=== design 1 ===
**Design 1: met2 routing**

Scale: 6 px per um. Cells faint in the background.
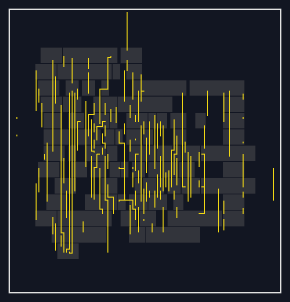

File: config.mk
export PLATFORM = sky130hd
export DESIGN_NAME = floor_request_scheduler_flat
export DESIGN_NICKNAME = d
export VERILOG_FILES = /design/src/rtl/floor_request_scheduler_if.sv /design/src/rtl/floor_request_scheduler.sv /design/src/flat_wrapper.sv
export SDC_FILE = /design/constraint.sdc
export NUM_CORES = 1
export LEC_CHECK = 0
export ABC_AREA = 0
export CORE_AREA = 4 4 41 43
export CTS_CLUSTER_SIZE = 28
export DETAILED_ROUTE_END_ITERATION = 10
export DIE_AREA = 0 0 45 47
export PLACE_DENSITY = 0.79
export SLEW_MARGIN = 20
export SYNTH_ARGS = -nofsm -noshare
export SYNTH_HDL_FRONTEND = slang
export SYNTH_SLANG_ARGS = --single-unit
export TNS_END_PERCENT = 10
File: constraint.sdc
create_clock -name clk -period 1.9 [get_ports clk]
set_clock_uncertainty 0.1 [all_clocks]
set_input_delay 0.38 -clock clk [delete_from_list [all_inputs] [get_ports clk]]
set_output_delay 0.38 -clock clk [all_outputs]
set_load 0.03 [all_outputs]
File: src/rtl/floor_request_scheduler_if.sv
// rtl/floor_request_scheduler_if.sv - button/car-position inputs and scheduler outputs
interface floor_request_scheduler_if #(
  parameter int NUM_FLOORS = 4,
  parameter int FLOOR_W    = $clog2(NUM_FLOORS)
);
  logic [NUM_FLOORS-1:0] btn;
  logic [FLOOR_W-1:0]    cur_floor;
  logic                  at_floor;
  logic [NUM_FLOORS-1:0] req;
  logic [FLOOR_W-1:0]    target;
  logic                  target_vld;
  logic                  dir_up;
  logic                  dir_dn;

  // Button panel / car position side
  modport master (
    output btn, cur_floor, at_floor,
    input  req, target, target_vld, dir_up, dir_dn
  );

  // Scheduler side
  modport slave (
    input  btn, cur_floor, at_floor,
    output req, target, target_vld, dir_up, dir_dn
  );
endinterface

File: src/rtl/floor_request_scheduler.sv
// rtl/floor_request_scheduler.sv - latched floor calls with SCAN up/down sweep scheduling
module floor_request_scheduler #(
  parameter int NUM_FLOORS = 4,
  parameter int FLOOR_W    = $clog2(NUM_FLOORS)
) (
  input  logic                   clk,
  input  logic                   rst_n,
  floor_request_scheduler_if.slave bus
);

  typedef enum logic [1:0] {
    IDLE = 2'b00,
    UP   = 2'b01,
    DOWN = 2'b10
  } state_t;

  state_t                state;
  state_t                state_nxt;
  logic [NUM_FLOORS-1:0] req_q;
  logic [FLOOR_W-1:0]    target_q;
  logic [FLOOR_W-1:0]    tgt_nxt;
  logic                  vld_q;
  logic                  up_q;
  logic                  dn_q;

  logic                  valid;
  logic [NUM_FLOORS-1:0] clr;
  logic [NUM_FLOORS-1:0] pend;
  logic                  above;
  logic                  below;
  logic [FLOOR_W-1:0]    lo_above;
  logic [FLOOR_W-1:0]    hi_below;

  // Service mask, pending-above/below search and SCAN next-state selection
  always_comb begin
    valid    = ({1'b0, bus.cur_floor} < (FLOOR_W+1)'(NUM_FLOORS));
    clr      = '0;
    above    = 1'b0;
    below    = 1'b0;
    lo_above = '0;
    hi_below = '0;
    for (int i = 0; i < NUM_FLOORS; i++) begin
      clr[i] = bus.at_floor & valid & (bus.cur_floor == FLOOR_W'(i));
    end
    pend = req_q & ~clr;
    // Descending scan: last hit is the lowest pending floor above the car
    for (int i = NUM_FLOORS - 1; i >= 0; i--) begin
      if (pend[i] && (FLOOR_W'(i) > bus.cur_floor)) begin
        above    = 1'b1;
        lo_above = FLOOR_W'(i);
      end
    end
    // Ascending scan: last hit is the highest pending floor below the car
    for (int i = 0; i < NUM_FLOORS; i++) begin
      if (pend[i] && (FLOOR_W'(i) < bus.cur_floor)) begin
        below    = 1'b1;
        hi_below = FLOOR_W'(i);
      end
    end
    state_nxt = IDLE;
    case (state)
      IDLE:    state_nxt = above ? UP   : (below ? DOWN : IDLE);
      UP:      state_nxt = above ? UP   : (below ? DOWN : IDLE);
      DOWN:    state_nxt = below ? DOWN : (above ? UP   : IDLE);
      default: state_nxt = IDLE;
    endcase
    tgt_nxt = '0;
    if (state_nxt == UP) begin
      tgt_nxt = lo_above;
    end else if (state_nxt == DOWN) begin
      tgt_nxt = hi_below;
    end
  end

  // Request latch plus sweep FSM with registered target/direction decodes;
  // the FSM freezes while the reported floor index is out of range
  always_ff @(posedge clk or negedge rst_n) begin
    if (!rst_n) begin
      req_q    <= '0;
      state    <= IDLE;
      target_q <= '0;
      vld_q    <= 1'b0;
      up_q     <= 1'b0;
      dn_q     <= 1'b0;
    end else begin
      req_q <= (req_q | bus.btn) & ~clr;
      if (valid) begin
        state    <= state_nxt;
        target_q <= tgt_nxt;
        vld_q    <= (state_nxt != IDLE);
        up_q     <= (state_nxt == UP);
        dn_q     <= (state_nxt == DOWN);
      end
    end
  end

  assign bus.req        = req_q;
  assign bus.target     = target_q;
  assign bus.target_vld = vld_q;
  assign bus.dir_up     = up_q;
  assign bus.dir_dn     = dn_q;

endmodule

File: src/flat_wrapper.sv
// flat-port wrapper written by rule: the top's interface ports become plain ports
module floor_request_scheduler_flat 
#(
  parameter int NUM_FLOORS = 4,
  parameter int FLOOR_W    = $clog2(NUM_FLOORS)
)
  (clk, rst_n, bus_btn, bus_cur_floor, bus_at_floor, bus_req, bus_target, bus_target_vld, bus_dir_up, bus_dir_dn);
  floor_request_scheduler_if #(.NUM_FLOORS(NUM_FLOORS), .FLOOR_W(FLOOR_W)) bus_i ();
  input  logic clk;
  input  logic rst_n;
  input wire logic [$bits(bus_i.btn)-1:0] bus_btn;
  input wire logic [$bits(bus_i.cur_floor)-1:0] bus_cur_floor;
  input wire logic [$bits(bus_i.at_floor)-1:0] bus_at_floor;
  output wire logic [$bits(bus_i.req)-1:0] bus_req;
  output wire logic [$bits(bus_i.target)-1:0] bus_target;
  output wire logic [$bits(bus_i.target_vld)-1:0] bus_target_vld;
  output wire logic [$bits(bus_i.dir_up)-1:0] bus_dir_up;
  output wire logic [$bits(bus_i.dir_dn)-1:0] bus_dir_dn;
  assign bus_i.btn = bus_btn;
  assign bus_i.cur_floor = bus_cur_floor;
  assign bus_i.at_floor = bus_at_floor;
  assign bus_req = bus_i.req;
  assign bus_target = bus_i.target;
  assign bus_target_vld = bus_i.target_vld;
  assign bus_dir_up = bus_i.dir_up;
  assign bus_dir_dn = bus_i.dir_dn;
  floor_request_scheduler #(.NUM_FLOORS(NUM_FLOORS), .FLOOR_W(FLOOR_W)) u_core (.clk(clk), .rst_n(rst_n), .bus(bus_i));
endmodule
=== design 2 ===
$ cat config.mk
export PLATFORM = sky130hd
export DESIGN_NAME = pipeline_ctrl
export DESIGN_NICKNAME = d
export VERILOG_FILES = /design/src/rtl/pipeline_pkg.sv /design/src/rtl/pipeline_ctrl_fwd_select.sv /design/src/rtl/pipeline_ctrl.sv
export SDC_FILE = /design/constraint.sdc
export NUM_CORES = 1
export LEC_CHECK = 0
export ABC_AREA = 1
export CAP_MARGIN = 40
export CORE_MARGIN = 8
export CORE_UTILIZATION = 40
export CTS_CLUSTER_SIZE = 30
export DETAILED_ROUTE_END_ITERATION = 10
export HOLD_SLACK_MARGIN = 0.08
export PLACE_DENSITY = 0.69
export REMOVE_ABC_BUFFERS = 1
export SLEW_MARGIN = 10
export SYNTH_ARGS = -nofsm -noshare
export SYNTH_HDL_FRONTEND = slang
export SYNTH_HIERARCHICAL = 1
export SYNTH_SLANG_ARGS = --single-unit
$ cat constraint.sdc
create_clock -name clk -period 3.7 [get_ports clk]
set_clock_uncertainty 0.05 [all_clocks]
set_input_delay 0.74 -clock clk [delete_from_list [all_inputs] [get_ports clk]]
set_output_delay 0.74 -clock clk [all_outputs]
set_load 0.01 [all_outputs]
$ cat src/rtl/pipeline_pkg.sv
// Shared types and constants for the pipeline hazard controller.
// The ERR state exists only when PIPE_CTRL_TIMEOUT_EN is defined.
package pipeline_pkg;

  localparam int REG_W = 5;

  localparam logic [1:0] FWD_REG = 2'd0;
  localparam logic [1:0] FWD_EX  = 2'd1;
  localparam logic [1:0] FWD_MEM = 2'd2;
  localparam logic [1:0] FWD_WB  = 2'd3;

`ifdef PIPE_CTRL_TIMEOUT_EN
  typedef enum logic [1:0] {
    ST_RUN      = 2'd0,
    ST_MEM_WAIT = 2'd1,
    ST_ERR      = 2'd2
  } state_e;
`else
  typedef enum logic [1:0] {
    ST_RUN      = 2'd0,
    ST_MEM_WAIT = 2'd1
  } state_e;
`endif

endpackage

$ cat src/rtl/pipeline_ctrl_fwd_select.sv
// Priority comparator choosing the forwarding source for one ID-stage operand.
module fwd_select
  import pipeline_pkg::*;
(
  input  logic [REG_W-1:0] src,
  input  logic [REG_W-1:0] ex_dst,
  input  logic             ex_wr,
  input  logic [REG_W-1:0] mem_dst,
  input  logic             mem_wr,
  input  logic [REG_W-1:0] wb_dst,
  input  logic             wb_wr,
  output logic [1:0]       sel
);

  // NOTE: every always_comb output gets a default first so no path leaves it unassigned (no latch).
  always_comb begin
    sel = FWD_REG;
    if (src != '0) begin
      if (ex_wr && ex_dst == src)        sel = FWD_EX;
      else if (mem_wr && mem_dst == src) sel = FWD_MEM;
      else if (wb_wr && wb_dst == src)   sel = FWD_WB;
    end
  end

endmodule

$ cat src/rtl/pipeline_ctrl.sv
// Five-stage pipeline hazard controller: forwarding, load-use stalls, branch flushes,
// memory-wait freeze and saturating event counters. Optional: PIPE_CTRL_TIMEOUT_EN.
module pipeline_ctrl
  import pipeline_pkg::*;
#(
  parameter int CNT_W   = 16,
  parameter int TIMEOUT = 255
) (
  input  logic             clk,
  input  logic             reset,
  input  logic [15:0]      instr_top,
  input  logic [4:0]       ex_reg_dst,
  input  logic [4:0]       mem_reg_dst,
  input  logic [4:0]       wb_reg_dst,
  input  logic             ex_reg_write,
  input  logic             mem_reg_write,
  input  logic             wb_reg_write,
  input  logic             ex_mem_read,
  input  logic             mem_mem_read,
  input  logic             branch_taken,
  input  logic             mem_req,
  input  logic             mem_ready,
  output logic             pc_we,
  output logic             if_we,
  output logic             id_we,
  output logic             ex_we,
  output logic             mem_we,
  output logic             if_flush,
  output logic             id_flush,
  output logic [1:0]       ctrl_rs,
  output logic [1:0]       ctrl_rt,
  output logic [CNT_W-1:0] stall_count,
  output logic [CNT_W-1:0] flush_count,
  output logic             bus_error
);

  logic [REG_W-1:0] rs, rt;
  assign rs = instr_top[9:5];
  assign rt = instr_top[4:0];

  fwd_select u_fwd_rs (
    .src(rs), .ex_dst(ex_reg_dst), .ex_wr(ex_reg_write),
    .mem_dst(mem_reg_dst), .mem_wr(mem_reg_write),
    .wb_dst(wb_reg_dst), .wb_wr(wb_reg_write), .sel(ctrl_rs)
  );

  fwd_select u_fwd_rt (
    .src(rt), .ex_dst(ex_reg_dst), .ex_wr(ex_reg_write),
    .mem_dst(mem_reg_dst), .mem_wr(mem_reg_write),
    .wb_dst(wb_reg_dst), .wb_wr(wb_reg_write), .sel(ctrl_rt)
  );

  logic lu;
  assign lu = (ex_mem_read && ex_reg_write && ex_reg_dst != '0 &&
               (ex_reg_dst == rs || ex_reg_dst == rt)) ||
              (mem_mem_read && mem_reg_write && mem_reg_dst != '0 &&
               (mem_reg_dst == rs || mem_reg_dst == rt));

  state_e state_q, state_d;
  logic   freeze;

`ifdef PIPE_CTRL_TIMEOUT_EN
  localparam logic [7:0] WAIT_LAST = 8'(TIMEOUT - 1);
  logic [7:0] wait_q;
`endif

  always_comb begin
    state_d = state_q;
    freeze  = 1'b0;
    unique case (state_q)
      ST_RUN: begin
        if (mem_req && !mem_ready) begin
          state_d = ST_MEM_WAIT;
          freeze  = 1'b1;
        end
      end
      ST_MEM_WAIT: begin
        freeze = 1'b1;
        if (mem_ready) state_d = ST_RUN;
`ifdef PIPE_CTRL_TIMEOUT_EN
        else if (wait_q == WAIT_LAST) state_d = ST_ERR;
`endif
      end
`ifdef PIPE_CTRL_TIMEOUT_EN
      ST_ERR: freeze = 1'b1;
`endif
      default: state_d = ST_RUN;
    endcase

    pc_we    = 1'b1;
    if_we    = 1'b1;
    id_we    = 1'b1;
    ex_we    = 1'b1;
    mem_we   = 1'b1;
    if_flush = 1'b0;
    id_flush = 1'b0;
    // Freeze holds every stage, so lu and branch are simply re-evaluated after release.
    if (freeze) begin
      pc_we  = 1'b0;
      if_we  = 1'b0;
      id_we  = 1'b0;
      ex_we  = 1'b0;
      mem_we = 1'b0;
    end else if (branch_taken) begin
      if_flush = 1'b1;
      id_flush = 1'b1;
    end else if (lu) begin
      pc_we    = 1'b0;
      if_we    = 1'b0;
      id_flush = 1'b1;
    end
  end

  logic [CNT_W-1:0] stall_q, flush_q;

  // NOTE: sequential state uses non-blocking assignments so all registers update from pre-edge values.
  always_ff @(posedge clk or posedge reset) begin
    if (reset) begin
      state_q <= ST_RUN;
      stall_q <= '0;
      flush_q <= '0;
    end else begin
      state_q <= state_d;
      if (!pc_we && stall_q != '1)   stall_q <= stall_q + 1'b1;
      if (if_flush && flush_q != '1) flush_q <= flush_q + 1'b1;
    end
  end

  assign stall_count = stall_q;
  assign flush_count = flush_q;

`ifdef PIPE_CTRL_TIMEOUT_EN
  always_ff @(posedge clk or posedge reset) begin
    if (reset)                                               wait_q <= '0;
    else if (state_q == ST_MEM_WAIT && state_d == ST_MEM_WAIT) wait_q <= wait_q + 1'b1;
    else                                                     wait_q <= '0;
  end

  // ERR is left only by reset, so the sticky flag is the state itself.
  assign bus_error = (state_q == ST_ERR);
`else
  logic [7:0] unused_timeout;
  assign unused_timeout = 8'(TIMEOUT);
  assign bus_error      = 1'b0;
`endif

endmodule

=== design 3 ===
===== src/rtl/cmp_arb_pkg.sv =====
// Shared types for the round-robin comparator arbiter: FSM state encoding
// and the packed result-flag struct.
package cmp_arb_pkg;

  typedef enum logic [1:0] {
    IDLE    = 2'd0,
    COMPARE = 2'd1,
    RESPOND = 2'd2
  } state_t;

  typedef struct packed {
    logic eq;
    logic gt;
    logic lt;
  } flags_t;

endpackage


===== src/rtl/cmp_core.sv =====
// Combinational magnitude comparator. Defining SIGNED_CMP_EN switches the
// operands to two's-complement interpretation; otherwise they are unsigned.
module cmp_core #(
  parameter int WIDTH = 4
) (
  input  logic [WIDTH-1:0] a,
  input  logic [WIDTH-1:0] b,
  output logic             eq,
  output logic             gt,
  output logic             lt
);

`ifdef SIGNED_CMP_EN
  logic signed [WIDTH-1:0] a_s;
  logic signed [WIDTH-1:0] b_s;

  assign a_s = $signed(a);
  assign b_s = $signed(b);
  assign gt  = (a_s > b_s);
`else
  assign gt  = (a > b);
`endif

  assign eq = (a == b);
  assign lt = !eq && !gt;

endmodule


===== src/rtl/cmp_arbiter.sv =====
// Round-robin arbiter sharing one comparator between NUM_REQ requesters.
// Comparison mode follows the SIGNED_CMP_EN macro (see cmp_core).
module cmp_arbiter
  import cmp_arb_pkg::*;
#(
  parameter int NUM_REQ = 4,
  parameter int WIDTH   = 4
) (
  input  logic                         Clk,
  input  logic                         Reset,
  input  logic [NUM_REQ-1:0]           Req,
  input  logic [NUM_REQ*WIDTH-1:0]     A_Bus,
  input  logic [NUM_REQ*WIDTH-1:0]     B_Bus,
  output logic [NUM_REQ-1:0]           Grant,
  output logic                         Done,
  output logic [$clog2(NUM_REQ)-1:0]   Done_Id,
  output logic                         A_E_B,
  output logic                         A_G_B,
  output logic                         A_L_B,
  output logic                         Busy
);

  localparam int ID_W = $clog2(NUM_REQ);

  state_t             state;
  state_t             state_n;
  logic [ID_W-1:0]    last_served;
  logic [ID_W-1:0]    cand;
  logic [ID_W-1:0]    winner;
  logic               found;
  logic [NUM_REQ-1:0] grant_n;
  logic [WIDTH-1:0]   sel_a;
  logic [WIDTH-1:0]   sel_b;
  logic               load;
  logic               capture;
  logic               retire;

  logic [WIDTH-1:0]   opa_p0;
  logic [WIDTH-1:0]   opb_p0;
  logic [ID_W-1:0]    id_p0;
  flags_t             cmp_res;
  flags_t             flags_p1;

  // Search upward from the requester after last_served, wrapping around.
  // An unknown Req bit fails the if-test and is therefore ignored.
  always_comb begin
    found  = 1'b0;
    winner = '0;
    cand   = '0;
    for (int k = 1; k <= NUM_REQ; k++) begin
      cand = ID_W'((int'(last_served) + k) % NUM_REQ);
      if (!found) begin
        if (Req[cand]) begin
          found  = 1'b1;
          winner = cand;
        end
      end
    end
  end

  always_comb begin
    grant_n = '0;
    sel_a   = '0;
    sel_b   = '0;
    for (int i = 0; i < NUM_REQ; i++) begin
      if (winner == ID_W'(i)) begin
        grant_n[i] = 1'b1;
        sel_a      = A_Bus[i*WIDTH +: WIDTH];
        sel_b      = B_Bus[i*WIDTH +: WIDTH];
      end
    end
  end

  always_comb begin
    state_n = state;
    load    = 1'b0;
    capture = 1'b0;
    retire  = 1'b0;
    case (state)
      IDLE: begin
        if (found) begin
          state_n = COMPARE;
          load    = 1'b1;
        end
      end
      COMPARE: begin
        state_n = RESPOND;
        capture = 1'b1;
      end
      RESPOND: begin
        state_n = IDLE;
        retire  = 1'b1;
      end
      default: state_n = IDLE;
    endcase
  end

  always_ff @(posedge Clk) begin
    if (Reset) state <= IDLE;
    else       state <= state_n;
  end

  // Stage p0: operands and winner index captured on the IDLE->COMPARE edge.
  always_ff @(posedge Clk) begin
    if (load) begin
      opa_p0 <= sel_a;
      opb_p0 <= sel_b;
      id_p0  <= winner;
    end
  end

  cmp_core #(
    .WIDTH(WIDTH)
  ) u_cmp_core (
    .a  (opa_p0),
    .b  (opb_p0),
    .eq (cmp_res.eq),
    .gt (cmp_res.gt),
    .lt (cmp_res.lt)
  );

  // Stage p1: flags registered on the COMPARE->RESPOND edge and held until
  // the next transaction reaches RESPOND.
  always_ff @(posedge Clk) begin
    if (Reset) begin
      Grant       <= '0;
      Done        <= 1'b0;
      Done_Id     <= '0;
      flags_p1    <= '0;
      last_served <= ID_W'(NUM_REQ - 1);
    end else begin
      Done <= capture;
      if (load)        Grant <= grant_n;
      else if (retire) Grant <= '0;
      if (capture) begin
        flags_p1 <= cmp_res;
        Done_Id  <= id_p0;
      end
      if (retire) last_served <= id_p0;
    end
  end

  assign A_E_B = flags_p1.eq;
  assign A_G_B = flags_p1.gt;
  assign A_L_B = flags_p1.lt;
  assign Busy  = (state != IDLE);

endmodule


===== config.mk =====
export PLATFORM = sky130hd
export DESIGN_NAME = cmp_arbiter
export DESIGN_NICKNAME = d
export VERILOG_FILES = /design/src/rtl/cmp_arb_pkg.sv /design/src/rtl/cmp_core.sv /design/src/rtl/cmp_arbiter.sv
export SDC_FILE = /design/constraint.sdc
export NUM_CORES = 1
export LEC_CHECK = 0
export CAP_MARGIN = 10
export CELL_PAD_IN_SITES_DETAIL_PLACEMENT = 0
export CELL_PAD_IN_SITES_GLOBAL_PLACEMENT = 1
export CORE_MARGIN = 1
export CORE_UTILIZATION = 25
export DETAILED_ROUTE_END_ITERATION = 10
export PLACE_DENSITY_LB_ADDON = 0.1
export SYNTH_ARGS = -nofsm -noshare
export SYNTH_HDL_FRONTEND = slang
export SYNTH_SLANG_ARGS = --single-unit

===== constraint.sdc =====
create_clock -name Clk -period 1.57 [get_ports Clk]
set_input_delay 0.314 -clock Clk [delete_from_list [all_inputs] [get_ports Clk]]
set_output_delay 0.314 -clock Clk [all_outputs]
set_load 0.02 [all_outputs]

=== design 4 ===
$ cat src/rtl/rng_seq_ctrl_pkg.sv
`default_nettype none
// ============================================================================
// Module   : rng_seq_ctrl_pkg
// Brief    : Shared state encoding, lamp-index width and default timings
//            for the memory-pattern round sequencer.
// Revision : 1.0 - initial release
// ============================================================================
package rng_seq_ctrl_pkg;

    typedef enum logic [3:0] {
        ST_IDLE     = 4'd0,
        ST_GEN_REQ  = 4'd1,
        ST_GEN_CAP  = 4'd2,
        ST_SHOW_ON  = 4'd3,
        ST_SHOW_OFF = 4'd4,
        ST_INPUT    = 4'd5,
        ST_PASS     = 4'd6,
        ST_FAIL     = 4'd7,
        ST_WIN      = 4'd8
    } state_t;

    localparam int c_lamp_w          = 2;
    localparam int c_tmr_w           = 32;
    localparam int c_on_cyc_def      = 25000000;
    localparam int c_off_cyc_def     = 12500000;
    localparam int c_timeout_cyc_def = 250000000;

endpackage
`default_nettype wire

$ cat src/rtl/rng_seq_ctrl_seq_buf.sv
`default_nettype none
// ============================================================================
// Module   : rng_seq_ctrl_seq_buf
// Brief    : Pattern buffer, DEPTH x DW register file, synchronous write and
//            combinational read. Contents are not reset.
// Revision : 1.0 - initial release
// ============================================================================
module rng_seq_ctrl_seq_buf
    import rng_seq_ctrl_pkg::*;
#(
    parameter int DEPTH = 16,
    parameter int AW    = 4,
    parameter int DW    = c_lamp_w
) (
    input  logic          clk,
    input  logic          we,
    input  logic [AW-1:0] waddr,
    input  logic [DW-1:0] wdata,
    input  logic [AW-1:0] raddr,
    output logic [DW-1:0] rdata
);

    logic [DW-1:0] r_mem [DEPTH];

    always_ff @(posedge clk) begin
        if (we) begin
            r_mem[waddr] <= wdata;
        end
    end

    assign rdata = r_mem[raddr];

endmodule
`default_nettype wire

$ cat src/rtl/rng_seq_ctrl.sv
`default_nettype none
// ============================================================================
// Module   : rng_seq_ctrl
// Brief    : Round sequencer: draws from the rng, plays the pattern on four
//            lamps and checks the player's presses.
// Config   : define TIMEOUT_EN to fail the round after TIMEOUT_CYC idle cycles
// Revision : 1.0 - initial release
// ============================================================================
module rng_seq_ctrl
    import rng_seq_ctrl_pkg::*;
#(
    parameter int MAX_LEN     = 16,
    parameter int ON_CYC      = c_on_cyc_def,
    parameter int OFF_CYC     = c_off_cyc_def,
    parameter int TIMEOUT_CYC = c_timeout_cyc_def
) (
    input  logic                     clk,
    input  logic                     rst,
    input  logic                     start,
    input  logic [7:0]               rng_in,
    input  logic                     btn_valid,
    input  logic [1:0]               btn,
    output logic                     rng_en,
    output logic [3:0]               led,
    output logic                     busy,
    output logic                     await_in,
    output logic                     pass,
    output logic                     fail,
    output logic                     win,
    output logic [$clog2(MAX_LEN):0] level
);

    localparam int c_iw = $clog2(MAX_LEN);
    localparam int c_lw = c_iw + 1;

    state_t              r_state;
    state_t              w_next;
    logic [c_tmr_w-1:0]  r_timer;
    logic [c_lw-1:0]     r_level;
    logic [c_iw-1:0]     r_index;
    logic [c_lw-1:0]     w_lvl_m1;
    logic [c_lamp_w-1:0] w_rd_data;
    logic                w_last;
    logic                w_match;
    logic                w_at_max;
    logic                w_on_done;
    logic                w_off_done;
    logic                w_to_done;
    logic                w_tmr_clr;
    logic                w_unused;

    assign w_lvl_m1   = r_level - c_lw'(1);
    assign w_last     = (r_index == w_lvl_m1[c_iw-1:0]);
    assign w_match    = (btn == w_rd_data);
    assign w_at_max   = (r_level == c_lw'(MAX_LEN));
    assign w_on_done  = (r_timer == c_tmr_w'(ON_CYC - 1));
    assign w_off_done = (r_timer == c_tmr_w'(OFF_CYC - 1));

`ifdef TIMEOUT_EN
    assign w_to_done = (r_timer == c_tmr_w'(TIMEOUT_CYC - 1));
    assign w_unused  = ^{1'b0, rng_in[7:2]};
`else
    assign w_to_done = 1'b0;
    assign w_unused  = ^{1'b0, rng_in[7:2], c_tmr_w'(TIMEOUT_CYC)};
`endif

    // An accepted press restarts the timer even though the state is unchanged.
    assign w_tmr_clr = (w_next != r_state) || ((r_state == ST_INPUT) && btn_valid);

    rng_seq_ctrl_seq_buf #(
        .DEPTH (MAX_LEN),
        .AW    (c_iw),
        .DW    (c_lamp_w)
    ) u_seq_buf (
        .clk   (clk),
        .we    (r_state == ST_GEN_CAP),
        .waddr (w_lvl_m1[c_iw-1:0]),
        .wdata (rng_in[c_lamp_w-1:0]),
        .raddr (r_index),
        .rdata (w_rd_data)
    );

    always_ff @(posedge clk or posedge rst) begin
        if (rst) begin
            r_state <= ST_IDLE;
            r_timer <= '0;
            r_level <= '0;
            r_index <= '0;
        end else begin
            r_state <= w_next;
            r_timer <= w_tmr_clr ? '0 : r_timer + c_tmr_w'(1);
            case (r_state)
                ST_IDLE, ST_FAIL, ST_WIN: begin
                    if (start) begin
                        r_level <= c_lw'(1);
                        r_index <= '0;
                    end
                end
                ST_GEN_CAP: r_index <= '0;
                ST_SHOW_OFF: begin
                    if (w_off_done) begin
                        r_index <= w_last ? '0 : r_index + c_iw'(1);
                    end
                end
                ST_INPUT: begin
                    if (btn_valid && w_match && !w_last) begin
                        r_index <= r_index + c_iw'(1);
                    end
                end
                ST_PASS: begin
                    if (!w_at_max) begin
                        r_level <= r_level + c_lw'(1);
                    end
                end
                default: ;
            endcase
        end
    end

    always_comb begin
        w_next = r_state;
        case (r_state)
            ST_IDLE, ST_FAIL, ST_WIN: if (start) w_next = ST_GEN_REQ;
            ST_GEN_REQ:  w_next = ST_GEN_CAP;
            ST_GEN_CAP:  w_next = ST_SHOW_ON;
            ST_SHOW_ON:  if (w_on_done) w_next = ST_SHOW_OFF;
            ST_SHOW_OFF: if (w_off_done) w_next = w_last ? ST_INPUT : ST_SHOW_ON;
            ST_INPUT: begin
                if (btn_valid) begin
                    if (!w_match) begin
                        w_next = ST_FAIL;
                    end else if (w_last) begin
                        w_next = ST_PASS;
                    end
                end else if (w_to_done) begin
                    w_next = ST_FAIL;
                end
            end
            ST_PASS:     w_next = w_at_max ? ST_WIN : ST_GEN_REQ;
            default:     w_next = ST_IDLE;
        endcase
    end

    // Outputs decode the state register so an async reset clears them at once.
    assign rng_en   = (r_state == ST_GEN_REQ);
    assign led      = (r_state == ST_SHOW_ON) ? (4'b0001 << w_rd_data) : 4'b0000;
    assign busy     = (r_state == ST_GEN_REQ) || (r_state == ST_GEN_CAP) ||
                      (r_state == ST_SHOW_ON) || (r_state == ST_SHOW_OFF);
    assign await_in = (r_state == ST_INPUT);
    assign pass     = (r_state == ST_PASS);
    assign fail     = (r_state == ST_FAIL);
    assign win      = (r_state == ST_WIN);
    assign level    = r_level;

endmodule
`default_nettype wire
$ cat config.mk
export PLATFORM = sky130hd
export DESIGN_NAME = rng_seq_ctrl
export DESIGN_NICKNAME = d
export VERILOG_FILES = /design/src/rtl/rng_seq_ctrl_pkg.sv /design/src/rtl/rng_seq_ctrl_seq_buf.sv /design/src/rtl/rng_seq_ctrl.sv
export SDC_FILE = /design/constraint.sdc
export NUM_CORES = 1
export LEC_CHECK = 0
export CELL_PAD_IN_SITES_DETAIL_PLACEMENT = 1
export CELL_PAD_IN_SITES_GLOBAL_PLACEMENT = 2
export CORE_AREA = 2 2 104 106
export CTS_CLUSTER_DIAMETER = 40
export DETAILED_ROUTE_END_ITERATION = 10
export DIE_AREA = 0 0 106 108
export PLACE_DENSITY_LB_ADDON = 0.05
export SYNTH_ARGS = -nofsm -noshare
export SYNTH_HDL_FRONTEND = slang
export SYNTH_SLANG_ARGS = --single-unit
$ cat constraint.sdc
create_clock -name clk -period 4.2 [get_ports clk]
set_input_delay 0.42 -clock clk [delete_from_list [all_inputs] [get_ports clk]]
set_output_delay 0.42 -clock clk [all_outputs]
set_load 0.01 [all_outputs]

## Gallery

Met2 routing.
picture 1
Scale: 4 px per um. Cells faint in the background.
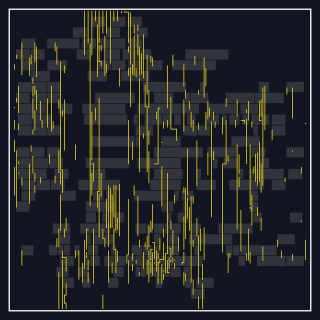
picture 2
Scale: 2 px per um. Cells faint in the background.
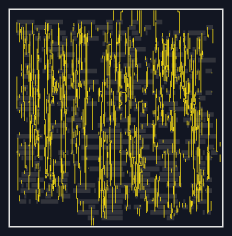
picture 3
Scale: 3 px per um. Cells faint in the background.
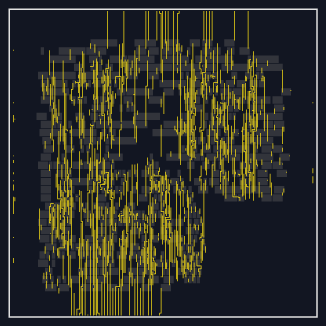
- smallest die: picture 1
| picture | from |
|---|---|
| picture 3 | design 2 |
| picture 2 | design 4 |
| picture 1 | design 3 |

**Design 2: zoomed window**

Region (31, 51) to (71, 91) um. Cells in gray, sequential cells in the stronger gray; small squares are vias.
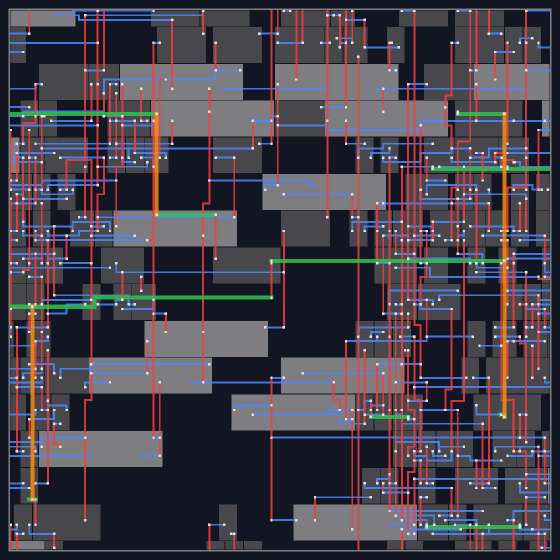
red -> M2
orange -> M4
green -> M3
blue -> M1
cells with their middle in the window = 116
netlist names of flops here include = `flush_count` (6), `stall_count` (6)
most frequent = nand2_1 (36), dfrtp_1 (13)
sequential cells in the window = 13

==> summary.txt, design 2 <==
flow finished, numbers: wire length on met3 547 um, Yosys chip area 2960 sq um, P_clk 266 uW, crit path DRT 2910 ps, GRT Util Overall 0.164, fin crit period 3480 ps, ratio of cells with drive above 1 in the final layout 0.102, Non-clock buffers, area share 0.214, hold wc startpoint state_q[0], M1 GR Usage 0.206, NumNets Final 592, Top pwr grp registers, hold slack final 462 ps, unrepaired setup endpoints after global routing false, fin area 3950 sq um, DRC viols 0, status finished, final reports clean, overall power 1.22 mW, FF-to-FF setup slack 1660 ps, reg2reg end flush_count[10], Worst setup EP type output port, worst path arrival time 2690 ps, Final Max-Slew Violation Tally 0, Tool Warnings 31, sequential share of power 0.396, setup bufs post-CTS 0
## design 2: placed cells by master, fill, tap and decap left out
cell and instances:
nand2_1 159, clkdlybuf4s50_1 77, inv_1 55, nor2_1 50
dfrtp_1 33, xor2_1 23, nand4_1 23, nand3_1 22
xnor2_1 18, nor3_1 11, inv_2 10, buf_4 10
nand2_2 9, o21ai_1 7, nand3_2 5, nor2_4 5
clkbuf_8 5, clkinv_1 4, nor2_2 4, o21ai_0 4
a21oi_2 4, nor4_1 2, ha_1 2, clkinv_2 2
nor3_4 1, nand3_4 1, a31oi_1 1, a21oi_1 1
conb_1 1, clkbuf_1 1
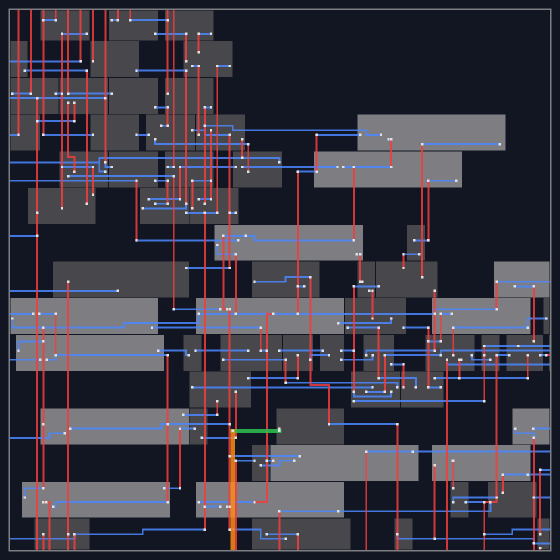
**Above:** design 3 (zoomed window).
Region (18, 33) to (58, 73) um. Cells in gray, sequential cells in the stronger gray; small squares are vias.
orange -> M4
green -> M3
red -> M2
blue -> M1
cells with their middle in the window = 59
sequential cells in the window = 13
most frequent = clkdlybuf4s50_1 (11), edfxtp_1 (10), mux2i_1 (9)
netlist names of flops here include = `opa_p0` (4), `opb_p0` (4), `id_p0` (2)

==> summary.txt, design 3 <==
flow finished, numbers: status finished with violations, violated checks setup timing, DR top layer met4, Initial DRT Pass Iterations 4, largest net degree at the start of global routing 14, core box area 5110 sq um, Setup violations, final 6, Non-Filler Instances 276, M1 GR Usage 0.172, number of enable flip-flop cells 10, Max-area cell share 0.225, CP max stage cell dfxtp_4, simple share 0.125, Comb power frac 0.355, Seq/Total Area, Yosys 0.436, Worst Setup EP opb_p0[3], clock buffer depth 2, Cell Int Power 1.26 mW, final worst slack -62.8 ps, buffer-and-inverter tally for the worst setup path 2, HPWL Detailed 2430 um, CTS Hold Bufs 0, crit-path max FO 6, via count 1209, 1st-iter DRT viols 36
==> design 3: cells in the mapped netlist, types with 2 or more instances <==
library cell / number
nand3_1: 5
nor2_1: 12
a21oi_1: 9
a41o_1: 2
edfxtp_1: 10
buf_2: 2
o311a_1: 2
nor2b_1: 2
dfxtp_1: 14
clkbuf_1: 2
inv_2: 3
nand2_1: 9
nand2b_1: 4
mux2i_1: 26
o21ai_0: 7
inv_1: 6
ha_1: 4
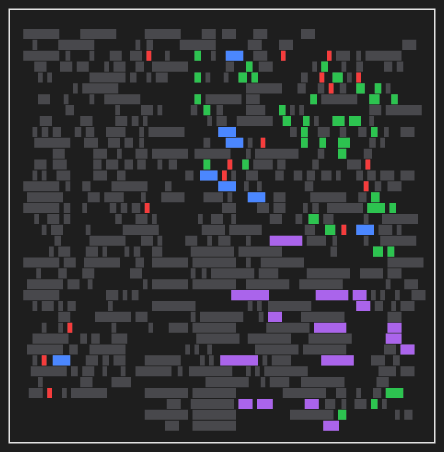
**Above:** design 4 (gate families picked out).
Scale: 4 px per um.
purple -> mux cells  # cells 16, most used mux2i_1
blue -> fa/ha/maj cells  # cells 8, most used ha_1
red -> inv cells  # cells 16, most used inv_1, where widely spread
green -> aoi and oai cells  # cells 37, most used o21ai_0

**Design 4: track usage over the die**

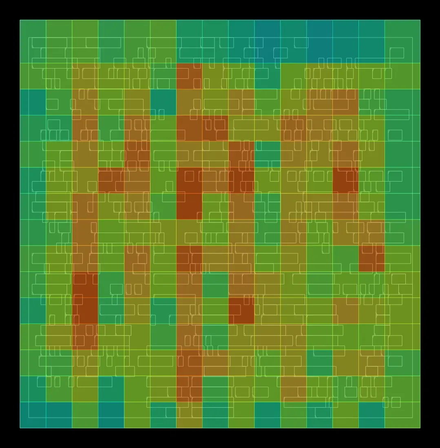
average wire per standard cell: 16.8 um
M1 GR Usage: 0.244

==> summary.txt, design 4 <==
flow finished, numbers: status finished, final reports clean, Cell Int Power 1.21 mW, Non-clock buffers, area share 0.0478, Port Buf Inserts 22, cts bufs inserted 9, 1st-iter DRT viols 129, seq_cells 77, pwr dens 368 nW/um^2, largest net degree at the start of global routing 46, fin crit period 3480 ps, Placed Area 4570 sq um, Top pwr grp registers, core box area 10200 sq um, hold slack final 490 ps, Most common reg cell dfrtp_1, aoi share 0.0622, max-cap viol count 0, well tap count 136, dpl cells 556, Setup violations, final 0, DR top layer met4, fmax 288 MHz, routed length on met2 4780 um, Yosys cell types 58, hold depth 1, Worst setup EP type output port, final wirelength 9630 um, FP Util 0.415
design 4: cell usage after synthesis, types with 8 or more instances:
master / instances / area (sq um)
nor2_1: 68 / 255
dfrtp_1: 45 / 1130
nand2_1: 36 / 135
edfxtp_1: 32 / 961
xor2_1: 25 / 219
nand3_1: 21 / 105
inv_1: 15 / 56.3
nor3_1: 15 / 75.1
o21ai_0: 13 / 65.1
xnor2_1: 11 / 96.3
nand4_1: 10 / 62.6
a21oi_1: 8 / 40.0
ha_1: 8 / 100
design 4: flip-flops by register name, indices dropped and copies added (netlist names):
name,flops
r_index,4
u_seq_buf.r_mem,32
r_timer,32
r_state,4
level,5
**Design 1: gate families picked out**

Scale: 10 px per um.
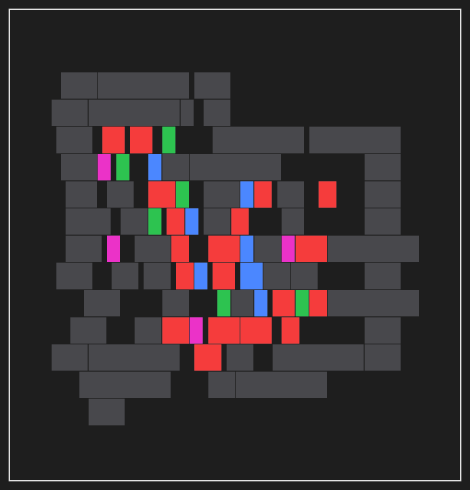
magenta -> inv cells  # cells 4, most used inv_1
blue -> nand cells  # cells 7, most used nand2_1, where center
red -> aoi and oai cells  # cells 19, most used a21oi_1, where center
green -> nor cells  # cells 6, most used nor2_1

## Picture notes: 'met2 routing' of design 1
main direction = vertical
share of all routed wire = 46%
nets with wire on the layer = 79
wire length on this layer = 568 um

==> summary.txt, design 1 <==
flow finished, numbers: Crit. Startpoint u_core.bus.req[3], Initial DRT Pass Iterations 5, vias in the first global route 497, flop share of the area 0.334, XORs/XNORs by Area 0, Signal buffers 28, sequential share of power 0.418, status finished, final reports clean, Max stage delay on crit path 690 ps, crit path DRT 1420 ps, area fraction in mux cells 0, Hold Crit Class in2async, CTS Hold Bufs 0, setup bufs post-CTS 0, initial antenna violation count 0, ys cells 56, Reg clk slew, reported paths 70 ps, invs w/o clock 4
## design 1: state kept, by name, summed over array words and instances (netlist names)
name and count:
u_core.bus.dir_dn 1, u_core.bus.req 4, u_core.bus.dir_up 1, u_core.bus.target_vld 1, u_core.bus.target 2, u_core.state 2
## design 1: final timing paths
path                                         end  slack (ps)  cells after the start
hold reg to reg             u_core.bus.target[0]         480                      1
max in group asynchronous   u_core.bus.target[1]        1050                      1
hold / removal             u_core.bus.target_vld         330                      1
setup / recovery                      bus_req[3]          80                      1
min in group clk            u_core.bus.target[0]         480                      1
setup reg to reg            u_core.bus.target[1]         410                      4

=== design 5 ===
**Design 5: track usage over the die**

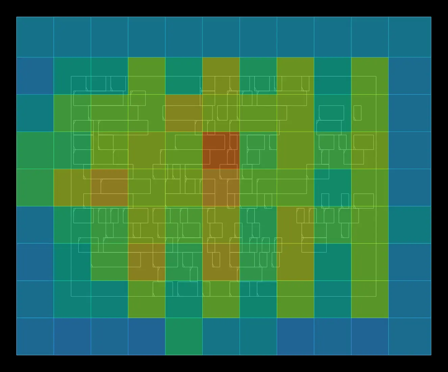

### src/rtl/gpi_input_conditioner.sv
// gpi_input_conditioner: GPIO pad input conditioner.
// Registers the pad controls, synchronizes DI_I[0], debounces it into FILT_O,
// and optionally produces edge pulses plus a sticky edge interrupt.
// Optional feature macro: GPI_EDGE_IRQ_EN (edge pulses / IRQ). When it is
// undefined, RISE_O/FALL_O/IRQ_O are tied low and no edge flops exist.
module gpi_input_conditioner #(
  parameter int unsigned SYNC_STAGES = 2,
  parameter int unsigned CNT_W       = 8
) (
  input  logic             CLK_I,
  input  logic             RSTN_I,
  input  logic             EN_I,
  input  logic             PU_CFG_I,
  input  logic             PD_CFG_I,
  input  logic [1:0]       STE_CFG_I,
  input  logic [CNT_W-1:0] DEB_LEN_I,
  input  logic [1:0]       EDGE_EN_I,
  input  logic             IRQ_CLR_I,
  input  logic [1:0]       DI_I,
  output logic             IE_O,
  output logic             PU_O,
  output logic             PD_O,
  output logic [1:0]       STE_O,
  output logic             FILT_O,
  output logic             RISE_O,
  output logic             FALL_O,
  output logic             IRQ_O
);

  logic [SYNC_STAGES-1:0] sync_q;
  logic                   sync;
  logic [CNT_W-1:0]       cnt;

  assign sync = sync_q[SYNC_STAGES-1];

  // Pad control registers: one-cycle copies of the configuration inputs.
  always_ff @(posedge CLK_I or negedge RSTN_I) begin
    if (!RSTN_I) begin
      IE_O  <= 1'b0;
      PU_O  <= 1'b0;
      PD_O  <= 1'b0;
      STE_O <= '0;
    end else begin
      IE_O  <= EN_I;
      PU_O  <= PU_CFG_I;
      PD_O  <= PD_CFG_I;
      STE_O <= STE_CFG_I;
    end
  end

  // Synchronizer chain for the pad data bit; runs regardless of the enable.
  always_ff @(posedge CLK_I or negedge RSTN_I) begin
    if (!RSTN_I) begin
      sync_q <= '0;
    end else begin
      sync_q <= {sync_q[SYNC_STAGES-2:0], DI_I[0]};
    end
  end

  // Debounce: FILT_O follows sync once it has differed for DEB_LEN_I+1 cycles.
  // EN_I is the next value of IE_O, so gating on it keeps cnt at 0 and FILT_O
  // frozen in exactly the cycles where IE_O reads 0.
  always_ff @(posedge CLK_I or negedge RSTN_I) begin
    if (!RSTN_I) begin
      cnt    <= '0;
      FILT_O <= 1'b0;
    end else if (!EN_I) begin
      cnt    <= '0;
    end else if (sync != FILT_O) begin
      if (cnt >= DEB_LEN_I) begin
        FILT_O <= sync;
        cnt    <= '0;
      end else begin
        cnt    <= cnt + CNT_W'(1);
      end
    end else begin
      cnt    <= '0;
    end
  end

`ifdef GPI_EDGE_IRQ_EN
  logic filt_d;

  // Edge detector: one-cycle pulse in the cycle after FILT_O changes.
  always_ff @(posedge CLK_I or negedge RSTN_I) begin
    if (!RSTN_I) begin
      filt_d <= 1'b0;
      RISE_O <= 1'b0;
      FALL_O <= 1'b0;
    end else begin
      filt_d <= FILT_O;
      RISE_O <= EN_I &  FILT_O & ~filt_d;
      FALL_O <= EN_I & ~FILT_O &  filt_d;
    end
  end

  // Sticky interrupt: a qualifying edge wins over a simultaneous clear.
  always_ff @(posedge CLK_I or negedge RSTN_I) begin
    if (!RSTN_I) begin
      IRQ_O <= 1'b0;
    end else if ((RISE_O & EDGE_EN_I[0]) | (FALL_O & EDGE_EN_I[1])) begin
      IRQ_O <= 1'b1;
    end else if (IRQ_CLR_I) begin
      IRQ_O <= 1'b0;
    end
  end

  logic unused_di;
  assign unused_di = DI_I[1];
`else
  assign RISE_O = 1'b0;
  assign FALL_O = 1'b0;
  assign IRQ_O  = 1'b0;

  logic unused_in;
  assign unused_in = ^{DI_I[1], EDGE_EN_I, IRQ_CLR_I};
`endif

endmodule

### config.mk
export PLATFORM = sky130hd
export DESIGN_NAME = gpi_input_conditioner
export DESIGN_NICKNAME = d
export VERILOG_FILES = /design/src/rtl/gpi_input_conditioner.sv
export SDC_FILE = /design/constraint.sdc
export NUM_CORES = 1
export LEC_CHECK = 0
export ABC_AREA = 1
export ABC_CLOCK_PERIOD_IN_PS = 3450
export CELL_PAD_IN_SITES_DETAIL_PLACEMENT = 1
export CELL_PAD_IN_SITES_GLOBAL_PLACEMENT = 1
export CORE_ASPECT_RATIO = 0.75
export CORE_MARGIN = 10
export CORE_UTILIZATION = 34
export CTS_CLUSTER_SIZE = 40
export DETAILED_ROUTE_END_ITERATION = 7
export PLACE_DENSITY = 0.78
export SLEW_MARGIN = 20
export SYNTH_ARGS = -nofsm -noshare
export SYNTH_HDL_FRONTEND = slang
export SYNTH_SLANG_ARGS = --single-unit
### constraint.sdc
create_clock -name CLK_I -period 3.45 [get_ports CLK_I]
set_input_delay 0.8625 -clock CLK_I [delete_from_list [all_inputs] [get_ports CLK_I]]
set_output_delay 0.8625 -clock CLK_I [all_outputs]
set_load 0.1 [all_outputs]
=== design 6 ===
--- src/rtl/slip_axis_decoder_id.sv ---
// SLIP symbol stream to AXI-Stream packets. The first unescaped symbol of each frame becomes TID.
// Optional macro SLIP_DEC_ERR_FLAG_EN adds o_m_axis_tuser (frame escape-error flag on the tlast beat).
module slip_axis_decoder_id #(
    parameter int unsigned                 SYMBOL_WIDTH   = 8,
    parameter int unsigned                 TID_WIDTH      = 4,
    parameter logic [SYMBOL_WIDTH-1:0]     SYMBOL_END     = SYMBOL_WIDTH'(8'hC0),
    parameter logic [SYMBOL_WIDTH-1:0]     SYMBOL_ESC     = SYMBOL_WIDTH'(8'hDB),
    parameter logic [SYMBOL_WIDTH-1:0]     SYMBOL_ESC_END = SYMBOL_WIDTH'(8'hDC),
    parameter logic [SYMBOL_WIDTH-1:0]     SYMBOL_ESC_ESC = SYMBOL_WIDTH'(8'hDD)
) (
    input  logic                    i_clk,
    input  logic                    i_rst_n,
    input  logic                    i_s_axis_tvalid,
    output logic                    o_s_axis_tready,
    input  logic [SYMBOL_WIDTH-1:0] i_s_axis_tdata,
    output logic                    o_m_axis_tvalid,
    input  logic                    i_m_axis_tready,
    output logic [SYMBOL_WIDTH-1:0] o_m_axis_tdata,
    output logic [TID_WIDTH-1:0]    o_m_axis_tid,
    output logic                    o_m_axis_tlast
`ifdef SLIP_DEC_ERR_FLAG_EN
    ,
    output logic                    o_m_axis_tuser
`endif
);

    typedef enum logic [2:0] {
        ST_HUNT,
        ST_ID,
        ST_ID_ESC,
        ST_DATA,
        ST_DATA_ESC
    } state_e;

    state_e                  state_q,    state_d;
    logic [TID_WIDTH-1:0]    tid_q,      tid_d;
    logic [SYMBOL_WIDTH-1:0] la_q,       la_d;
    logic                    la_vld_q,   la_vld_d;
    logic                    m_tvalid_q, m_tvalid_d;
    logic [SYMBOL_WIDTH-1:0] m_tdata_q,  m_tdata_d;
    logic [TID_WIDTH-1:0]    m_tid_q,    m_tid_d;
    logic                    m_tlast_q,  m_tlast_d;
`ifdef SLIP_DEC_ERR_FLAG_EN
    logic                    err_q,      err_d;
    logic                    m_tuser_q,  m_tuser_d;
    logic                    esc_err;
`endif

    logic                    accept;
    logic                    is_payload;
    logic                    is_end;
    logic [SYMBOL_WIDTH-1:0] sym;
    logic [SYMBOL_WIDTH-1:0] sym_res;

    // The output register can take a new beat whenever it is empty or draining this cycle.
    assign o_s_axis_tready = !m_tvalid_q || i_m_axis_tready;
    assign accept          = i_s_axis_tvalid && o_s_axis_tready;
    assign sym             = i_s_axis_tdata;

    // Next-state decode: one transition per consumed symbol, lookahead shifts into the output beat.
    always_comb begin
        state_d    = state_q;
        tid_d      = tid_q;
        la_d       = la_q;
        la_vld_d   = la_vld_q;
        m_tvalid_d = m_tvalid_q && !i_m_axis_tready;
        m_tdata_d  = m_tdata_q;
        m_tid_d    = m_tid_q;
        m_tlast_d  = m_tlast_q;
        is_payload = 1'b0;
        is_end     = 1'b0;
        sym_res    = sym;
`ifdef SLIP_DEC_ERR_FLAG_EN
        err_d      = err_q;
        m_tuser_d  = m_tuser_q;
        esc_err    = 1'b0;
`endif

        if (accept) begin
            unique case (state_q)
                ST_HUNT: begin
                    if (sym == SYMBOL_END) state_d = ST_ID;
                end
                ST_ID: begin
                    if (sym == SYMBOL_END) begin
                        state_d = ST_ID;
                    end else if (sym == SYMBOL_ESC) begin
                        state_d = ST_ID_ESC;
                    end else begin
                        tid_d   = sym[TID_WIDTH-1:0];
                        state_d = ST_DATA;
                    end
                end
                ST_ID_ESC: begin
                    if (sym == SYMBOL_ESC_END) begin
                        tid_d   = SYMBOL_END[TID_WIDTH-1:0];
                        state_d = ST_DATA;
                    end else if (sym == SYMBOL_ESC_ESC) begin
                        tid_d   = SYMBOL_ESC[TID_WIDTH-1:0];
                        state_d = ST_DATA;
                    end else if (sym == SYMBOL_END) begin
`ifdef SLIP_DEC_ERR_FLAG_EN
                        err_d   = 1'b1;
`endif
                        state_d = ST_ID;
                    end else begin
`ifdef SLIP_DEC_ERR_FLAG_EN
                        err_d   = 1'b1;
`endif
                        tid_d   = sym[TID_WIDTH-1:0];
                        state_d = ST_DATA;
                    end
                end
                ST_DATA: begin
                    if (sym == SYMBOL_ESC)      state_d = ST_DATA_ESC;
                    else if (sym == SYMBOL_END) is_end = 1'b1;
                    else                        is_payload = 1'b1;
                end
                ST_DATA_ESC: begin
                    state_d = ST_DATA;
                    if (sym == SYMBOL_ESC_END) begin
                        sym_res    = SYMBOL_END;
                        is_payload = 1'b1;
                    end else if (sym == SYMBOL_ESC_ESC) begin
                        sym_res    = SYMBOL_ESC;
                        is_payload = 1'b1;
                    end else if (sym == SYMBOL_END) begin
`ifdef SLIP_DEC_ERR_FLAG_EN
                        esc_err    = 1'b1;
`endif
                        is_end     = 1'b1;
                    end else begin
`ifdef SLIP_DEC_ERR_FLAG_EN
                        esc_err    = 1'b1;
`endif
                        is_payload = 1'b1;
                    end
                end
                default: state_d = ST_HUNT;
            endcase
        end

        // Payload: push the previous lookahead out as a non-last beat, then refill it.
        if (is_payload) begin
            if (la_vld_q) begin
                m_tvalid_d = 1'b1;
                m_tdata_d  = la_q;
                m_tid_d    = tid_q;
                m_tlast_d  = 1'b0;
`ifdef SLIP_DEC_ERR_FLAG_EN
                m_tuser_d  = 1'b0;
`endif
            end
            la_d     = sym_res;
            la_vld_d = 1'b1;
`ifdef SLIP_DEC_ERR_FLAG_EN
            if (esc_err) err_d = 1'b1;
`endif
        end

        // Frame end: the lookahead (if any) is the tlast beat; an ID-only frame emits nothing.
        if (is_end) begin
            if (la_vld_q) begin
                m_tvalid_d = 1'b1;
                m_tdata_d  = la_q;
                m_tid_d    = tid_q;
                m_tlast_d  = 1'b1;
`ifdef SLIP_DEC_ERR_FLAG_EN
                m_tuser_d  = err_q || esc_err;
`endif
            end
            la_vld_d = 1'b0;
`ifdef SLIP_DEC_ERR_FLAG_EN
            err_d    = 1'b0;
`endif
            state_d  = ST_ID;
        end
    end

    always_ff @(posedge i_clk or negedge i_rst_n) begin
        if (!i_rst_n) begin
            state_q    <= ST_HUNT;
            tid_q      <= '0;
            la_q       <= '0;
            la_vld_q   <= 1'b0;
            m_tvalid_q <= 1'b0;
            m_tdata_q  <= '0;
            m_tid_q    <= '0;
            m_tlast_q  <= 1'b0;
`ifdef SLIP_DEC_ERR_FLAG_EN
            err_q      <= 1'b0;
            m_tuser_q  <= 1'b0;
`endif
        end else begin
            state_q    <= state_d;
            tid_q      <= tid_d;
            la_q       <= la_d;
            la_vld_q   <= la_vld_d;
            m_tvalid_q <= m_tvalid_d;
            m_tdata_q  <= m_tdata_d;
            m_tid_q    <= m_tid_d;
            m_tlast_q  <= m_tlast_d;
`ifdef SLIP_DEC_ERR_FLAG_EN
            err_q      <= err_d;
            m_tuser_q  <= m_tuser_d;
`endif
        end
    end

    assign o_m_axis_tvalid = m_tvalid_q;
    assign o_m_axis_tdata  = m_tdata_q;
    assign o_m_axis_tid    = m_tid_q;
    assign o_m_axis_tlast  = m_tlast_q;
`ifdef SLIP_DEC_ERR_FLAG_EN
    assign o_m_axis_tuser  = m_tuser_q;
`endif

endmodule

--- config.mk ---
export PLATFORM = sky130hd
export DESIGN_NAME = slip_axis_decoder_id
export DESIGN_NICKNAME = d
export VERILOG_FILES = /design/src/rtl/slip_axis_decoder_id.sv
export SDC_FILE = /design/constraint.sdc
export NUM_CORES = 1
export LEC_CHECK = 0
export CAP_MARGIN = 20
export CORE_MARGIN = 2
export CORE_UTILIZATION = 45
export CTS_BUF_LIST = sky130_fd_sc_hd__clkbuf_2 sky130_fd_sc_hd__clkbuf_4 sky130_fd_sc_hd__clkbuf_8
export CTS_CLUSTER_SIZE = 10
export DETAILED_ROUTE_END_ITERATION = 10
export PLACE_DENSITY_LB_ADDON = 0.05
export SLEW_MARGIN = 20
export SYNTH_ARGS = -nofsm -noshare
export SYNTH_HDL_FRONTEND = slang
export SYNTH_SLANG_ARGS = --single-unit
--- constraint.sdc ---
create_clock -name i_clk -period 3.3 [get_ports i_clk]
set_input_delay 0.99 -clock i_clk [delete_from_list [all_inputs] [get_ports i_clk]]
set_output_delay 0.99 -clock i_clk [all_outputs]
set_load 0.005 [all_outputs]
=== design 7 ===
<file path="src/rtl/mem_arbiter.sv">
// Arbitrates instruction-fetch and data ports onto one shared RAM with a 3-state FSM.
// Define MEM_ARBITER_STARVE_EN to build the instruction-fetch starvation guard.
module mem_arbiter #(
  parameter int unsigned STARVE_LIMIT = 3
) (
  input  logic        CLK,
  input  logic        nRST,
  input  logic        iREN,
  input  logic [31:0] iaddr,
  input  logic        dREN,
  input  logic        dWEN,
  input  logic [31:0] daddr,
  input  logic [31:0] dstore,
  output logic        iwait,
  output logic        dwait,
  output logic [31:0] iload,
  output logic [31:0] dload,
  output logic        ramREN,
  output logic        ramWEN,
  output logic [31:0] ramaddr,
  output logic [31:0] ramstore,
  input  logic [31:0] ramload,
  input  logic        ramready,
  output logic [1:0]  arb_state
);

  typedef enum logic [1:0] {
    IDLE = 2'd0,
    IGNT = 2'd1,
    DGNT = 2'd2
  } state_t;

  state_t      state, next_state;
  logic [31:0] addr_q, store_q;
  logic        ren_q, wen_q;
  logic        ireq, dreq, starve;
  logic        grant_i, grant_d, release_bus;

  assign ireq = iREN;
  assign dreq = dREN | dWEN;

`ifdef MEM_ARBITER_STARVE_EN
  localparam logic [2:0] LIMIT = 3'(STARVE_LIMIT);
  logic [2:0] starve_cnt;

  // Counts data grants that overtook a waiting fetch; saturates at 7.
  always_ff @(posedge CLK or negedge nRST) begin
    if (!nRST) begin
      starve_cnt <= '0;
    end else if (grant_i) begin
      starve_cnt <= '0;
    end else if (grant_d && iREN && (starve_cnt != 3'd7)) begin
      starve_cnt <= starve_cnt + 3'd1;
    end
  end

  assign starve = (starve_cnt >= LIMIT);
`else
  assign starve = 1'b0;
`endif

  always_comb begin
    next_state = state;
    grant_i    = 1'b0;
    grant_d    = 1'b0;
    case (state)
      IDLE: begin
        if (dreq && !(ireq && starve)) begin
          next_state = DGNT;
          grant_d    = 1'b1;
        end else if (ireq) begin
          next_state = IGNT;
          grant_i    = 1'b1;
        end
      end
      IGNT:    if (ramready || !ireq) next_state = IDLE;
      DGNT:    if (ramready || !dreq) next_state = IDLE;
      default: next_state = IDLE;
    endcase
  end

  // Strobes are cleared on the edge that returns to IDLE, so an abort drops them one cycle later.
  assign release_bus = (state != IDLE) && (next_state == IDLE);

  always_ff @(posedge CLK or negedge nRST) begin
    if (!nRST) begin
      state   <= IDLE;
      addr_q  <= '0;
      store_q <= '0;
      ren_q   <= 1'b0;
      wen_q   <= 1'b0;
    end else begin
      state <= next_state;
      if (grant_i) begin
        addr_q  <= iaddr;
        store_q <= '0;
        ren_q   <= 1'b1;
        wen_q   <= 1'b0;
      end else if (grant_d) begin
        addr_q  <= daddr;
        store_q <= dstore;
        ren_q   <= ~dWEN;
        wen_q   <= dWEN;
      end else if (release_bus) begin
        ren_q <= 1'b0;
        wen_q <= 1'b0;
      end
    end
  end

  always_comb begin
    iwait     = 1'b1;
    dwait     = 1'b1;
    iload     = '0;
    dload     = '0;
    ramREN    = ren_q;
    ramWEN    = wen_q;
    ramaddr   = addr_q;
    ramstore  = store_q;
    arb_state = state;
    if ((state == IGNT) && ramready) begin
      iwait = 1'b0;
      iload = ramload;
    end
    if ((state == DGNT) && ramready) begin
      dwait = 1'b0;
      if (ren_q) dload = ramload;
    end
  end

endmodule

</file>
<file path="config.mk">
export PLATFORM = sky130hd
export DESIGN_NAME = mem_arbiter
export DESIGN_NICKNAME = d
export VERILOG_FILES = /design/src/rtl/mem_arbiter.sv
export SDC_FILE = /design/constraint.sdc
export NUM_CORES = 1
export LEC_CHECK = 0
export ABC_AREA = 1
export CAP_MARGIN = 30
export CORE_ASPECT_RATIO = 0.8
export CORE_UTILIZATION = 33
export CTS_BUF_LIST = sky130_fd_sc_hd__clkbuf_8 sky130_fd_sc_hd__clkbuf_16
export DETAILED_ROUTE_END_ITERATION = 12
export PLACE_DENSITY = 0.81
export SYNTH_ARGS = -nofsm -noshare
export SYNTH_HDL_FRONTEND = slang
export SYNTH_SLANG_ARGS = --single-unit
</file>
<file path="constraint.sdc">
create_clock -name CLK -period 1.6 [get_ports CLK]
set_clock_uncertainty 0.15 [all_clocks]
set_input_delay 0.32 -clock CLK [delete_from_list [all_inputs] [get_ports CLK]]
set_output_delay 0.32 -clock CLK [all_outputs]
set_load 0.02 [all_outputs]
</file>
**Design 6: gate families picked out**

Scale: 8 px per um.
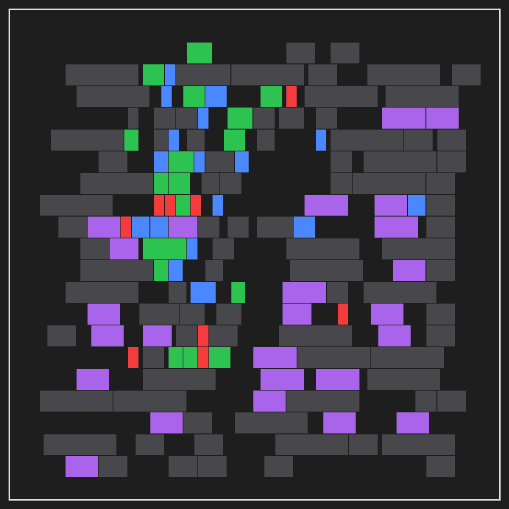
green -> aoi and oai cells  # cells 17, most used o21ai_0
red -> inv cells  # cells 9, most used inv_1
blue -> nand cells  # cells 17, most used nand2_1
purple -> mux cells  # cells 25, most used mux2_2

==> summary.txt, design 6 <==
flow finished, numbers: status finished, final reports clean, Worst setup EP type output port, wire length on met3 139 um, crit path DRT 2310 ps, unrepaired setup endpoints after global routing false, critical path class in2out, Lkg Pwr 0.856 nW, Yosys warnings 0, Main logic family multiplexers, Comb/total area 0.349, H-tree level count 2, mapped cell area 1470 sq um, wl on met1 1310 um, post-route ant nets 0, Fin Clk Skew 5.56 ps, most numerous logic cells after layout dfrtp_1, clkdlybuf4s50_1, mux2_2, inv_1, nand2_1, cts bufs inserted 5, gr ovfl total 0, cell mode on critical path clkdlybuf4s50_1, row cnt 20, die area 3740 sq um, XORs/XNORs by Area 0
## design 6: through the flow
stage / cells / total power [mW] / hold slack [ps]
2_1_floorplan: 118 / 0.612 / 475
3_3_place_gp: 190 / 0.755 / 487
3_5_place_dp: 190 / 0.764 / 493
4_1_cts: 198 / 0.999 / 514
5_1_grt: 198 / 1.05 / 531
6_report: 198 / 0.987 / 509
## design 6: kinds of logic after synthesis
| kind of cell | after synthesis |
|---|---|
| DFF | 30 |
| and+or+nand+nor | 27 |
| muxes | 25 |
| AOI/OAI and AO/OA | 23 |
| buffers and inverters | 13 |
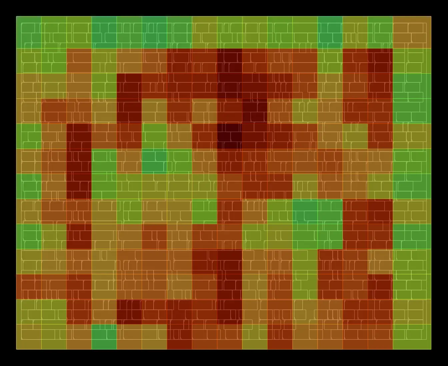
**Above:** design 7 (track usage over the die).
GRT Util Overall: 0.285
M1 GR Usage: 0.302
Most Crowded Layer GR: met2

==> summary.txt, design 7 <==
flow finished, numbers: worst path arrival time 1530 ps, vias in the first global route 4462, CTS tree built, max-cap viol count 0, CTS sink cnt 68, cts bufs inserted 9, Leading cell kind buffers, final worst slack -399 ps, status finished with violations, Cell area leaders dfrtp_1, nand2_1, nand3_1, nor2_1, inv_1, clock buffer depth 2, cell count after synthesis 448, Placed Area 6780 sq um, DRC viols 0, CP max stage cell dfrtp_2, violated checks setup timing, Comb power frac 0.431, Signal buffers 339, Setup violations, final 135, Comb/total area 0.294, Worst setup EP type output port, P_comb 3.42 mW, Non-clock buffers, area share 0.437, hold depth 2, H-tree level count 3, n_diodes 0, core box area 9690 sq um, overall power 7.93 mW, NumNets Final 905, Sw Pwr 2.95 mW
==> design 7: cells by family after synthesis <==
kind of cell / share of synthesized area
compound gates: 0.00151
buf+inv: 0.0929
flops: 0.514
simple gates: 0.392
==> design 7: Yosys cell counts (2+ instances only) <==
library cell / count
nand2_1: 162
nand3_1: 76
dfrtp_1: 68
nor2_1: 67
inv_1: 40
buf_2: 9
clkbuf_1: 9
buf_4: 6
nor2_4: 3
buf_6: 2
inv_2: 2
==> design 7: sequential cells by signal (all words and copies together), names as in the netlist <==
signal	count
ramREN	1
ramstore	32
ramaddr	32
ramWEN	1
arb_state	2
**Design 5: met2 routing**

Scale: 4 px per um. Cells faint in the background.
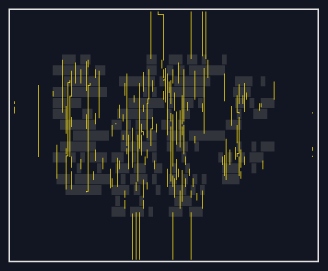
longest straight run = 26.5 um
share of all routed wire = 46%
main direction = vertical
nets with wire on the layer = 115

**Design 5: gate families picked out**

Scale: 6 px per um.
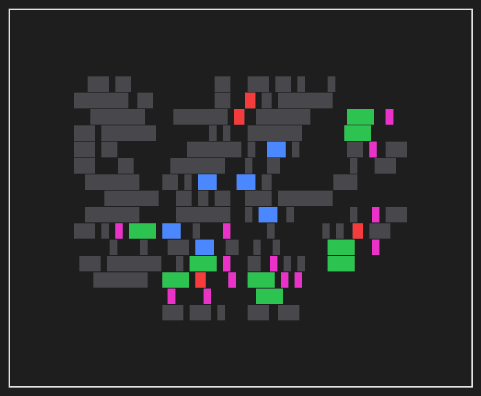
magenta -> inv cells  # cells 13, most used inv_1
green -> fa/ha/maj cells  # cells 9, most used ha_1
blue -> xor and xnor cells  # cells 6, most used xor2_1, where center
red -> aoi and oai cells  # cells 4, most used a21oi_1

Notes on 'track usage over the die' of design 5 above:
GRT Util Overall: 0.0706
average wire per standard cell: 11.6 um
Util after Layout: 0.464
GR Layer Usage met2: 0.111
M1 GR Usage: 0.0748

==> summary.txt, design 5 <==
flow finished, numbers: status finished, final reports clean, P_clk 94.1 uW, Port Buf Inserts 21, Worst path depth 8, Post-CTS Resized 0, most common cell in the synthesized netlist dfrtp_1, Sw Ratio 0.320, fin crit period 2150 ps, Yosys chip area 826 sq um, crit share post-route 0.624, Die X 76.9 um, crit-path cells clkdlybuf4s50_1, inv_1, ha_1, nand2_1, nor2_1, nand4_1, nand4_2, nor2_1, Seq cells post-synth 16, I/O Pins 29, Seq/Total Area, Yosys 0.485, Die Span Y 62.7 um, sequential share of power 0.516, mapped cell area 826 sq um, n_diodes 0, die area 4820 sq um, FP Util 0.358, hold depth 0, cts bufs inserted 3, hold slack final 349 ps, via count 610, initial antenna violation count 0, most numerous logic cells after layout dfrtp_1, clkdlybuf4s50_1, inv_1, nand2_1, nor2_1, post-synth top area cell dfrtp_1, core box area 2310 sq um, Hold Crit Class reg2reg
[design 5: cell type report]
type                       instances  area [sq um]  share of cell area
sequential                        16           400               0.374
multi-input combinational         55           362               0.338
timing repair buffer              21           195               0.182
inverter                          13          48.8              0.0456
tap                               34          42.5              0.0397
clock buffer                       3          22.5              0.0210
[design 5: flip-flops by register name, indices dropped and copies added, names as in the netlist]
signal / count
cnt: 8
FILT_O: 1
PD_O: 1
PU_O: 1
sync_q: 2
IE_O: 1
STE_O: 2

==> layout pictures side by side <==
Sequential cells colored by netlist name.
shot_01.png
Scale: 6 px per um. Other sequential cells in the stronger gray, the rest of the logic in the fainter gray.
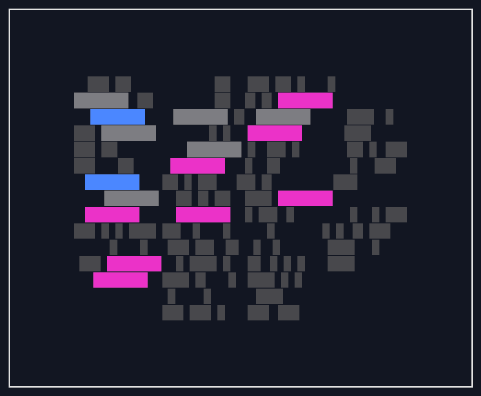
shot_02.png
Scale: 4 px per um. Other sequential cells in the stronger gray, the rest of the logic in the fainter gray.
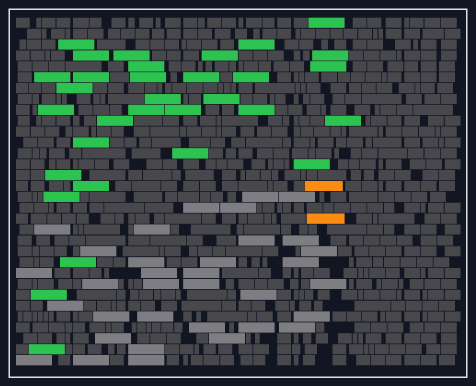
shot_03.png
Scale: 8 px per um. Other sequential cells in the stronger gray, the rest of the logic in the fainter gray.
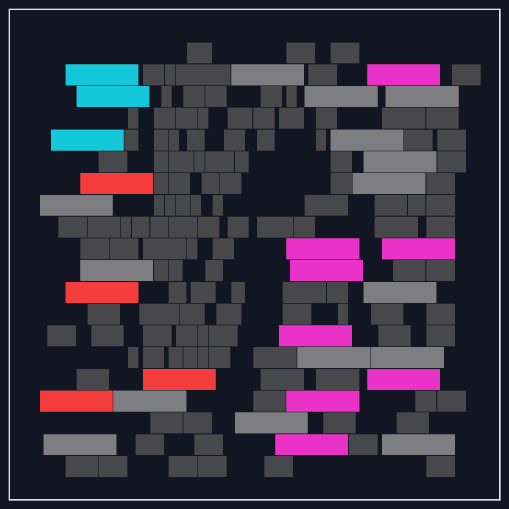
shot_02.png is design 7.
shot_01.png is design 5.
shot_03.png is design 6.
- smallest die: shot_03.png
- fewest cells: shot_01.png


=== design 8 ===
**Design 8: sequential cells colored by netlist name**

Scale: 4 px per um. Other sequential cells in the stronger gray, the rest of the logic in the fainter gray.
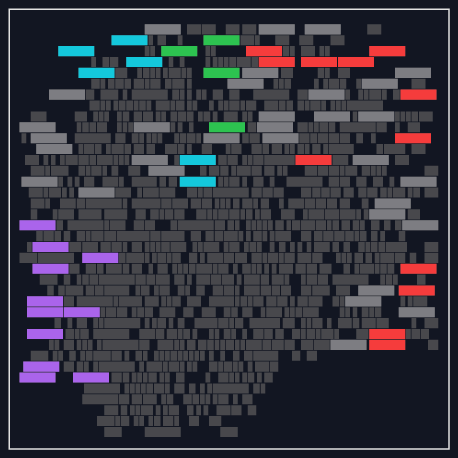

--- src/rtl/jpeg_rle_symbolizer.sv ---
// JPEG baseline run-length symbolizer: zigzag-ordered quantized coefficients in,
// (run, size, amplitude) symbols out, with differential DC, ZRL insertion and EOB.
module jpeg_rle_symbolizer #(
  parameter int unsigned COEF_W = 11,
  parameter int unsigned AMP_W  = 12
) (
  input  logic              clk,
  input  logic              rst_n,
  input  logic              sof,
  input  logic              in_valid,
  output logic              in_ready,
  input  logic [COEF_W-1:0] in_coef,
  output logic              out_valid,
  input  logic              out_ready,
  output logic              out_dc,
  output logic [3:0]        out_run,
  output logic [3:0]        out_size,
  output logic [AMP_W-1:0]  out_amp,
  output logic              out_last
);

  localparam logic [0:0] StAccept = 1'b0;
  localparam logic [0:0] StZrl    = 1'b1;

  function automatic logic [3:0] cat_f(input logic [AMP_W-1:0] x);
    logic [AMP_W-1:0] mag;
    cat_f = '0;
    mag   = x[AMP_W-1] ? (~x + 1'b1) : x;
    for (int i = 0; i < AMP_W; i++) begin
      if (mag[i]) cat_f = 4'(i + 1);
    end
  endfunction

  // Negative values are sent as the low size bits of x-1 (one's complement of |x|).
  function automatic logic [AMP_W-1:0] enc_f(input logic [AMP_W-1:0] x, input logic [3:0] sz);
    logic [AMP_W-1:0] mask;
    mask  = (AMP_W'(1) << sz) - AMP_W'(1);
    enc_f = x[AMP_W-1] ? ((x - AMP_W'(1)) & mask) : x;
  endfunction

  logic [0:0]        state_q, state_d;
  logic [5:0]        idx_q, idx_d, idx_eff;
  logic [5:0]        zrun_q, zrun_d, zrun_eff;
  logic [COEF_W-1:0] dc_pred_q, dc_pred_d, pred_eff;
  logic [3:0]        hold_size_q, hold_size_d;
  logic [AMP_W-1:0]  hold_amp_q, hold_amp_d;
  logic              hold_last_q, hold_last_d;
  logic              alive_q;
  logic              out_valid_d, out_dc_d, out_last_d;
  logic [3:0]        out_run_d, out_size_d;
  logic [AMP_W-1:0]  out_amp_d;

  logic              slot_free, accept;
  logic [AMP_W-1:0]  coef_ext, pred_ext, sel;
  logic [3:0]        sel_size;
  logic [AMP_W-1:0]  sel_amp;

  assign slot_free = !out_valid || out_ready;
  // alive_q keeps in_ready low through reset and the release edge.
  assign in_ready  = alive_q && (state_q == StAccept) && slot_free;
  assign accept    = in_valid && in_ready;

  // sof in the same cycle as an accept makes that beat the DC of a fresh block.
  assign idx_eff  = sof ? 6'd0 : idx_q;
  assign zrun_eff = sof ? 6'd0 : zrun_q;
  assign pred_eff = sof ? '0 : dc_pred_q;

  assign coef_ext = {{(AMP_W - COEF_W){in_coef[COEF_W-1]}}, in_coef};
  assign pred_ext = {{(AMP_W - COEF_W){pred_eff[COEF_W-1]}}, pred_eff};
  assign sel      = (idx_eff == 6'd0) ? (coef_ext - pred_ext) : coef_ext;
  assign sel_size = cat_f(sel);
  assign sel_amp  = enc_f(sel, sel_size);

  always_comb begin
    state_d     = state_q;
    idx_d       = idx_q;
    zrun_d      = zrun_q;
    dc_pred_d   = dc_pred_q;
    hold_size_d = hold_size_q;
    hold_amp_d  = hold_amp_q;
    hold_last_d = hold_last_q;
    out_valid_d = out_valid && !out_ready;
    out_dc_d    = out_dc;
    out_run_d   = out_run;
    out_size_d  = out_size;
    out_amp_d   = out_amp;
    out_last_d  = out_last;

    case (state_q)
      StAccept: begin
        if (accept) begin
          idx_d = idx_eff + 6'd1;
          if (idx_eff == 6'd0) begin
            out_valid_d = 1'b1;
            out_dc_d    = 1'b1;
            out_run_d   = 4'd0;
            out_size_d  = sel_size;
            out_amp_d   = sel_amp;
            out_last_d  = 1'b0;
            dc_pred_d   = in_coef;
            zrun_d      = 6'd0;
          end else if (in_coef == '0) begin
            if (idx_eff == 6'd63) begin
              out_valid_d = 1'b1;
              out_dc_d    = 1'b0;
              out_run_d   = 4'd0;
              out_size_d  = 4'd0;
              out_amp_d   = '0;
              out_last_d  = 1'b1;
              zrun_d      = 6'd0;
            end else begin
              zrun_d = zrun_eff + 6'd1;
            end
          end else if (zrun_eff < 6'd16) begin
            out_valid_d = 1'b1;
            out_dc_d    = 1'b0;
            out_run_d   = zrun_eff[3:0];
            out_size_d  = sel_size;
            out_amp_d   = sel_amp;
            out_last_d  = (idx_eff == 6'd63);
            zrun_d      = 6'd0;
          end else begin
            hold_size_d = sel_size;
            hold_amp_d  = sel_amp;
            hold_last_d = (idx_eff == 6'd63);
            zrun_d      = zrun_eff;
            state_d     = StZrl;
          end
        end
      end
      default: begin
        if (slot_free) begin
          out_valid_d = 1'b1;
          out_dc_d    = 1'b0;
          if (zrun_q >= 6'd16) begin
            out_run_d  = 4'd15;
            out_size_d = 4'd0;
            out_amp_d  = '0;
            out_last_d = 1'b0;
            zrun_d     = zrun_q - 6'd16;
          end else begin
            out_run_d  = zrun_q[3:0];
            out_size_d = hold_size_q;
            out_amp_d  = hold_amp_q;
            out_last_d = hold_last_q;
            zrun_d     = 6'd0;
            state_d    = StAccept;
          end
        end
      end
    endcase

    if (sof && !accept) begin
      state_d     = StAccept;
      idx_d       = 6'd0;
      zrun_d      = 6'd0;
      dc_pred_d   = '0;
      out_valid_d = 1'b0;
    end
  end

  always_ff @(posedge clk or negedge rst_n) begin
    if (!rst_n) begin
      state_q     <= StAccept;
      idx_q       <= 6'd0;
      zrun_q      <= 6'd0;
      dc_pred_q   <= '0;
      hold_size_q <= 4'd0;
      hold_amp_q  <= '0;
      hold_last_q <= 1'b0;
      alive_q     <= 1'b0;
      out_valid   <= 1'b0;
      out_dc      <= 1'b0;
      out_run     <= 4'd0;
      out_size    <= 4'd0;
      out_amp     <= '0;
      out_last    <= 1'b0;
    end else begin
      state_q     <= state_d;
      idx_q       <= idx_d;
      zrun_q      <= zrun_d;
      dc_pred_q   <= dc_pred_d;
      hold_size_q <= hold_size_d;
      hold_amp_q  <= hold_amp_d;
      hold_last_q <= hold_last_d;
      alive_q     <= 1'b1;
      out_valid   <= out_valid_d;
      out_dc      <= out_dc_d;
      out_run     <= out_run_d;
      out_size    <= out_size_d;
      out_amp     <= out_amp_d;
      out_last    <= out_last_d;
    end
  end

endmodule

--- config.mk ---
export PLATFORM = sky130hd
export DESIGN_NAME = jpeg_rle_symbolizer
export DESIGN_NICKNAME = d
export VERILOG_FILES = /design/src/rtl/jpeg_rle_symbolizer.sv
export SDC_FILE = /design/constraint.sdc
export NUM_CORES = 1
export LEC_CHECK = 0
export ABC_AREA = 1
export CAP_MARGIN = 20
export CORE_MARGIN = 2
export CORE_UTILIZATION = 45
export CTS_BUF_LIST = sky130_fd_sc_hd__clkbuf_16
export DETAILED_ROUTE_END_ITERATION = 8
export GPL_TIMING_DRIVEN = 1
export HOLD_SLACK_MARGIN = 0.02
export PLACE_DENSITY = 0.75
export SLEW_MARGIN = 20
export SYNTH_ARGS = -nofsm -noshare
export SYNTH_HDL_FRONTEND = slang
export SYNTH_SLANG_ARGS = --single-unit
--- constraint.sdc ---
create_clock -name clk -period 3.92 [get_ports clk]
set_input_delay 0.784 -clock clk [delete_from_list [all_inputs] [get_ports clk]]
set_output_delay 0.784 -clock clk [all_outputs]
set_load 0.02 [all_outputs]
=== design 9 ===
===== src/rtl/seq_detector_ctrl_if.sv =====
// Word-in / result-out handshake bundle between the packet-side logic and the
// sequence detector controller.
interface seq_detector_ctrl_if #(
  parameter int unsigned WORD_W = 8,
  parameter int unsigned CNT_W  = 4
);
  logic [WORD_W-1:0] word_i;
  logic              word_valid_i;
  logic              word_ready_o;
  logic [CNT_W-1:0]  result_o;
  logic              result_sat_o;
  logic              result_valid_o;
  logic              result_ready_i;

  // Controller side.
  modport slave (
    input  word_i, word_valid_i, result_ready_i,
    output word_ready_o, result_o, result_sat_o, result_valid_o
  );

  // Packet-side producer / result consumer.
  modport master (
    output word_i, word_valid_i, result_ready_i,
    input  word_ready_o, result_o, result_sat_o, result_valid_o
  );
endinterface


===== src/rtl/seq_detector_ctrl.sv =====
// Serialises words MSB-first onto a Mealy sequence detector, counts its hits
// per word and returns the count through a one-deep result slot.
module seq_detector_ctrl #(
  parameter int unsigned WORD_W   = 8,
  parameter int unsigned CNT_W    = 4,
  parameter logic        IDLE_BIT = 1'b0
) (
  input  logic               clock_i,
  input  logic               areset_i,
  seq_detector_ctrl_if.slave ctrl_if,
  output logic               det_bit_o,
  input  logic               det_hit_i,
  output logic               busy_o
);

  localparam int unsigned      BitW    = (WORD_W > 1) ? $clog2(WORD_W) : 1;
  localparam logic [BitW-1:0]  LastIdx = BitW'(WORD_W - 1);
  localparam logic [CNT_W-1:0] CntMax  = {CNT_W{1'b1}};

  typedef enum logic [1:0] {StIdle, StShift, StStall} state_e;

  state_e            state_q, state_d;
  logic [WORD_W-1:0] shreg_q, shreg_d;
  logic [BitW-1:0]   bit_cnt_q, bit_cnt_d;
  logic [CNT_W-1:0]  hit_cnt_q, hit_cnt_d;
  logic              sat_q, sat_d;
  logic [CNT_W-1:0]  result_q, result_d;
  logic              result_sat_q, result_sat_d;
  logic              result_valid_q, result_valid_d;
  logic [CNT_W-1:0]  pend_q, pend_d;
  logic              pend_sat_q, pend_sat_d;

  logic [CNT_W-1:0]  hit_fin;
  logic              sat_fin;
  logic              last;
  logic              slot_ok;

  assign last    = (bit_cnt_q == LastIdx);
  // Slot can take a new result if empty or being drained this cycle.
  assign slot_ok = !result_valid_q || ctrl_if.result_ready_i;

  assign busy_o                 = (state_q != StIdle);
  assign ctrl_if.result_o       = result_q;
  assign ctrl_if.result_sat_o   = result_sat_q;
  assign ctrl_if.result_valid_o = result_valid_q;

  // Running count including this cycle's hit, saturating with a sticky flag.
  always_comb begin
    hit_fin = hit_cnt_q;
    sat_fin = sat_q;
    if (det_hit_i) begin
      if (hit_cnt_q == CntMax) begin
        sat_fin = 1'b1;
      end else begin
        hit_fin = hit_cnt_q + CNT_W'(1);
      end
    end
  end

  // Next-state, datapath and handshake outputs.
  always_comb begin
    state_d              = state_q;
    shreg_d              = shreg_q;
    bit_cnt_d            = bit_cnt_q;
    hit_cnt_d            = hit_cnt_q;
    sat_d                = sat_q;
    result_d             = result_q;
    result_sat_d         = result_sat_q;
    result_valid_d       = result_valid_q && !ctrl_if.result_ready_i;
    pend_d               = pend_q;
    pend_sat_d           = pend_sat_q;
    ctrl_if.word_ready_o = 1'b0;
    det_bit_o            = IDLE_BIT;

    unique case (state_q)
      StIdle: begin
        ctrl_if.word_ready_o = 1'b1;
        if (ctrl_if.word_valid_i) begin
          shreg_d   = ctrl_if.word_i;
          bit_cnt_d = '0;
          hit_cnt_d = '0;
          sat_d     = 1'b0;
          state_d   = StShift;
        end
      end
      StShift: begin
        det_bit_o = shreg_q[WORD_W-1];
        shreg_d   = shreg_q << 1;
        bit_cnt_d = bit_cnt_q + BitW'(1);
        hit_cnt_d = hit_fin;
        sat_d     = sat_fin;
        if (last) begin
          bit_cnt_d = '0;
          if (slot_ok) begin
            ctrl_if.word_ready_o = 1'b1;
            result_d       = hit_fin;
            result_sat_d   = sat_fin;
            result_valid_d = 1'b1;
            if (ctrl_if.word_valid_i) begin
              // Gapless reload keeps the detector stream continuous.
              shreg_d   = ctrl_if.word_i;
              hit_cnt_d = '0;
              sat_d     = 1'b0;
            end else begin
              state_d = StIdle;
            end
          end else begin
            pend_d     = hit_fin;
            pend_sat_d = sat_fin;
            state_d    = StStall;
          end
        end
      end
      StStall: begin
        if (ctrl_if.result_ready_i) begin
          result_d       = pend_q;
          result_sat_d   = pend_sat_q;
          result_valid_d = 1'b1;
          state_d        = StIdle;
        end
      end
      default: state_d = StIdle;
    endcase
  end

  // State and datapath registers.
  always_ff @(posedge clock_i or posedge areset_i) begin
    if (areset_i) begin
      state_q        <= StIdle;
      shreg_q        <= '0;
      bit_cnt_q      <= '0;
      hit_cnt_q      <= '0;
      sat_q          <= 1'b0;
      result_q       <= '0;
      result_sat_q   <= 1'b0;
      result_valid_q <= 1'b0;
      pend_q         <= '0;
      pend_sat_q     <= 1'b0;
    end else begin
      state_q        <= state_d;
      shreg_q        <= shreg_d;
      bit_cnt_q      <= bit_cnt_d;
      hit_cnt_q      <= hit_cnt_d;
      sat_q          <= sat_d;
      result_q       <= result_d;
      result_sat_q   <= result_sat_d;
      result_valid_q <= result_valid_d;
      pend_q         <= pend_d;
      pend_sat_q     <= pend_sat_d;
    end
  end

endmodule


===== src/flat_wrapper.sv =====
// flat-port wrapper written by rule: the top's interface ports become plain ports
module seq_detector_ctrl_flat 
#(
  parameter int unsigned WORD_W   = 8,
  parameter int unsigned CNT_W    = 4,
  parameter logic        IDLE_BIT = 1'b0
)
  (clock_i, areset_i, det_bit_o, det_hit_i, busy_o, ctrl_if_word_i, ctrl_if_word_valid_i, ctrl_if_result_ready_i, ctrl_if_word_ready_o, ctrl_if_result_o, ctrl_if_result_sat_o, ctrl_if_result_valid_o);
  seq_detector_ctrl_if #(.WORD_W(WORD_W), .CNT_W(CNT_W)) ctrl_if_i ();
  input  logic clock_i;
  input  logic areset_i;
  output logic det_bit_o;
  input  logic det_hit_i;
  output logic busy_o;
  input wire logic [$bits(ctrl_if_i.word_i)-1:0] ctrl_if_word_i;
  input wire logic [$bits(ctrl_if_i.word_valid_i)-1:0] ctrl_if_word_valid_i;
  input wire logic [$bits(ctrl_if_i.result_ready_i)-1:0] ctrl_if_result_ready_i;
  output wire logic [$bits(ctrl_if_i.word_ready_o)-1:0] ctrl_if_word_ready_o;
  output wire logic [$bits(ctrl_if_i.result_o)-1:0] ctrl_if_result_o;
  output wire logic [$bits(ctrl_if_i.result_sat_o)-1:0] ctrl_if_result_sat_o;
  output wire logic [$bits(ctrl_if_i.result_valid_o)-1:0] ctrl_if_result_valid_o;
  assign ctrl_if_i.word_i = ctrl_if_word_i;
  assign ctrl_if_i.word_valid_i = ctrl_if_word_valid_i;
  assign ctrl_if_i.result_ready_i = ctrl_if_result_ready_i;
  assign ctrl_if_word_ready_o = ctrl_if_i.word_ready_o;
  assign ctrl_if_result_o = ctrl_if_i.result_o;
  assign ctrl_if_result_sat_o = ctrl_if_i.result_sat_o;
  assign ctrl_if_result_valid_o = ctrl_if_i.result_valid_o;
  seq_detector_ctrl #(.WORD_W(WORD_W), .CNT_W(CNT_W), .IDLE_BIT(IDLE_BIT)) u_core (.clock_i(clock_i), .areset_i(areset_i), .ctrl_if(ctrl_if_i), .det_bit_o(det_bit_o), .det_hit_i(det_hit_i), .busy_o(busy_o));
endmodule

===== config.mk =====
export PLATFORM = sky130hd
export DESIGN_NAME = seq_detector_ctrl_flat
export DESIGN_NICKNAME = d
export VERILOG_FILES = /design/src/rtl/seq_detector_ctrl_if.sv /design/src/rtl/seq_detector_ctrl.sv /design/src/flat_wrapper.sv
export SDC_FILE = /design/constraint.sdc
export NUM_CORES = 1
export LEC_CHECK = 0
export CAP_MARGIN = 25
export CORE_MARGIN = 3
export CORE_UTILIZATION = 53
export CTS_CLUSTER_DIAMETER = 40
export CTS_CLUSTER_SIZE = 20
export DETAILED_ROUTE_END_ITERATION = 10
export PLACE_DENSITY = 0.78
export RECOVER_POWER = 25
export SYNTH_ARGS = -nofsm -noshare
export SYNTH_HDL_FRONTEND = slang
export SYNTH_SLANG_ARGS = --single-unit
export TNS_END_PERCENT = 50

===== constraint.sdc =====
create_clock -name clock_i -period 2.2 [get_ports clock_i]
set_input_delay 0.44 -clock clock_i [delete_from_list [all_inputs] [get_ports clock_i]]
set_output_delay 0.44 -clock clock_i [all_outputs]
set_load 0.01 [all_outputs]


## Gallery

Track usage over the die.
(a)
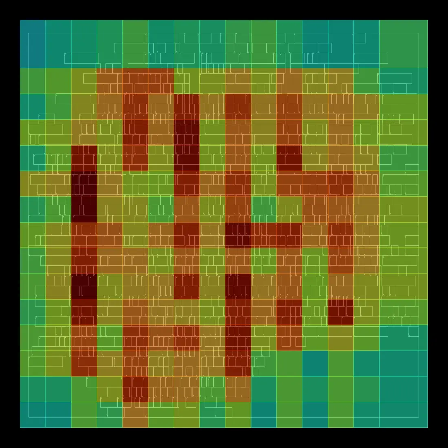
(b)
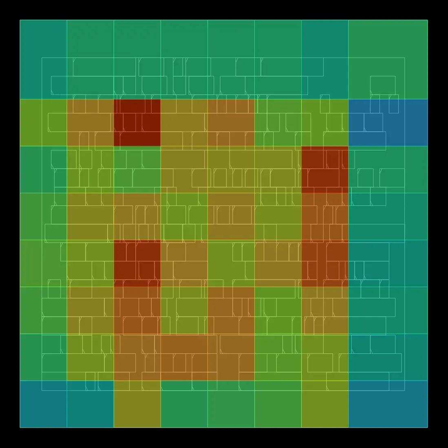
Of these, highest track usage: (a)
(a): design 8
(b): design 9

**Design 8: zoomed window**

Region (35, 57) to (75, 97) um. Cells in gray, sequential cells in the stronger gray; small squares are vias.
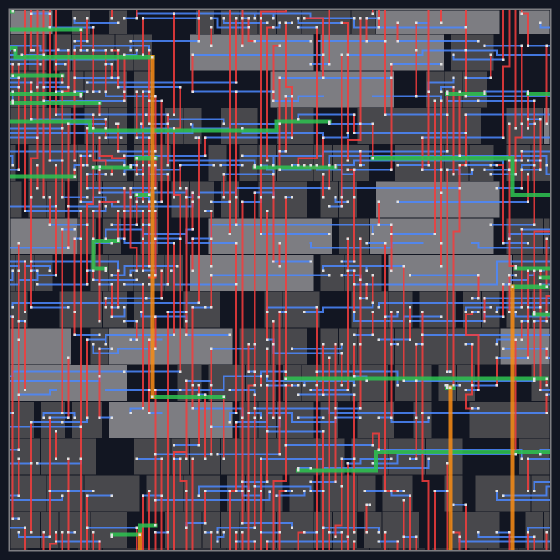
red -> M2
blue -> M1
orange -> M4
green -> M3
netlist names of flops here include = `hold_amp_q` (3), `out_run` (2), `zrun_q` (2)
cells with their middle in the window = 164
most frequent = nand2_1 (44), buf_4 (28)
sequential cells in the window = 13

**Design 8: gate families picked out**

Scale: 4 px per um.
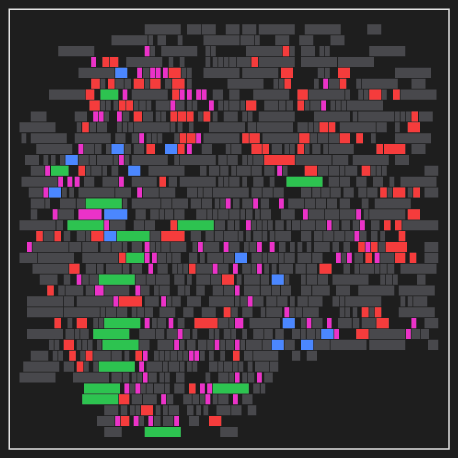
red -> aoi and oai cells  # cells 97, most used o21ai_0, where widely spread
green -> fa/ha/maj cells  # cells 17, most used ha_4
magenta -> inv cells  # cells 97, most used inv_1
blue -> xor and xnor cells  # cells 14, most used xor2_1

## Picture notes: 'sequential cells colored by netlist name' of design 8
green -> `out_run`  # flops 4, where north
cyan -> `zrun_q`  # flops 6
purple -> `dc_pred_q`  # flops 11
red -> `out_amp`  # flops 12

==> summary.txt, design 8 <==
flow finished, numbers: cell count after synthesis 726, Seq power 794 uW, clock network area share 0.0377, Avg Cell Area, Syn 6.91 sq um, Cell area leaders dfrtp_1, nand2_1, inv_1, nand3_1, nor2_1, Main logic family simple AND/OR/NAND/NOR gates, row cnt 38, Yosys warnings 0, Reg clk slew, reported paths 60 ps, Non-Filler Instances 1023, Most common reg cell dfrtp_1, Hold Crit Class in2async, worst skew pair latency 340 ps, Layout area overhead 44.2%, Die X 110 um, CP max stage cell ha_4, core box area 10800 sq um, sequential cell area 1630 sq um, met3 Use GR 0.0362, status finished, final reports clean, Top pwr grp combinational cells, logic area 3450 sq um, cts bufs inserted 9
-- design 8: final timing paths --
| path | to | cells past startpoint | from | slack (ps) |
|---|---|---|---|---|
| max in group asynchronous | idx_q[2] | 2 | rst_n | 2750 |
| min in group clk | out_dc | 2 | out_dc | 470 |
| max | out_amp[6] | 33 | sof | 180 |
| max reg2reg | out_amp[5] | 26 | dc_pred_q[0] | 340 |
| min | out_amp[10] | 1 | rst_n | 440 |
| min reg2reg | out_dc | 2 | out_dc | 470 |
**Design 9: sequential cells colored by netlist name**

Scale: 8 px per um. Other sequential cells in the stronger gray, the rest of the logic in the fainter gray.
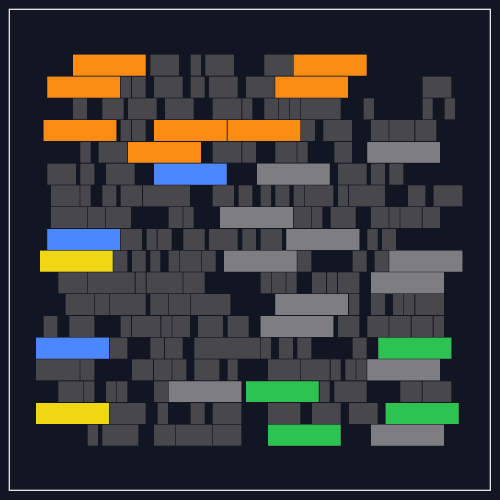
yellow -> `u_core.state_q`  # flops 2
green -> `u_core.ctrl_if.result_o`  # flops 4
orange -> `u_core.shreg_q`  # flops 8
blue -> `u_core.bit_cnt_q`  # flops 3
not colored = 12

==> summary.txt, design 9 <==
flow finished, numbers: DR top layer met4, Most Crowded Layer GR met2, sequential share of power 0.377, FP Util 0.591, status finished with violations, Max-area cell share 0.470, max-cap viol count 1, CTS tree built, violated checks capacitance limit, slew limit, Layout area overhead 24.3%, via count 1267, Top pwr grp combinational cells, CTS sink cnt 29, gpl congestion 0.839, reg2reg end u_core.ctrl_if.result_sat_o, Final Max-Slew Violation Tally 30, crit-path cells ha_1, ha_1, nand2_1, o21ai_0, dlygate4sd2_1, I/O Pins 22, dpl cells 216, Reg clk slew, reported paths 90 ps, most common cell in the synthesized netlist dfrtp_1
-- design 9: state kept, by name, summed over array words and instances, names as in the netlist --
| signal | cells |
|---|---|
| u_core.bit_cnt_q | 3 |
| u_core.ctrl_if.result_o | 4 |
| u_core.ctrl_if.result_sat_o | 1 |
| u_core.ctrl_if.result_valid_o | 1 |
| u_core.hit_cnt_q | 4 |
| u_core.pend_q | 4 |
| u_core.pend_sat_q | 1 |
| u_core.sat_q | 1 |
| u_core.shreg_q | 8 |
| u_core.state_q | 2 |

=== design 10 ===
==> config.mk <==
export PLATFORM = sky130hd
export DESIGN_NAME = regfile_write_arbiter
export DESIGN_NICKNAME = d
export VERILOG_FILES = /design/src/rtl/regfile_pkg.sv /design/src/rtl/rf_wr_slot.sv /design/src/rtl/regfile_write_arbiter.sv
export SDC_FILE = /design/constraint.sdc
export NUM_CORES = 1
export LEC_CHECK = 0
export ABC_AREA = 1
export CAP_MARGIN = 25
export CORE_UTILIZATION = 25
export CTS_CLUSTER_DIAMETER = 80
export CTS_CLUSTER_SIZE = 12
export DETAILED_ROUTE_END_ITERATION = 10
export DONT_BUFFER_PORTS = 1
export PLACE_DENSITY = 0.47
export SYNTH_ARGS = -nofsm -noshare
export SYNTH_HDL_FRONTEND = slang
export SYNTH_HIERARCHICAL = 1
export SYNTH_SLANG_ARGS = --single-unit
==> constraint.sdc <==
create_clock -name clk -period 3 [get_ports clk]
set_clock_uncertainty 0.2 [all_clocks]
set_input_delay 0.45 -clock clk [delete_from_list [all_inputs] [get_ports clk]]
set_output_delay 0.45 -clock clk [all_outputs]
set_load 0.05 [all_outputs]
==> src/rtl/regfile_pkg.sv <==
// rtl/regfile_pkg.sv - shared widths, port ids and round-robin pointer encoding for the write arbiter
package regfile_pkg;

  localparam int ADDR_W   = 4;
  localparam int DATA_W   = 32;
  localparam int NUM_REGS = 16;

  typedef enum logic {
    PORT_A = 1'b0,
    PORT_B = 1'b1
  } port_e;

  typedef enum logic {
    PREF_A = 1'b0,
    PREF_B = 1'b1
  } rr_ptr_e;

  function automatic rr_ptr_e rr_flip(rr_ptr_e p);
    return (p == PREF_A) ? PREF_B : PREF_A;
  endfunction

endpackage

==> src/rtl/rf_wr_slot.sv <==
// rtl/rf_wr_slot.sv - one-entry writeback holding register (valid/dest/data) with capture and release
module rf_wr_slot #(
  parameter int ADDR_W = 4,
  parameter int DATA_W = 32
) (
  input  logic              clk,
  input  logic              reset_n,
  input  logic              capture_i,
  input  logic              release_i,
  input  logic [ADDR_W-1:0] dest_i,
  input  logic [DATA_W-1:0] data_i,
  output logic              full_o,
  output logic [ADDR_W-1:0] dest_o,
  output logic [DATA_W-1:0] data_o
);

  logic              full_q;
  logic [ADDR_W-1:0] dest_q;
  logic [DATA_W-1:0] data_q;

  // capture only happens while empty and release only while full, so they never collide
  always_ff @(posedge clk) begin
    if (!reset_n) begin
      full_q <= 1'b0;
      dest_q <= '0;
      data_q <= '0;
    end else if (capture_i) begin
      full_q <= 1'b1;
      dest_q <= dest_i;
      data_q <= data_i;
    end else if (release_i) begin
      full_q <= 1'b0;
    end
  end

  assign full_o = full_q;
  assign dest_o = dest_q;
  assign data_o = data_q;

endmodule

==> src/rtl/regfile_write_arbiter.sv <==
// rtl/regfile_write_arbiter.sv - arbitrates ALU (A) and load (B) writebacks onto the single register-file write port
// Optional: ZERO_REG_DISCARD_EN drops dest==0 requests at capture so R0 behaves hardwired.
import regfile_pkg::*;

module regfile_write_arbiter #(
  parameter int DATA_W = regfile_pkg::DATA_W,
  parameter int ADDR_W = regfile_pkg::ADDR_W
) (
  input  logic              clk,
  input  logic              reset_n,
  input  logic              a_valid,
  output logic              a_ready,
  input  logic [ADDR_W-1:0] a_dest,
  input  logic [DATA_W-1:0] a_data,
  input  logic              b_valid,
  output logic              b_ready,
  input  logic [ADDR_W-1:0] b_dest,
  input  logic [DATA_W-1:0] b_data,
  input  logic              rf_hold,
  output logic [ADDR_W-1:0] rf_dest,
  output logic [DATA_W-1:0] rf_data,
  output logic              rf_load_enable,
  output logic              pending
);

  logic              a_full, b_full;
  logic [ADDR_W-1:0] a_dest_s, b_dest_s;
  logic [DATA_W-1:0] a_data_s, b_data_s;
  logic              a_keep, b_keep, a_cap, b_cap, a_rel, b_rel;
  logic              gnt_vld;
  port_e             gnt_port;
  rr_ptr_e           rr_q, rr_d;
  logic              a_older_q, a_older_d;
  logic [ADDR_W-1:0] rf_dest_q;
  logic [DATA_W-1:0] rf_data_q;
  logic              rf_load_enable_q;

  assign a_ready = ~a_full;
  assign b_ready = ~b_full;
  assign pending = a_full | b_full;

`ifdef ZERO_REG_DISCARD_EN
  assign a_keep = (a_dest != '0);
  assign b_keep = (b_dest != '0);
`else
  assign a_keep = 1'b1;
  assign b_keep = 1'b1;
`endif

  assign a_cap = a_valid & a_ready & a_keep;
  assign b_cap = b_valid & b_ready & b_keep;
  assign a_rel = gnt_vld & (gnt_port == PORT_A);
  assign b_rel = gnt_vld & (gnt_port == PORT_B);

  rf_wr_slot #(.ADDR_W(ADDR_W), .DATA_W(DATA_W)) u_slot_a (
    .clk(clk), .reset_n(reset_n), .capture_i(a_cap), .release_i(a_rel),
    .dest_i(a_dest), .data_i(a_data), .full_o(a_full), .dest_o(a_dest_s), .data_o(a_data_s)
  );

  rf_wr_slot #(.ADDR_W(ADDR_W), .DATA_W(DATA_W)) u_slot_b (
    .clk(clk), .reset_n(reset_n), .capture_i(b_cap), .release_i(b_rel),
    .dest_i(b_dest), .data_i(b_data), .full_o(b_full), .dest_o(b_dest_s), .data_o(b_data_s)
  );

  // a slot only captures while empty, so the newcomer is always younger than any resident entry
  always_comb begin
    a_older_d = a_older_q;
    if (a_cap && b_cap)  a_older_d = 1'b1;
    else if (a_cap)      a_older_d = 1'b0;
    else if (b_cap)      a_older_d = 1'b1;
  end

  always_comb begin
    gnt_vld  = 1'b0;
    gnt_port = PORT_A;
    rr_d     = rr_q;
    if (!rf_hold) begin
      if (a_full && b_full) begin
        gnt_vld = 1'b1;
        if (a_dest_s != b_dest_s) begin
          gnt_port = (rr_q == PREF_A) ? PORT_A : PORT_B;
          rr_d     = rr_flip(rr_q);
        end else begin
          // same register: program order decides, round-robin is left alone
          gnt_port = a_older_q ? PORT_A : PORT_B;
        end
      end else if (a_full) begin
        gnt_vld  = 1'b1;
        gnt_port = PORT_A;
      end else if (b_full) begin
        gnt_vld  = 1'b1;
        gnt_port = PORT_B;
      end
    end
  end

  always_ff @(posedge clk) begin
    if (!reset_n) begin
      rr_q             <= PREF_A;
      a_older_q        <= 1'b0;
      rf_load_enable_q <= 1'b0;
      rf_dest_q        <= '0;
      rf_data_q        <= '0;
    end else begin
      rr_q             <= rr_d;
      a_older_q        <= a_older_d;
      rf_load_enable_q <= gnt_vld;
      if (gnt_vld) begin
        rf_dest_q <= (gnt_port == PORT_A) ? a_dest_s : b_dest_s;
        rf_data_q <= (gnt_port == PORT_A) ? a_data_s : b_data_s;
      end
    end
  end

  assign rf_dest        = rf_dest_q;
  assign rf_data        = rf_data_q;
  assign rf_load_enable = rf_load_enable_q;

endmodule
=== design 11 ===
### config.mk
export PLATFORM = sky130hd
export DESIGN_NAME = rpn_stack_sched
export DESIGN_NICKNAME = d
export VERILOG_FILES = /design/src/rtl/rpn_stack_sched.sv
export SDC_FILE = /design/constraint.sdc
export NUM_CORES = 2
export LEC_CHECK = 0
export CORE_UTILIZATION = 30
export DETAILED_ROUTE_END_ITERATION = 8
export SKIP_CTS_REPAIR_TIMING = 1
export SLEW_MARGIN = 20
export SYNTH_ARGS = -nofsm -noshare
export SYNTH_HDL_FRONTEND = slang
export SYNTH_SLANG_ARGS = --single-unit
export TNS_END_PERCENT = 10
### constraint.sdc
create_clock -name clk_i -period 13 [get_ports clk_i]
set_input_delay 2.6 -clock clk_i [delete_from_list [all_inputs] [get_ports clk_i]]
set_output_delay 2.6 -clock clk_i [all_outputs]
set_load 0.02 [all_outputs]
### src/rtl/rpn_stack_sched.sv
// Postfix expression sequencer: drives an external operand stack through
// push/pop strobes, executes binary operators and reports the final value.
module rpn_stack_sched #(
  parameter int WIDTH = 32,
  parameter int DEPTH = 16,
  localparam int DEPTH_W = $clog2(DEPTH + 1)
) (
  input  logic               clk_i,
  input  logic               rst_ni,
  input  logic               tok_vld_i,
  output logic               tok_rdy_o,
  input  logic [1:0]         tok_type_i,
  input  logic [WIDTH-1:0]   tok_dat_i,
  input  logic               clr_i,
  output logic               push_stb_o,
  output logic [WIDTH-1:0]   push_dat_o,
  output logic               pop_stb_o,
  input  logic [WIDTH-1:0]   pop_dat_i,
  output logic               stk_clr_o,
  output logic               res_vld_o,
  output logic [WIDTH-1:0]   res_dat_o,
  output logic               err_o,
  output logic [2:0]         err_code_o,
  output logic [DEPTH_W-1:0] depth_cnt_o
);

  typedef enum logic [3:0] {
    IDLE, POP_B, CAP_B, CAP_A, PUSH,
    FIN_POP, FIN_CAP, DONE, ERROR
  } state_e;

  typedef enum logic [1:0] {
    T_OPND = 2'b00,
    T_OPER = 2'b01,
    T_END  = 2'b10,
    T_RSVD = 2'b11
  } tok_e;

  typedef enum logic [2:0] {
    E_NONE  = 3'd0,
    E_UNDER = 3'd1,
    E_OVER  = 3'd2,
    E_END   = 3'd3,
    E_RSVD  = 3'd4
  } err_e;

  localparam logic [DEPTH_W-1:0] DMAX = DEPTH_W'(DEPTH);
  localparam logic [DEPTH_W-1:0] DTWO = DEPTH_W'(2);
  localparam logic [DEPTH_W-1:0] DONE_D = DEPTH_W'(1);

  state_e             state_q;
  logic               rdy_q;
  logic               push_stb_q;
  logic [WIDTH-1:0]   push_dat_q;
  logic               pop_stb_q;
  logic               stk_clr_q;
  logic               res_vld_q;
  logic [WIDTH-1:0]   res_dat_q;
  logic               err_q;
  err_e               code_q;
  logic [DEPTH_W-1:0] depth_q;
  logic [1:0]         op_q;
  logic [WIDTH-1:0]   b_q;

  logic acc;
  logic fail;
  err_e fcode;
  tok_e ttype;

  function automatic logic [WIDTH-1:0] alu(
    input logic [1:0]       op,
    input logic [WIDTH-1:0] a,
    input logic [WIDTH-1:0] b
  );
    logic [WIDTH-1:0] r;
    unique case (op)
      2'd0: r = a + b;
      2'd1: r = a - b;
      2'd2: r = a * b;
      default: r = a & b;
    endcase
    return r;
  endfunction

  assign ttype = tok_e'(tok_type_i);
  assign acc   = tok_vld_i & rdy_q & ~clr_i;

  // Legality of the offered token against the current occupancy
  always_comb begin
    fail  = 1'b0;
    fcode = E_NONE;
    unique case (ttype)
      T_OPND: begin
        fail  = (depth_q == DMAX);
        fcode = E_OVER;
      end
      T_OPER: begin
        fail  = (depth_q < DTWO);
        fcode = E_UNDER;
      end
      T_END: begin
        fail  = (depth_q != DONE_D);
        fcode = E_END;
      end
      default: begin
        fail  = 1'b1;
        fcode = E_RSVD;
      end
    endcase
  end

  always_ff @(posedge clk_i or negedge rst_ni) begin
    if (!rst_ni) begin
      state_q    <= IDLE;
      rdy_q      <= 1'b0;
      push_stb_q <= 1'b0;
      push_dat_q <= '0;
      pop_stb_q  <= 1'b0;
      stk_clr_q  <= 1'b0;
      res_vld_q  <= 1'b0;
      res_dat_q  <= '0;
      err_q      <= 1'b0;
      code_q     <= E_NONE;
      depth_q    <= '0;
      op_q       <= 2'd0;
      b_q        <= '0;
    end else begin
      push_stb_q <= 1'b0;
      pop_stb_q  <= 1'b0;
      stk_clr_q  <= 1'b0;
      res_vld_q  <= 1'b0;
      if (clr_i) begin
        state_q   <= IDLE;
        depth_q   <= '0;
        err_q     <= 1'b0;
        code_q    <= E_NONE;
        stk_clr_q <= 1'b1;
        rdy_q     <= 1'b1;
      end else begin
        unique case (state_q)
          IDLE: begin
            rdy_q <= 1'b1;
            if (acc && fail) begin
              state_q <= ERROR;
              err_q   <= 1'b1;
              code_q  <= fcode;
              rdy_q   <= 1'b0;
            end else if (acc) begin
              unique case (ttype)
                T_OPND: begin
                  push_stb_q <= 1'b1;
                  push_dat_q <= tok_dat_i;
                  depth_q    <= depth_q + 1'b1;
                end
                T_OPER: begin
                  op_q      <= tok_dat_i[1:0];
                  pop_stb_q <= 1'b1;
                  rdy_q     <= 1'b0;
                  state_q   <= POP_B;
                end
                default: begin
                  pop_stb_q <= 1'b1;
                  rdy_q     <= 1'b0;
                  state_q   <= FIN_POP;
                end
              endcase
            end
          end
          POP_B: begin
            pop_stb_q <= 1'b1;
            state_q   <= CAP_B;
          end
          CAP_B: begin
            b_q     <= pop_dat_i;
            state_q <= CAP_A;
          end
          // Deeper operand arrives last; it is the left-hand side
          CAP_A: begin
            push_dat_q <= alu(op_q, pop_dat_i, b_q);
            push_stb_q <= 1'b1;
            depth_q    <= depth_q - 1'b1;
            state_q    <= PUSH;
          end
          PUSH: begin
            rdy_q   <= 1'b1;
            state_q <= IDLE;
          end
          FIN_POP: state_q <= FIN_CAP;
          FIN_CAP: begin
            res_dat_q <= pop_dat_i;
            res_vld_q <= 1'b1;
            depth_q   <= '0;
            state_q   <= DONE;
          end
          DONE: begin
            rdy_q   <= 1'b1;
            state_q <= IDLE;
          end
          default: begin
            rdy_q   <= 1'b0;
            state_q <= ERROR;
          end
        endcase
      end
    end
  end

  // A clear in the push cycle must kill the write of an abandoned result
  assign push_stb_o  = push_stb_q & ~clr_i;
  assign push_dat_o  = push_dat_q;
  assign pop_stb_o   = pop_stb_q;
  assign tok_rdy_o   = rdy_q;
  assign stk_clr_o   = stk_clr_q;
  assign res_vld_o   = res_vld_q;
  assign res_dat_o   = res_dat_q;
  assign err_o       = err_q;
  assign err_code_o  = code_q;
  assign depth_cnt_o = depth_q;

endmodule

=== design 12 ===
$ cat config.mk
export PLATFORM = sky130hd
export DESIGN_NAME = alu_rr_scheduler
export DESIGN_NICKNAME = d
export VERILOG_FILES = /design/src/rtl/alu_pkg.sv /design/src/rtl/alu_rr_scheduler_rr_arb2.sv /design/src/rtl/alu_rr_scheduler.sv
export SDC_FILE = /design/constraint.sdc
export NUM_CORES = 1
export LEC_CHECK = 0
export ABC_AREA = 1
export CELL_PAD_IN_SITES_DETAIL_PLACEMENT = 0
export CELL_PAD_IN_SITES_GLOBAL_PLACEMENT = 1
export CORE_MARGIN = 3
export CORE_UTILIZATION = 24
export CTS_BUF_LIST = sky130_fd_sc_hd__clkbuf_2 sky130_fd_sc_hd__clkbuf_4 sky130_fd_sc_hd__clkbuf_8
export DETAILED_ROUTE_END_ITERATION = 10
export PLACE_DENSITY_LB_ADDON = 0.1
export RECOVER_POWER = 25
export SYNTH_ARGS = -nofsm -noshare
export SYNTH_HDL_FRONTEND = slang
export SYNTH_SLANG_ARGS = --single-unit
$ cat constraint.sdc
create_clock -name clk -period 1.62 [get_ports clk]
set_clock_uncertainty 0.15 [all_clocks]
set_input_delay 0.324 -clock clk [delete_from_list [all_inputs] [get_ports clk]]
set_output_delay 0.324 -clock clk [all_outputs]
set_load 0.005 [all_outputs]
$ cat src/rtl/alu_pkg.sv
// ---------------------------------------------------------------------------
// alu_pkg
// Shared definitions for the ALU and the logic that drives it:
//   - opcode constants for the select input (N = 3 bits)
//   - scheduler state encoding
//   - helper to flag the reserved opcode
// ---------------------------------------------------------------------------
package alu_pkg;

  localparam logic [2:0] OP_MOV = 3'd0;
  localparam logic [2:0] OP_NOT = 3'd1;
  localparam logic [2:0] OP_ADD = 3'd2;
  localparam logic [2:0] OP_SUB = 3'd3;
  localparam logic [2:0] OP_OR  = 3'd4;
  localparam logic [2:0] OP_AND = 3'd5;
  localparam logic [2:0] OP_SLI = 3'd6;
  localparam logic [2:0] OP_RSV = 3'd7;

  typedef enum logic [1:0] {
    IDLE = 2'd0,
    EXEC = 2'd1,
    RESP = 2'd2
  } sched_state_e;

  function automatic logic is_reserved(input logic [2:0] op);
    return op == OP_RSV;
  endfunction

endpackage

$ cat src/rtl/alu_rr_scheduler_rr_arb2.sv
// ---------------------------------------------------------------------------
// rr_arb2
// Two-way round-robin arbiter, purely combinational.
//   valid0, valid1 : request lines
//   last_grant     : requester granted most recently (0 or 1)
//   grant0, grant1 : one-hot grant (both low when nobody requests)
// A lone requester always wins; on a tie the requester that did not win
// last time is granted.
// ---------------------------------------------------------------------------
module rr_arb2 (
  input  logic valid0,
  input  logic valid1,
  input  logic last_grant,
  output logic grant0,
  output logic grant1
);

  assign grant0 = valid0 && (!valid1 || last_grant);
  assign grant1 = valid1 && (!valid0 || !last_grant);

endmodule

$ cat src/rtl/alu_rr_scheduler.sv
// ---------------------------------------------------------------------------
// alu_rr_scheduler
// Shares one registered ALU between two requesters. An op is taken on a
// valid/ready handshake (round-robin between the two sources), driven onto
// the ALU operand/select inputs, the ALU latency is waited out, and the
// result is returned with the owning requester id on one response channel.
// One op in flight at a time.
//
// Ports:
//   clk, rst_n                      clock, async active-low reset
//   req{0,1}_valid/_ready           request handshake (ready only in IDLE)
//   req{0,1}_op/_a/_b               opcode and operands
//   rsp_valid/rsp_ready             response handshake
//   rsp_id/_data/_carry/_err        owner, captured R0, R0_carry, reserved op
//   alu_r2/alu_r3/alu_select        ALU drives, held until the next accept
//   alu_r0/alu_carry                ALU result inputs
//   busy                            high whenever not IDLE
//
// state | meaning
// IDLE  | waiting for a request, grant and accept happen here
// EXEC  | ALU drives stable, counting out ALU_LAT+1 cycles
// RESP  | response presented, waiting for rsp_ready
// ---------------------------------------------------------------------------
module alu_rr_scheduler
  import alu_pkg::*;
#(
  parameter int SIZE    = 4,
  parameter int N       = 3,
  parameter int ALU_LAT = 1
) (
  input  logic            clk,
  input  logic            rst_n,
  input  logic            req0_valid,
  output logic            req0_ready,
  input  logic [N-1:0]    req0_op,
  input  logic [SIZE-1:0] req0_a,
  input  logic [SIZE-1:0] req0_b,
  input  logic            req1_valid,
  output logic            req1_ready,
  input  logic [N-1:0]    req1_op,
  input  logic [SIZE-1:0] req1_a,
  input  logic [SIZE-1:0] req1_b,
  output logic            rsp_valid,
  input  logic            rsp_ready,
  output logic            rsp_id,
  output logic [SIZE-1:0] rsp_data,
  output logic            rsp_carry,
  output logic            rsp_err,
  output logic [SIZE-1:0] alu_r2,
  output logic [SIZE-1:0] alu_r3,
  output logic [N-1:0]    alu_select,
  input  logic [SIZE-1:0] alu_r0,
  input  logic            alu_carry,
  output logic            busy
);

  localparam int CW = 3;

  sched_state_e  state_q, state_d;
  logic [CW-1:0] cnt_q;
  logic          last_grant_q;
  logic          id_q;
  logic          grant0, grant1;
  logic          accept, done;

  rr_arb2 u_arb (
    .valid0     (req0_valid),
    .valid1     (req1_valid),
    .last_grant (last_grant_q),
    .grant0     (grant0),
    .grant1     (grant1)
  );

  always_comb begin
    state_d = state_q;
    accept  = 1'b0;
    done    = 1'b0;
    case (state_q)
      IDLE: begin
        if (grant0 || grant1) begin
          accept  = 1'b1;
          state_d = EXEC;
        end
      end
      EXEC: begin
        if (cnt_q == CW'(ALU_LAT)) begin
          done    = 1'b1;
          state_d = RESP;
        end
      end
      RESP: begin
        if (rsp_ready) state_d = IDLE;
      end
      default: state_d = IDLE;
    endcase
  end

  // Ready is gated by rst_n so a requester holding valid through reset never
  // sees a handshake while the block is held in reset.
  assign req0_ready = rst_n && (state_q == IDLE) && grant0;
  assign req1_ready = rst_n && (state_q == IDLE) && grant1;
  assign rsp_valid  = (state_q == RESP);
  assign busy       = (state_q != IDLE);

  always_ff @(posedge clk or negedge rst_n) begin
    if (!rst_n) state_q <= IDLE;
    else        state_q <= state_d;
  end

  always_ff @(posedge clk or negedge rst_n) begin
    if (!rst_n) begin
      cnt_q        <= '0;
      last_grant_q <= 1'b1;
      id_q         <= 1'b0;
      alu_r2       <= '0;
      alu_r3       <= '0;
      alu_select   <= '0;
      rsp_id       <= 1'b0;
      rsp_data     <= '0;
      rsp_carry    <= 1'b0;
      rsp_err      <= 1'b0;
    end else begin
      if (accept) begin
        if (grant0) begin
          alu_select <= req0_op;
          alu_r2     <= req0_a;
          alu_r3     <= req0_b;
        end else begin
          alu_select <= req1_op;
          alu_r2     <= req1_a;
          alu_r3     <= req1_b;
        end
        id_q         <= grant1;
        last_grant_q <= grant1;
        cnt_q        <= '0;
      end else if (state_q == EXEC) begin
        cnt_q <= cnt_q + CW'(1);
      end

      if (done) begin
        rsp_data  <= alu_r0;
        rsp_carry <= alu_carry;
        rsp_err   <= is_reserved(3'(alu_select));
        rsp_id    <= id_q;
      end
    end
  end

endmodule

**Design 10: gate families picked out**

Scale: 3 px per um.
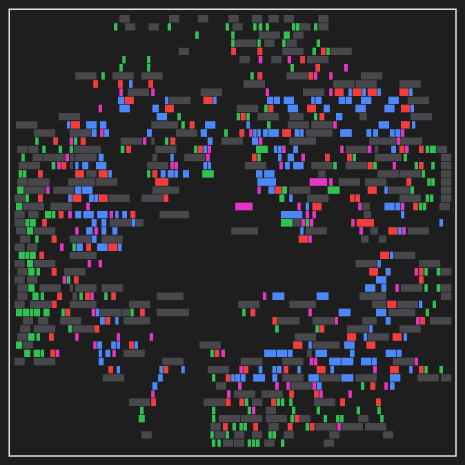
red -> aoi and oai cells  # cells 115, most used o21ai_0, where widely spread
magenta -> inv cells  # cells 87, most used inv_1, where widely spread
blue -> nand cells  # cells 164, most used nand2_1
green -> nor cells  # cells 152, most used nor2_1, where widely spread

==> summary.txt, design 10 <==
flow finished, numbers: hold wc startpoint a_data[18], Max-area cell share 0.422, Non-Filler Instances 1021, post-synth top area cell dfxtp_1, fin area 6720 sq um, Yosys cell types 29, Root Buffer clkbuf_16, post-route ant nets 0, Yosys warnings 6, status finished, final reports clean, flop share of the area 0.337, Final Max-Slew Violation Tally 0, via count 4373, vias per cell 4.28, 1st-iter DRT viols 204, aoi share 0.130, row cnt 53
-- design 10: flip-flops by register name, summed over array words and instances, names as in the netlist --
signal and count:
a_older_q 1, u_slot_a/data_o 32, rf_data 32, u_slot_a/full_o 1
rr_q 1, u_slot_a/dest_o 4, rf_load_enable 1, u_slot_b/full_o 1
u_slot_b/data_o 32, u_slot_b/dest_o 4, rf_dest 4
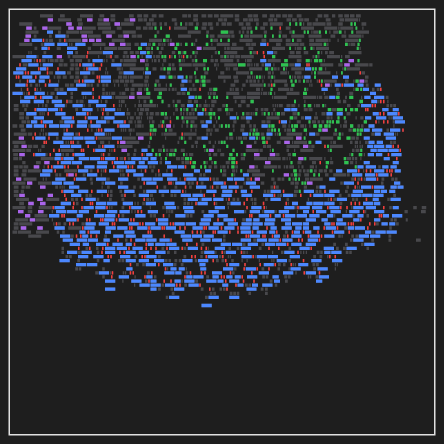
**Above:** design 11 (gate families picked out).
Scale: 1.5 px per um.
blue -> fa/ha/maj cells  # cells 572, most used fa_1
purple -> mux cells  # cells 69, most used mux2_2
green -> aoi and oai cells  # cells 289, most used a21oi_1
red -> inv cells  # cells 403, most used inv_1

**Design 11: zoomed window**

Region (121, 178) to (161, 218) um. Cells in gray, sequential cells in the stronger gray; small squares are vias.
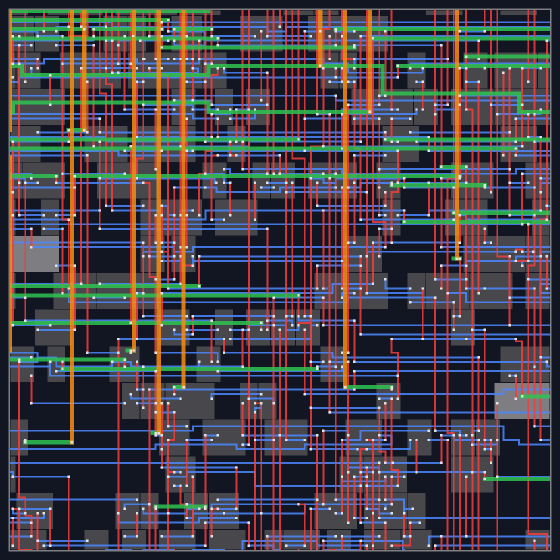
green -> M3
orange -> M4
red -> M2
blue -> M1
cells with their middle in the window = 108
most frequent = o21ai_0 (12), a21oi_1 (11)
sequential cells in the window = 0

==> summary.txt, design 11 <==
flow finished, numbers: status finished, final reports clean, FF-to-FF setup slack 4980 ps, cts bufs inserted 17, worst skew pair latency 450 ps, first-pass GRT wire length 119000 um, Crit. Startpoint pop_dat_i[18], Initial DRT Pass Iterations 5, final hold vios 0, relative slew slack 0.229, worst path arrival time 10590 ps, Max-area cell share 0.346, clock network area share 0.0215, max-cap viol count 0, dpl cells 3709, fraction of registers with async set/reset 1.00, CTS tree built, mapped cell area 23600 sq um, crit path DRT 13330 ps, CP Launch Type input pin, Fin Clk Skew 10.8 ps
[design 11: worst max-delay path, stage by stage]
cell and delay (ps):
clkdlybuf4s50_1 1000, and2_1 470, fa_1 530, inv_1 50, fa_1 500, fa_1 450
fa_1 550, inv_1 50, fa_1 490, fa_1 450, fa_1 540, fa_1 430
ha_1 450, nand3_1 180, nor2_1 420, and3_1 230, a41o_1 200, o21ai_0 150
nand2b_1 180, xnor2_1 220, a21oi_1 100, a221oi_1 330
**Design 12: zoomed window**

Region (19, 35) to (59, 75) um. Cells in gray, sequential cells in the stronger gray; small squares are vias.
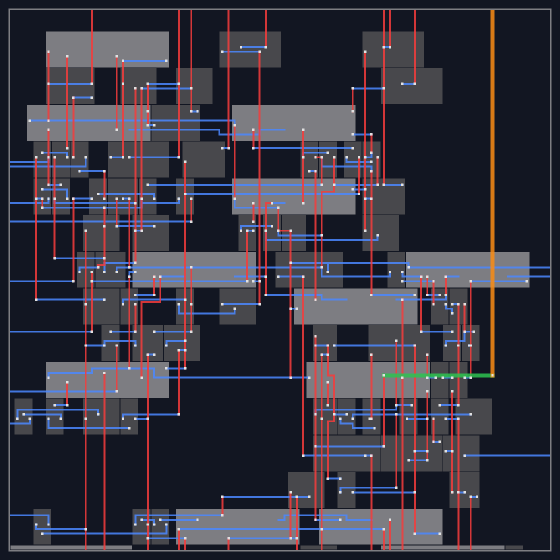
red -> M2
green -> M3
orange -> M4
blue -> M1
sequential cells in the window = 11
most frequent = nand2_1 (28), buf_4 (12), dfrtp_1 (11)
cells with their middle in the window = 78
netlist names of flops here include = `alu_r2` (4), `alu_r3` (3), `cnt_q` (3)

==> summary.txt, design 12 <==
flow finished, numbers: relative slew slack 0.780, Seq cells post-synth 25, M1 GR Usage 0.149, CP Launch Type flop, largest net degree at the start of global routing 26, die area 6070 sq um, final worst slack -72.2 ps, post-synth top area cell dfrtp_1, gr ovfl total 0, Die X 77.9 um, Setup violations, final 2, status finished with violations, FP Util 0.256, well tap count 67, violated checks setup timing
==> design 12: worst max-delay path by stage <==
| stage | startpoint | end | slack (ps) | cells after the start |
|---|---|---|---|---|
| 3_3_place_gp | req0_valid | req0_ready | -500 | 4 |
| 2_1_floorplan | last_grant_q | req0_ready | 130 | 5 |
| 5_1_grt | last_grant_q | req1_ready | -160 | 5 |
| 4_1_cts | state_q[0] | req1_ready | -120 | 5 |
| 3_5_place_dp | req0_valid | req0_ready | -550 | 4 |
| 6_report | state_q[1] | req1_ready | -70 | 5 |

## Gallery

Track usage over the die.
Plate I
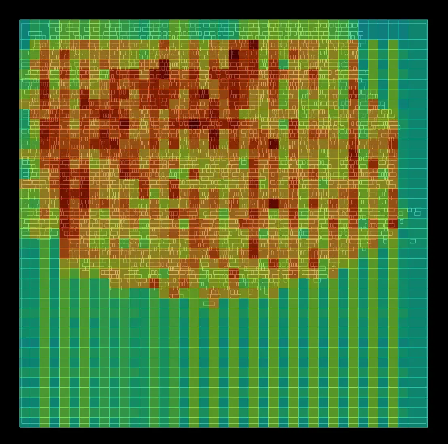
Plate II
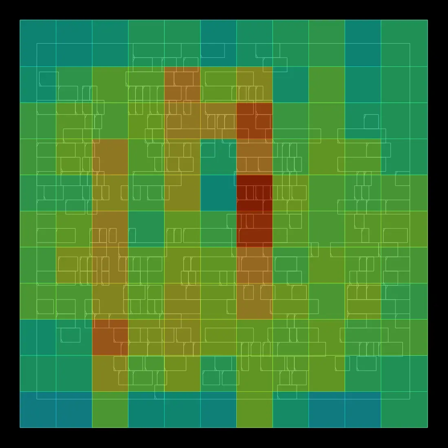
Plate III
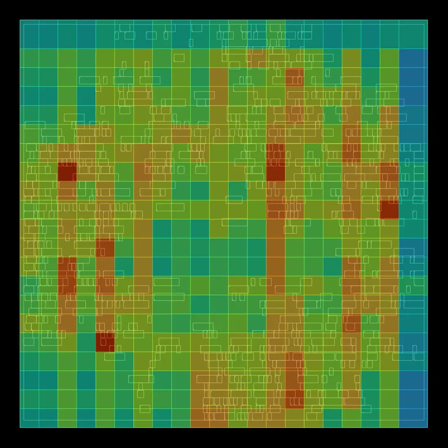
Plate III -> design 10
Plate I -> design 11
Plate II -> design 12


=== design 13 ===
**Design 13: gate families picked out**

Scale: 3 px per um.
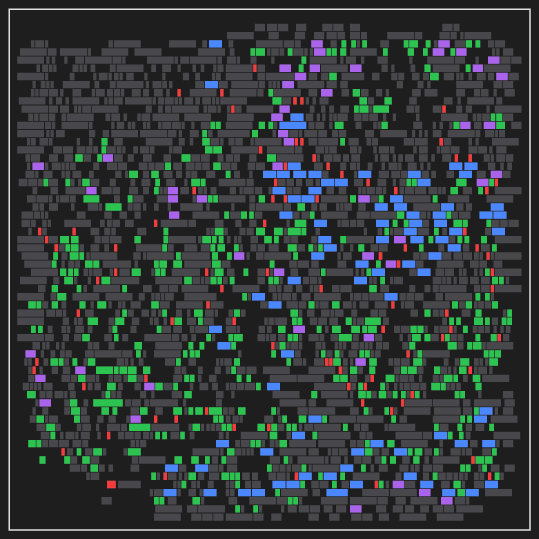

<file path="config.mk">
export PLATFORM = sky130hd
export DESIGN_NAME = step_motion_ctrl
export DESIGN_NICKNAME = d
export VERILOG_FILES = /design/src/rtl/step_ctrl_pkg.sv /design/src/rtl/step_interval_timer.sv /design/src/rtl/step_motion_ctrl.sv
export SDC_FILE = /design/constraint.sdc
export NUM_CORES = 1
export LEC_CHECK = 0
export CAP_MARGIN = 30
export CORE_MARGIN = 2
export CORE_UTILIZATION = 55
export CTS_CLUSTER_DIAMETER = 30
export CTS_CLUSTER_SIZE = 24
export DETAILED_ROUTE_END_ITERATION = 16
export GPL_TIMING_DRIVEN = 1
export PLACE_DENSITY = 0.76
export SYNTH_ARGS = -nofsm -noshare
export SYNTH_HDL_FRONTEND = slang
export SYNTH_SLANG_ARGS = --single-unit
</file>
<file path="constraint.sdc">
create_clock -name clk -period 8.3 [get_ports clk]
set_input_delay 0.83 -clock clk [delete_from_list [all_inputs] [get_ports clk]]
set_output_delay 0.83 -clock clk [all_outputs]
set_load 0.005 [all_outputs]
</file>
<file path="src/rtl/step_ctrl_pkg.sv">
// Shared types and widths for the step motion sequencer.
package step_ctrl_pkg;

  localparam int unsigned POS_W    = 32;
  localparam int unsigned PERIOD_W = 32;

  typedef enum logic [2:0] {
    IDLE,
    ACCEL,
    CRUISE,
    DECEL,
    DONE
  } stateT;

  function automatic logic isMoving(input stateT s);
    return (s == ACCEL) || (s == CRUISE) || (s == DECEL);
  endfunction

endpackage

</file>
<file path="src/rtl/step_interval_timer.sv">
// Step interval timer: counts cycles against the interval and raises a registered tick
// in the cycle the count reaches period-1. All inputs describe the upcoming cycle.
module step_interval_timer
  import step_ctrl_pkg::*;
(
  input  logic                clk,
  input  logic                rst,
  input  logic                clear,
  input  logic                run,
  input  logic                mask,
  input  logic [PERIOD_W-1:0] period,
  output logic                tickRaw,
  output logic                tickOut
);

  logic [PERIOD_W-1:0] timer;
  logic [PERIOD_W-1:0] timerNext;
  logic                hit;

  // A tick or a fresh command restarts the count for the next interval.
  always_comb begin
    timerNext = (clear || tickRaw) ? '0 : timer + PERIOD_W'(1);
    hit       = (timerNext == period - PERIOD_W'(1));
  end

  always_ff @(posedge clk or posedge rst) begin
    if (rst) begin
      timer   <= '0;
      tickRaw <= 1'b0;
      tickOut <= 1'b0;
    end else if (!run) begin
      timer   <= '0;
      tickRaw <= 1'b0;
      tickOut <= 1'b0;
    end else begin
      timer   <= timerNext;
      tickRaw <= hit;
      tickOut <= hit && !mask;
    end
  end

endmodule

</file>
<file path="src/rtl/step_motion_ctrl.sv">
// Trapezoidal-ramp step sequencer with absolute position tracking and decelerated abort.
// Build option: define SOFT_LIMIT_EN to add POS_LO/POS_HI travel limits and the limit_hit output.
module step_motion_ctrl
  import step_ctrl_pkg::*;
#(
  parameter int unsigned          CNT_W     = 24,
  parameter logic [PERIOD_W-1:0]  P_START   = 32'd400000,
  parameter logic [PERIOD_W-1:0]  P_MIN     = 32'd200000,
  parameter logic [PERIOD_W-1:0]  ACC_DELTA = 32'd10000
`ifdef SOFT_LIMIT_EN
  ,
  parameter logic signed [POS_W-1:0] POS_LO = -32'sd100000,
  parameter logic signed [POS_W-1:0] POS_HI = 32'sd100000
`endif
) (
  input  logic                    clk,
  input  logic                    rst,
  input  logic                    cmd_valid,
  output logic                    cmd_ready,
  input  logic                    cmd_dir,
  input  logic [CNT_W-1:0]        cmd_steps,
  input  logic                    abort,
  output logic                    step_tick,
  output logic                    step_dir,
  output logic                    busy,
  output logic                    done,
  output logic signed [POS_W-1:0] position
`ifdef SOFT_LIMIT_EN
  ,
  output logic                    limit_hit
`endif
);

  if (P_MIN == '0 || P_MIN > P_START) begin : gBadPeriod
    $error("step_motion_ctrl: need 0 < P_MIN <= P_START");
  end
`ifdef SOFT_LIMIT_EN
  if (POS_LO > POS_HI) begin : gBadLimit
    $error("step_motion_ctrl: need POS_LO <= POS_HI");
  end
`endif

  stateT                    state, stateN;
  logic [CNT_W-1:0]         rem, remN, ramp, rampN, remDec;
  logic [PERIOD_W-1:0]      period, periodN, periodUp, periodDn;
  logic [PERIOD_W:0]        periodSum;
  logic [CNT_W:0]           abortCap;
  logic signed [POS_W-1:0]  posN;
  logic                     dirN, busyN, doneN, readyN;
  logic                     clear, run, mask, tickRaw;
`ifdef SOFT_LIMIT_EN
  logic                     limitN;
`endif

  // Saturating ramp arithmetic kept out of the FSM body.
  assign remDec    = rem - CNT_W'(1);
  assign periodSum = {1'b0, period} + {1'b0, ACC_DELTA};
  assign periodUp  = (periodSum > {1'b0, P_START}) ? P_START : periodSum[PERIOD_W-1:0];
  assign periodDn  = (period < ACC_DELTA || (period - ACC_DELTA) < P_MIN) ? P_MIN
                                                                          : period - ACC_DELTA;

  step_interval_timer uTimer (
    .clk     (clk),
    .rst     (rst),
    .clear   (clear),
    .run     (run),
    .mask    (mask),
    .period  (periodN),
    .tickRaw (tickRaw),
    .tickOut (step_tick)
  );

  always_comb begin
    stateN   = state;
    remN     = rem;
    rampN    = ramp;
    periodN  = period;
    posN     = position;
    dirN     = step_dir;
    busyN    = busy;
    doneN    = 1'b0;
    readyN   = cmd_ready;
    clear    = 1'b0;
    abortCap = '0;
`ifdef SOFT_LIMIT_EN
    limitN   = 1'b0;
`endif
    case (state)
      IDLE: begin
        if (cmd_valid && cmd_ready) begin
          dirN    = cmd_dir;
          remN    = cmd_steps;
          periodN = P_START;
          rampN   = '0;
          readyN  = 1'b0;
          clear   = 1'b1;
          if (cmd_steps == '0) begin
            stateN = DONE;
            doneN  = 1'b1;
          end else begin
            stateN = ACCEL;
            busyN  = 1'b1;
          end
        end
      end
      ACCEL, CRUISE, DECEL: begin
        if (tickRaw) begin
`ifdef SOFT_LIMIT_EN
          // A masked tick means the step would leave the travel window.
          if (!step_tick) begin
            stateN = DONE;
            doneN  = 1'b1;
            limitN = 1'b1;
          end else begin
`else
          begin
`endif
            posN = step_dir ? position + POS_W'(1) : position - POS_W'(1);
            remN = remDec;
            if (remDec == '0) begin
              stateN = DONE;
              doneN  = 1'b1;
            end else if (state == DECEL || remDec <= ramp) begin
              stateN  = DECEL;
              periodN = periodUp;
              rampN   = (ramp == '0) ? '0 : ramp - CNT_W'(1);
            end else if (state == ACCEL) begin
              periodN = periodDn;
              rampN   = ramp + CNT_W'(1);
              if (periodDn == P_MIN) stateN = CRUISE;
            end
          end
        end
        // Abort leaves just enough steps to walk the ramp back down.
        abortCap = {1'b0, rampN} + (CNT_W+1)'(1);
        if (abort && stateN != DONE && {1'b0, remN} > abortCap) begin
          remN = rampN + CNT_W'(1);
        end
      end
      DONE: begin
        stateN = IDLE;
        busyN  = 1'b0;
        readyN = 1'b1;
      end
      default: stateN = IDLE;
    endcase
    run = isMoving(stateN);
`ifdef SOFT_LIMIT_EN
    mask = dirN ? (posN >= POS_HI) : (posN <= POS_LO);
`else
    mask = 1'b0;
`endif
  end

  always_ff @(posedge clk or posedge rst) begin
    if (rst) begin
      state     <= IDLE;
      cmd_ready <= 1'b1;
      step_dir  <= 1'b0;
      busy      <= 1'b0;
      done      <= 1'b0;
      position  <= '0;
      period    <= P_START;
      ramp      <= '0;
      rem       <= '0;
`ifdef SOFT_LIMIT_EN
      limit_hit <= 1'b0;
`endif
    end else begin
      state     <= stateN;
      cmd_ready <= readyN;
      step_dir  <= dirN;
      busy      <= busyN;
      done      <= doneN;
      position  <= posN;
      period    <= periodN;
      ramp      <= rampN;
      rem       <= remN;
`ifdef SOFT_LIMIT_EN
      limit_hit <= limitN;
`endif
    end
  end

endmodule

</file>
=== design 14 ===
--- src/rtl/l1_l2_bus_arbiter_if.sv ---
// L1/L2 arbiter handshake bundle: I-cache, D-cache, L2 command, and snoop channels.
// master = the arbiter itself, slave = the caches/L2 environment around it.
interface l1_l2_bus_arbiter_if #(
    parameter int ADDRESS_BITS = 32
);
    logic                    i_req;
    logic [ADDRESS_BITS-1:0] i_addr;
    logic                    i_gnt;
    logic                    i_done;

    logic                    d_req;
    logic [1:0]              d_op;
    logic [ADDRESS_BITS-1:0] d_addr;
    logic                    d_gnt;
    logic                    d_done;

    logic                    l2_valid;
    logic [1:0]              l2_op;
    logic [ADDRESS_BITS-1:0] l2_addr;
    logic                    l2_ready;
    logic                    l2_resp;

    logic                    snp_valid;
    logic                    snp_op;
    logic [ADDRESS_BITS-1:0] snp_addr;
    logic                    snp_ready;

    logic                    dsnp_valid;
    logic                    dsnp_op;
    logic [ADDRESS_BITS-1:0] dsnp_addr;
    logic                    dsnp_done;

    logic                    proto_err;

    modport master (
        input  i_req, i_addr, d_req, d_op, d_addr,
        input  l2_ready, l2_resp, snp_valid, snp_op, snp_addr, dsnp_done,
        output i_gnt, i_done, d_gnt, d_done,
        output l2_valid, l2_op, l2_addr, snp_ready,
        output dsnp_valid, dsnp_op, dsnp_addr, proto_err
    );

    modport slave (
        output i_req, i_addr, d_req, d_op, d_addr,
        output l2_ready, l2_resp, snp_valid, snp_op, snp_addr, dsnp_done,
        input  i_gnt, i_done, d_gnt, d_done,
        input  l2_valid, l2_op, l2_addr, snp_ready,
        input  dsnp_valid, dsnp_op, dsnp_addr, proto_err
    );
endinterface

--- src/rtl/l1_l2_bus_arbiter.sv ---
// Serialises I/D-cache misses and L2 snoops onto the single L2 port, one transaction at a time.
// Latency: grant + l2_valid one cycle after the request is sampled in IDLE; done one cycle after l2_resp.
// Backpressure: l2_ready stalls ISSUE; requests and snoops are held by their sources until grant/snp_ready.
module l1_l2_bus_arbiter #(
    parameter int ADDRESS_BITS = 32,
    parameter int OFFSET_BITS  = 6
) (
    input  logic                   clk,
    input  logic                   rst,
    l1_l2_bus_arbiter_if.master    bus
);
    localparam int   LINE_BITS = ADDRESS_BITS - OFFSET_BITS;
    localparam logic OWN_I     = 1'b0;
    localparam logic OWN_D     = 1'b1;

    typedef enum logic [1:0] {IDLE, ISSUE, WAIT_RESP, SNOOP} state_t;

    typedef struct packed {
        logic                 owner;
        logic [1:0]           op;
        logic [LINE_BITS-1:0] line;
    } txn_t;

    state_t               state_q, state_d;
    txn_t                 txn_q, txn_d;
    logic                 last_grant_q;
    logic                 snp_op_q;
    logic [LINE_BITS-1:0] snp_line_q;
    logic                 i_gnt_q, d_gnt_q, i_done_q, d_done_q, snp_ready_q, proto_err_q;
    logic                 snp_take, d_wb, pick_d, req_any, start_txn, resp_ok;
    logic                 unused_offsets;

    assign unused_offsets = ^{bus.i_addr[OFFSET_BITS-1:0], bus.d_addr[OFFSET_BITS-1:0],
                              bus.snp_addr[OFFSET_BITS-1:0]};

    // A snoop still held during its own snp_ready cycle has already been serviced.
    always_comb begin
        snp_take   = bus.snp_valid && !snp_ready_q;
        d_wb       = bus.d_req && (bus.d_op == 2'd2);
        req_any    = bus.i_req || bus.d_req;
        pick_d     = d_wb || (bus.d_req && (!bus.i_req || last_grant_q == OWN_I));
        txn_d.owner = pick_d ? OWN_D : OWN_I;
        txn_d.op    = (pick_d && bus.d_op != 2'd3) ? bus.d_op : 2'd0;
        txn_d.line  = pick_d ? bus.d_addr[ADDRESS_BITS-1:OFFSET_BITS]
                             : bus.i_addr[ADDRESS_BITS-1:OFFSET_BITS];
    end

    always_ff @(posedge clk or posedge rst) begin
        if (rst) state_q <= IDLE;
        else     state_q <= state_d;
    end

    always_comb begin
        state_d = state_q;
        unique case (state_q)
            IDLE: begin
                if (snp_take)     state_d = SNOOP;
                else if (req_any) state_d = ISSUE;
            end
            ISSUE:     if (bus.l2_ready)  state_d = WAIT_RESP;
            WAIT_RESP: if (bus.l2_resp)   state_d = IDLE;
            SNOOP:     if (bus.dsnp_done) state_d = IDLE;
            default:   state_d = IDLE;
        endcase
    end

    assign start_txn = (state_q == IDLE) && (state_d == ISSUE);
    assign resp_ok   = (state_q == WAIT_RESP) && bus.l2_resp;

    always_ff @(posedge clk or posedge rst) begin
        if (rst) begin
            txn_q        <= '0;
            last_grant_q <= OWN_D;
            snp_op_q     <= 1'b0;
            snp_line_q   <= '0;
            i_gnt_q      <= 1'b0;
            d_gnt_q      <= 1'b0;
            i_done_q     <= 1'b0;
            d_done_q     <= 1'b0;
            snp_ready_q  <= 1'b0;
            proto_err_q  <= 1'b0;
        end else begin
            i_gnt_q     <= start_txn && !pick_d;
            d_gnt_q     <= start_txn && pick_d;
            i_done_q    <= resp_ok && (txn_q.owner == OWN_I);
            d_done_q    <= resp_ok && (txn_q.owner == OWN_D);
            snp_ready_q <= (state_q == SNOOP) && bus.dsnp_done;
            if (start_txn) txn_q <= txn_d;
            if (resp_ok)   last_grant_q <= txn_q.owner;
            if (state_q == IDLE && snp_take) begin
                snp_op_q   <= bus.snp_op;
                snp_line_q <= bus.snp_addr[ADDRESS_BITS-1:OFFSET_BITS];
            end
            proto_err_q <= proto_err_q
                         | (bus.l2_resp && state_q != WAIT_RESP)
                         | (bus.dsnp_done && state_q != SNOOP)
                         | (start_txn && pick_d && bus.d_op == 2'd3);
        end
    end

    always_comb begin
        bus.l2_valid   = (state_q == ISSUE);
        bus.l2_op      = (state_q == ISSUE) ? txn_q.op : 2'd0;
        bus.l2_addr    = (state_q == ISSUE) ? {txn_q.line, {OFFSET_BITS{1'b0}}} : '0;
        bus.dsnp_valid = (state_q == SNOOP);
        bus.dsnp_op    = (state_q == SNOOP) ? snp_op_q : 1'b0;
        bus.dsnp_addr  = (state_q == SNOOP) ? {snp_line_q, {OFFSET_BITS{1'b0}}} : '0;
        bus.i_gnt      = i_gnt_q;
        bus.d_gnt      = d_gnt_q;
        bus.i_done     = i_done_q;
        bus.d_done     = d_done_q;
        bus.snp_ready  = snp_ready_q;
        bus.proto_err  = proto_err_q;
    end
endmodule

--- src/flat_wrapper.sv ---
// flat-port wrapper written by rule: the top's interface ports become plain ports
module l1_l2_bus_arbiter_flat 
#(
    parameter int ADDRESS_BITS = 32,
    parameter int OFFSET_BITS  = 6
)
  (clk, rst, bus_i_req, bus_i_addr, bus_d_req, bus_d_op, bus_d_addr, bus_l2_ready, bus_l2_resp, bus_snp_valid, bus_snp_op, bus_snp_addr, bus_dsnp_done, bus_i_gnt, bus_i_done, bus_d_gnt, bus_d_done, bus_l2_valid, bus_l2_op, bus_l2_addr, bus_snp_ready, bus_dsnp_valid, bus_dsnp_op, bus_dsnp_addr, bus_proto_err);
  l1_l2_bus_arbiter_if #(.ADDRESS_BITS(ADDRESS_BITS)) bus_i ();
  input  logic clk;
  input  logic rst;
  input wire logic [$bits(bus_i.i_req)-1:0] bus_i_req;
  input wire logic [$bits(bus_i.i_addr)-1:0] bus_i_addr;
  input wire logic [$bits(bus_i.d_req)-1:0] bus_d_req;
  input wire logic [$bits(bus_i.d_op)-1:0] bus_d_op;
  input wire logic [$bits(bus_i.d_addr)-1:0] bus_d_addr;
  input wire logic [$bits(bus_i.l2_ready)-1:0] bus_l2_ready;
  input wire logic [$bits(bus_i.l2_resp)-1:0] bus_l2_resp;
  input wire logic [$bits(bus_i.snp_valid)-1:0] bus_snp_valid;
  input wire logic [$bits(bus_i.snp_op)-1:0] bus_snp_op;
  input wire logic [$bits(bus_i.snp_addr)-1:0] bus_snp_addr;
  input wire logic [$bits(bus_i.dsnp_done)-1:0] bus_dsnp_done;
  output wire logic [$bits(bus_i.i_gnt)-1:0] bus_i_gnt;
  output wire logic [$bits(bus_i.i_done)-1:0] bus_i_done;
  output wire logic [$bits(bus_i.d_gnt)-1:0] bus_d_gnt;
  output wire logic [$bits(bus_i.d_done)-1:0] bus_d_done;
  output wire logic [$bits(bus_i.l2_valid)-1:0] bus_l2_valid;
  output wire logic [$bits(bus_i.l2_op)-1:0] bus_l2_op;
  output wire logic [$bits(bus_i.l2_addr)-1:0] bus_l2_addr;
  output wire logic [$bits(bus_i.snp_ready)-1:0] bus_snp_ready;
  output wire logic [$bits(bus_i.dsnp_valid)-1:0] bus_dsnp_valid;
  output wire logic [$bits(bus_i.dsnp_op)-1:0] bus_dsnp_op;
  output wire logic [$bits(bus_i.dsnp_addr)-1:0] bus_dsnp_addr;
  output wire logic [$bits(bus_i.proto_err)-1:0] bus_proto_err;
  assign bus_i.i_req = bus_i_req;
  assign bus_i.i_addr = bus_i_addr;
  assign bus_i.d_req = bus_d_req;
  assign bus_i.d_op = bus_d_op;
  assign bus_i.d_addr = bus_d_addr;
  assign bus_i.l2_ready = bus_l2_ready;
  assign bus_i.l2_resp = bus_l2_resp;
  assign bus_i.snp_valid = bus_snp_valid;
  assign bus_i.snp_op = bus_snp_op;
  assign bus_i.snp_addr = bus_snp_addr;
  assign bus_i.dsnp_done = bus_dsnp_done;
  assign bus_i_gnt = bus_i.i_gnt;
  assign bus_i_done = bus_i.i_done;
  assign bus_d_gnt = bus_i.d_gnt;
  assign bus_d_done = bus_i.d_done;
  assign bus_l2_valid = bus_i.l2_valid;
  assign bus_l2_op = bus_i.l2_op;
  assign bus_l2_addr = bus_i.l2_addr;
  assign bus_snp_ready = bus_i.snp_ready;
  assign bus_dsnp_valid = bus_i.dsnp_valid;
  assign bus_dsnp_op = bus_i.dsnp_op;
  assign bus_dsnp_addr = bus_i.dsnp_addr;
  assign bus_proto_err = bus_i.proto_err;
  l1_l2_bus_arbiter #(.ADDRESS_BITS(ADDRESS_BITS), .OFFSET_BITS(OFFSET_BITS)) u_core (.clk(clk), .rst(rst), .bus(bus_i));
endmodule
--- config.mk ---
export PLATFORM = sky130hd
export DESIGN_NAME = l1_l2_bus_arbiter_flat
export DESIGN_NICKNAME = d
export VERILOG_FILES = /design/src/rtl/l1_l2_bus_arbiter_if.sv /design/src/rtl/l1_l2_bus_arbiter.sv /design/src/flat_wrapper.sv
export SDC_FILE = /design/constraint.sdc
export NUM_CORES = 1
export LEC_CHECK = 0
export ABC_AREA = 1
export ABC_CLOCK_PERIOD_IN_PS = 2600
export CORE_MARGIN = 2
export CORE_UTILIZATION = 39
export DETAILED_ROUTE_END_ITERATION = 10
export PLACE_DENSITY = 0.84
export SLEW_MARGIN = 20
export SYNTH_ARGS = -nofsm -noshare
export SYNTH_HDL_FRONTEND = slang
export SYNTH_SLANG_ARGS = --single-unit
--- constraint.sdc ---
create_clock -name clk -period 2.6 [get_ports clk]
set_input_delay 0.39 -clock clk [delete_from_list [all_inputs] [get_ports clk]]
set_output_delay 0.39 -clock clk [all_outputs]
set_load 0.05 [all_outputs]
**Design 14: gate families picked out**

Scale: 4 px per um.
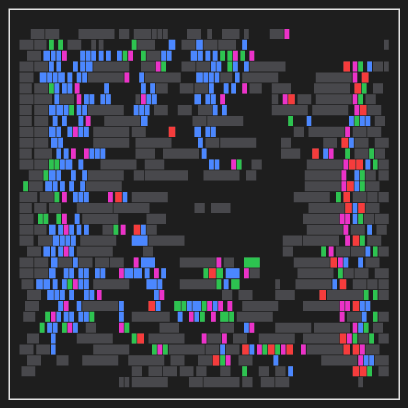
blue -> nand cells  # cells 203, most used nand2_1, where widely spread
green -> nor cells  # cells 69, most used nor2_1, where widely spread
red -> aoi and oai cells  # cells 33, most used o21ai_0
magenta -> inv cells  # cells 71, most used inv_1, where widely spread

==> summary.txt, design 14 <==
flow finished, numbers: core box area 8300 sq um, sequential cell area 1630 sq um, most common cell in the synthesized netlist nand2_1, worst reg2reg path startpoint u_core.last_grant_q, unrepaired setup endpoints after global routing false, Seq power 1.65 mW, Top pwr grp combinational cells, status finished, final reports clean, Cell area leaders dfrtp_1, nand2_1, inv_1, nor2_1, buf_4, gpl congestion 0.868, simple share 0.323, H-tree level count 3, Fin Clk Skew 13.5 ps, pwr dens 1070 nW/um^2, final wirelength 8770 um, overall power 5.36 mW, Hold Crit Class in2async, Layout area overhead 48.0%
-- design 14: worst max-delay path: cells and delay by family, from the launching register on --
| kind | cells | cell delay, ps |
|---|---|---|
| flops | 1 | 420 |
| buf+inv | 3 | 870 |
| simple gates | 2 | 320 |
-- design 14: flip-flops by register name, summed over array words and instances, names as in the netlist --
register and count:
u_core.snp_op_q 1, u_core.bus.d_gnt 1, u_core.last_grant_q 1, u_core.bus.i_done 1
u_core.bus.proto_err 1, u_core.state_q 2, u_core.bus.snp_ready 1, u_core.snp_line_q 26
u_core.bus.d_done 1, u_core.txn_q 29, u_core.bus.i_gnt 1
**Design 13: zoomed window**

Region (67, 101) to (107, 141) um. Cells in gray, sequential cells in the stronger gray; small squares are vias.
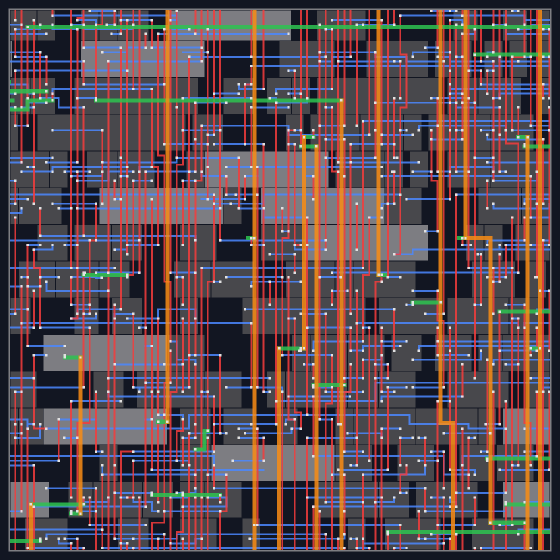
orange -> M4
blue -> M1
red -> M2
green -> M3
netlist names of flops here include = `rem` (3), `state` (3), `period` (2)
most frequent = ha_1 (13), inv_1 (11), nor2_1 (10)
sequential cells in the window = 9
cells with their middle in the window = 131

Notes on 'gate families picked out' of design 13 above:
red -> inv cells  # cells 87, most used inv_1
purple -> mux cells  # cells 49, where widely spread
blue -> fa/ha/maj cells  # cells 89, most used ha_1
green -> aoi and oai cells  # cells 418, most used o21ai_0, where widely spread

==> summary.txt, design 13 <==
flow finished, numbers: status finished, final reports clean, ratio of cells with drive above 1 in the final layout 0.103, Reg clk slew, reported paths 70 ps, simple share 0.281, largest net degree at the start of global routing 89, 1st-iter DRT viols 1860, fmax 127 MHz, Worst setup EP type flop, worst skew pair latency 460 ps, Die Span Y 173 um, NumNets Final 2200, Final Max-Slew Violation Tally 0, Root Buffer clkbuf_16, fraction of registers with async set/reset 1.00, area fraction in mux cells 0.0332, Cell area leaders dfrtp_1, ha_1, nand2_1, xnor2_1, xor2_1, worst reg2reg path startpoint rem[1], worst hold endpoint position[31], pwr dens 295 nW/um^2, Initial DRT Pass Iterations 6
-- design 13: stage by stage --
step / setup TNS [ps] / power, mW / std cells / worst slack (ps) / utilization
2_1_floorplan: 0 / 3.18 / 2052 / 95.1 / -
3_3_place_gp: 0 / 4.03 / 2431 / 102 / 0.604
4_1_cts: 0 / 5.00 / 2463 / 6.81 / 0.627
5_1_grt: -1300 / 5.54 / 2473 / -133 / 0.634
3_5_place_dp: -1600 / 4.09 / 2431 / -192 / 0.604
6_report: 0 / 5.22 / 2473 / 396 / 0.634

=== design 15 ===
**Design 15: track usage over the die**

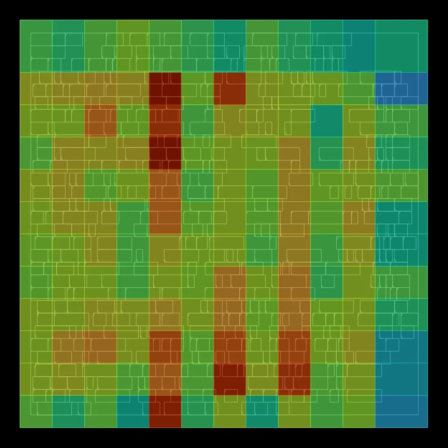

File: src/rtl/alu_share_arb.sv
// alu_share_arb: round-robin arbiter sequencing two requesters onto one shared 16-bit ALU
module alu_share_arb #(
   parameter int W     = 16,
   parameter int SEL_W = 2,
   parameter int CNT_W = 16
) (
   input  logic             clk,
   input  logic             rst_n,
   input  logic             req0_valid,
   output logic             req0_ready,
   input  logic [W-1:0]     req0_opa,
   input  logic [W-1:0]     req0_opb,
   input  logic [SEL_W-1:0] req0_sel,
   input  logic             req1_valid,
   output logic             req1_ready,
   input  logic [W-1:0]     req1_opa,
   input  logic [W-1:0]     req1_opb,
   input  logic [SEL_W-1:0] req1_sel,
   output logic [W-1:0]     alu_opa,
   output logic [W-1:0]     alu_opb,
   output logic [SEL_W-1:0] alu_sel,
   input  logic [W-1:0]     alu_res,
   input  logic             alu_c,
   input  logic             alu_z,
   input  logic             alu_o,
   output logic             rsp_valid,
   input  logic             rsp_ready,
   output logic             rsp_id,
   output logic [W-1:0]     rsp_res,
   output logic             rsp_c,
   output logic             rsp_z,
   output logic             rsp_o,
   output logic             busy,
   output logic [CNT_W-1:0] op_count
);
   typedef enum logic [1:0] {IDLE, EXEC, RESP} state_t;
   state_t state, state_nxt;
   logic last_grant, grant, any_valid, accept;
   assign any_valid = req0_valid | req1_valid;
   assign grant     = (req0_valid && req1_valid) ? ~last_grant : req1_valid;
   assign accept    = (state == IDLE) && any_valid;
   always_ff @(posedge clk) begin
      state <= !rst_n ? IDLE : state_nxt;
   end
   always_comb begin
      state_nxt = state == IDLE ? (any_valid ? EXEC : IDLE) :
                  state == EXEC ? RESP :
                  (state == RESP && !rsp_ready) ? RESP : IDLE;
   end
   always_comb begin
      busy       = state != IDLE;
      req0_ready = accept && !grant;
      req1_ready = accept && grant;
   end
   always_ff @(posedge clk) begin
      if (!rst_n) begin
         alu_opa    <= '0;
         alu_opb    <= '0;
         alu_sel    <= '0;
         rsp_id     <= 1'b0;
         rsp_res    <= '0;
         rsp_c      <= 1'b0;
         rsp_z      <= 1'b0;
         rsp_o      <= 1'b0;
         rsp_valid  <= 1'b0;
         op_count   <= '0;
         last_grant <= 1'b1;
      end else begin
         if (accept) begin
            alu_opa    <= grant ? req1_opa : req0_opa;
            alu_opb    <= grant ? req1_opb : req0_opb;
            alu_sel    <= grant ? req1_sel : req0_sel;
            rsp_id     <= grant;
            last_grant <= grant;
         end
         if (state == EXEC) begin
            rsp_res   <= alu_res;
            rsp_c     <= alu_c;
            rsp_z     <= alu_z;
            rsp_o     <= alu_o;
            rsp_valid <= 1'b1;
         end
         if (state == RESP && rsp_ready) begin
            rsp_valid <= 1'b0;
            op_count  <= op_count + 1'b1;
         end
      end
   end
endmodule

File: config.mk
export PLATFORM = sky130hd
export DESIGN_NAME = alu_share_arb
export DESIGN_NICKNAME = d
export VERILOG_FILES = /design/src/rtl/alu_share_arb.sv
export SDC_FILE = /design/constraint.sdc
export NUM_CORES = 1
export LEC_CHECK = 0
export CAP_MARGIN = 15
export CORE_MARGIN = 2
export CORE_UTILIZATION = 40
export DETAILED_ROUTE_END_ITERATION = 6
export HOLD_SLACK_MARGIN = 0.08
export PLACE_DENSITY = 0.83
export SLEW_MARGIN = 20
export SYNTH_ARGS = -nofsm -noshare
export SYNTH_HDL_FRONTEND = slang
export SYNTH_SLANG_ARGS = --single-unit
File: constraint.sdc
create_clock -name clk -period 2.6 [get_ports clk]
set_input_delay 0.39 -clock clk [delete_from_list [all_inputs] [get_ports clk]]
set_output_delay 0.39 -clock clk [all_outputs]
set_load 0.1 [all_outputs]
=== design 16 ===
## src/rtl/uart_tx_arbiter.sv

```systemverilog
// Round-robin arbiter that shares one UART transmitter among N byte requesters.
// It latches the granted byte, pulses tx_start, and holds the grant until tx_done_tick or a watchdog abort.
module uart_tx_arbiter #(
  parameter int N       = 4,
  parameter int DBIT    = 8,
  parameter int TIMEOUT = 4096
) (
  input  logic              clk,
  input  logic              rst_n,
  input  logic [N-1:0]      req,
  input  logic [N*DBIT-1:0] data,
  input  logic              tx_done_tick,
  output logic              tx_start,
  output logic [DBIT-1:0]   tx_din,
  output logic [N-1:0]      gnt,
  output logic [N-1:0]      ack,
  output logic              err_tick
);

  localparam int PW = $clog2(N);
  localparam int CW = (TIMEOUT > 0) ? $clog2(TIMEOUT + 1) : 1;

  typedef enum logic [1:0] {IDLE, START, BUSY} state_t;

  state_t          state_reg, state_next;
  logic [PW-1:0]   ptr_reg;
  logic [PW-1:0]   idx_reg;
  logic [CW-1:0]   cnt_reg;
  logic [N-1:0]    gnt_reg;
  logic [N-1:0]    ack_reg;
  logic [DBIT-1:0] din_reg;
  logic            err_reg;

  logic            found;
  logic [PW-1:0]   pick;
  logic [PW-1:0]   cand;
  logic            timeout;
  logic [PW-1:0]   ptr_next;

  // First requester at or after ptr, searching upward with wrap-around.
  always_comb begin
    found = 1'b0;
    pick  = '0;
    cand  = '0;
    for (int k = 0; k < N; k++) begin
      cand = PW'((int'(ptr_reg) + k) % N);
      if (!found && req[cand]) begin
        found = 1'b1;
        pick  = cand;
      end
    end
  end

  generate
    if (TIMEOUT > 0) begin : g_wdog
      assign timeout = (cnt_reg == CW'(TIMEOUT - 1));
    end else begin : g_no_wdog
      assign timeout = 1'b0;
    end
  endgenerate

  assign ptr_next = (idx_reg == PW'(N - 1)) ? '0 : idx_reg + 1'b1;

  // State register plus the datapath registers it steers.
  always_ff @(posedge clk or negedge rst_n) begin
    if (!rst_n) begin
      state_reg <= IDLE;
      ptr_reg   <= '0;
      idx_reg   <= '0;
      cnt_reg   <= '0;
      gnt_reg   <= '0;
      ack_reg   <= '0;
      din_reg   <= '0;
      err_reg   <= 1'b0;
    end else begin
      state_reg <= state_next;
      ack_reg   <= '0;
      err_reg   <= 1'b0;
      case (state_reg)
        IDLE: begin
          if (found) begin
            gnt_reg <= {{(N-1){1'b0}}, 1'b1} << pick;
            idx_reg <= pick;
            din_reg <= data[int'(pick)*DBIT +: DBIT];
          end
        end
        START: cnt_reg <= '0;
        BUSY: begin
          // Done wins over a coincident timeout.
          if (tx_done_tick || timeout) begin
            gnt_reg <= '0;
            ptr_reg <= ptr_next;
            if (tx_done_tick) ack_reg <= gnt_reg;
            else              err_reg <= 1'b1;
          end else if (cnt_reg != CW'(TIMEOUT)) begin
            cnt_reg <= cnt_reg + 1'b1;
          end
        end
        default: ;
      endcase
    end
  end

  always_comb begin
    state_next = state_reg;
    case (state_reg)
      IDLE:    if (found) state_next = START;
      START:   state_next = BUSY;
      BUSY:    if (tx_done_tick || timeout) state_next = IDLE;
      default: state_next = IDLE;
    endcase
  end

  always_comb begin
    tx_start = (state_reg == START);
    tx_din   = din_reg;
    gnt      = gnt_reg;
    ack      = ack_reg;
    err_tick = err_reg;
  end

endmodule
```

## config.mk

```make
export PLATFORM = sky130hd
export DESIGN_NAME = uart_tx_arbiter
export DESIGN_NICKNAME = d
export VERILOG_FILES = /design/src/rtl/uart_tx_arbiter.sv
export SDC_FILE = /design/constraint.sdc
export NUM_CORES = 1
export LEC_CHECK = 0
export CAP_MARGIN = 20
export CORE_MARGIN = 8
export CORE_UTILIZATION = 35
export DETAILED_ROUTE_END_ITERATION = 12
export SLEW_MARGIN = 20
export SYNTH_ARGS = -nofsm -noshare
export SYNTH_HDL_FRONTEND = slang
export SYNTH_SLANG_ARGS = --single-unit
```

## constraint.sdc

```tcl
create_clock -name clk -period 3.8 [get_ports clk]
set_input_delay 0.57 -clock clk [delete_from_list [all_inputs] [get_ports clk]]
set_output_delay 0.57 -clock clk [all_outputs]
set_load 0.02 [all_outputs]
```

=== design 17 ===
<file path="config.mk">
export PLATFORM = sky130hd
export DESIGN_NAME = seq_arith_unit
export DESIGN_NICKNAME = d
export VERILOG_FILES = /design/src/rtl/arith_pkg.sv /design/src/rtl/seq_mult_core.sv /design/src/rtl/seq_arith_unit.sv
export SDC_FILE = /design/constraint.sdc
export NUM_CORES = 1
export LEC_CHECK = 0
export CAP_MARGIN = 20
export CORE_MARGIN = 2
export CORE_UTILIZATION = 35
export CTS_BUF_LIST = sky130_fd_sc_hd__clkbuf_16
export DETAILED_ROUTE_END_ITERATION = 16
export GPL_TIMING_DRIVEN = 0
export SLEW_MARGIN = 40
export SYNTH_ARGS = -nofsm -noshare
export SYNTH_HDL_FRONTEND = slang
export SYNTH_SLANG_ARGS = --single-unit
export TNS_END_PERCENT = 1
</file>
<file path="constraint.sdc">
create_clock -name clk -period 3.33 [get_ports clk]
set_clock_uncertainty 0.15 [all_clocks]
set_input_delay 0.666 -clock clk [delete_from_list [all_inputs] [get_ports clk]]
set_output_delay 0.666 -clock clk [all_outputs]
set_load 0.01 [all_outputs]
</file>
<file path="src/rtl/arith_pkg.sv">
// rtl/arith_pkg.sv - shared types and saturation helpers for seq_arith_unit
package arith_pkg;

    typedef enum logic [1:0] {
        OP_ADD = 2'b00,
        OP_SUB = 2'b01,
        OP_MUL = 2'b10,
        OP_MAC = 2'b11
    } op_t;

    typedef enum logic [1:0] {
        ST_IDLE = 2'b00,
        ST_MUL  = 2'b01,
        ST_ACC  = 2'b10,
        ST_DONE = 2'b11
    } state_t;

    // Largest positive value of a width-bit signed number; caller truncates to width.
    function automatic logic [127:0] sat_max_val(input int width);
        sat_max_val = (128'(1) << (width - 1)) - 128'(1);
    endfunction

    // Most negative value of a width-bit signed number; caller truncates to width.
    function automatic logic [127:0] sat_min_val(input int width);
        sat_min_val = 128'(1) << (width - 1);
    endfunction

endpackage

</file>
<file path="src/rtl/seq_mult_core.sv">
// rtl/seq_mult_core.sv - unsigned radix-2 shift-add multiplier, one bit per cycle
module seq_mult_core #(
    parameter int WIDTH = 8
) (
    input  logic                 clk,
    input  logic                 rst_n,
    input  logic                 start,
    input  logic [WIDTH-1:0]     mcand,
    input  logic [WIDTH-1:0]     mplier,
    output logic                 done,
    output logic [2*WIDTH-1:0]   product
);

    localparam int CNT_W = $clog2(WIDTH + 1);

    logic                 r_busy;
    logic [CNT_W-1:0]     r_cnt;
    logic [2*WIDTH-1:0]   r_mcand;
    logic [2*WIDTH-1:0]   r_prod;
    logic [WIDTH-1:0]     r_mplier;
    logic [2*WIDTH-1:0]   w_partial;

    // Partial product selected by the current multiplier LSB
    always_comb begin
        w_partial = r_mplier[0] ? r_mcand : '0;
    end

    // product already includes this cycle's partial, so the caller can take it
    // on the same edge that finishes the last iteration
    assign product = r_prod + w_partial;
    assign done    = r_busy && (r_cnt == '0);

    // Iteration state: load on start, then add/shift while counting down to 0
    always_ff @(posedge clk or negedge rst_n) begin
        if (!rst_n) begin
            r_busy   <= 1'b0;
            r_cnt    <= '0;
            r_mcand  <= '0;
            r_prod   <= '0;
            r_mplier <= '0;
        end else if (start) begin
            r_busy   <= 1'b1;
            r_cnt    <= CNT_W'(WIDTH - 1);
            r_mcand  <= {{WIDTH{1'b0}}, mcand};
            r_mplier <= mplier;
            r_prod   <= '0;
        end else if (r_busy) begin
            r_prod   <= product;
            r_mcand  <= r_mcand << 1;
            r_mplier <= r_mplier >> 1;
            if (r_cnt == '0) begin
                r_busy <= 1'b0;
            end else begin
                r_cnt <= r_cnt - CNT_W'(1);
            end
        end
    end

endmodule

</file>
<file path="src/rtl/seq_arith_unit.sv">
// rtl/seq_arith_unit.sv - multi-cycle signed add/sub/mul/mac unit; ARITH_SAT_EN enables MAC saturation
module seq_arith_unit
    import arith_pkg::*;
#(
    parameter int IN_WIDTH  = 8,
    parameter int OUT_WIDTH = 2 * IN_WIDTH
) (
    input  logic                 clk,
    input  logic                 rst_n,
    input  logic                 in_valid,
    output logic                 in_ready,
    input  logic [IN_WIDTH-1:0]  in1,
    input  logic [IN_WIDTH-1:0]  in2,
    input  logic [1:0]           op,
    input  logic                 acc_clr,
    output logic                 out_valid,
    input  logic                 out_ready,
    output logic [OUT_WIDTH-1:0] out,
    output logic                 ovf,
    output logic                 busy
);

    localparam int IMSB = IN_WIDTH - 1;
    localparam int OMSB = OUT_WIDTH - 1;

`ifdef ARITH_SAT_EN
    localparam logic [OUT_WIDTH-1:0] SAT_MAX = OUT_WIDTH'(sat_max_val(OUT_WIDTH));
    localparam logic [OUT_WIDTH-1:0] SAT_MIN = OUT_WIDTH'(sat_min_val(OUT_WIDTH));
`endif

    state_t                r_state;
    op_t                   r_op;
    logic                  r_neg;
    logic                  r_clr;
    logic [OUT_WIDTH-1:0]  r_acc;
    logic [OUT_WIDTH-1:0]  r_prod;
    logic [OUT_WIDTH-1:0]  r_out;
    logic                  r_ovf;
    logic                  r_out_valid;
    logic                  r_busy;

    op_t                   w_op;
    logic                  w_accept;
    logic                  w_core_start;
    logic                  w_core_done;
    logic [2*IN_WIDTH-1:0] w_core_prod;
    logic [IN_WIDTH:0]     w_a_ext;
    logic [IN_WIDTH:0]     w_b_ext;
    logic [IN_WIDTH:0]     w_addsub;
    logic [OUT_WIDTH-1:0]  w_addsub_ext;
    logic [IN_WIDTH-1:0]   w_mag1;
    logic [IN_WIDTH-1:0]   w_mag2;
    logic [OUT_WIDTH-1:0]  w_mag_ext;
    logic [OUT_WIDTH-1:0]  w_signed_prod;
    logic [OUT_WIDTH-1:0]  w_acc_old;
    logic [OUT_WIDTH-1:0]  w_acc_sum;
    logic                  w_acc_ovf;
    logic [OUT_WIDTH-1:0]  w_acc_res;

    assign w_op      = op_t'(op);
    assign in_ready  = (r_state == ST_IDLE);
    assign w_accept  = in_valid && in_ready;
    assign out       = r_out;
    assign ovf       = r_ovf;
    assign out_valid = r_out_valid;
    assign busy      = r_busy;

    // Exact IN_WIDTH+1-bit add/sub, then sign-extended to the result width
    always_comb begin
        w_a_ext      = {in1[IMSB], in1};
        w_b_ext      = {in2[IMSB], in2};
        w_addsub     = (w_op == OP_SUB) ? (w_a_ext - w_b_ext) : (w_a_ext + w_b_ext);
        w_addsub_ext = {{(OUT_WIDTH-IN_WIDTH-1){w_addsub[IN_WIDTH]}}, w_addsub};
    end

    // Operand magnitudes as unsigned IN_WIDTH-bit values; 2^(IN_WIDTH-1) is
    // representable unsigned, so the most negative operand needs no special case
    always_comb begin
        w_mag1       = in1[IMSB] ? (IN_WIDTH'(0) - in1) : in1;
        w_mag2       = in2[IMSB] ? (IN_WIDTH'(0) - in2) : in2;
        w_core_start = w_accept && ((w_op == OP_MUL) || (w_op == OP_MAC));
    end

    seq_mult_core #(
        .WIDTH (IN_WIDTH)
    ) u_mult (
        .clk     (clk),
        .rst_n   (rst_n),
        .start   (w_core_start),
        .mcand   (w_mag1),
        .mplier  (w_mag2),
        .done    (w_core_done),
        .product (w_core_prod)
    );

    // Re-apply the product sign and form the accumulator sum with overflow detect
    always_comb begin
        w_mag_ext     = OUT_WIDTH'(w_core_prod);
        w_signed_prod = r_neg ? (OUT_WIDTH'(0) - w_mag_ext) : w_mag_ext;
        w_acc_old     = r_clr ? '0 : r_acc;
        w_acc_sum     = w_acc_old + r_prod;
        w_acc_ovf     = (w_acc_old[OMSB] == r_prod[OMSB]) && (w_acc_sum[OMSB] != w_acc_old[OMSB]);
`ifdef ARITH_SAT_EN
        w_acc_res     = w_acc_ovf ? (w_acc_old[OMSB] ? SAT_MIN : SAT_MAX) : w_acc_sum;
`else
        w_acc_res     = w_acc_sum;
`endif
    end

    // Control FSM with registered outputs and accumulator
    always_ff @(posedge clk or negedge rst_n) begin
        if (!rst_n) begin
            r_state     <= ST_IDLE;
            r_op        <= OP_ADD;
            r_neg       <= 1'b0;
            r_clr       <= 1'b0;
            r_acc       <= '0;
            r_prod      <= '0;
            r_out       <= '0;
            r_ovf       <= 1'b0;
            r_out_valid <= 1'b0;
            r_busy      <= 1'b0;
        end else begin
            case (r_state)
                ST_IDLE: begin
                    if (w_accept) begin
                        r_op   <= w_op;
                        r_neg  <= in1[IMSB] ^ in2[IMSB];
                        r_clr  <= acc_clr;
                        r_busy <= 1'b1;
                        if ((w_op != OP_MAC) && acc_clr) begin
                            r_acc <= '0;
                        end
                        if ((w_op == OP_ADD) || (w_op == OP_SUB)) begin
                            r_out       <= w_addsub_ext;
                            r_ovf       <= 1'b0;
                            r_out_valid <= 1'b1;
                            r_state     <= ST_DONE;
                        end else begin
                            r_state <= ST_MUL;
                        end
                    end
                end
                ST_MUL: begin
                    if (w_core_done) begin
                        if (r_op == OP_MAC) begin
                            r_prod  <= w_signed_prod;
                            r_state <= ST_ACC;
                        end else begin
                            r_out       <= w_signed_prod;
                            r_ovf       <= 1'b0;
                            r_out_valid <= 1'b1;
                            r_state     <= ST_DONE;
                        end
                    end
                end
                ST_ACC: begin
                    r_out       <= w_acc_res;
                    r_acc       <= w_acc_res;
                    r_ovf       <= w_acc_ovf;
                    r_out_valid <= 1'b1;
                    r_state     <= ST_DONE;
                end
                ST_DONE: begin
                    if (out_ready) begin
                        r_out_valid <= 1'b0;
                        r_busy      <= 1'b0;
                        r_state     <= ST_IDLE;
                    end
                end
                default: begin
                    r_state <= ST_IDLE;
                end
            endcase
        end
    end

endmodule

</file>

==> layout pictures side by side <==
Gate families picked out.
panel A
Scale: 4 px per um.
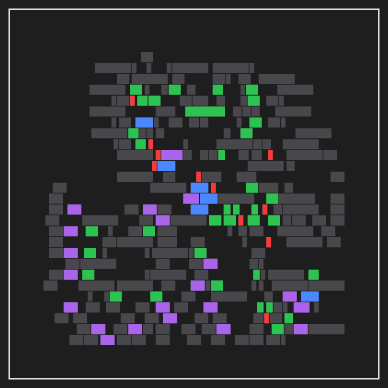
panel B
Scale: 3 px per um.
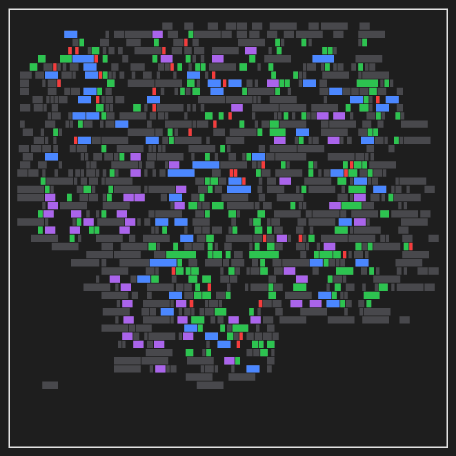
panel C
Scale: 6 px per um.
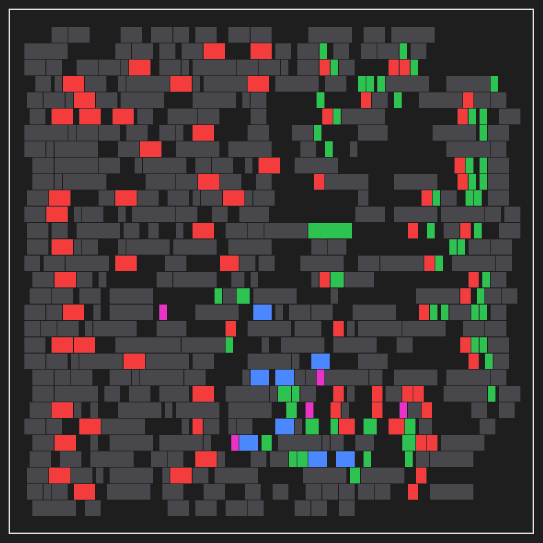
| from | picture |
|---|---|
| design 16 | panel A |
| design 15 | panel C |
| design 17 | panel B |
The one with the most cells is panel B.

Key to panel B:
blue -> fa/ha/maj cells  # cells 51, most used ha_1
red -> inv cells  # cells 35, most used inv_1
green -> aoi and oai cells  # cells 172, most used o21ai_0
purple -> mux cells  # cells 51, most used mux2i_1

**Design 15: zoomed window**

Region (24, 41) to (64, 81) um. Cells in gray, sequential cells in the stronger gray; small squares are vias.
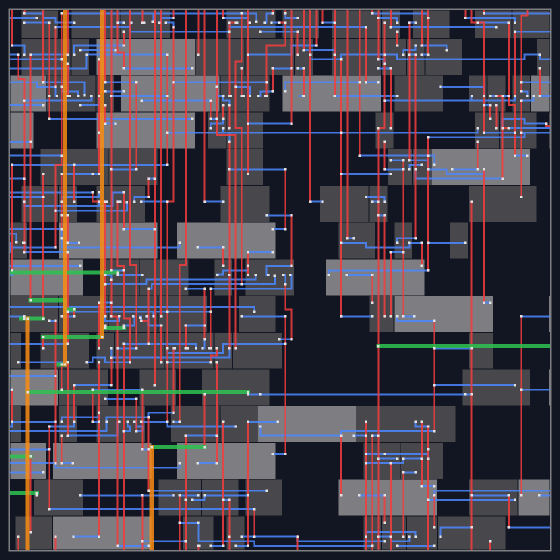
orange -> M4
blue -> M1
green -> M3
red -> M2
netlist names of flops here include = `alu_opb` (9), `rsp_res` (3), `state` (2)
sequential cells in the window = 15
most frequent = clkdlybuf4s50_1 (21), buf_4 (17), dfxtp_1 (15)
cells with their middle in the window = 102

**Design 15: I/O nets highlighted**

Scale: 6 px per um.
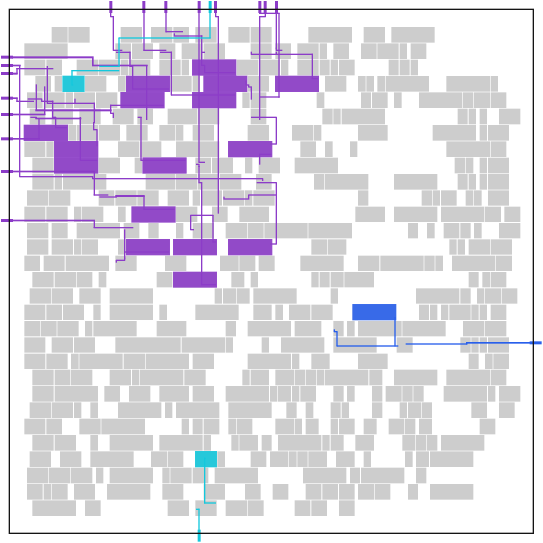
purple -> `alu_opb`  # direction output, edge 8 north, 8 west, end cells 16, buffers 16, wire 561 um
blue -> `rsp_valid`  # direction output, edge east, end cells 1, buffers 1, wire 39.2 um
cyan -> `req1_sel`  # direction input, edge 1 south, 1 north, end cells 2, buffers 2, wire 51.2 um

About 'track usage over the die' of design 15:
M1 GR Usage: 0.253
average wire per standard cell: 15.2 um
GR Layer Usage met2: 0.339

==> summary.txt, design 15 <==
flow finished, numbers: status finished, final reports clean, clock network area share 0.0397, worst skew pair latency 320 ps, Main logic family simple AND/OR/NAND/NOR gates, DRC viols 0, row cnt 30, cell depth of the worst flop-to-flop path 4, Avg Cell Area, Syn 9.06 sq um, GRT Util Overall 0.207, NumNets Final 555, Initial DRT Pass Iterations 6, Worst setup EP type output port, measured slew at the worst slew-check pin 755 ps, FP Util 0.409, well tap count 80, Non-Filler Instances 547, Die Span Y 87.1 um, cts bufs inserted 9, Post-CTS Resized 0, core box area 6760 sq um, Non-clock buffers, area share 0.345
## design 15: metal layers
metal | track usage | wire length [um] | vias to the layer above
met1 | 0.253 | 3310 | 1343
met2 | 0.339 | 4090 | 149
li1 | - | - | 1427
met4 | 0.0895 | 180 | 0
met3 | 0.0635 | 760 | 15
met5 | 0 | 0 | -
## design 15: power breakdown
| part | total (mW) | internal [mW] | switching (mW) |
|---|---|---|---|
| registers | 1.26 | 1.21 | 0.0476 |
| logic | 1.11 | 0.326 | 0.784 |
| clock network | 0.821 | 0.443 | 0.379 |
**Design 16: zoomed window**

Region (26, 44) to (66, 84) um. Cells in gray, sequential cells in the stronger gray; small squares are vias.
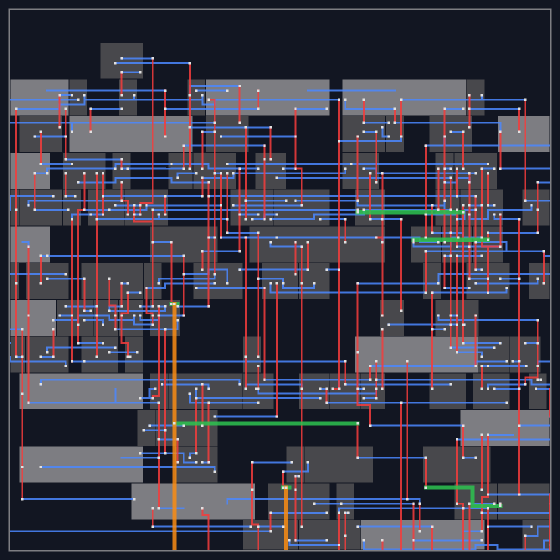
green -> M3
red -> M2
blue -> M1
orange -> M4
cells with their middle in the window = 85
netlist names of flops here include = `cnt_reg` (6), `state_reg` (2)
most frequent = xnor2_1 (9), dfrtp_1 (9), inv_1 (7)
sequential cells in the window = 9

==> summary.txt, design 16 <==
flow finished, numbers: status finished, final reports clean, Util after Layout 0.494, max-cap viol count 0, Seq power 559 uW, aoi share 0.166, Seq cells post-synth 36, fraction of registers with async set/reset 1.00, ratio of cells with drive above 1 in the final layout 0.0635, setup bufs post-CTS 0, Lkg Pwr 1.17 nW, fin area 2740 sq um, hold depth 2, area fraction in mux cells 0.108, most common cell in the synthesized netlist dfrtp_1, Final Max-Slew Violation Tally 0, cell count after synthesis 195, Most common reg cell dfrtp_1, Die X 92.0 um, critical path's top delay family AND-OR/OR-AND gates, worst path arrival time 2660 ps, most numerous logic cells after layout clkdlybuf4s50_1, dfrtp_1, mux2i_1, nand2_1, nor2_1
design 16: cells by family after synthesis:
logic type / Yosys count
flops: 36
mux: 21
buf+inv: 20
compound gates: 40
xor+xnor: 10
simple gates: 62
fa+ha+maj: 6
design 16: cell type report:
type,count,area (sq um),area share
multi-input cells,139,1040,0.380
inverters,11,41.3,0.0151
repair buffers,58,576,0.210
well taps,72,90.1,0.0329
flip-flops and latches,36,901,0.329
clock buffers,8,90.1,0.0329
**Design 17: met2 routing**

Scale: 2 px per um. Cells faint in the background.
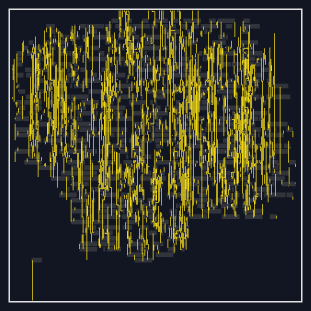
main direction = vertical
nets with wire on the layer = 748

**Design 17: zoomed window**

Region (53, 82) to (93, 122) um. Cells in gray, sequential cells in the stronger gray; small squares are vias.
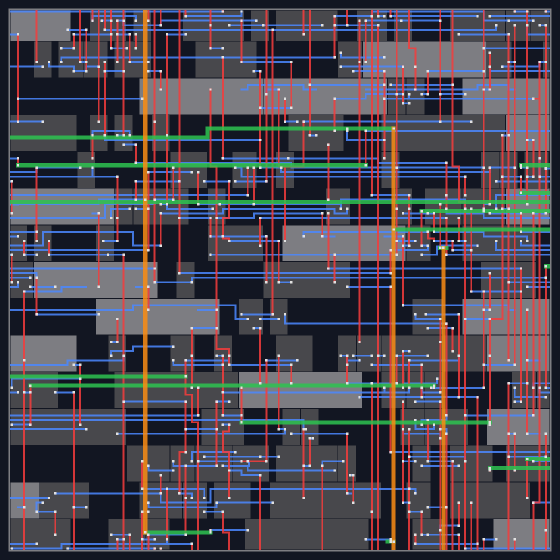
blue -> M1
red -> M2
green -> M3
orange -> M4
cells with their middle in the window = 107
sequential cells in the window = 12
netlist names of flops here include = `r_prod` (4), `out` (2), `u_mult.r_prod` (2)
most frequent = dfrtp_1 (12), a21oi_1 (11)

==> summary.txt, design 17 <==
flow finished, numbers: final worst slack -397 ps, Post-Syn Nets 874, status finished with violations, Avg Cell Area, Syn 8.76 sq um, post-synth top area cell dfrtp_1, aoi share 0.180, Setup violations, final 14, Max-area cell share 0.364, simple share 0.177, HPWL Detailed 14000 um, violated checks setup timing, final hold vios 0, setup bufs post-CTS 13, Non-clock buffers, area share 0.0819, Post-CTS Resized 57, most common cell in the synthesized netlist dfrtp_1, Signal buffers 88, Util after Layout 0.433, Place WS -1580 ps
## design 17: cells by family after synthesis
group | count (synthesis)
mux | 51
buf+inv | 67
simple gates | 272
flops | 102
xor+xnor | 57
compound gates | 200
fa+ha+maj | 51
## design 17: critical path, cell delays in order (launching register included)
cell and delay [ps]:
dfrtp_2 430, buf_8 140, and2_4 140, ha_4 150, inv_2 50, fa_2 200
nor2b_2 50, o31a_1 340, o21a_2 270, xnor2_2 160, nand2_1 80, a211o_1 350
o41ai_4 400, xnor2_2 150, or4_1 500, o221ai_2 80

=== design 18 ===
**Design 18: met2 routing**

Scale: 3 px per um. Cells faint in the background.
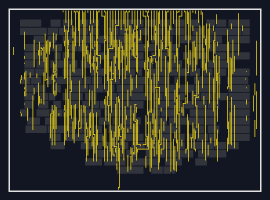

--- config.mk ---
export PLATFORM = sky130hd
export DESIGN_NAME = slow_write_arbiter
export DESIGN_NICKNAME = d
export VERILOG_FILES = /design/src/rtl/slow_write_arbiter.sv
export SDC_FILE = /design/constraint.sdc
export NUM_CORES = 1
export LEC_CHECK = 0
export CAP_MARGIN = 5
export CORE_ASPECT_RATIO = 0.7
export CORE_MARGIN = 3
export CORE_UTILIZATION = 35
export DETAILED_ROUTE_END_ITERATION = 8
export PLACE_DENSITY = 0.84
export SETUP_SLACK_MARGIN = 0.2
export SLEW_MARGIN = 10
export SYNTH_ARGS = -nofsm -noshare
export SYNTH_HDL_FRONTEND = slang
export SYNTH_SLANG_ARGS = --single-unit
--- constraint.sdc ---
create_clock -name clk -period 1.6 [get_ports clk]
set_input_delay 0.16 -clock clk [delete_from_list [all_inputs] [get_ports clk]]
set_output_delay 0.16 -clock clk [all_outputs]
set_load 0.1 [all_outputs]
--- src/rtl/slow_write_arbiter.sv ---
// Round-robin arbiter that shares one slow-clock write port among N_REQ fast-domain clients.
// The active-low strobe covers exactly one full synchronised high phase of slc.
module slow_write_arbiter #(
  parameter int unsigned N_REQ = 4,
  parameter int unsigned DW    = 8,
  parameter int unsigned AW    = 4
) (
  input  logic                clk,
  input  logic                rst_n,
  input  logic                slc,
  input  logic [N_REQ-1:0]    req,
  input  logic [N_REQ*DW-1:0] wdata,
  input  logic [N_REQ*AW-1:0] waddr,
  output logic [N_REQ-1:0]    gnt,
  output logic [N_REQ-1:0]    done,
  output logic                busy,
  output logic                en_n,
  output logic [AW-1:0]       dev_addr,
  output logic [DW-1:0]       dev_data
);

  localparam int unsigned PW = (N_REQ > 1) ? $clog2(N_REQ) : 1;

  typedef enum logic [2:0] {StIdle, StSyncLo, StSyncHi, StStrobe, StDone} state_e;

  state_e            state_q, state_d;
  logic              slc_meta_q, s_slc;
  logic [PW-1:0]     rr_ptr_q, rr_ptr_d;
  logic [PW-1:0]     win_q, win_d;
  logic [N_REQ-1:0]  gnt_q, gnt_d;
  logic [AW-1:0]     addr_q, addr_d;
  logic [DW-1:0]     data_q, data_d;
  logic              en_n_q, en_n_d;
  logic              win_found;
  logic [PW-1:0]     win_idx;

  // Two-flop synchroniser; only s_slc may steer the FSM.
  always_ff @(posedge clk or negedge rst_n) begin
    if (!rst_n) begin
      slc_meta_q <= 1'b0;
      s_slc      <= 1'b0;
    end else begin
      slc_meta_q <= slc;
      s_slc      <= slc_meta_q;
    end
  end

  // First requester at or above rr_ptr, wrapping.
  always_comb begin
    win_found = 1'b0;
    win_idx   = '0;
    for (int unsigned k = 0; k < N_REQ; k++) begin
      int unsigned idx;
      idx = (int'(rr_ptr_q) + k) % N_REQ;
      if (!win_found && req[idx]) begin
        win_found = 1'b1;
        win_idx   = PW'(idx);
      end
    end
  end

  always_comb begin
    state_d  = state_q;
    rr_ptr_d = rr_ptr_q;
    win_d    = win_q;
    gnt_d    = gnt_q;
    addr_d   = addr_q;
    data_d   = data_q;
    case (state_q)
      StIdle: begin
        if (win_found) begin
          state_d        = StSyncLo;
          win_d          = win_idx;
          gnt_d          = '0;
          gnt_d[win_idx] = 1'b1;
          addr_d         = waddr[win_idx*AW +: AW];
          data_d         = wdata[win_idx*DW +: DW];
        end
      end
      // Waiting for low first guarantees the strobe sees a whole high phase.
      StSyncLo: if (!s_slc) state_d = StSyncHi;
      StSyncHi: if (s_slc) state_d = StStrobe;
      StStrobe: if (!s_slc) state_d = StDone;
      StDone: begin
        state_d  = StIdle;
        gnt_d    = '0;
        rr_ptr_d = (win_q == PW'(N_REQ - 1)) ? '0 : win_q + PW'(1);
      end
      default: state_d = StIdle;
    endcase
    en_n_d = (state_d != StStrobe);
  end

  always_ff @(posedge clk or negedge rst_n) begin
    if (!rst_n) begin
      state_q  <= StIdle;
      rr_ptr_q <= '0;
      win_q    <= '0;
      gnt_q    <= '0;
      addr_q   <= '0;
      data_q   <= '0;
      en_n_q   <= 1'b1;
    end else begin
      state_q  <= state_d;
      rr_ptr_q <= rr_ptr_d;
      win_q    <= win_d;
      gnt_q    <= gnt_d;
      addr_q   <= addr_d;
      data_q   <= data_d;
      en_n_q   <= en_n_d;
    end
  end

  assign gnt      = gnt_q;
  assign done     = (state_q == StDone) ? gnt_q : '0;
  assign busy     = (state_q != StIdle);
  assign en_n     = en_n_q;
  assign dev_addr = addr_q;
  assign dev_data = data_q;

endmodule
=== design 19 ===
--- src/rtl/ctrl_pipe_pkg.sv ---
// Shared definitions for the control pipeline chain: default field widths,
// the NOP opcode and the per-stage control record.
package ctrl_pipe_pkg;

    localparam int DEF_OP_W = 7;
    localparam int DEF_F3_W = 3;
    localparam int DEF_RD_W = 5;

    localparam logic [DEF_OP_W-1:0] OP_NOP = '0;

    typedef struct packed {
        logic                valid;
        logic [DEF_OP_W-1:0] op;
        logic [DEF_F3_W-1:0] f3;
        logic [DEF_RD_W-1:0] rd;
        logic                we;
    } stage_t;

endpackage

--- src/rtl/ctrl_pipe_chain_slot.sv ---
// One control stage: loads a new record, holds it, or clears it.
// Payload fields are forced to zero whenever the stage is not valid.
module ctrl_pipe_slot
    import ctrl_pipe_pkg::*;
#(
    parameter int OP_W = DEF_OP_W,
    parameter int F3_W = DEF_F3_W,
    parameter int RD_W = DEF_RD_W
) (
    input  logic            clk,
    input  logic            rst,
    input  logic            load_i,
    input  logic            clear_i,
    input  logic            valid_i,
    input  logic [OP_W-1:0] op_i,
    input  logic [F3_W-1:0] f3_i,
    input  logic [RD_W-1:0] rd_i,
    input  logic            we_i,
    output logic            valid_o,
    output logic [OP_W-1:0] op_o,
    output logic [F3_W-1:0] f3_o,
    output logic [RD_W-1:0] rd_o,
    output logic            we_o
);

    logic            valid_q, valid_d;
    logic [OP_W-1:0] op_q, op_d;
    logic [F3_W-1:0] f3_q, f3_d;
    logic [RD_W-1:0] rd_q, rd_d;
    logic            we_q, we_d;

    always_comb begin
        valid_d = valid_q;
        op_d    = op_q;
        f3_d    = f3_q;
        rd_d    = rd_q;
        we_d    = we_q;
        if (clear_i) begin
            valid_d = 1'b0;
            op_d    = OP_W'(OP_NOP);
            f3_d    = '0;
            rd_d    = '0;
            we_d    = 1'b0;
        end else if (load_i) begin
            // A bubble carries no payload so downstream sees all-zero fields.
            valid_d = valid_i;
            op_d    = valid_i ? op_i : OP_W'(OP_NOP);
            f3_d    = valid_i ? f3_i : '0;
            rd_d    = valid_i ? rd_i : '0;
            we_d    = valid_i & we_i;
        end
    end

    always_ff @(posedge clk or posedge rst) begin
        if (rst) begin
            valid_q <= 1'b0;
            op_q    <= OP_W'(OP_NOP);
            f3_q    <= '0;
            rd_q    <= '0;
            we_q    <= 1'b0;
        end else begin
            valid_q <= valid_d;
            op_q    <= op_d;
            f3_q    <= f3_d;
            rd_q    <= rd_d;
            we_q    <= we_d;
        end
    end

    assign valid_o = valid_q;
    assign op_o    = op_q;
    assign f3_o    = f3_q;
    assign rd_o    = rd_q;
    assign we_o    = we_q;

endmodule

--- src/rtl/ctrl_pipe_chain.sv ---
// In-order control pipeline of DEPTH stages with stall/flush, per-stage
// register-hazard match vectors and an occupancy count.
module ctrl_pipe_chain
    import ctrl_pipe_pkg::*;
#(
    parameter int DEPTH = 2,
    parameter int OP_W  = DEF_OP_W,
    parameter int F3_W  = DEF_F3_W,
    parameter int RD_W  = DEF_RD_W,
    localparam int OCC_W = $clog2(DEPTH + 1)
) (
    input  logic             clk,
    input  logic             rst,
    input  logic             in_valid,
    input  logic [OP_W-1:0]  in_op,
    input  logic [F3_W-1:0]  in_f3,
    input  logic [RD_W-1:0]  in_rd,
    input  logic             in_we,
    input  logic             stall,
    input  logic             flush,
    input  logic [RD_W-1:0]  rs1,
    input  logic [RD_W-1:0]  rs2,
    output logic             out_valid,
    output logic [OP_W-1:0]  out_op,
    output logic [F3_W-1:0]  out_f3,
    output logic [RD_W-1:0]  out_rd,
    output logic             out_we,
    output logic [DEPTH-1:0] hit_rs1,
    output logic [DEPTH-1:0] hit_rs2,
    output logic [OCC_W-1:0] occ
);

    if (DEPTH < 1 || DEPTH > 8) begin : g_bad_depth
        $error("ctrl_pipe_chain: DEPTH must be within 1..8");
    end

    logic [DEPTH-1:0]           s_valid, s_we, src_valid, src_we;
    logic [DEPTH-1:0][OP_W-1:0] s_op, src_op;
    logic [DEPTH-1:0][F3_W-1:0] s_f3, src_f3;
    logic [DEPTH-1:0][RD_W-1:0] s_rd, src_rd;
    logic                       advance;

    // Flush outranks stall; stall freezes every stage and drops the inputs.
    assign advance = ~stall & ~flush;

    always_comb begin
        src_valid[0] = in_valid;
        src_op[0]    = in_op;
        src_f3[0]    = in_f3;
        src_rd[0]    = in_rd;
        src_we[0]    = in_we;
        for (int k = 1; k < DEPTH; k++) begin
            src_valid[k] = s_valid[k-1];
            src_op[k]    = s_op[k-1];
            src_f3[k]    = s_f3[k-1];
            src_rd[k]    = s_rd[k-1];
            src_we[k]    = s_we[k-1];
        end
    end

    for (genvar k = 0; k < DEPTH; k++) begin : g_stage
        ctrl_pipe_slot #(
            .OP_W (OP_W),
            .F3_W (F3_W),
            .RD_W (RD_W)
        ) u_slot (
            .clk     (clk),
            .rst     (rst),
            .load_i  (advance),
            .clear_i (flush),
            .valid_i (src_valid[k]),
            .op_i    (src_op[k]),
            .f3_i    (src_f3[k]),
            .rd_i    (src_rd[k]),
            .we_i    (src_we[k]),
            .valid_o (s_valid[k]),
            .op_o    (s_op[k]),
            .f3_o    (s_f3[k]),
            .rd_o    (s_rd[k]),
            .we_o    (s_we[k])
        );
    end

    always_comb begin
        hit_rs1 = '0;
        hit_rs2 = '0;
        occ     = '0;
        for (int k = 0; k < DEPTH; k++) begin
            hit_rs1[k] = s_valid[k] & s_we[k] & (s_rd[k] == rs1) & (rs1 != '0);
            hit_rs2[k] = s_valid[k] & s_we[k] & (s_rd[k] == rs2) & (rs2 != '0);
            occ        = occ + OCC_W'(s_valid[k]);
        end
    end

    assign out_valid = s_valid[DEPTH-1];
    assign out_op    = s_op[DEPTH-1];
    assign out_f3    = s_f3[DEPTH-1];
    assign out_rd    = s_rd[DEPTH-1];
    assign out_we    = s_we[DEPTH-1];

endmodule

--- config.mk ---
export PLATFORM = sky130hd
export DESIGN_NAME = ctrl_pipe_chain
export DESIGN_NICKNAME = d
export VERILOG_FILES = /design/src/rtl/ctrl_pipe_pkg.sv /design/src/rtl/ctrl_pipe_chain_slot.sv /design/src/rtl/ctrl_pipe_chain.sv
export SDC_FILE = /design/constraint.sdc
export NUM_CORES = 1
export LEC_CHECK = 0
export ABC_CLOCK_PERIOD_IN_PS = 2400
export CORE_MARGIN = 1
export CORE_UTILIZATION = 40
export CTS_CLUSTER_SIZE = 14
export DETAILED_ROUTE_END_ITERATION = 10
export PLACE_DENSITY_LB_ADDON = 0.3
export SLEW_MARGIN = 20
export SYNTH_ARGS = -nofsm -noshare
export SYNTH_HDL_FRONTEND = slang
export SYNTH_HIERARCHICAL = 1
export SYNTH_SLANG_ARGS = --single-unit
--- constraint.sdc ---
create_clock -name clk -period 2.4 [get_ports clk]
set_clock_uncertainty 0.1 [all_clocks]
set_input_delay 0.72 -clock clk [delete_from_list [all_inputs] [get_ports clk]]
set_output_delay 0.72 -clock clk [all_outputs]
set_load 0.01 [all_outputs]
=== design 20 ===
File: src/rtl/uart_pkg.sv
// Shared types and constants for the buffered UART unit and its serialisers.
package uart_pkg;

  // Clocks per serial bit, shared by transmitter and receiver.
  localparam int BAUD_DIV = 16;

  typedef logic [7:0] byte_t;

  typedef enum logic [2:0] {IDLE, SEND_PUSH, RECV_WAIT, RECV_POP, DONE} cmd_state_t;
  typedef enum logic [1:0] {TD_IDLE, TD_START, TD_ARM, TD_WAIT} td_state_t;

  function automatic int nbytes(input int data_w);
    return data_w / 8;
  endfunction

endpackage

File: src/rtl/uart_fifo.sv
// Byte FIFO with first-word-fall-through output; push while full is honoured when a pop happens too.
module uart_fifo #(
  parameter int WIDTH = 8,
  parameter int DEPTH = 16
) (
  input  logic                   clk,
  input  logic                   rstn,
  input  logic                   push,
  input  logic                   pop,
  input  logic [WIDTH-1:0]       din,
  output logic [WIDTH-1:0]       dout,
  output logic                   full,
  output logic                   empty,
  output logic [$clog2(DEPTH):0] count
);

  localparam int AW = $clog2(DEPTH);

  logic [WIDTH-1:0] mem [DEPTH];
  logic [AW-1:0]    rd_ptr;
  logic [AW-1:0]    wr_ptr;
  logic             do_push;
  logic             do_pop;

  assign full    = (count == (AW+1)'(DEPTH));
  assign empty   = (count == '0);
  assign do_pop  = pop && !empty;
  assign do_push = push && (!full || do_pop);
  assign dout    = mem[rd_ptr];

  always_ff @(posedge clk) begin
    if (!rstn) begin
      rd_ptr <= '0;
      wr_ptr <= '0;
      count  <= '0;
    end else begin
      if (do_push) wr_ptr <= wr_ptr + 1'b1;
      if (do_pop)  rd_ptr <= rd_ptr + 1'b1;
      if (do_push && !do_pop)      count <= count + 1'b1;
      else if (do_pop && !do_push) count <= count - 1'b1;
    end
  end

  always_ff @(posedge clk) begin
    if (do_push) mem[wr_ptr] <= din;
  end

endmodule

File: src/rtl/uart_rx.sv
// 8N1 deserialiser with mid-bit sampling; ready pulses once per frame, ferr flags a low stop bit.
module uart_rx
  import uart_pkg::*;
(
  output byte_t rdata,
  output logic  ready,
  output logic  ferr,
  input  logic  rxd,
  input  logic  clk,
  input  logic  rstn
);

  typedef enum logic [1:0] {RX_IDLE, RX_START, RX_DATA, RX_STOP} rx_state_t;

  localparam int DW = $clog2(BAUD_DIV);

  rx_state_t     state;
  logic          rx_meta;
  logic          rx_s;
  logic          rx_prev;
  byte_t         shreg;
  logic [2:0]    bit_cnt;
  logic [DW-1:0] div_cnt;

  always_ff @(posedge clk) begin
    if (!rstn) begin
      rx_meta <= 1'b1;
      rx_s    <= 1'b1;
      rx_prev <= 1'b1;
    end else begin
      rx_meta <= rxd;
      rx_s    <= rx_meta;
      rx_prev <= rx_s;
    end
  end

  // Frames begin on a falling edge, so a line left low by a bad stop bit is not mistaken for a start.
  always_ff @(posedge clk) begin
    if (!rstn) begin
      state   <= RX_IDLE;
      rdata   <= '0;
      ready   <= 1'b0;
      ferr    <= 1'b0;
      shreg   <= '0;
      bit_cnt <= '0;
      div_cnt <= '0;
    end else begin
      ready <= 1'b0;
      case (state)
        RX_IDLE: begin
          div_cnt <= '0;
          if (rx_prev && !rx_s) state <= RX_START;
        end
        RX_START: begin
          if (div_cnt == DW'(BAUD_DIV/2 - 1)) begin
            div_cnt <= '0;
            bit_cnt <= '0;
            state   <= rx_s ? RX_IDLE : RX_DATA;
          end else begin
            div_cnt <= div_cnt + 1'b1;
          end
        end
        RX_DATA: begin
          if (div_cnt == DW'(BAUD_DIV-1)) begin
            div_cnt <= '0;
            shreg   <= {rx_s, shreg[7:1]};
            if (bit_cnt == 3'd7) state <= RX_STOP;
            else                 bit_cnt <= bit_cnt + 1'b1;
          end else begin
            div_cnt <= div_cnt + 1'b1;
          end
        end
        RX_STOP: begin
          if (div_cnt == DW'(BAUD_DIV-1)) begin
            rdata <= shreg;
            ferr  <= !rx_s;
            ready <= 1'b1;
            state <= RX_IDLE;
          end else begin
            div_cnt <= div_cnt + 1'b1;
          end
        end
        default: state <= RX_IDLE;
      endcase
    end
  end

endmodule

File: src/rtl/uart_tx.sv
// 8N1 serialiser: start latches a byte, busy rises the following cycle and drops after the stop bit.
module uart_tx
  import uart_pkg::*;
(
  input  byte_t data,
  input  logic  start,
  output logic  busy,
  output logic  txd,
  input  logic  clk,
  input  logic  rstn
);

  localparam int DW = $clog2(BAUD_DIV);

  logic [8:0]    shreg;
  logic [3:0]    bit_cnt;
  logic [DW-1:0] div_cnt;

  always_ff @(posedge clk) begin
    if (!rstn) begin
      busy    <= 1'b0;
      txd     <= 1'b1;
      shreg   <= '1;
      bit_cnt <= '0;
      div_cnt <= '0;
    end else if (!busy) begin
      if (start) begin
        shreg   <= {1'b1, data};
        txd     <= 1'b0;
        busy    <= 1'b1;
        bit_cnt <= '0;
        div_cnt <= '0;
      end
    end else if (div_cnt == DW'(BAUD_DIV-1)) begin
      div_cnt <= '0;
      if (bit_cnt == 4'd9) begin
        busy <= 1'b0;
      end else begin
        txd     <= shreg[0];
        shreg   <= {1'b1, shreg[8:1]};
        bit_cnt <= bit_cnt + 1'b1;
      end
    end else begin
      div_cnt <= div_cnt + 1'b1;
    end
  end

endmodule

File: src/rtl/uart_buffered_unit.sv
// Buffered UART control unit: byte FIFOs in both directions, one go/done per DATA_W/8-byte word.
// Defining UART_LOOPBACK_EN adds lb_en, which loops the transmitter into the receiver and parks txd high.
module uart_buffered_unit
  import uart_pkg::*;
#(
  parameter int DATA_W   = 32,
  parameter int RX_DEPTH = 16,
  parameter int TX_DEPTH = 16
) (
  input  logic              clk,
  input  logic              rstn,
  input  logic              go,
  input  logic              rors,
  input  logic [DATA_W-1:0] wdata,
  output logic [DATA_W-1:0] rdata,
  output logic              done,
  output logic              rx_overrun,
  output logic              rx_ferr,
  output logic              txd,
`ifdef UART_LOOPBACK_EN
  input  logic              lb_en,
`endif
  input  logic              rxd
);

  localparam int NB  = nbytes(DATA_W);
  localparam int KW  = $clog2(NB) + 1;
  localparam int RCW = $clog2(RX_DEPTH) + 1;
  localparam int TCW = $clog2(TX_DEPTH) + 1;

  cmd_state_t        cmd_state;
  td_state_t         td_state;
  logic [DATA_W-1:0] wdata_q;
  logic [DATA_W-1:0] rx_word;
  logic [DATA_W-1:0] rx_next;
  logic [KW-1:0]     k;

  logic              tx_push, tx_pop, tx_full, tx_empty;
  byte_t             tx_dout, tx_byte;
  logic [TCW-1:0]    unused_tx_count;
  logic              tx_start, tx_busy, tx_line;

  logic              rx_push, rx_pop, rx_full, unused_rx_empty;
  byte_t             rx_dout, rx_byte;
  logic [RCW-1:0]    rx_count;
  logic              rx_ready, rx_bad, rx_line;

`ifdef UART_LOOPBACK_EN
  assign rx_line = lb_en ? tx_line : rxd;
  assign txd     = lb_en ? 1'b1 : tx_line;
`else
  assign rx_line = rxd;
  assign txd     = tx_line;
`endif

  uart_tx u_tx (
    .data (tx_byte),
    .start(tx_start),
    .busy (tx_busy),
    .txd  (tx_line),
    .clk  (clk),
    .rstn (rstn)
  );

  uart_rx u_rx (
    .rdata(rx_byte),
    .ready(rx_ready),
    .ferr (rx_bad),
    .rxd  (rx_line),
    .clk  (clk),
    .rstn (rstn)
  );

  uart_fifo #(.WIDTH(8), .DEPTH(TX_DEPTH)) u_tx_fifo (
    .clk  (clk),
    .rstn (rstn),
    .push (tx_push),
    .pop  (tx_pop),
    .din  (wdata_q[7:0]),
    .dout (tx_dout),
    .full (tx_full),
    .empty(tx_empty),
    .count(unused_tx_count)
  );

  uart_fifo #(.WIDTH(8), .DEPTH(RX_DEPTH)) u_rx_fifo (
    .clk  (clk),
    .rstn (rstn),
    .push (rx_push),
    .pop  (rx_pop),
    .din  (rx_byte),
    .dout (rx_dout),
    .full (rx_full),
    .empty(unused_rx_empty),
    .count(rx_count)
  );

  assign rx_push = rx_ready && !rx_bad;
  assign rx_pop  = (cmd_state == RECV_POP);
  assign tx_push = (cmd_state == SEND_PUSH) && !tx_full;
  assign tx_pop  = (td_state == TD_IDLE) && !tx_empty && !tx_busy;
  assign rx_next = (rx_word >> 8) | (DATA_W'(rx_dout) << (DATA_W - 8));

  always_ff @(posedge clk) begin
    if (!rstn) begin
      rx_overrun <= 1'b0;
      rx_ferr    <= 1'b0;
    end else begin
      if (rx_push && rx_full && !rx_pop) rx_overrun <= 1'b1;
      if (rx_ready && rx_bad)            rx_ferr    <= 1'b1;
    end
  end

  // Busy from the serialiser lags start by a cycle, hence the TD_ARM guard before trusting it.
  always_ff @(posedge clk) begin
    if (!rstn) begin
      td_state <= TD_IDLE;
      tx_start <= 1'b0;
      tx_byte  <= '0;
    end else begin
      case (td_state)
        TD_IDLE: begin
          if (tx_pop) begin
            tx_byte  <= tx_dout;
            tx_start <= 1'b1;
            td_state <= TD_START;
          end
        end
        TD_START: begin
          tx_start <= 1'b0;
          td_state <= TD_ARM;
        end
        TD_ARM:  td_state <= TD_WAIT;
        TD_WAIT: if (!tx_busy) td_state <= TD_IDLE;
        default: td_state <= TD_IDLE;
      endcase
    end
  end

  // Words go out LSB byte first and are reassembled the same way, so byte 0 always lands in bits 7:0.
  always_ff @(posedge clk) begin
    if (!rstn) begin
      cmd_state <= IDLE;
      done      <= 1'b0;
      rdata     <= '0;
      wdata_q   <= '0;
      rx_word   <= '0;
      k         <= '0;
    end else begin
      done <= 1'b0;
      case (cmd_state)
        IDLE: begin
          if (go) begin
            k <= '0;
            if (rors) begin
              wdata_q   <= wdata;
              cmd_state <= SEND_PUSH;
            end else begin
              cmd_state <= RECV_WAIT;
            end
          end
        end
        SEND_PUSH: begin
          if (!tx_full) begin
            wdata_q <= wdata_q >> 8;
            k       <= k + 1'b1;
            if (k == KW'(NB - 1)) begin
              done      <= 1'b1;
              cmd_state <= DONE;
            end
          end
        end
        RECV_WAIT: if (rx_count >= RCW'(NB)) cmd_state <= RECV_POP;
        RECV_POP: begin
          rx_word <= rx_next;
          k       <= k + 1'b1;
          if (k == KW'(NB - 1)) begin
            rdata     <= rx_next;
            done      <= 1'b1;
            cmd_state <= DONE;
          end
        end
        DONE:    cmd_state <= IDLE;
        default: cmd_state <= IDLE;
      endcase
    end
  end

endmodule

File: config.mk
export PLATFORM = sky130hd
export DESIGN_NAME = uart_buffered_unit
export DESIGN_NICKNAME = d
export VERILOG_FILES = /design/src/rtl/uart_pkg.sv /design/src/rtl/uart_fifo.sv /design/src/rtl/uart_rx.sv /design/src/rtl/uart_tx.sv /design/src/rtl/uart_buffered_unit.sv
export SDC_FILE = /design/constraint.sdc
export NUM_CORES = 1
export LEC_CHECK = 0
export ABC_AREA = 1
export CORE_UTILIZATION = 30
export CTS_BUF_LIST = sky130_fd_sc_hd__clkbuf_16
export CTS_CLUSTER_DIAMETER = 80
export CTS_CLUSTER_SIZE = 16
export DETAILED_ROUTE_END_ITERATION = 6
export GPL_ROUTABILITY_DRIVEN = 0
export GPL_TIMING_DRIVEN = 0
export SLEW_MARGIN = 10
export SYNTH_ARGS = -nofsm -noshare
export SYNTH_HDL_FRONTEND = slang
export SYNTH_HIERARCHICAL = 1
export SYNTH_SLANG_ARGS = --single-unit
export TNS_END_PERCENT = 20
File: constraint.sdc
create_clock -name clk -period 2.8 [get_ports clk]
set_clock_uncertainty 0.05 [all_clocks]
set_input_delay 0.56 -clock clk [delete_from_list [all_inputs] [get_ports clk]]
set_output_delay 0.56 -clock clk [all_outputs]
set_load 0.005 [all_outputs]
=== design 21 ===
`src/rtl/flt2int.sv`:
```
// Multi-cycle half-precision float to 16-bit signed integer converter, one shift per clock.
// Define ROUND_EN for round-half-to-even; the default build truncates toward zero.
module flt2int #(
    parameter int BIAS = 15
) (
    input  logic        clk,
    input  logic        reset,
    input  logic        start,
    input  logic [15:0] flt_in,
    output logic [15:0] int_out,
    output logic        ovf,
    output logic        done
);

    localparam logic [1:0] IDLE  = 2'd0;
    localparam logic [1:0] LOAD  = 2'd1;
    localparam logic [1:0] SHIFT = 2'd2;
    localparam logic [1:0] FIN   = 2'd3;

`ifdef ROUND_EN
    localparam logic ROUND_ON = 1'b1;
`else
    localparam logic ROUND_ON = 1'b0;
`endif

    // Exponent landmarks: 0.5, 1.0, 1024 (sig already integral) and the saturating exponent.
    localparam logic [4:0] E_HALF = 5'(BIAS - 1);
    localparam logic [4:0] E_ONE  = 5'(BIAS);
    localparam logic [4:0] E_UNIT = 5'(BIAS + 10);
    localparam logic [4:0] E_MAX  = 5'(BIAS + 15);

    logic [1:0]  state_q, state_d;
    logic [15:0] flt_q, flt_d;
    logic [15:0] mag_q, mag_d;
    logic [3:0]  cnt_q, cnt_d;
    logic        left_q, left_d;
    logic        guard_q, guard_d;
    logic        sticky_q, sticky_d;
    logic        sat_q, sat_d;
    logic        exact_q, exact_d;
    logic [15:0] int_out_q, int_out_d;
    logic        ovf_q, ovf_d;
    logic        done_q, done_d;

    logic        sgn;
    logic [4:0]  expo;
    logic [9:0]  mant;
    logic [10:0] sig;

    assign sgn  = flt_q[15];
    assign expo = flt_q[14:10];
    assign mant = flt_q[9:0];
    assign sig  = {1'b1, mant};

    function automatic logic [15:0] round_mag(input logic [15:0] mag, input logic guard,
                                              input logic sticky);
        return mag + {15'd0, ROUND_ON & guard & (sticky | mag[0])};
    endfunction

    function automatic logic [15:0] sat_val(input logic neg);
        return neg ? 16'h8000 : 16'h7FFF;
    endfunction

    function automatic logic [15:0] apply_sign(input logic neg, input logic [15:0] mag);
        logic signed [15:0] smag;
        smag = signed'(mag);
        return neg ? 16'(-smag) : mag;
    endfunction

    always_comb begin
        state_d   = state_q;
        flt_d     = flt_q;
        mag_d     = mag_q;
        cnt_d     = cnt_q;
        left_d    = left_q;
        guard_d   = guard_q;
        sticky_d  = sticky_q;
        sat_d     = sat_q;
        exact_d   = exact_q;
        int_out_d = int_out_q;
        ovf_d     = ovf_q;
        done_d    = done_q;
        case (state_q)
            IDLE: begin
                if (start) begin
                    flt_d   = flt_in;
                    done_d  = 1'b0;
                    ovf_d   = 1'b0;
                    state_d = LOAD;
                end
            end
            LOAD: begin
                mag_d    = 16'd0;
                cnt_d    = 4'd0;
                left_d   = 1'b0;
                guard_d  = 1'b0;
                sticky_d = 1'b0;
                sat_d    = 1'b0;
                exact_d  = 1'b0;
                if (expo == 5'd0) begin
                    mag_d = 16'd0;
                end else if (expo < E_ONE) begin
                    // Only 0.5 <= |x| < 1 can round up to 1; shift it fully into guard/sticky.
                    if (ROUND_ON && expo == E_HALF) begin
                        mag_d = {5'd0, sig};
                        cnt_d = 4'd11;
                    end
                end else if (expo < E_UNIT) begin
                    mag_d = {5'd0, sig};
                    cnt_d = 4'(E_UNIT - expo);
                end else if (expo == E_UNIT) begin
                    mag_d = {5'd0, sig};
                end else if (expo < E_MAX) begin
                    mag_d  = {5'd0, sig};
                    cnt_d  = 4'(expo - E_UNIT);
                    left_d = 1'b1;
                end else if (expo == E_MAX && sgn && mant == 10'd0) begin
                    exact_d = 1'b1;
                end else begin
                    sat_d = 1'b1;
                end
                state_d = (cnt_d == 4'd0) ? FIN : SHIFT;
            end
            SHIFT: begin
                if (left_q) begin
                    mag_d = mag_q << 1;
                end else begin
                    mag_d    = mag_q >> 1;
                    guard_d  = mag_q[0];
                    sticky_d = sticky_q | guard_q;
                end
                cnt_d = cnt_q - 4'd1;
                if (cnt_q == 4'd1) state_d = FIN;
            end
            FIN: begin
                if (sat_q)        int_out_d = sat_val(sgn);
                else if (exact_q) int_out_d = 16'h8000;
                else              int_out_d = apply_sign(sgn, round_mag(mag_q, guard_q, sticky_q));
                ovf_d   = sat_q;
                done_d  = 1'b1;
                state_d = IDLE;
            end
            default: state_d = IDLE;
        endcase
    end

    always_ff @(posedge clk) begin
        if (reset) begin
            state_q   <= IDLE;
            int_out_q <= 16'h0000;
            ovf_q     <= 1'b0;
            done_q    <= 1'b0;
        end else begin
            state_q   <= state_d;
            int_out_q <= int_out_d;
            ovf_q     <= ovf_d;
            done_q    <= done_d;
        end
    end

    always_ff @(posedge clk) begin
        flt_q    <= flt_d;
        mag_q    <= mag_d;
        cnt_q    <= cnt_d;
        left_q   <= left_d;
        guard_q  <= guard_d;
        sticky_q <= sticky_d;
        sat_q    <= sat_d;
        exact_q  <= exact_d;
    end

    assign int_out = int_out_q;
    assign ovf     = ovf_q;
    assign done    = done_q;

endmodule

```
`config.mk`:
```
export PLATFORM = sky130hd
export DESIGN_NAME = flt2int
export DESIGN_NICKNAME = d
export VERILOG_FILES = /design/src/rtl/flt2int.sv
export SDC_FILE = /design/constraint.sdc
export NUM_CORES = 1
export LEC_CHECK = 0
export CAP_MARGIN = 25
export CORE_MARGIN = 2
export CORE_UTILIZATION = 40
export DETAILED_ROUTE_END_ITERATION = 12
export GPL_TIMING_DRIVEN = 0
export PLACE_DENSITY = 0.68
export SYNTH_ARGS = -nofsm -noshare
export SYNTH_HDL_FRONTEND = slang
export SYNTH_SLANG_ARGS = --single-unit
```
`constraint.sdc`:
```
create_clock -name clk -period 2.15 [get_ports clk]
set_clock_uncertainty 0.2 [all_clocks]
set_input_delay 0.43 -clock clk [delete_from_list [all_inputs] [get_ports clk]]
set_output_delay 0.43 -clock clk [all_outputs]
set_load 0.01 [all_outputs]
```
**Design 18: zoomed window**

Region (22, 20) to (62, 60) um. Cells in gray, sequential cells in the stronger gray; small squares are vias.
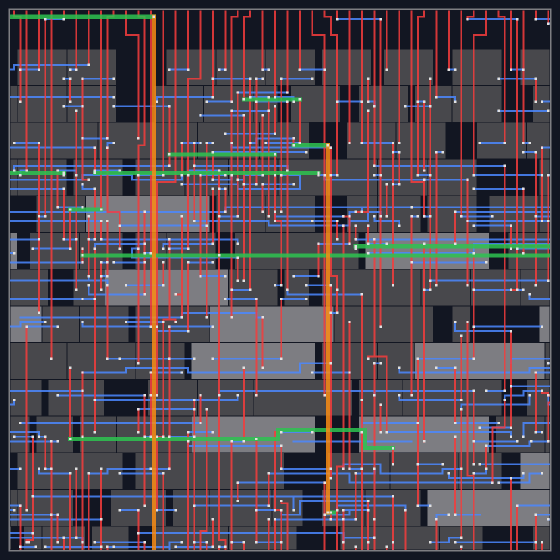
blue -> M1
orange -> M4
green -> M3
red -> M2
sequential cells in the window = 9
cells with their middle in the window = 104
netlist names of flops here include = `dev_addr` (3), `dev_data` (2), `gnt` (2)
most frequent = clkdlybuf4s50_1 (32), mux2i_1 (11)

## Picture notes: 'met2 routing' of design 18
nets with wire on the layer = 259
share of all routed wire = 54%
main direction = vertical
longest straight run = 33.3 um

==> summary.txt, design 18 <==
flow finished, numbers: violated checks setup timing, area fraction in mux cells 0.180, most common cell in the synthesized netlist dfrtp_1, gpl congestion 0.739, Tool Warnings 29, final worst slack -201 ps, FF-to-FF setup slack -200 ps, Post-Syn Nets 182, Worst VDD drop 1.73 mV, Hold Crit Class in2async, clock buffer depth 2, met3 Use GR 0.0331, fraction of registers with async set/reset 1.00, max-cap viol count 0, fin crit period 1800 ps, n_diodes 0, Yosys warnings 0, status finished with violations, Cell area leaders dfrtp_1, mux2i_1, o2bb2ai_1, a31oi_1, mux2_2, Main logic family AND-OR/OR-AND gates, Setup violations, final 17, Root Buffer clkbuf_8
==> design 18: layout make-up <==
class	instances	area, sq um	share of cell area
tap	52	65.1	0.0213
timing repair buffer	110	1340	0.437
inverter	1	3.75	0.00123
clock inverter	1	30.0	0.00983
sequential	26	658	0.215
multi-input combinational	92	921	0.301
clock buffer	3	41.3	0.0135
==> design 18: critical path, cell delays in order, from the launching register on <==
cell and delay, ps:
dfrtp_2 470, or3b_4 410, o221ai_4 100, buf_6 170, mux2_4 300, a22oi_2 150, o21ai_1 90
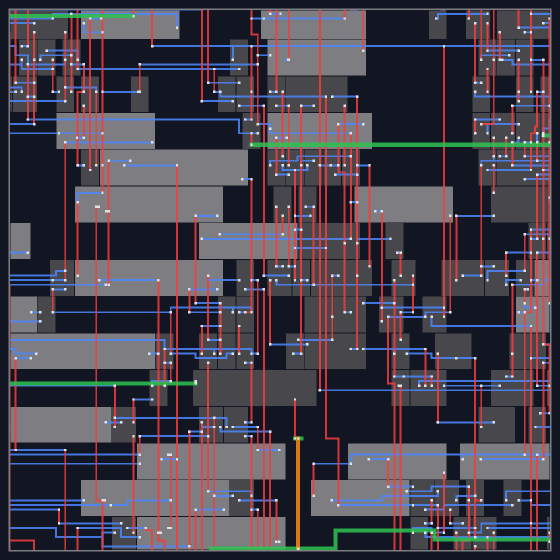
**Above:** design 20 (zoomed window).
Region (107, 158) to (147, 198) um. Cells in gray, sequential cells in the stronger gray; small squares are vias.
green -> M3
blue -> M1
red -> M2
orange -> M4
cells with their middle in the window = 102
most frequent = nor2_1 (22), nand2_1 (14), inv_1 (10)
netlist names of flops here include = `u_rx_fifo/mem` (8), `cmd_state` (2), `td_state` (2)
sequential cells in the window = 18

**Design 20: gate families picked out**

Scale: 2 px per um.
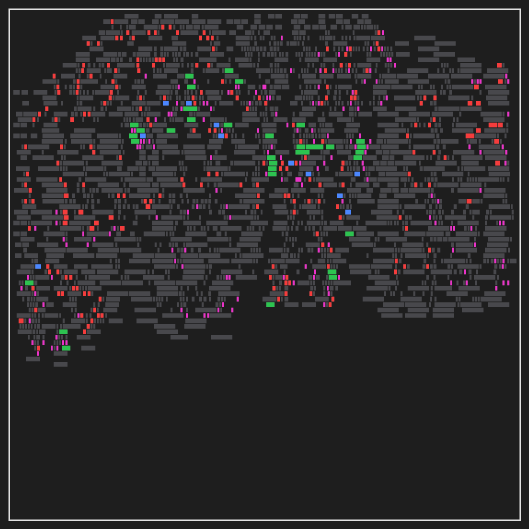
red -> aoi and oai cells  # cells 214, most used o21ai_0
green -> fa/ha/maj cells  # cells 33, most used ha_1
magenta -> inv cells  # cells 172, most used inv_1
blue -> xor and xnor cells  # cells 11, most used xor2_1

==> summary.txt, design 20 <==
flow finished, numbers: wl on met1 20900 um, Avg Cell Area, Syn 9.03 sq um, Hold Crit Class reg2reg, final wirelength 47200 um, pwr dens 783 nW/um^2, clock buf count 31, crit share post-route 0.979, worst hold endpoint u_rx/rx_s, Post-CTS Resized 28, HPWL Detailed 33000 um, status finished, final reports clean, most common logic cell in the routed design nand2_1, average wire per standard cell 15.2 um, #MultiIn Comb 1409, clock buffer depth 3, hold slack final 372 ps, critical path class reg2reg, cell mode on critical path nand2_1, cts bufs inserted 31, flop share of the area 0.518, dpl cells 3041, fin area 22200 sq um, fin crit period 2740 ps, Non-Filler Instances 3107, critical path's top delay family simple AND/OR/NAND/NOR gates, relative slew slack 0.331, n_diodes 0, H-tree level count 1, DRC viols 0
design 20: sequential cells by signal, summed over array words and instances (netlist names), 4 cells and up, named ones only:
register          flops
u_rx_fifo/wr_ptr      4
rx_word              24
u_tx_fifo/wr_ptr      4
u_rx/shreg            8
u_rx_fifo/count       5
u_rx/div_cnt          4
u_tx_fifo/mem       128
tx_byte               8
u_tx/shreg            8
u_rx/rdata            8
u_tx_fifo/count       5
u_rx_fifo/rd_ptr      4
rdata                32
u_rx_fifo/mem       128
u_tx/div_cnt          4
u_tx_fifo/rd_ptr      4
wdata_q              32
u_tx/bit_cnt          4
**Design 19: zoomed window**

Region (14, 28) to (54, 68) um. Cells in gray, sequential cells in the stronger gray; small squares are vias.
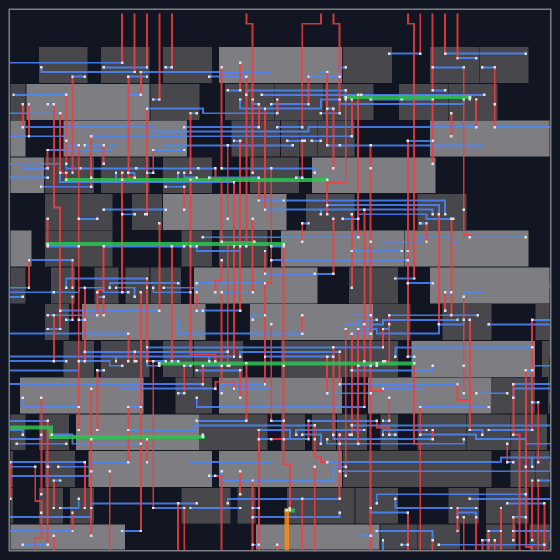
blue -> M1
orange -> M4
green -> M3
red -> M2
most frequent = dfrtp_1 (21), a32o_1 (13), clkdlybuf4s50_1 (12)
netlist names of flops here include = `g_stage.u_slot/op_o` (8), `g_stage.u_slot/rd_o` (6), `g_stage.u_slot/f3_o` (3)
sequential cells in the window = 21
cells with their middle in the window = 90

==> summary.txt, design 19 <==
flow finished, numbers: violated checks setup timing, overall power 1.40 mW, crit path DRT 1580 ps, cell depth of the worst flop-to-flop path 4, clock buffer depth 2, status finished with violations, n_diodes 0, Setup violations, final 4, H-tree level count 2, Most common reg cell dfrtp_1, final worst slack -73.4 ps, first-pass GRT wire length 6270 um, vias in the first global route 1292, setup bufs post-CTS 0, DR top layer met4
-- design 19: how the worst max path moves through the flow --
stage                            end   start  cells past startpoint  slack (ps)
after floorplan           hit_rs1[0]  rs1[1]                      3         150
after global placement    hit_rs2[1]  rs2[2]                      5        -730
after detailed placement  hit_rs1[0]  rs1[1]                      5        -750
after CTS                 hit_rs2[1]  rs2[2]                      5         -80
after global routing      hit_rs1[0]  rs1[0]                      5        -100
final                     hit_rs2[1]  rs2[2]                      5         -70
**Design 21: track usage over the die**

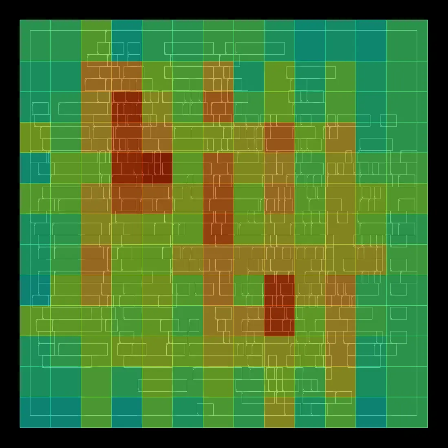
Most Crowded Layer GR: met2
GR Layer Usage met2: 0.265
Util after Layout: 0.517
M1 GR Usage: 0.208
average wire per standard cell: 13.8 um

==> summary.txt, design 21 <==
flow finished, numbers: Comb power frac 0.374, dpl cells 440, Seq/Total Area, Yosys 0.506, Place WS -181 ps, cell count after synthesis 302, Yosys chip area 3110 sq um, Worst path depth 8, hold wc startpoint int_out[1], via count 2379, Root Buffer clkbuf_8, P_clk 1.18 mW, Worst Setup EP mag_q[2], setup bufs post-CTS 2, Non-Filler Instances 465, status finished, final reports clean, clock buf count 9, hold depth 2
-- design 21: synth_stat cells (6+ instances only) --
master / count / area share
clkbuf_1: 10 / 0.012
dfxtp_1: 20 / 0.13
ha_1: 13 / 0.052
nor2_1: 35 / 0.042
nor3_1: 18 / 0.029
xnor2_1: 7 / 0.020
mux2i_1: 8 / 0.026
inv_1: 15 / 0.018
nand2_1: 16 / 0.019
a22o_1: 9 / 0.025
a21oi_1: 23 / 0.037
mux2_2: 9 / 0.033
o21ai_0: 11 / 0.018
xor2_1: 6 / 0.017
edfxtp_1: 39 / 0.38

=== design 22 ===
[src/rtl/dmem_host_bridge.sv]
// ---------------------------------------------------------------------------
// dmem_host_bridge
//
// This bridge is the hardware version of the host-side "load memory, run the
// core, dump memory" sequence. A go pulse starts the sequence:
//   1. LOAD     : host words on in_data are written to DMEM at addresses
//                 0 .. LOAD_WORDS-1.
//   2. START/RUN: the core gets a one-cycle START pulse. The bridge then
//                 waits for the core END level.
//   3. DUMP     : DMEM words DUMP_BASE .. DUMP_BASE+DUMP_WORDS-1 are read
//                 back and streamed to the host with a valid/ready handshake.
//   4. DONE     : done stays high until the next go pulse.
// The bridge also drives the top-level DMEM mux select, so the core, the
// loader and the reader never share the memory port.
//
// Ports:
//   clk, RESET          system clock; asynchronous active-high reset
//   go                  start pulse, only acted on in IDLE or DONE
//   in_data/valid/ready host -> DMEM load stream
//   out_data/valid/ready DMEM -> host dump stream
//   mem_addr/wdata/we   DMEM port used by the load and dump paths
//   mem_rdata           DMEM read data, valid RD_LAT cycles after mem_addr
//   addr_mux_select     0 = core, 1 = load path, 2 = dump path
//   core_start/core_end START pulse to the core / END level from the core
//   busy, done          sequence status
// ---------------------------------------------------------------------------
module dmem_host_bridge #(
  parameter int LOAD_WORDS = 1000,
  parameter int DUMP_BASE  = 0,
  parameter int DUMP_WORDS = 997,
  parameter int RD_LAT     = 1
) (
  input  logic        clk,
  input  logic        RESET,
  input  logic        go,
  input  logic [15:0] in_data,
  input  logic        in_valid,
  output logic        in_ready,
  output logic [15:0] out_data,
  output logic        out_valid,
  input  logic        out_ready,
  output logic [15:0] mem_addr,
  output logic [15:0] mem_wdata,
  output logic        mem_we,
  input  logic [15:0] mem_rdata,
  output logic [1:0]  addr_mux_select,
  output logic        core_start,
  input  logic        core_end,
  output logic        busy,
  output logic        done
);

  typedef enum logic [2:0] {
    IDLE,
    LOAD,
    START,
    RUN,
    DUMP_RD,
    DUMP_WAIT,
    DUMP_OUT,
    DONE
  } state_t;

  localparam logic [15:0] LoadLast = 16'(LOAD_WORDS - 1);
  localparam logic [15:0] DumpLast = 16'(DUMP_WORDS - 1);
  localparam logic [15:0] DumpBase = 16'(DUMP_BASE);
  localparam logic [7:0]  WaitLast = 8'(RD_LAT - 1);

  localparam logic [1:0] MuxCore = 2'd0;
  localparam logic [1:0] MuxLoad = 2'd1;
  localparam logic [1:0] MuxDump = 2'd2;

  state_t      state_q, state_d;
  logic [15:0] loadCnt_q, loadCnt_d;
  logic [15:0] dumpCnt_q, dumpCnt_d;
  logic [7:0]  waitCnt_q, waitCnt_d;
  logic [15:0] outData_q, outData_d;
  logic [15:0] dumpAddr;

  // The dump address wraps modulo 2^16 because the sum is kept at 16 bits.
  assign dumpAddr = DumpBase + dumpCnt_q;
  assign out_data = outData_q;

  // State, counters and the captured dump word. An asserted reset aborts any
  // sequence at once. Every output is decoded from the state, so all of them
  // fall to 0 in the same instant.
  always_ff @(posedge clk or posedge RESET) begin
    if (RESET) begin
      state_q   <= IDLE;
      loadCnt_q <= '0;
      dumpCnt_q <= '0;
      waitCnt_q <= '0;
      outData_q <= '0;
    end else begin
      state_q   <= state_d;
      loadCnt_q <= loadCnt_d;
      dumpCnt_q <= dumpCnt_d;
      waitCnt_q <= waitCnt_d;
      outData_q <= outData_d;
    end
  end

  // Next-state and output decode. Defaults leave the core as the DMEM owner
  // and keep every strobe low. Each state overrides only what it drives.
  always_comb begin
    state_d         = state_q;
    loadCnt_d       = loadCnt_q;
    dumpCnt_d       = dumpCnt_q;
    waitCnt_d       = waitCnt_q;
    outData_d       = outData_q;
    in_ready        = 1'b0;
    out_valid       = 1'b0;
    mem_addr        = '0;
    mem_wdata       = '0;
    mem_we          = 1'b0;
    addr_mux_select = MuxCore;
    core_start      = 1'b0;
    busy            = 1'b1;
    done            = 1'b0;

    case (state_q)
      IDLE: begin
        busy = 1'b0;
        if (go) begin
          loadCnt_d = '0;
          dumpCnt_d = '0;
          waitCnt_d = '0;
          state_d   = (LOAD_WORDS == 0) ? START : LOAD;
        end
      end

      // The write goes out in the cycle the host word is accepted. Once the
      // last word is in, the state leaves LOAD, so in_ready is already low
      // in the following cycle.
      LOAD: begin
        addr_mux_select = MuxLoad;
        in_ready        = 1'b1;
        mem_addr        = loadCnt_q;
        if (in_valid) begin
          mem_we    = 1'b1;
          mem_wdata = in_data;
          loadCnt_d = loadCnt_q + 16'd1;
          if (loadCnt_q == LoadLast) begin
            state_d = START;
          end
        end
      end

      START: begin
        core_start = 1'b1;
        state_d    = RUN;
      end

      // core_end is only examined from this state onwards. An END level that
      // was already high during START is therefore not seen until here.
      RUN: begin
        if (core_end) begin
          state_d = (DUMP_WORDS == 0) ? DONE : DUMP_RD;
        end
      end

      // The dump address is held through the read latency. A zero-latency
      // memory is captured directly.
      DUMP_RD: begin
        addr_mux_select = MuxDump;
        mem_addr        = dumpAddr;
        if (RD_LAT == 0) begin
          outData_d = mem_rdata;
          state_d   = DUMP_OUT;
        end else begin
          waitCnt_d = '0;
          state_d   = DUMP_WAIT;
        end
      end

      DUMP_WAIT: begin
        addr_mux_select = MuxDump;
        mem_addr        = dumpAddr;
        if (waitCnt_q == WaitLast) begin
          outData_d = mem_rdata;
          state_d   = DUMP_OUT;
        end else begin
          waitCnt_d = waitCnt_q + 8'd1;
        end
      end

      // out_data is a register, so it stays stable for as long as the host
      // applies backpressure.
      DUMP_OUT: begin
        addr_mux_select = MuxDump;
        mem_addr        = dumpAddr;
        out_valid       = 1'b1;
        if (out_ready) begin
          dumpCnt_d = dumpCnt_q + 16'd1;
          state_d   = (dumpCnt_q == DumpLast) ? DONE : DUMP_RD;
        end
      end

      DONE: begin
        busy = 1'b0;
        done = 1'b1;
        if (go) begin
          loadCnt_d = '0;
          dumpCnt_d = '0;
          waitCnt_d = '0;
          state_d   = (LOAD_WORDS == 0) ? START : LOAD;
        end
      end

      default: begin
        state_d = IDLE;
      end
    endcase
  end

endmodule
[config.mk]
export PLATFORM = sky130hd
export DESIGN_NAME = dmem_host_bridge
export DESIGN_NICKNAME = d
export VERILOG_FILES = /design/src/rtl/dmem_host_bridge.sv
export SDC_FILE = /design/constraint.sdc
export NUM_CORES = 1
export LEC_CHECK = 0
export ABC_AREA = 1
export CELL_PAD_IN_SITES_DETAIL_PLACEMENT = 0
export CELL_PAD_IN_SITES_GLOBAL_PLACEMENT = 1
export CORE_MARGIN = 8
export CORE_UTILIZATION = 27
export CTS_CLUSTER_SIZE = 12
export DETAILED_ROUTE_END_ITERATION = 8
export GPL_TIMING_DRIVEN = 1
export PLACE_DENSITY_LB_ADDON = 0.2
export REMOVE_ABC_BUFFERS = 1
export SLEW_MARGIN = 20
export SYNTH_ARGS = -nofsm -noshare
export SYNTH_HDL_FRONTEND = slang
export SYNTH_SLANG_ARGS = --single-unit
[constraint.sdc]
create_clock -name clk -period 2 [get_ports clk]
set_clock_uncertainty 0.1 [all_clocks]
set_input_delay 0.3 -clock clk [delete_from_list [all_inputs] [get_ports clk]]
set_output_delay 0.3 -clock clk [all_outputs]
set_load 0.03 [all_outputs]
=== design 23 ===
`config.mk`:
```
export PLATFORM = sky130hd
export DESIGN_NAME = mult_32bit_seq
export DESIGN_NICKNAME = d
export VERILOG_FILES = /design/src/rtl/mult_32bit_seq.sv
export SDC_FILE = /design/constraint.sdc
export NUM_CORES = 1
export LEC_CHECK = 0
export ABC_AREA = 1
export CAP_MARGIN = 15
export CORE_AREA = 3 3 152 139
export DETAILED_ROUTE_END_ITERATION = 10
export DIE_AREA = 0 0 155 142
export PLACE_DENSITY = 0.7
export SYNTH_ARGS = -nofsm -noshare
export SYNTH_HDL_FRONTEND = slang
export SYNTH_SLANG_ARGS = --single-unit
```
`constraint.sdc`:
```
create_clock -name clk -period 5.9 [get_ports clk]
set_input_delay 1.18 -clock clk [delete_from_list [all_inputs] [get_ports clk]]
set_output_delay 1.18 -clock clk [all_outputs]
set_load 0.005 [all_outputs]
```
`src/rtl/mult_32bit_seq.sv`:
```
// Unsigned WIDTHxWIDTH shift-add multiplier: one product bit per cycle; result valid 32 edges after start accept.
// start is ignored while busy; DONE accepts a new start for back-to-back throughput of one op per 33 cycles.
module mult_32bit_seq #(
  parameter int WIDTH = 32
) (
  input  logic             clk,
  input  logic             reset_n,
  input  logic             start,
  input  logic [WIDTH-1:0] value1,
  input  logic [WIDTH-1:0] value2,
  output logic             busy,
  output logic             done,
  output logic [WIDTH-1:0] hi,
  output logic [WIDTH-1:0] lo
);

  localparam int CW = (WIDTH > 1) ? $clog2(WIDTH) : 1;

  typedef enum logic [1:0] {IDLE, RUN, DONE} state_t;

  state_t           state_q, state_d;
  logic [WIDTH-1:0] mcand_q, mcand_d;
  logic [WIDTH-1:0] mplier_q, mplier_d;
  logic [WIDTH:0]   acc_q, acc_d;
  logic [CW-1:0]    cnt_q, cnt_d;
  logic [WIDTH-1:0] hi_q, hi_d;
  logic [WIDTH-1:0] lo_q, lo_d;
  logic             busy_q, busy_d;
  logic             done_q, done_d;

  logic [WIDTH:0]   sum;
  logic [2*WIDTH:0] shifted;

  always_ff @(posedge clk or negedge reset_n) begin
    if (!reset_n) begin
      state_q  <= IDLE;
      mcand_q  <= '0;
      mplier_q <= '0;
      acc_q    <= '0;
      cnt_q    <= '0;
      hi_q     <= '0;
      lo_q     <= '0;
      busy_q   <= 1'b0;
      done_q   <= 1'b0;
    end else begin
      state_q  <= state_d;
      mcand_q  <= mcand_d;
      mplier_q <= mplier_d;
      acc_q    <= acc_d;
      cnt_q    <= cnt_d;
      hi_q     <= hi_d;
      lo_q     <= lo_d;
      busy_q   <= busy_d;
      done_q   <= done_d;
    end
  end

  always_comb begin
    state_d  = state_q;
    mcand_d  = mcand_q;
    mplier_d = mplier_q;
    acc_d    = acc_q;
    cnt_d    = cnt_q;
    hi_d     = hi_q;
    lo_d     = lo_q;
    // Add is W+1 wide so the carry lands in acc[W] before the joint shift.
    sum      = mplier_q[0] ? ({1'b0, acc_q[WIDTH-1:0]} + {1'b0, mcand_q}) : acc_q;
    shifted  = {sum, mplier_q} >> 1;

    case (state_q)
      IDLE, DONE: begin
        if (start) begin
          mcand_d  = value1;
          mplier_d = value2;
          acc_d    = '0;
          cnt_d    = '0;
          state_d  = RUN;
        end else begin
          state_d  = IDLE;
        end
      end
      RUN: begin
        acc_d    = shifted[2*WIDTH:WIDTH];
        mplier_d = shifted[WIDTH-1:0];
        cnt_d    = cnt_q + CW'(1);
        if (cnt_q == CW'(WIDTH-1)) begin
          state_d = DONE;
          hi_d    = shifted[2*WIDTH-1:WIDTH];
          lo_d    = shifted[WIDTH-1:0];
        end
      end
      default: state_d = IDLE;
    endcase

    busy_d = (state_d != IDLE);
    done_d = (state_d == DONE);
  end

  assign busy = busy_q;
  assign done = done_q;
  assign hi   = hi_q;
  assign lo   = lo_q;

endmodule

```
=== design 24 ===
==> config.mk <==
export PLATFORM = sky130hd
export DESIGN_NAME = lock_actuator_driver_flat
export DESIGN_NICKNAME = d
export VERILOG_FILES = /design/src/rtl/lock_actuator_driver_if.sv /design/src/rtl/lock_actuator_driver.sv /design/src/flat_wrapper.sv
export SDC_FILE = /design/constraint.sdc
export NUM_CORES = 1
export LEC_CHECK = 0
export CAP_MARGIN = 20
export CORE_UTILIZATION = 45
export CTS_CLUSTER_DIAMETER = 30
export DETAILED_ROUTE_END_ITERATION = 10
export SETUP_SLACK_MARGIN = 0.3
export SYNTH_ARGS = -nofsm -noshare
export SYNTH_HDL_FRONTEND = slang
export SYNTH_SLANG_ARGS = --single-unit
==> constraint.sdc <==
create_clock -name clk -period 2.55 [get_ports clk]
set_input_delay 0.255 -clock clk [delete_from_list [all_inputs] [get_ports clk]]
set_output_delay 0.255 -clock clk [all_outputs]
set_load 0.03 [all_outputs]
==> src/rtl/lock_actuator_driver_if.sv <==
// ----------------------------------------------------------------------------
// lock_actuator_driver_if
//
// Purpose:
//   Groups the command pulses coming from the lock control FSM and the timed
//   drive signals going out to the board pins into a single bundle.
//
// Signals:
//   open_req   1-cycle pulse: unlock request            (controller -> driver)
//   lock_req   1-cycle pulse: re-lock request           (controller -> driver)
//   alarm_req  1-cycle pulse: alarm burst request       (controller -> driver)
//   solenoid   solenoid drive, high while energizing    (driver -> pins)
//   unlocked   high while the door is unlocked          (driver -> pins)
//   buzzer     buzzer drive                             (driver -> pins)
//   busy       high whenever the driver is not LOCKED   (driver -> controller)
//
// Modports:
//   master  the side that issues commands and observes the drive signals
//   slave   the lock_actuator_driver itself
// ----------------------------------------------------------------------------
interface lock_actuator_driver_if;

    logic open_req;
    logic lock_req;
    logic alarm_req;
    logic solenoid;
    logic unlocked;
    logic buzzer;
    logic busy;

    modport master (
        output open_req,
        output lock_req,
        output alarm_req,
        input  solenoid,
        input  unlocked,
        input  buzzer,
        input  busy
    );

    modport slave (
        input  open_req,
        input  lock_req,
        input  alarm_req,
        output solenoid,
        output unlocked,
        output buzzer,
        output busy
    );

endinterface

==> src/rtl/lock_actuator_driver.sv <==
// ----------------------------------------------------------------------------
// lock_actuator_driver
//
// Purpose:
//   Output side of the lock. Turns single-cycle command pulses into timed
//   physical drive signals: a bounded solenoid energize pulse, an unlocked
//   window that re-locks automatically, and a buzzer that beeps on every
//   unlock / retrigger (plus an optional alarm burst).
//
// Parameters:
//   OPEN_CYCLES       cycles the solenoid is energized per unlock (>=1)
//   AUTO_LOCK_CYCLES  cycles spent in OPEN before automatic re-lock (>=1)
//   BEEP_CYCLES       buzzer on-time per beep; also alarm off-time (>=1)
//   ALARM_BEEPS       beeps per alarm burst (only used with ALARM_EN)
//   CNT_W             counter width, must hold every cycle parameter
//
// Ports:
//   clk    in   system clock, all logic on the rising edge
//   rst_n  in   asynchronous reset, active low
//   bus    slave modport of lock_actuator_driver_if
//            open_req/lock_req/alarm_req in, solenoid/unlocked/buzzer/busy out
//
// Configuration macro:
//   ALARM_EN  when defined, alarm_req starts a burst of ALARM_BEEPS beeps
//             (BEEP_CYCLES on, BEEP_CYCLES off) that overrides open beeps.
//             When undefined, alarm_req is ignored and no alarm logic exists.
// ----------------------------------------------------------------------------
module lock_actuator_driver #(
    parameter int OPEN_CYCLES      = 50,
    parameter int AUTO_LOCK_CYCLES = 500,
    parameter int BEEP_CYCLES      = 10,
    parameter int ALARM_BEEPS      = 4,
    parameter int CNT_W            = 13
) (
    input  logic                    clk,
    input  logic                    rst_n,
    lock_actuator_driver_if.slave   bus
);

    // ------------------------------------------------------------------
    // Elaboration-time sanity check of the configuration
    // ------------------------------------------------------------------
    localparam int CNT_MAX = (1 << CNT_W) - 1;

    if ((OPEN_CYCLES < 1) || (AUTO_LOCK_CYCLES < 1) || (BEEP_CYCLES < 1) ||
        (ALARM_BEEPS < 1) || (OPEN_CYCLES > CNT_MAX) ||
        (AUTO_LOCK_CYCLES > CNT_MAX) || (BEEP_CYCLES > CNT_MAX) ||
        (ALARM_BEEPS > CNT_MAX)) begin : gBadConfig
        $error("lock_actuator_driver: cycle parameters must be >=1 and fit in CNT_W bits");
    end

    // ------------------------------------------------------------------
    // State encoding
    // ------------------------------------------------------------------
    localparam logic [1:0] ST_LOCKED = 2'd0;
    localparam logic [1:0] ST_PULSE  = 2'd1;
    localparam logic [1:0] ST_OPEN   = 2'd2;

    // Terminal counts: counters run 0..N-1 so an N-cycle interval ends on N-1
    localparam logic [CNT_W-1:0] CNT_ZERO  = '0;
    localparam logic [CNT_W-1:0] CNT_ONE   = CNT_W'(1);
    localparam logic [CNT_W-1:0] OPEN_LAST = CNT_W'(OPEN_CYCLES - 1);
    localparam logic [CNT_W-1:0] AUTO_LAST = CNT_W'(AUTO_LOCK_CYCLES - 1);
    localparam logic [CNT_W-1:0] BEEP_LAST = CNT_W'(BEEP_CYCLES - 1);

    // ------------------------------------------------------------------
    // Registers and next-state signals
    // ------------------------------------------------------------------
    logic [1:0]       state_q,    state_d;
    logic [CNT_W-1:0] cnt_q,      cnt_d;
    logic             beepOn_q,   beepOn_d;
    logic [CNT_W-1:0] beepCnt_q,  beepCnt_d;
    logic             beepStart;

    logic             solenoid_q, solenoid_d;
    logic             unlocked_q, unlocked_d;
    logic             busy_q,     busy_d;
    logic             buzzer_q,   buzzer_d;

    // ------------------------------------------------------------------
    // Main FSM. cnt_q times the current state and is cleared on every
    // state change. In OPEN, lock_req has priority over open_req; an
    // open_req there only restarts the window and the beep, the solenoid
    // is not pulsed again.
    // ------------------------------------------------------------------
    always_comb begin
        state_d   = state_q;
        cnt_d     = cnt_q;
        beepStart = 1'b0;

        case (state_q)
            ST_LOCKED: begin
                if (bus.open_req) begin
                    state_d   = ST_PULSE;
                    cnt_d     = CNT_ZERO;
                    beepStart = 1'b1;
                end
            end

            ST_PULSE: begin
                if (cnt_q == OPEN_LAST) begin
                    state_d = ST_OPEN;
                    cnt_d   = CNT_ZERO;
                end else begin
                    cnt_d = cnt_q + CNT_ONE;
                end
            end

            ST_OPEN: begin
                if (bus.lock_req) begin
                    state_d = ST_LOCKED;
                    cnt_d   = CNT_ZERO;
                end else if (bus.open_req) begin
                    cnt_d     = CNT_ZERO;
                    beepStart = 1'b1;
                end else if (cnt_q == AUTO_LAST) begin
                    state_d = ST_LOCKED;
                    cnt_d   = CNT_ZERO;
                end else begin
                    cnt_d = cnt_q + CNT_ONE;
                end
            end

            default: begin
                state_d = ST_LOCKED;
                cnt_d   = CNT_ZERO;
            end
        endcase
    end

    // ------------------------------------------------------------------
    // Open beep. A start (unlock or retrigger) reloads the counter even if
    // a beep is already running, so the buzzer stays high without a gap
    // for a full BEEP_CYCLES from the latest start.
    // ------------------------------------------------------------------
    always_comb begin
        beepOn_d  = beepOn_q;
        beepCnt_d = beepCnt_q;

        if (beepStart) begin
            beepOn_d  = 1'b1;
            beepCnt_d = CNT_ZERO;
        end else if (beepOn_q) begin
            if (beepCnt_q == BEEP_LAST) begin
                beepOn_d  = 1'b0;
                beepCnt_d = CNT_ZERO;
            end else begin
                beepCnt_d = beepCnt_q + CNT_ONE;
            end
        end
    end

`ifdef ALARM_EN
    // ------------------------------------------------------------------
    // Alarm burst: ALARM_BEEPS repetitions of BEEP_CYCLES on followed by
    // BEEP_CYCLES off. alarmPhase_q times the current half-period,
    // alarmGap_q marks the off half, alarmIdx_q counts completed beeps.
    // A new alarm_req restarts the burst from its first on-phase. The
    // burst runs independently of the lock state.
    // ------------------------------------------------------------------
    localparam logic [CNT_W-1:0] ALARM_LAST = CNT_W'(ALARM_BEEPS - 1);

    logic             alarmOn_q,    alarmOn_d;
    logic             alarmGap_q,   alarmGap_d;
    logic [CNT_W-1:0] alarmPhase_q, alarmPhase_d;
    logic [CNT_W-1:0] alarmIdx_q,   alarmIdx_d;

    always_comb begin
        alarmOn_d    = alarmOn_q;
        alarmGap_d   = alarmGap_q;
        alarmPhase_d = alarmPhase_q;
        alarmIdx_d   = alarmIdx_q;

        if (bus.alarm_req) begin
            alarmOn_d    = 1'b1;
            alarmGap_d   = 1'b0;
            alarmPhase_d = CNT_ZERO;
            alarmIdx_d   = CNT_ZERO;
        end else if (alarmOn_q) begin
            if (alarmPhase_q == BEEP_LAST) begin
                alarmPhase_d = CNT_ZERO;
                if (!alarmGap_q) begin
                    alarmGap_d = 1'b1;
                end else if (alarmIdx_q == ALARM_LAST) begin
                    alarmOn_d  = 1'b0;
                    alarmGap_d = 1'b0;
                    alarmIdx_d = CNT_ZERO;
                end else begin
                    alarmGap_d = 1'b0;
                    alarmIdx_d = alarmIdx_q + CNT_ONE;
                end
            end else begin
                alarmPhase_d = alarmPhase_q + CNT_ONE;
            end
        end
    end

    // Alarm registers
    always_ff @(posedge clk or negedge rst_n) begin
        if (!rst_n) begin
            alarmOn_q    <= 1'b0;
            alarmGap_q   <= 1'b0;
            alarmPhase_q <= CNT_ZERO;
            alarmIdx_q   <= CNT_ZERO;
        end else begin
            alarmOn_q    <= alarmOn_d;
            alarmGap_q   <= alarmGap_d;
            alarmPhase_q <= alarmPhase_d;
            alarmIdx_q   <= alarmIdx_d;
        end
    end

    // While a burst is active it owns the buzzer
    assign buzzer_d = alarmOn_d ? !alarmGap_d : beepOn_d;
`else
    assign buzzer_d = beepOn_d;
`endif

    // ------------------------------------------------------------------
    // Outputs are decoded from the next state so that the registered pins
    // change on the same edge as the state itself (1-cycle latency from a
    // request pulse).
    // ------------------------------------------------------------------
    assign solenoid_d = (state_d == ST_PULSE);
    assign unlocked_d = (state_d != ST_LOCKED);
    assign busy_d     = (state_d != ST_LOCKED);

    // State, counters and registered outputs; reset de-energizes at once
    always_ff @(posedge clk or negedge rst_n) begin
        if (!rst_n) begin
            state_q    <= ST_LOCKED;
            cnt_q      <= CNT_ZERO;
            beepOn_q   <= 1'b0;
            beepCnt_q  <= CNT_ZERO;
            solenoid_q <= 1'b0;
            unlocked_q <= 1'b0;
            busy_q     <= 1'b0;
            buzzer_q   <= 1'b0;
        end else begin
            state_q    <= state_d;
            cnt_q      <= cnt_d;
            beepOn_q   <= beepOn_d;
            beepCnt_q  <= beepCnt_d;
            solenoid_q <= solenoid_d;
            unlocked_q <= unlocked_d;
            busy_q     <= busy_d;
            buzzer_q   <= buzzer_d;
        end
    end

    assign bus.solenoid = solenoid_q;
    assign bus.unlocked = unlocked_q;
    assign bus.busy     = busy_q;
    assign bus.buzzer   = buzzer_q;

endmodule

==> src/flat_wrapper.sv <==
// flat-port wrapper written by rule: the top's interface ports become plain ports
module lock_actuator_driver_flat 
#(
    parameter int OPEN_CYCLES      = 50,
    parameter int AUTO_LOCK_CYCLES = 500,
    parameter int BEEP_CYCLES      = 10,
    parameter int ALARM_BEEPS      = 4,
    parameter int CNT_W            = 13
)
  (clk, rst_n, bus_open_req, bus_lock_req, bus_alarm_req, bus_solenoid, bus_unlocked, bus_buzzer, bus_busy);
  lock_actuator_driver_if bus_i ();
  input  logic clk;
  input  logic rst_n;
  input wire logic [$bits(bus_i.open_req)-1:0] bus_open_req;
  input wire logic [$bits(bus_i.lock_req)-1:0] bus_lock_req;
  input wire logic [$bits(bus_i.alarm_req)-1:0] bus_alarm_req;
  output wire logic [$bits(bus_i.solenoid)-1:0] bus_solenoid;
  output wire logic [$bits(bus_i.unlocked)-1:0] bus_unlocked;
  output wire logic [$bits(bus_i.buzzer)-1:0] bus_buzzer;
  output wire logic [$bits(bus_i.busy)-1:0] bus_busy;
  assign bus_i.open_req = bus_open_req;
  assign bus_i.lock_req = bus_lock_req;
  assign bus_i.alarm_req = bus_alarm_req;
  assign bus_solenoid = bus_i.solenoid;
  assign bus_unlocked = bus_i.unlocked;
  assign bus_buzzer = bus_i.buzzer;
  assign bus_busy = bus_i.busy;
  lock_actuator_driver #(.OPEN_CYCLES(OPEN_CYCLES), .AUTO_LOCK_CYCLES(AUTO_LOCK_CYCLES), .BEEP_CYCLES(BEEP_CYCLES), .ALARM_BEEPS(ALARM_BEEPS), .CNT_W(CNT_W)) u_core (.clk(clk), .rst_n(rst_n), .bus(bus_i));
endmodule
=== design 25 ===
**src/rtl/traffic_pkg.sv**
```systemverilog
// traffic_pkg: phase encodings, approach indices and light codes shared by light controllers
package traffic_pkg;
   localparam logic [1:0] PH_GREEN  = 2'd0;
   localparam logic [1:0] PH_YELLOW = 2'd1;
   localparam logic [1:0] PH_ALLRED = 2'd2;
   localparam int N = 0;
   localparam int E = 1;
   localparam int S = 2;
   localparam int W = 3;
   localparam logic [2:0] LT_RED = 3'b100;
   localparam logic [2:0] LT_YEL = 3'b010;
   localparam logic [2:0] LT_GRN = 3'b001;
endpackage

```
**src/rtl/tick_gen.sv**
```systemverilog
// tick_gen: one-cycle tick every CNT_MAX clocks; ports CLOCK_50, KEY (async active-low reset), tick
module tick_gen #(
   parameter int CNT_MAX = 50000000
) (
   input  logic CLOCK_50,
   input  logic KEY,
   output logic tick
);
   localparam int CW = CNT_MAX > 1 ? $clog2(CNT_MAX) : 1;
   logic [CW-1:0] cnt_q, cnt_d;
   assign tick = cnt_q == CW'(CNT_MAX - 1);
   always_comb cnt_d = tick ? '0 : cnt_q + CW'(1);
   always_ff @(posedge CLOCK_50 or negedge KEY)
      if (!KEY) cnt_q <= '0;
      else cnt_q <= cnt_d;
endmodule

```
**src/rtl/intersection_scheduler.sv**
```systemverilog
// intersection_scheduler: round-robin 4-way signal scheduler; in CLOCK_50, KEY, REQ[3:0]; out LED_ALL[11:0], GRANT[3:0], PHASE[1:0], SEC[5:0]
module intersection_scheduler
   import traffic_pkg::*;
#(
   parameter int CNT_MAX   = 50000000,
   parameter int T_MIN_GRN = 10,
   parameter int T_MAX_GRN = 30,
   parameter int T_YEL     = 5,
   parameter int T_ALLRED  = 2
) (
   input  logic        CLOCK_50,
   input  logic        KEY,
   input  logic [3:0]  REQ,
   output logic [11:0] LED_ALL,
   output logic [3:0]  GRANT,
   output logic [1:0]  PHASE,
   output logic [5:0]  SEC
);
   logic       tick;
   logic [1:0] phase_q, phase_d;
   logic [3:0] grant_q, grant_d, pend_q, pend_d, others, clr;
   logic [5:0] sec_q, sec_d, sec_n;
   logic       go_yel, go_ar, go_grn;

   tick_gen #(.CNT_MAX(CNT_MAX)) u_tick (.CLOCK_50(CLOCK_50), .KEY(KEY), .tick(tick));

   // first pending approach after the owner, walking owner+1..owner+3; keeps the owner if none
   function automatic logic [3:0] rr_pick(input logic [3:0] g, input logic [3:0] p);
      logic [3:0] c, r;
      logic       f;
      c = g;
      r = g;
      f = 1'b0;
      for (int i = 0; i < 3; i++) begin
         c = {c[2:0], c[3]};
         if (!f && (c & p) != 4'b0) begin
            r = c;
            f = 1'b1;
         end
      end
      return r;
   endfunction

   always_comb begin
      sec_n   = (sec_q == 6'd63) ? sec_q : sec_q + 6'd1;
      others  = pend_q & ~grant_q;
      go_yel  = tick && phase_q == PH_GREEN && sec_n >= 6'(T_MIN_GRN) && others != 4'b0 &&
                ((REQ & grant_q) == 4'b0 || sec_n >= 6'(T_MAX_GRN));
      go_ar   = tick && phase_q == PH_YELLOW && sec_n == 6'(T_YEL);
      go_grn  = tick && phase_q == PH_ALLRED && sec_n == 6'(T_ALLRED);
      clr     = go_grn ? rr_pick(grant_q, pend_q) : 4'b0;
      // owner's own request is masked; the newly granted bit is cleared even if requested this cycle
      pend_d  = (pend_q | (REQ & ~grant_q)) & ~clr;
      grant_d = go_grn ? clr : grant_q;
      phase_d = go_yel ? PH_YELLOW : go_ar ? PH_ALLRED : go_grn ? PH_GREEN : phase_q;
      sec_d   = !tick ? sec_q : (go_yel || go_ar || go_grn) ? 6'd0 : sec_n;
   end

   always_ff @(posedge CLOCK_50 or negedge KEY)
      if (!KEY) begin
         phase_q <= PH_GREEN;
         grant_q <= 4'(1) << N;
         sec_q   <= 6'd0;
         pend_q  <= 4'b0;
      end else begin
         phase_q <= phase_d;
         grant_q <= grant_d;
         sec_q   <= sec_d;
         pend_q  <= pend_d;
      end

   always_comb begin
      LED_ALL = {4{LT_RED}};
      for (int i = 0; i < 4; i++)
         LED_ALL[3*i +: 3] = !grant_q[i] ? LT_RED :
                             phase_q == PH_GREEN  ? LT_GRN :
                             phase_q == PH_YELLOW ? LT_YEL : LT_RED;
   end

   assign GRANT = grant_q;
   assign PHASE = phase_q;
   assign SEC   = sec_q;
endmodule

```
**config.mk**
```make
export PLATFORM = sky130hd
export DESIGN_NAME = intersection_scheduler
export DESIGN_NICKNAME = d
export VERILOG_FILES = /design/src/rtl/traffic_pkg.sv /design/src/rtl/tick_gen.sv /design/src/rtl/intersection_scheduler.sv
export SDC_FILE = /design/constraint.sdc
export NUM_CORES = 1
export LEC_CHECK = 0
export CORE_MARGIN = 3
export CORE_UTILIZATION = 60
export CTS_CLUSTER_SIZE = 16
export DETAILED_ROUTE_END_ITERATION = 10
export GPL_ROUTABILITY_DRIVEN = 0
export PLACE_DENSITY = 0.86
export SKIP_CTS_REPAIR_TIMING = 1
export SYNTH_ARGS = -nofsm -noshare
export SYNTH_HDL_FRONTEND = slang
export SYNTH_SLANG_ARGS = --single-unit
```
**constraint.sdc**
```tcl
create_clock -name CLOCK_50 -period 4.65 [get_ports CLOCK_50]
set_input_delay 1.1625 -clock CLOCK_50 [delete_from_list [all_inputs] [get_ports CLOCK_50]]
set_output_delay 1.1625 -clock CLOCK_50 [all_outputs]
set_load 0.1 [all_outputs]
```

==> layout pictures side by side <==
Met2 routing.
image #1
Scale: 4 px per um. Cells faint in the background.
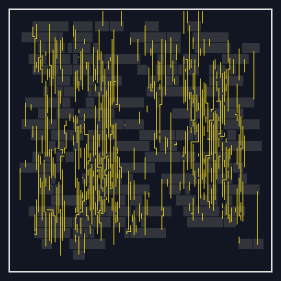
image #2
Scale: 4 px per um. Cells faint in the background.
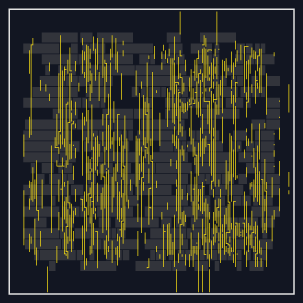
image #3
Scale: 2 px per um. Cells faint in the background.
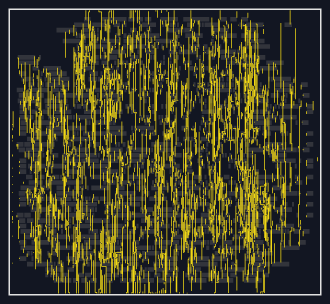
image #4
Scale: 2 px per um. Cells faint in the background.
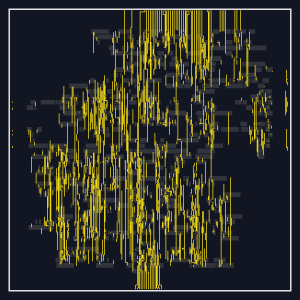
- design 24 = image #1
- design 23 = image #3
- design 25 = image #2
- design 22 = image #4

**Design 23: gate families picked out**

Scale: 3 px per um.
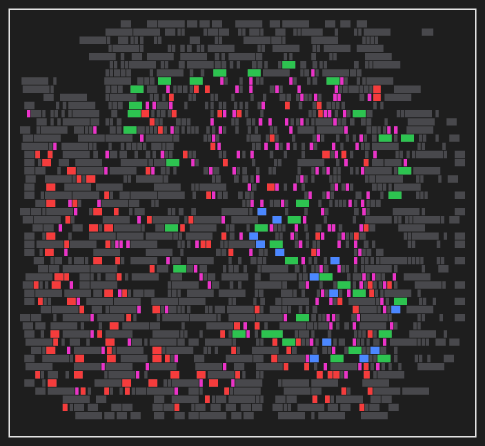
red -> aoi and oai cells  # cells 124, most used o21ai_0, where widely spread
green -> fa/ha/maj cells  # cells 35, most used ha_1
magenta -> inv cells  # cells 169, most used inv_1
blue -> xor and xnor cells  # cells 13, most used xnor2_1

==> summary.txt, design 23 <==
flow finished, numbers: status finished, final reports clean, cts bufs inserted 17, Leading cell kind registers, gr ovfl total 0, Lkg Pwr 6.01 nW, largest net degree at the start of global routing 103, Worst path depth 6, Clock power frac 0.161, Layout area overhead 23.1%, measured slew at the worst slew-check pin 971 ps, seq_cells 169, Top pwr grp combinational cells, critical path class in2reg, DR top layer met4, most numerous logic cells after layout nand2_1, dfrtp_1, inv_1, clkdlybuf4s50_1, nand3_1, Comb/total area 0.366, Seq/Total Area, Yosys 0.460, Root Buffer clkbuf_16, post-route ant nets 0, M1 GR Usage 0.363, average wire per standard cell 15.6 um, post-synth top area cell dfrtp_1, crit path DRT 6270 ps, n_diodes 0, Non-Filler Instances 1621
## design 23: sequential cells by signal, indices dropped and copies added (netlist names)
| register | cells |
|---|---|
| done | 1 |
| acc_q | 32 |
| hi | 32 |
| state_q | 2 |
| mplier_q | 32 |
| cnt_q | 5 |
| busy | 1 |
| mcand_q | 32 |
| lo | 32 |
## design 23: kinds of logic after synthesis
group / after synthesis / synth area share
AND/OR/NAND/NOR: 681 / 0.304
buffers and inverters: 212 / 0.0904
flip-flops: 169 / 0.460
AND-OR/OR-AND: 127 / 0.0850
adder cells (fa/ha/maj): 35 / 0.0485
XOR/XNOR: 13 / 0.0124
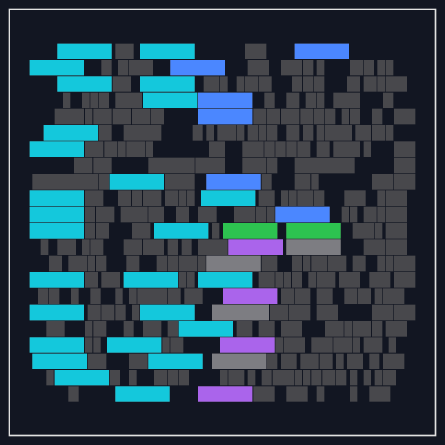
**Above:** design 25 (sequential cells colored by netlist name).
Scale: 6 px per um. Other sequential cells in the stronger gray, the rest of the logic in the fainter gray.
purple -> `pend_q`  # flops 4
blue -> `SEC`  # flops 6, where north
cyan -> `u_tick.cnt_q`  # flops 26
green -> `PHASE`  # flops 2
not colored = 4

==> summary.txt, design 25 <==
flow finished, numbers: status finished, final reports clean, cell depth of the worst flop-to-flop path 7, Seq power 365 uW, hold wc startpoint u_tick.cnt_q[4], Crit. Startpoint GRANT[0], CTS tree built, Final Max-Slew Violation Tally 0, hold slack final 481 ps, #MultiIn Comb 216, crit-path cells nand2b_1, nor2_1, clkdlybuf4s50_1, Non-clock buffers, area share 0.100, mapped cell area 2520 sq um, Worst Setup EP LED_ALL[0], fmax 292 MHz, Cell area leaders dfrtp_1, nor2_1, xnor2_1, nand2_1, nand3_1, CTS sink cnt 42, fraction of registers with async set/reset 1.00, hold depth 1, Place WS 1530 ps, M1 GR Usage 0.307, Sw Pwr 123 uW, P_comb 10.7 uW, Yosys chip area 2520 sq um, Most Crowded Layer GR met2, seq_cells 42, buffer-and-inverter tally for the worst setup path 1, Max stage delay on crit path 1130 ps, met3 Use GR 0.0554, Non-Filler Instances 354, Worst setup EP type output port
==> design 25: sequential cells by signal (all words and copies together), names as in the netlist <==
register      cells
u_tick.cnt_q     26
SEC               6
GRANT             4
PHASE             2
pend_q            4
==> design 25: kinds of logic after synthesis <==
group           share of synthesized area
mux                                0.0164
flops                               0.418
xor+xnor                           0.0765
fa+ha+maj                          0.0199
buf+inv                            0.0392
simple gates                        0.284
compound gates                      0.147
==> design 25: metal layers <==
metal  wire length, um  vias to the layer above  share of wire
met4                48                        0         0.0089
met1              2420                     1052           0.45
met2              2580                       71           0.48
li1                  -                     1049              -
met5                 0                        -              0
met3               312                       10          0.058
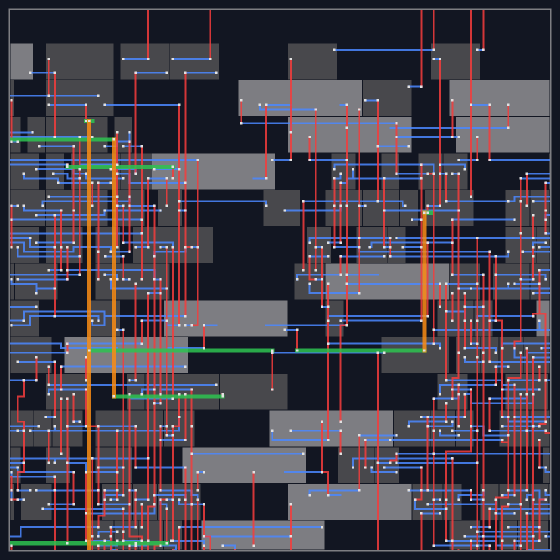
**Above:** design 24 (zoomed window).
Region (13, 25) to (53, 65) um. Cells in gray, sequential cells in the stronger gray; small squares are vias.
orange -> M4
blue -> M1
green -> M3
red -> M2
sequential cells in the window = 12
netlist names of flops here include = `u_core.beepCnt_q` (6), `u_core.cnt_q` (3)
most frequent = dfrtp_1 (12), o21ai_0 (11), nand2_1 (7)
cells with their middle in the window = 102

**Design 24: gate families picked out**

Scale: 8 px per um.
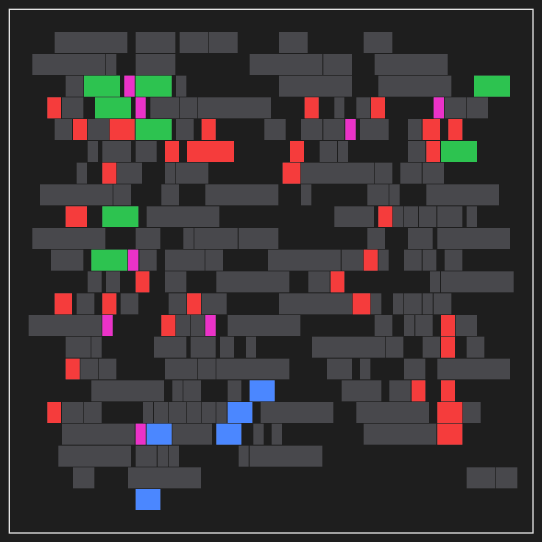
green -> fa/ha/maj cells  # cells 8, most used ha_1
blue -> xor and xnor cells  # cells 5, most used xnor2_1, where south
magenta -> inv cells  # cells 8, most used inv_1
red -> aoi and oai cells  # cells 32, most used o21ai_0

==> summary.txt, design 24 <==
flow finished, numbers: status finished, final reports clean, Placed Area 1940 sq um, invs w/o clock 8, P_comb 672 uW, most common cell in the synthesized netlist dfrtp_1, dpl cells 248, DR top layer met4, Cell area leaders dfrtp_1, ha_1, o21ai_0, a21o_1, nor4_1, wl on met1 1730 um, routed length on met2 1920 um, Total Neg Setup Slack 0 ps, unrepaired setup endpoints after global routing false, sequential cell area 776 sq um, Seq power 644 uW, post-synth top area cell dfrtp_1, Layout area overhead 13.7%, wire length on met3 117 um, Seq cells post-synth 31, Sw Ratio 0.382, initial antenna violation count 0, post-route ant nets 0, 1st-iter DRT viols 63, Comb/total area 0.480, Leading cell kind multi-input combinational cells, most numerous logic cells after layout dfrtp_1, o21ai_0, nor2_1, nand2_1, nor4_1, Signal buffers 11, area fraction in mux cells 0.00625, I/O Pins 9, Main logic family simple AND/OR/NAND/NOR gates, simple share 0.275
[design 24: final timing paths]
check	start	endpoint	cells after the start
min reg2reg	u_core.beepOn_q	u_core.beepCnt_q[3]	1
max reg2reg	u_core.state_q[0]	u_core.cnt_q[0]	7
max	u_core.state_q[0]	u_core.cnt_q[0]	7
min in group clk	u_core.beepOn_q	u_core.beepCnt_q[3]	1
max in group asynchronous	rst_n	u_core.cnt_q[10]	2
min	rst_n	u_core.beepCnt_q[4]	2
[design 24: what timing repair did]
action	CTS	global route
gates resized	0	2
endpoints found under the setup margin	0	6
hold endpoints to repair	0	0
**Design 22: zoomed window**

Region (50, 78) to (90, 118) um. Cells in gray, sequential cells in the stronger gray; small squares are vias.
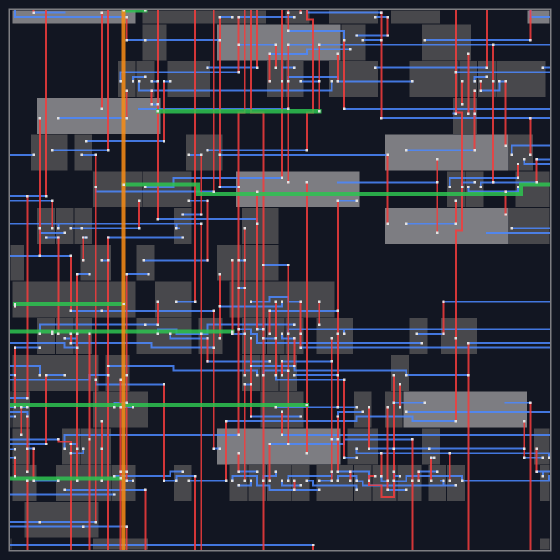
red -> M2
blue -> M1
orange -> M4
green -> M3
most frequent = nand2_1 (23), nor2_1 (8), clkdlybuf4s50_1 (8)
cells with their middle in the window = 86
sequential cells in the window = 7
netlist names of flops here include = `out_data` (4), `waitCnt_q` (3)

==> summary.txt, design 22 <==
flow finished, numbers: status finished, final reports clean, simple share 0.428, ys cells 589, Cell Int Power 4.33 mW, Comb power frac 0.569, Yosys warnings 0, n_diodes 0, Post-CTS Resized 18, Worst Setup EP out_valid, cell count after synthesis 589, Worst VDD drop 1.37 mV, XORs/XNORs by Area 0.00845, worst path arrival time 1530 ps, met3 Use GR 0.0333, crit-path cells buf_4, buf_4, inv_2, nand3_4, inv_2, buf_4, Non-clock buffers, area share 0.189, cell depth of the worst flop-to-flop path 10, Leading cell kind multi-input combinational cells, Avg Cell Area, Syn 7.04 sq um, gpl congestion 0.800, mapped cell area 4150 sq um, Final Max-Slew Violation Tally 0, Port Buf Inserts 93
## design 22: metrics by stage
stage / instance area (sq um) / hold WS (ps) / setup WS (ps) / utilization / instances
6_report: 5640 / 256 / 74.7 / 0.374 / 887
3_3_place_gp: 5190 / 354 / 132 / 0.344 / 863
5_1_grt: 5640 / 301 / 9.27 / 0.374 / 887
4_1_cts: 5580 / 267 / 3.60 / 0.370 / 882
3_5_place_dp: 5190 / 358 / 110 / 0.344 / 863
2_1_floorplan: 3970 / 345 / -341 / - / 565


## Gallery

Gate families picked out.
Plate I
Scale: 6 px per um.
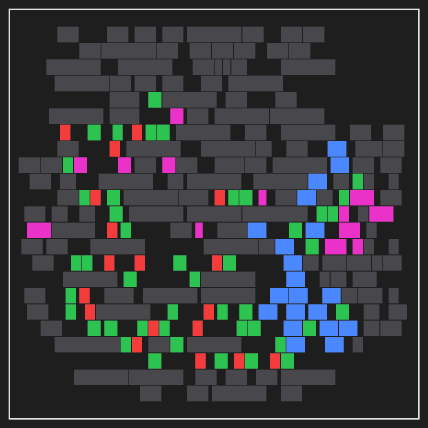
Plate II
Scale: 4 px per um.
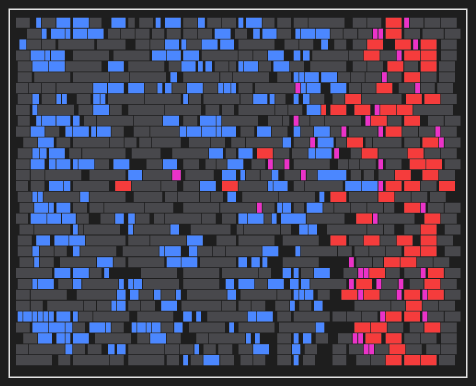
Plate III
Scale: 3 px per um.
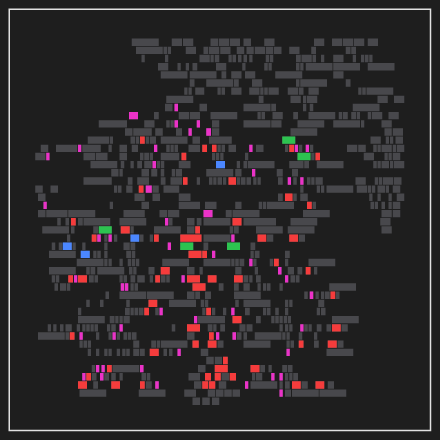
Plate IV
Scale: 6 px per um.
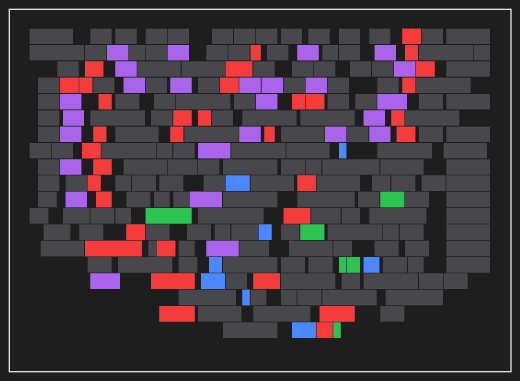
Plate V
Scale: 4 px per um.
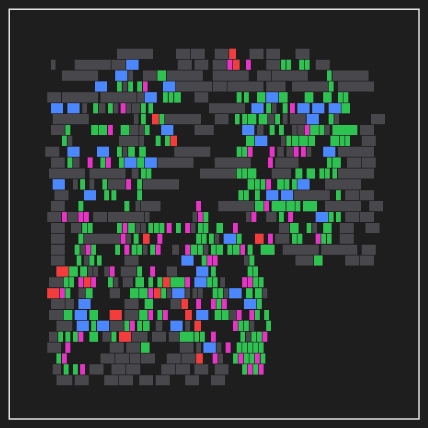
Plate VI
Scale: 6 px per um.
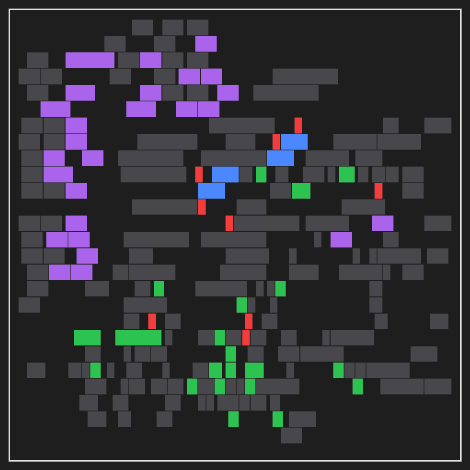
Plate V -> design 2
Plate VI -> design 3
Plate III -> design 22
Plate IV -> design 18
Plate I -> design 19
Plate II -> design 7


==> gallery <==
Track usage over the die.
panel A
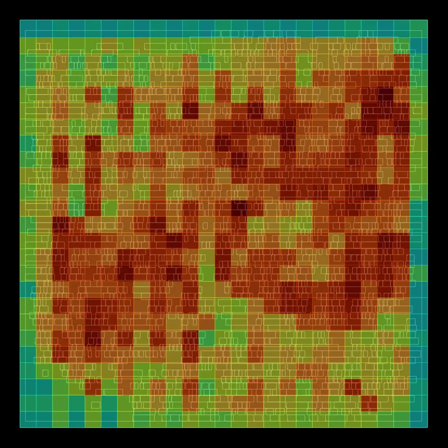
panel B
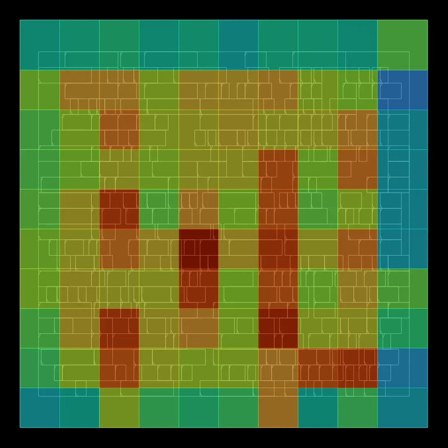
panel C
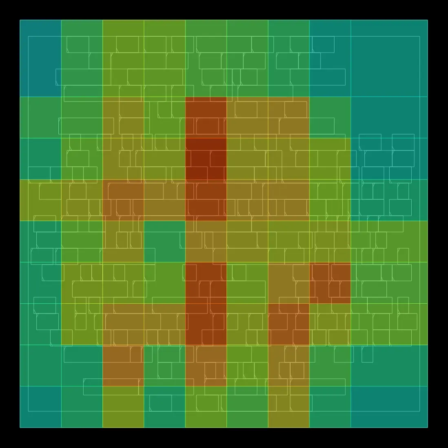
panel D
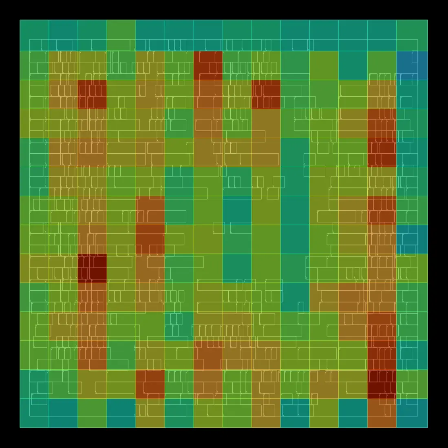
panel E
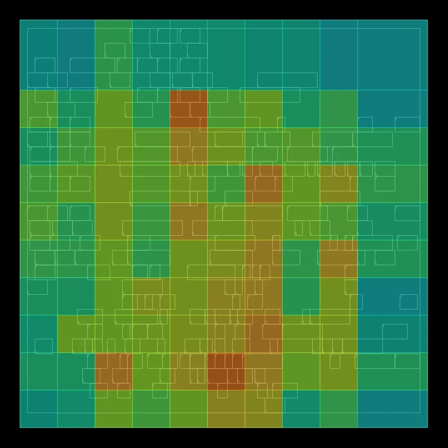
panel F
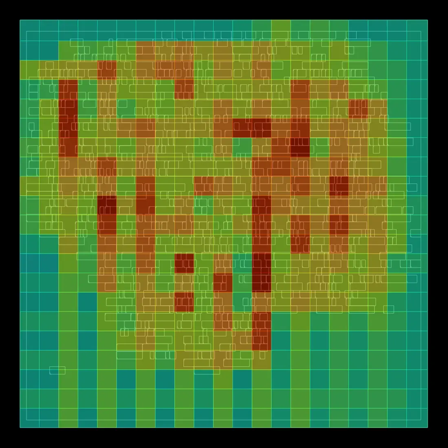
Of these, highest track usage: panel A
- design 19 = panel C
- design 17 = panel F
- design 3 = panel E
- design 13 = panel A
- design 25 = panel B
- design 14 = panel D

No activity file was given, so power comes from the tool's default toggle rates.
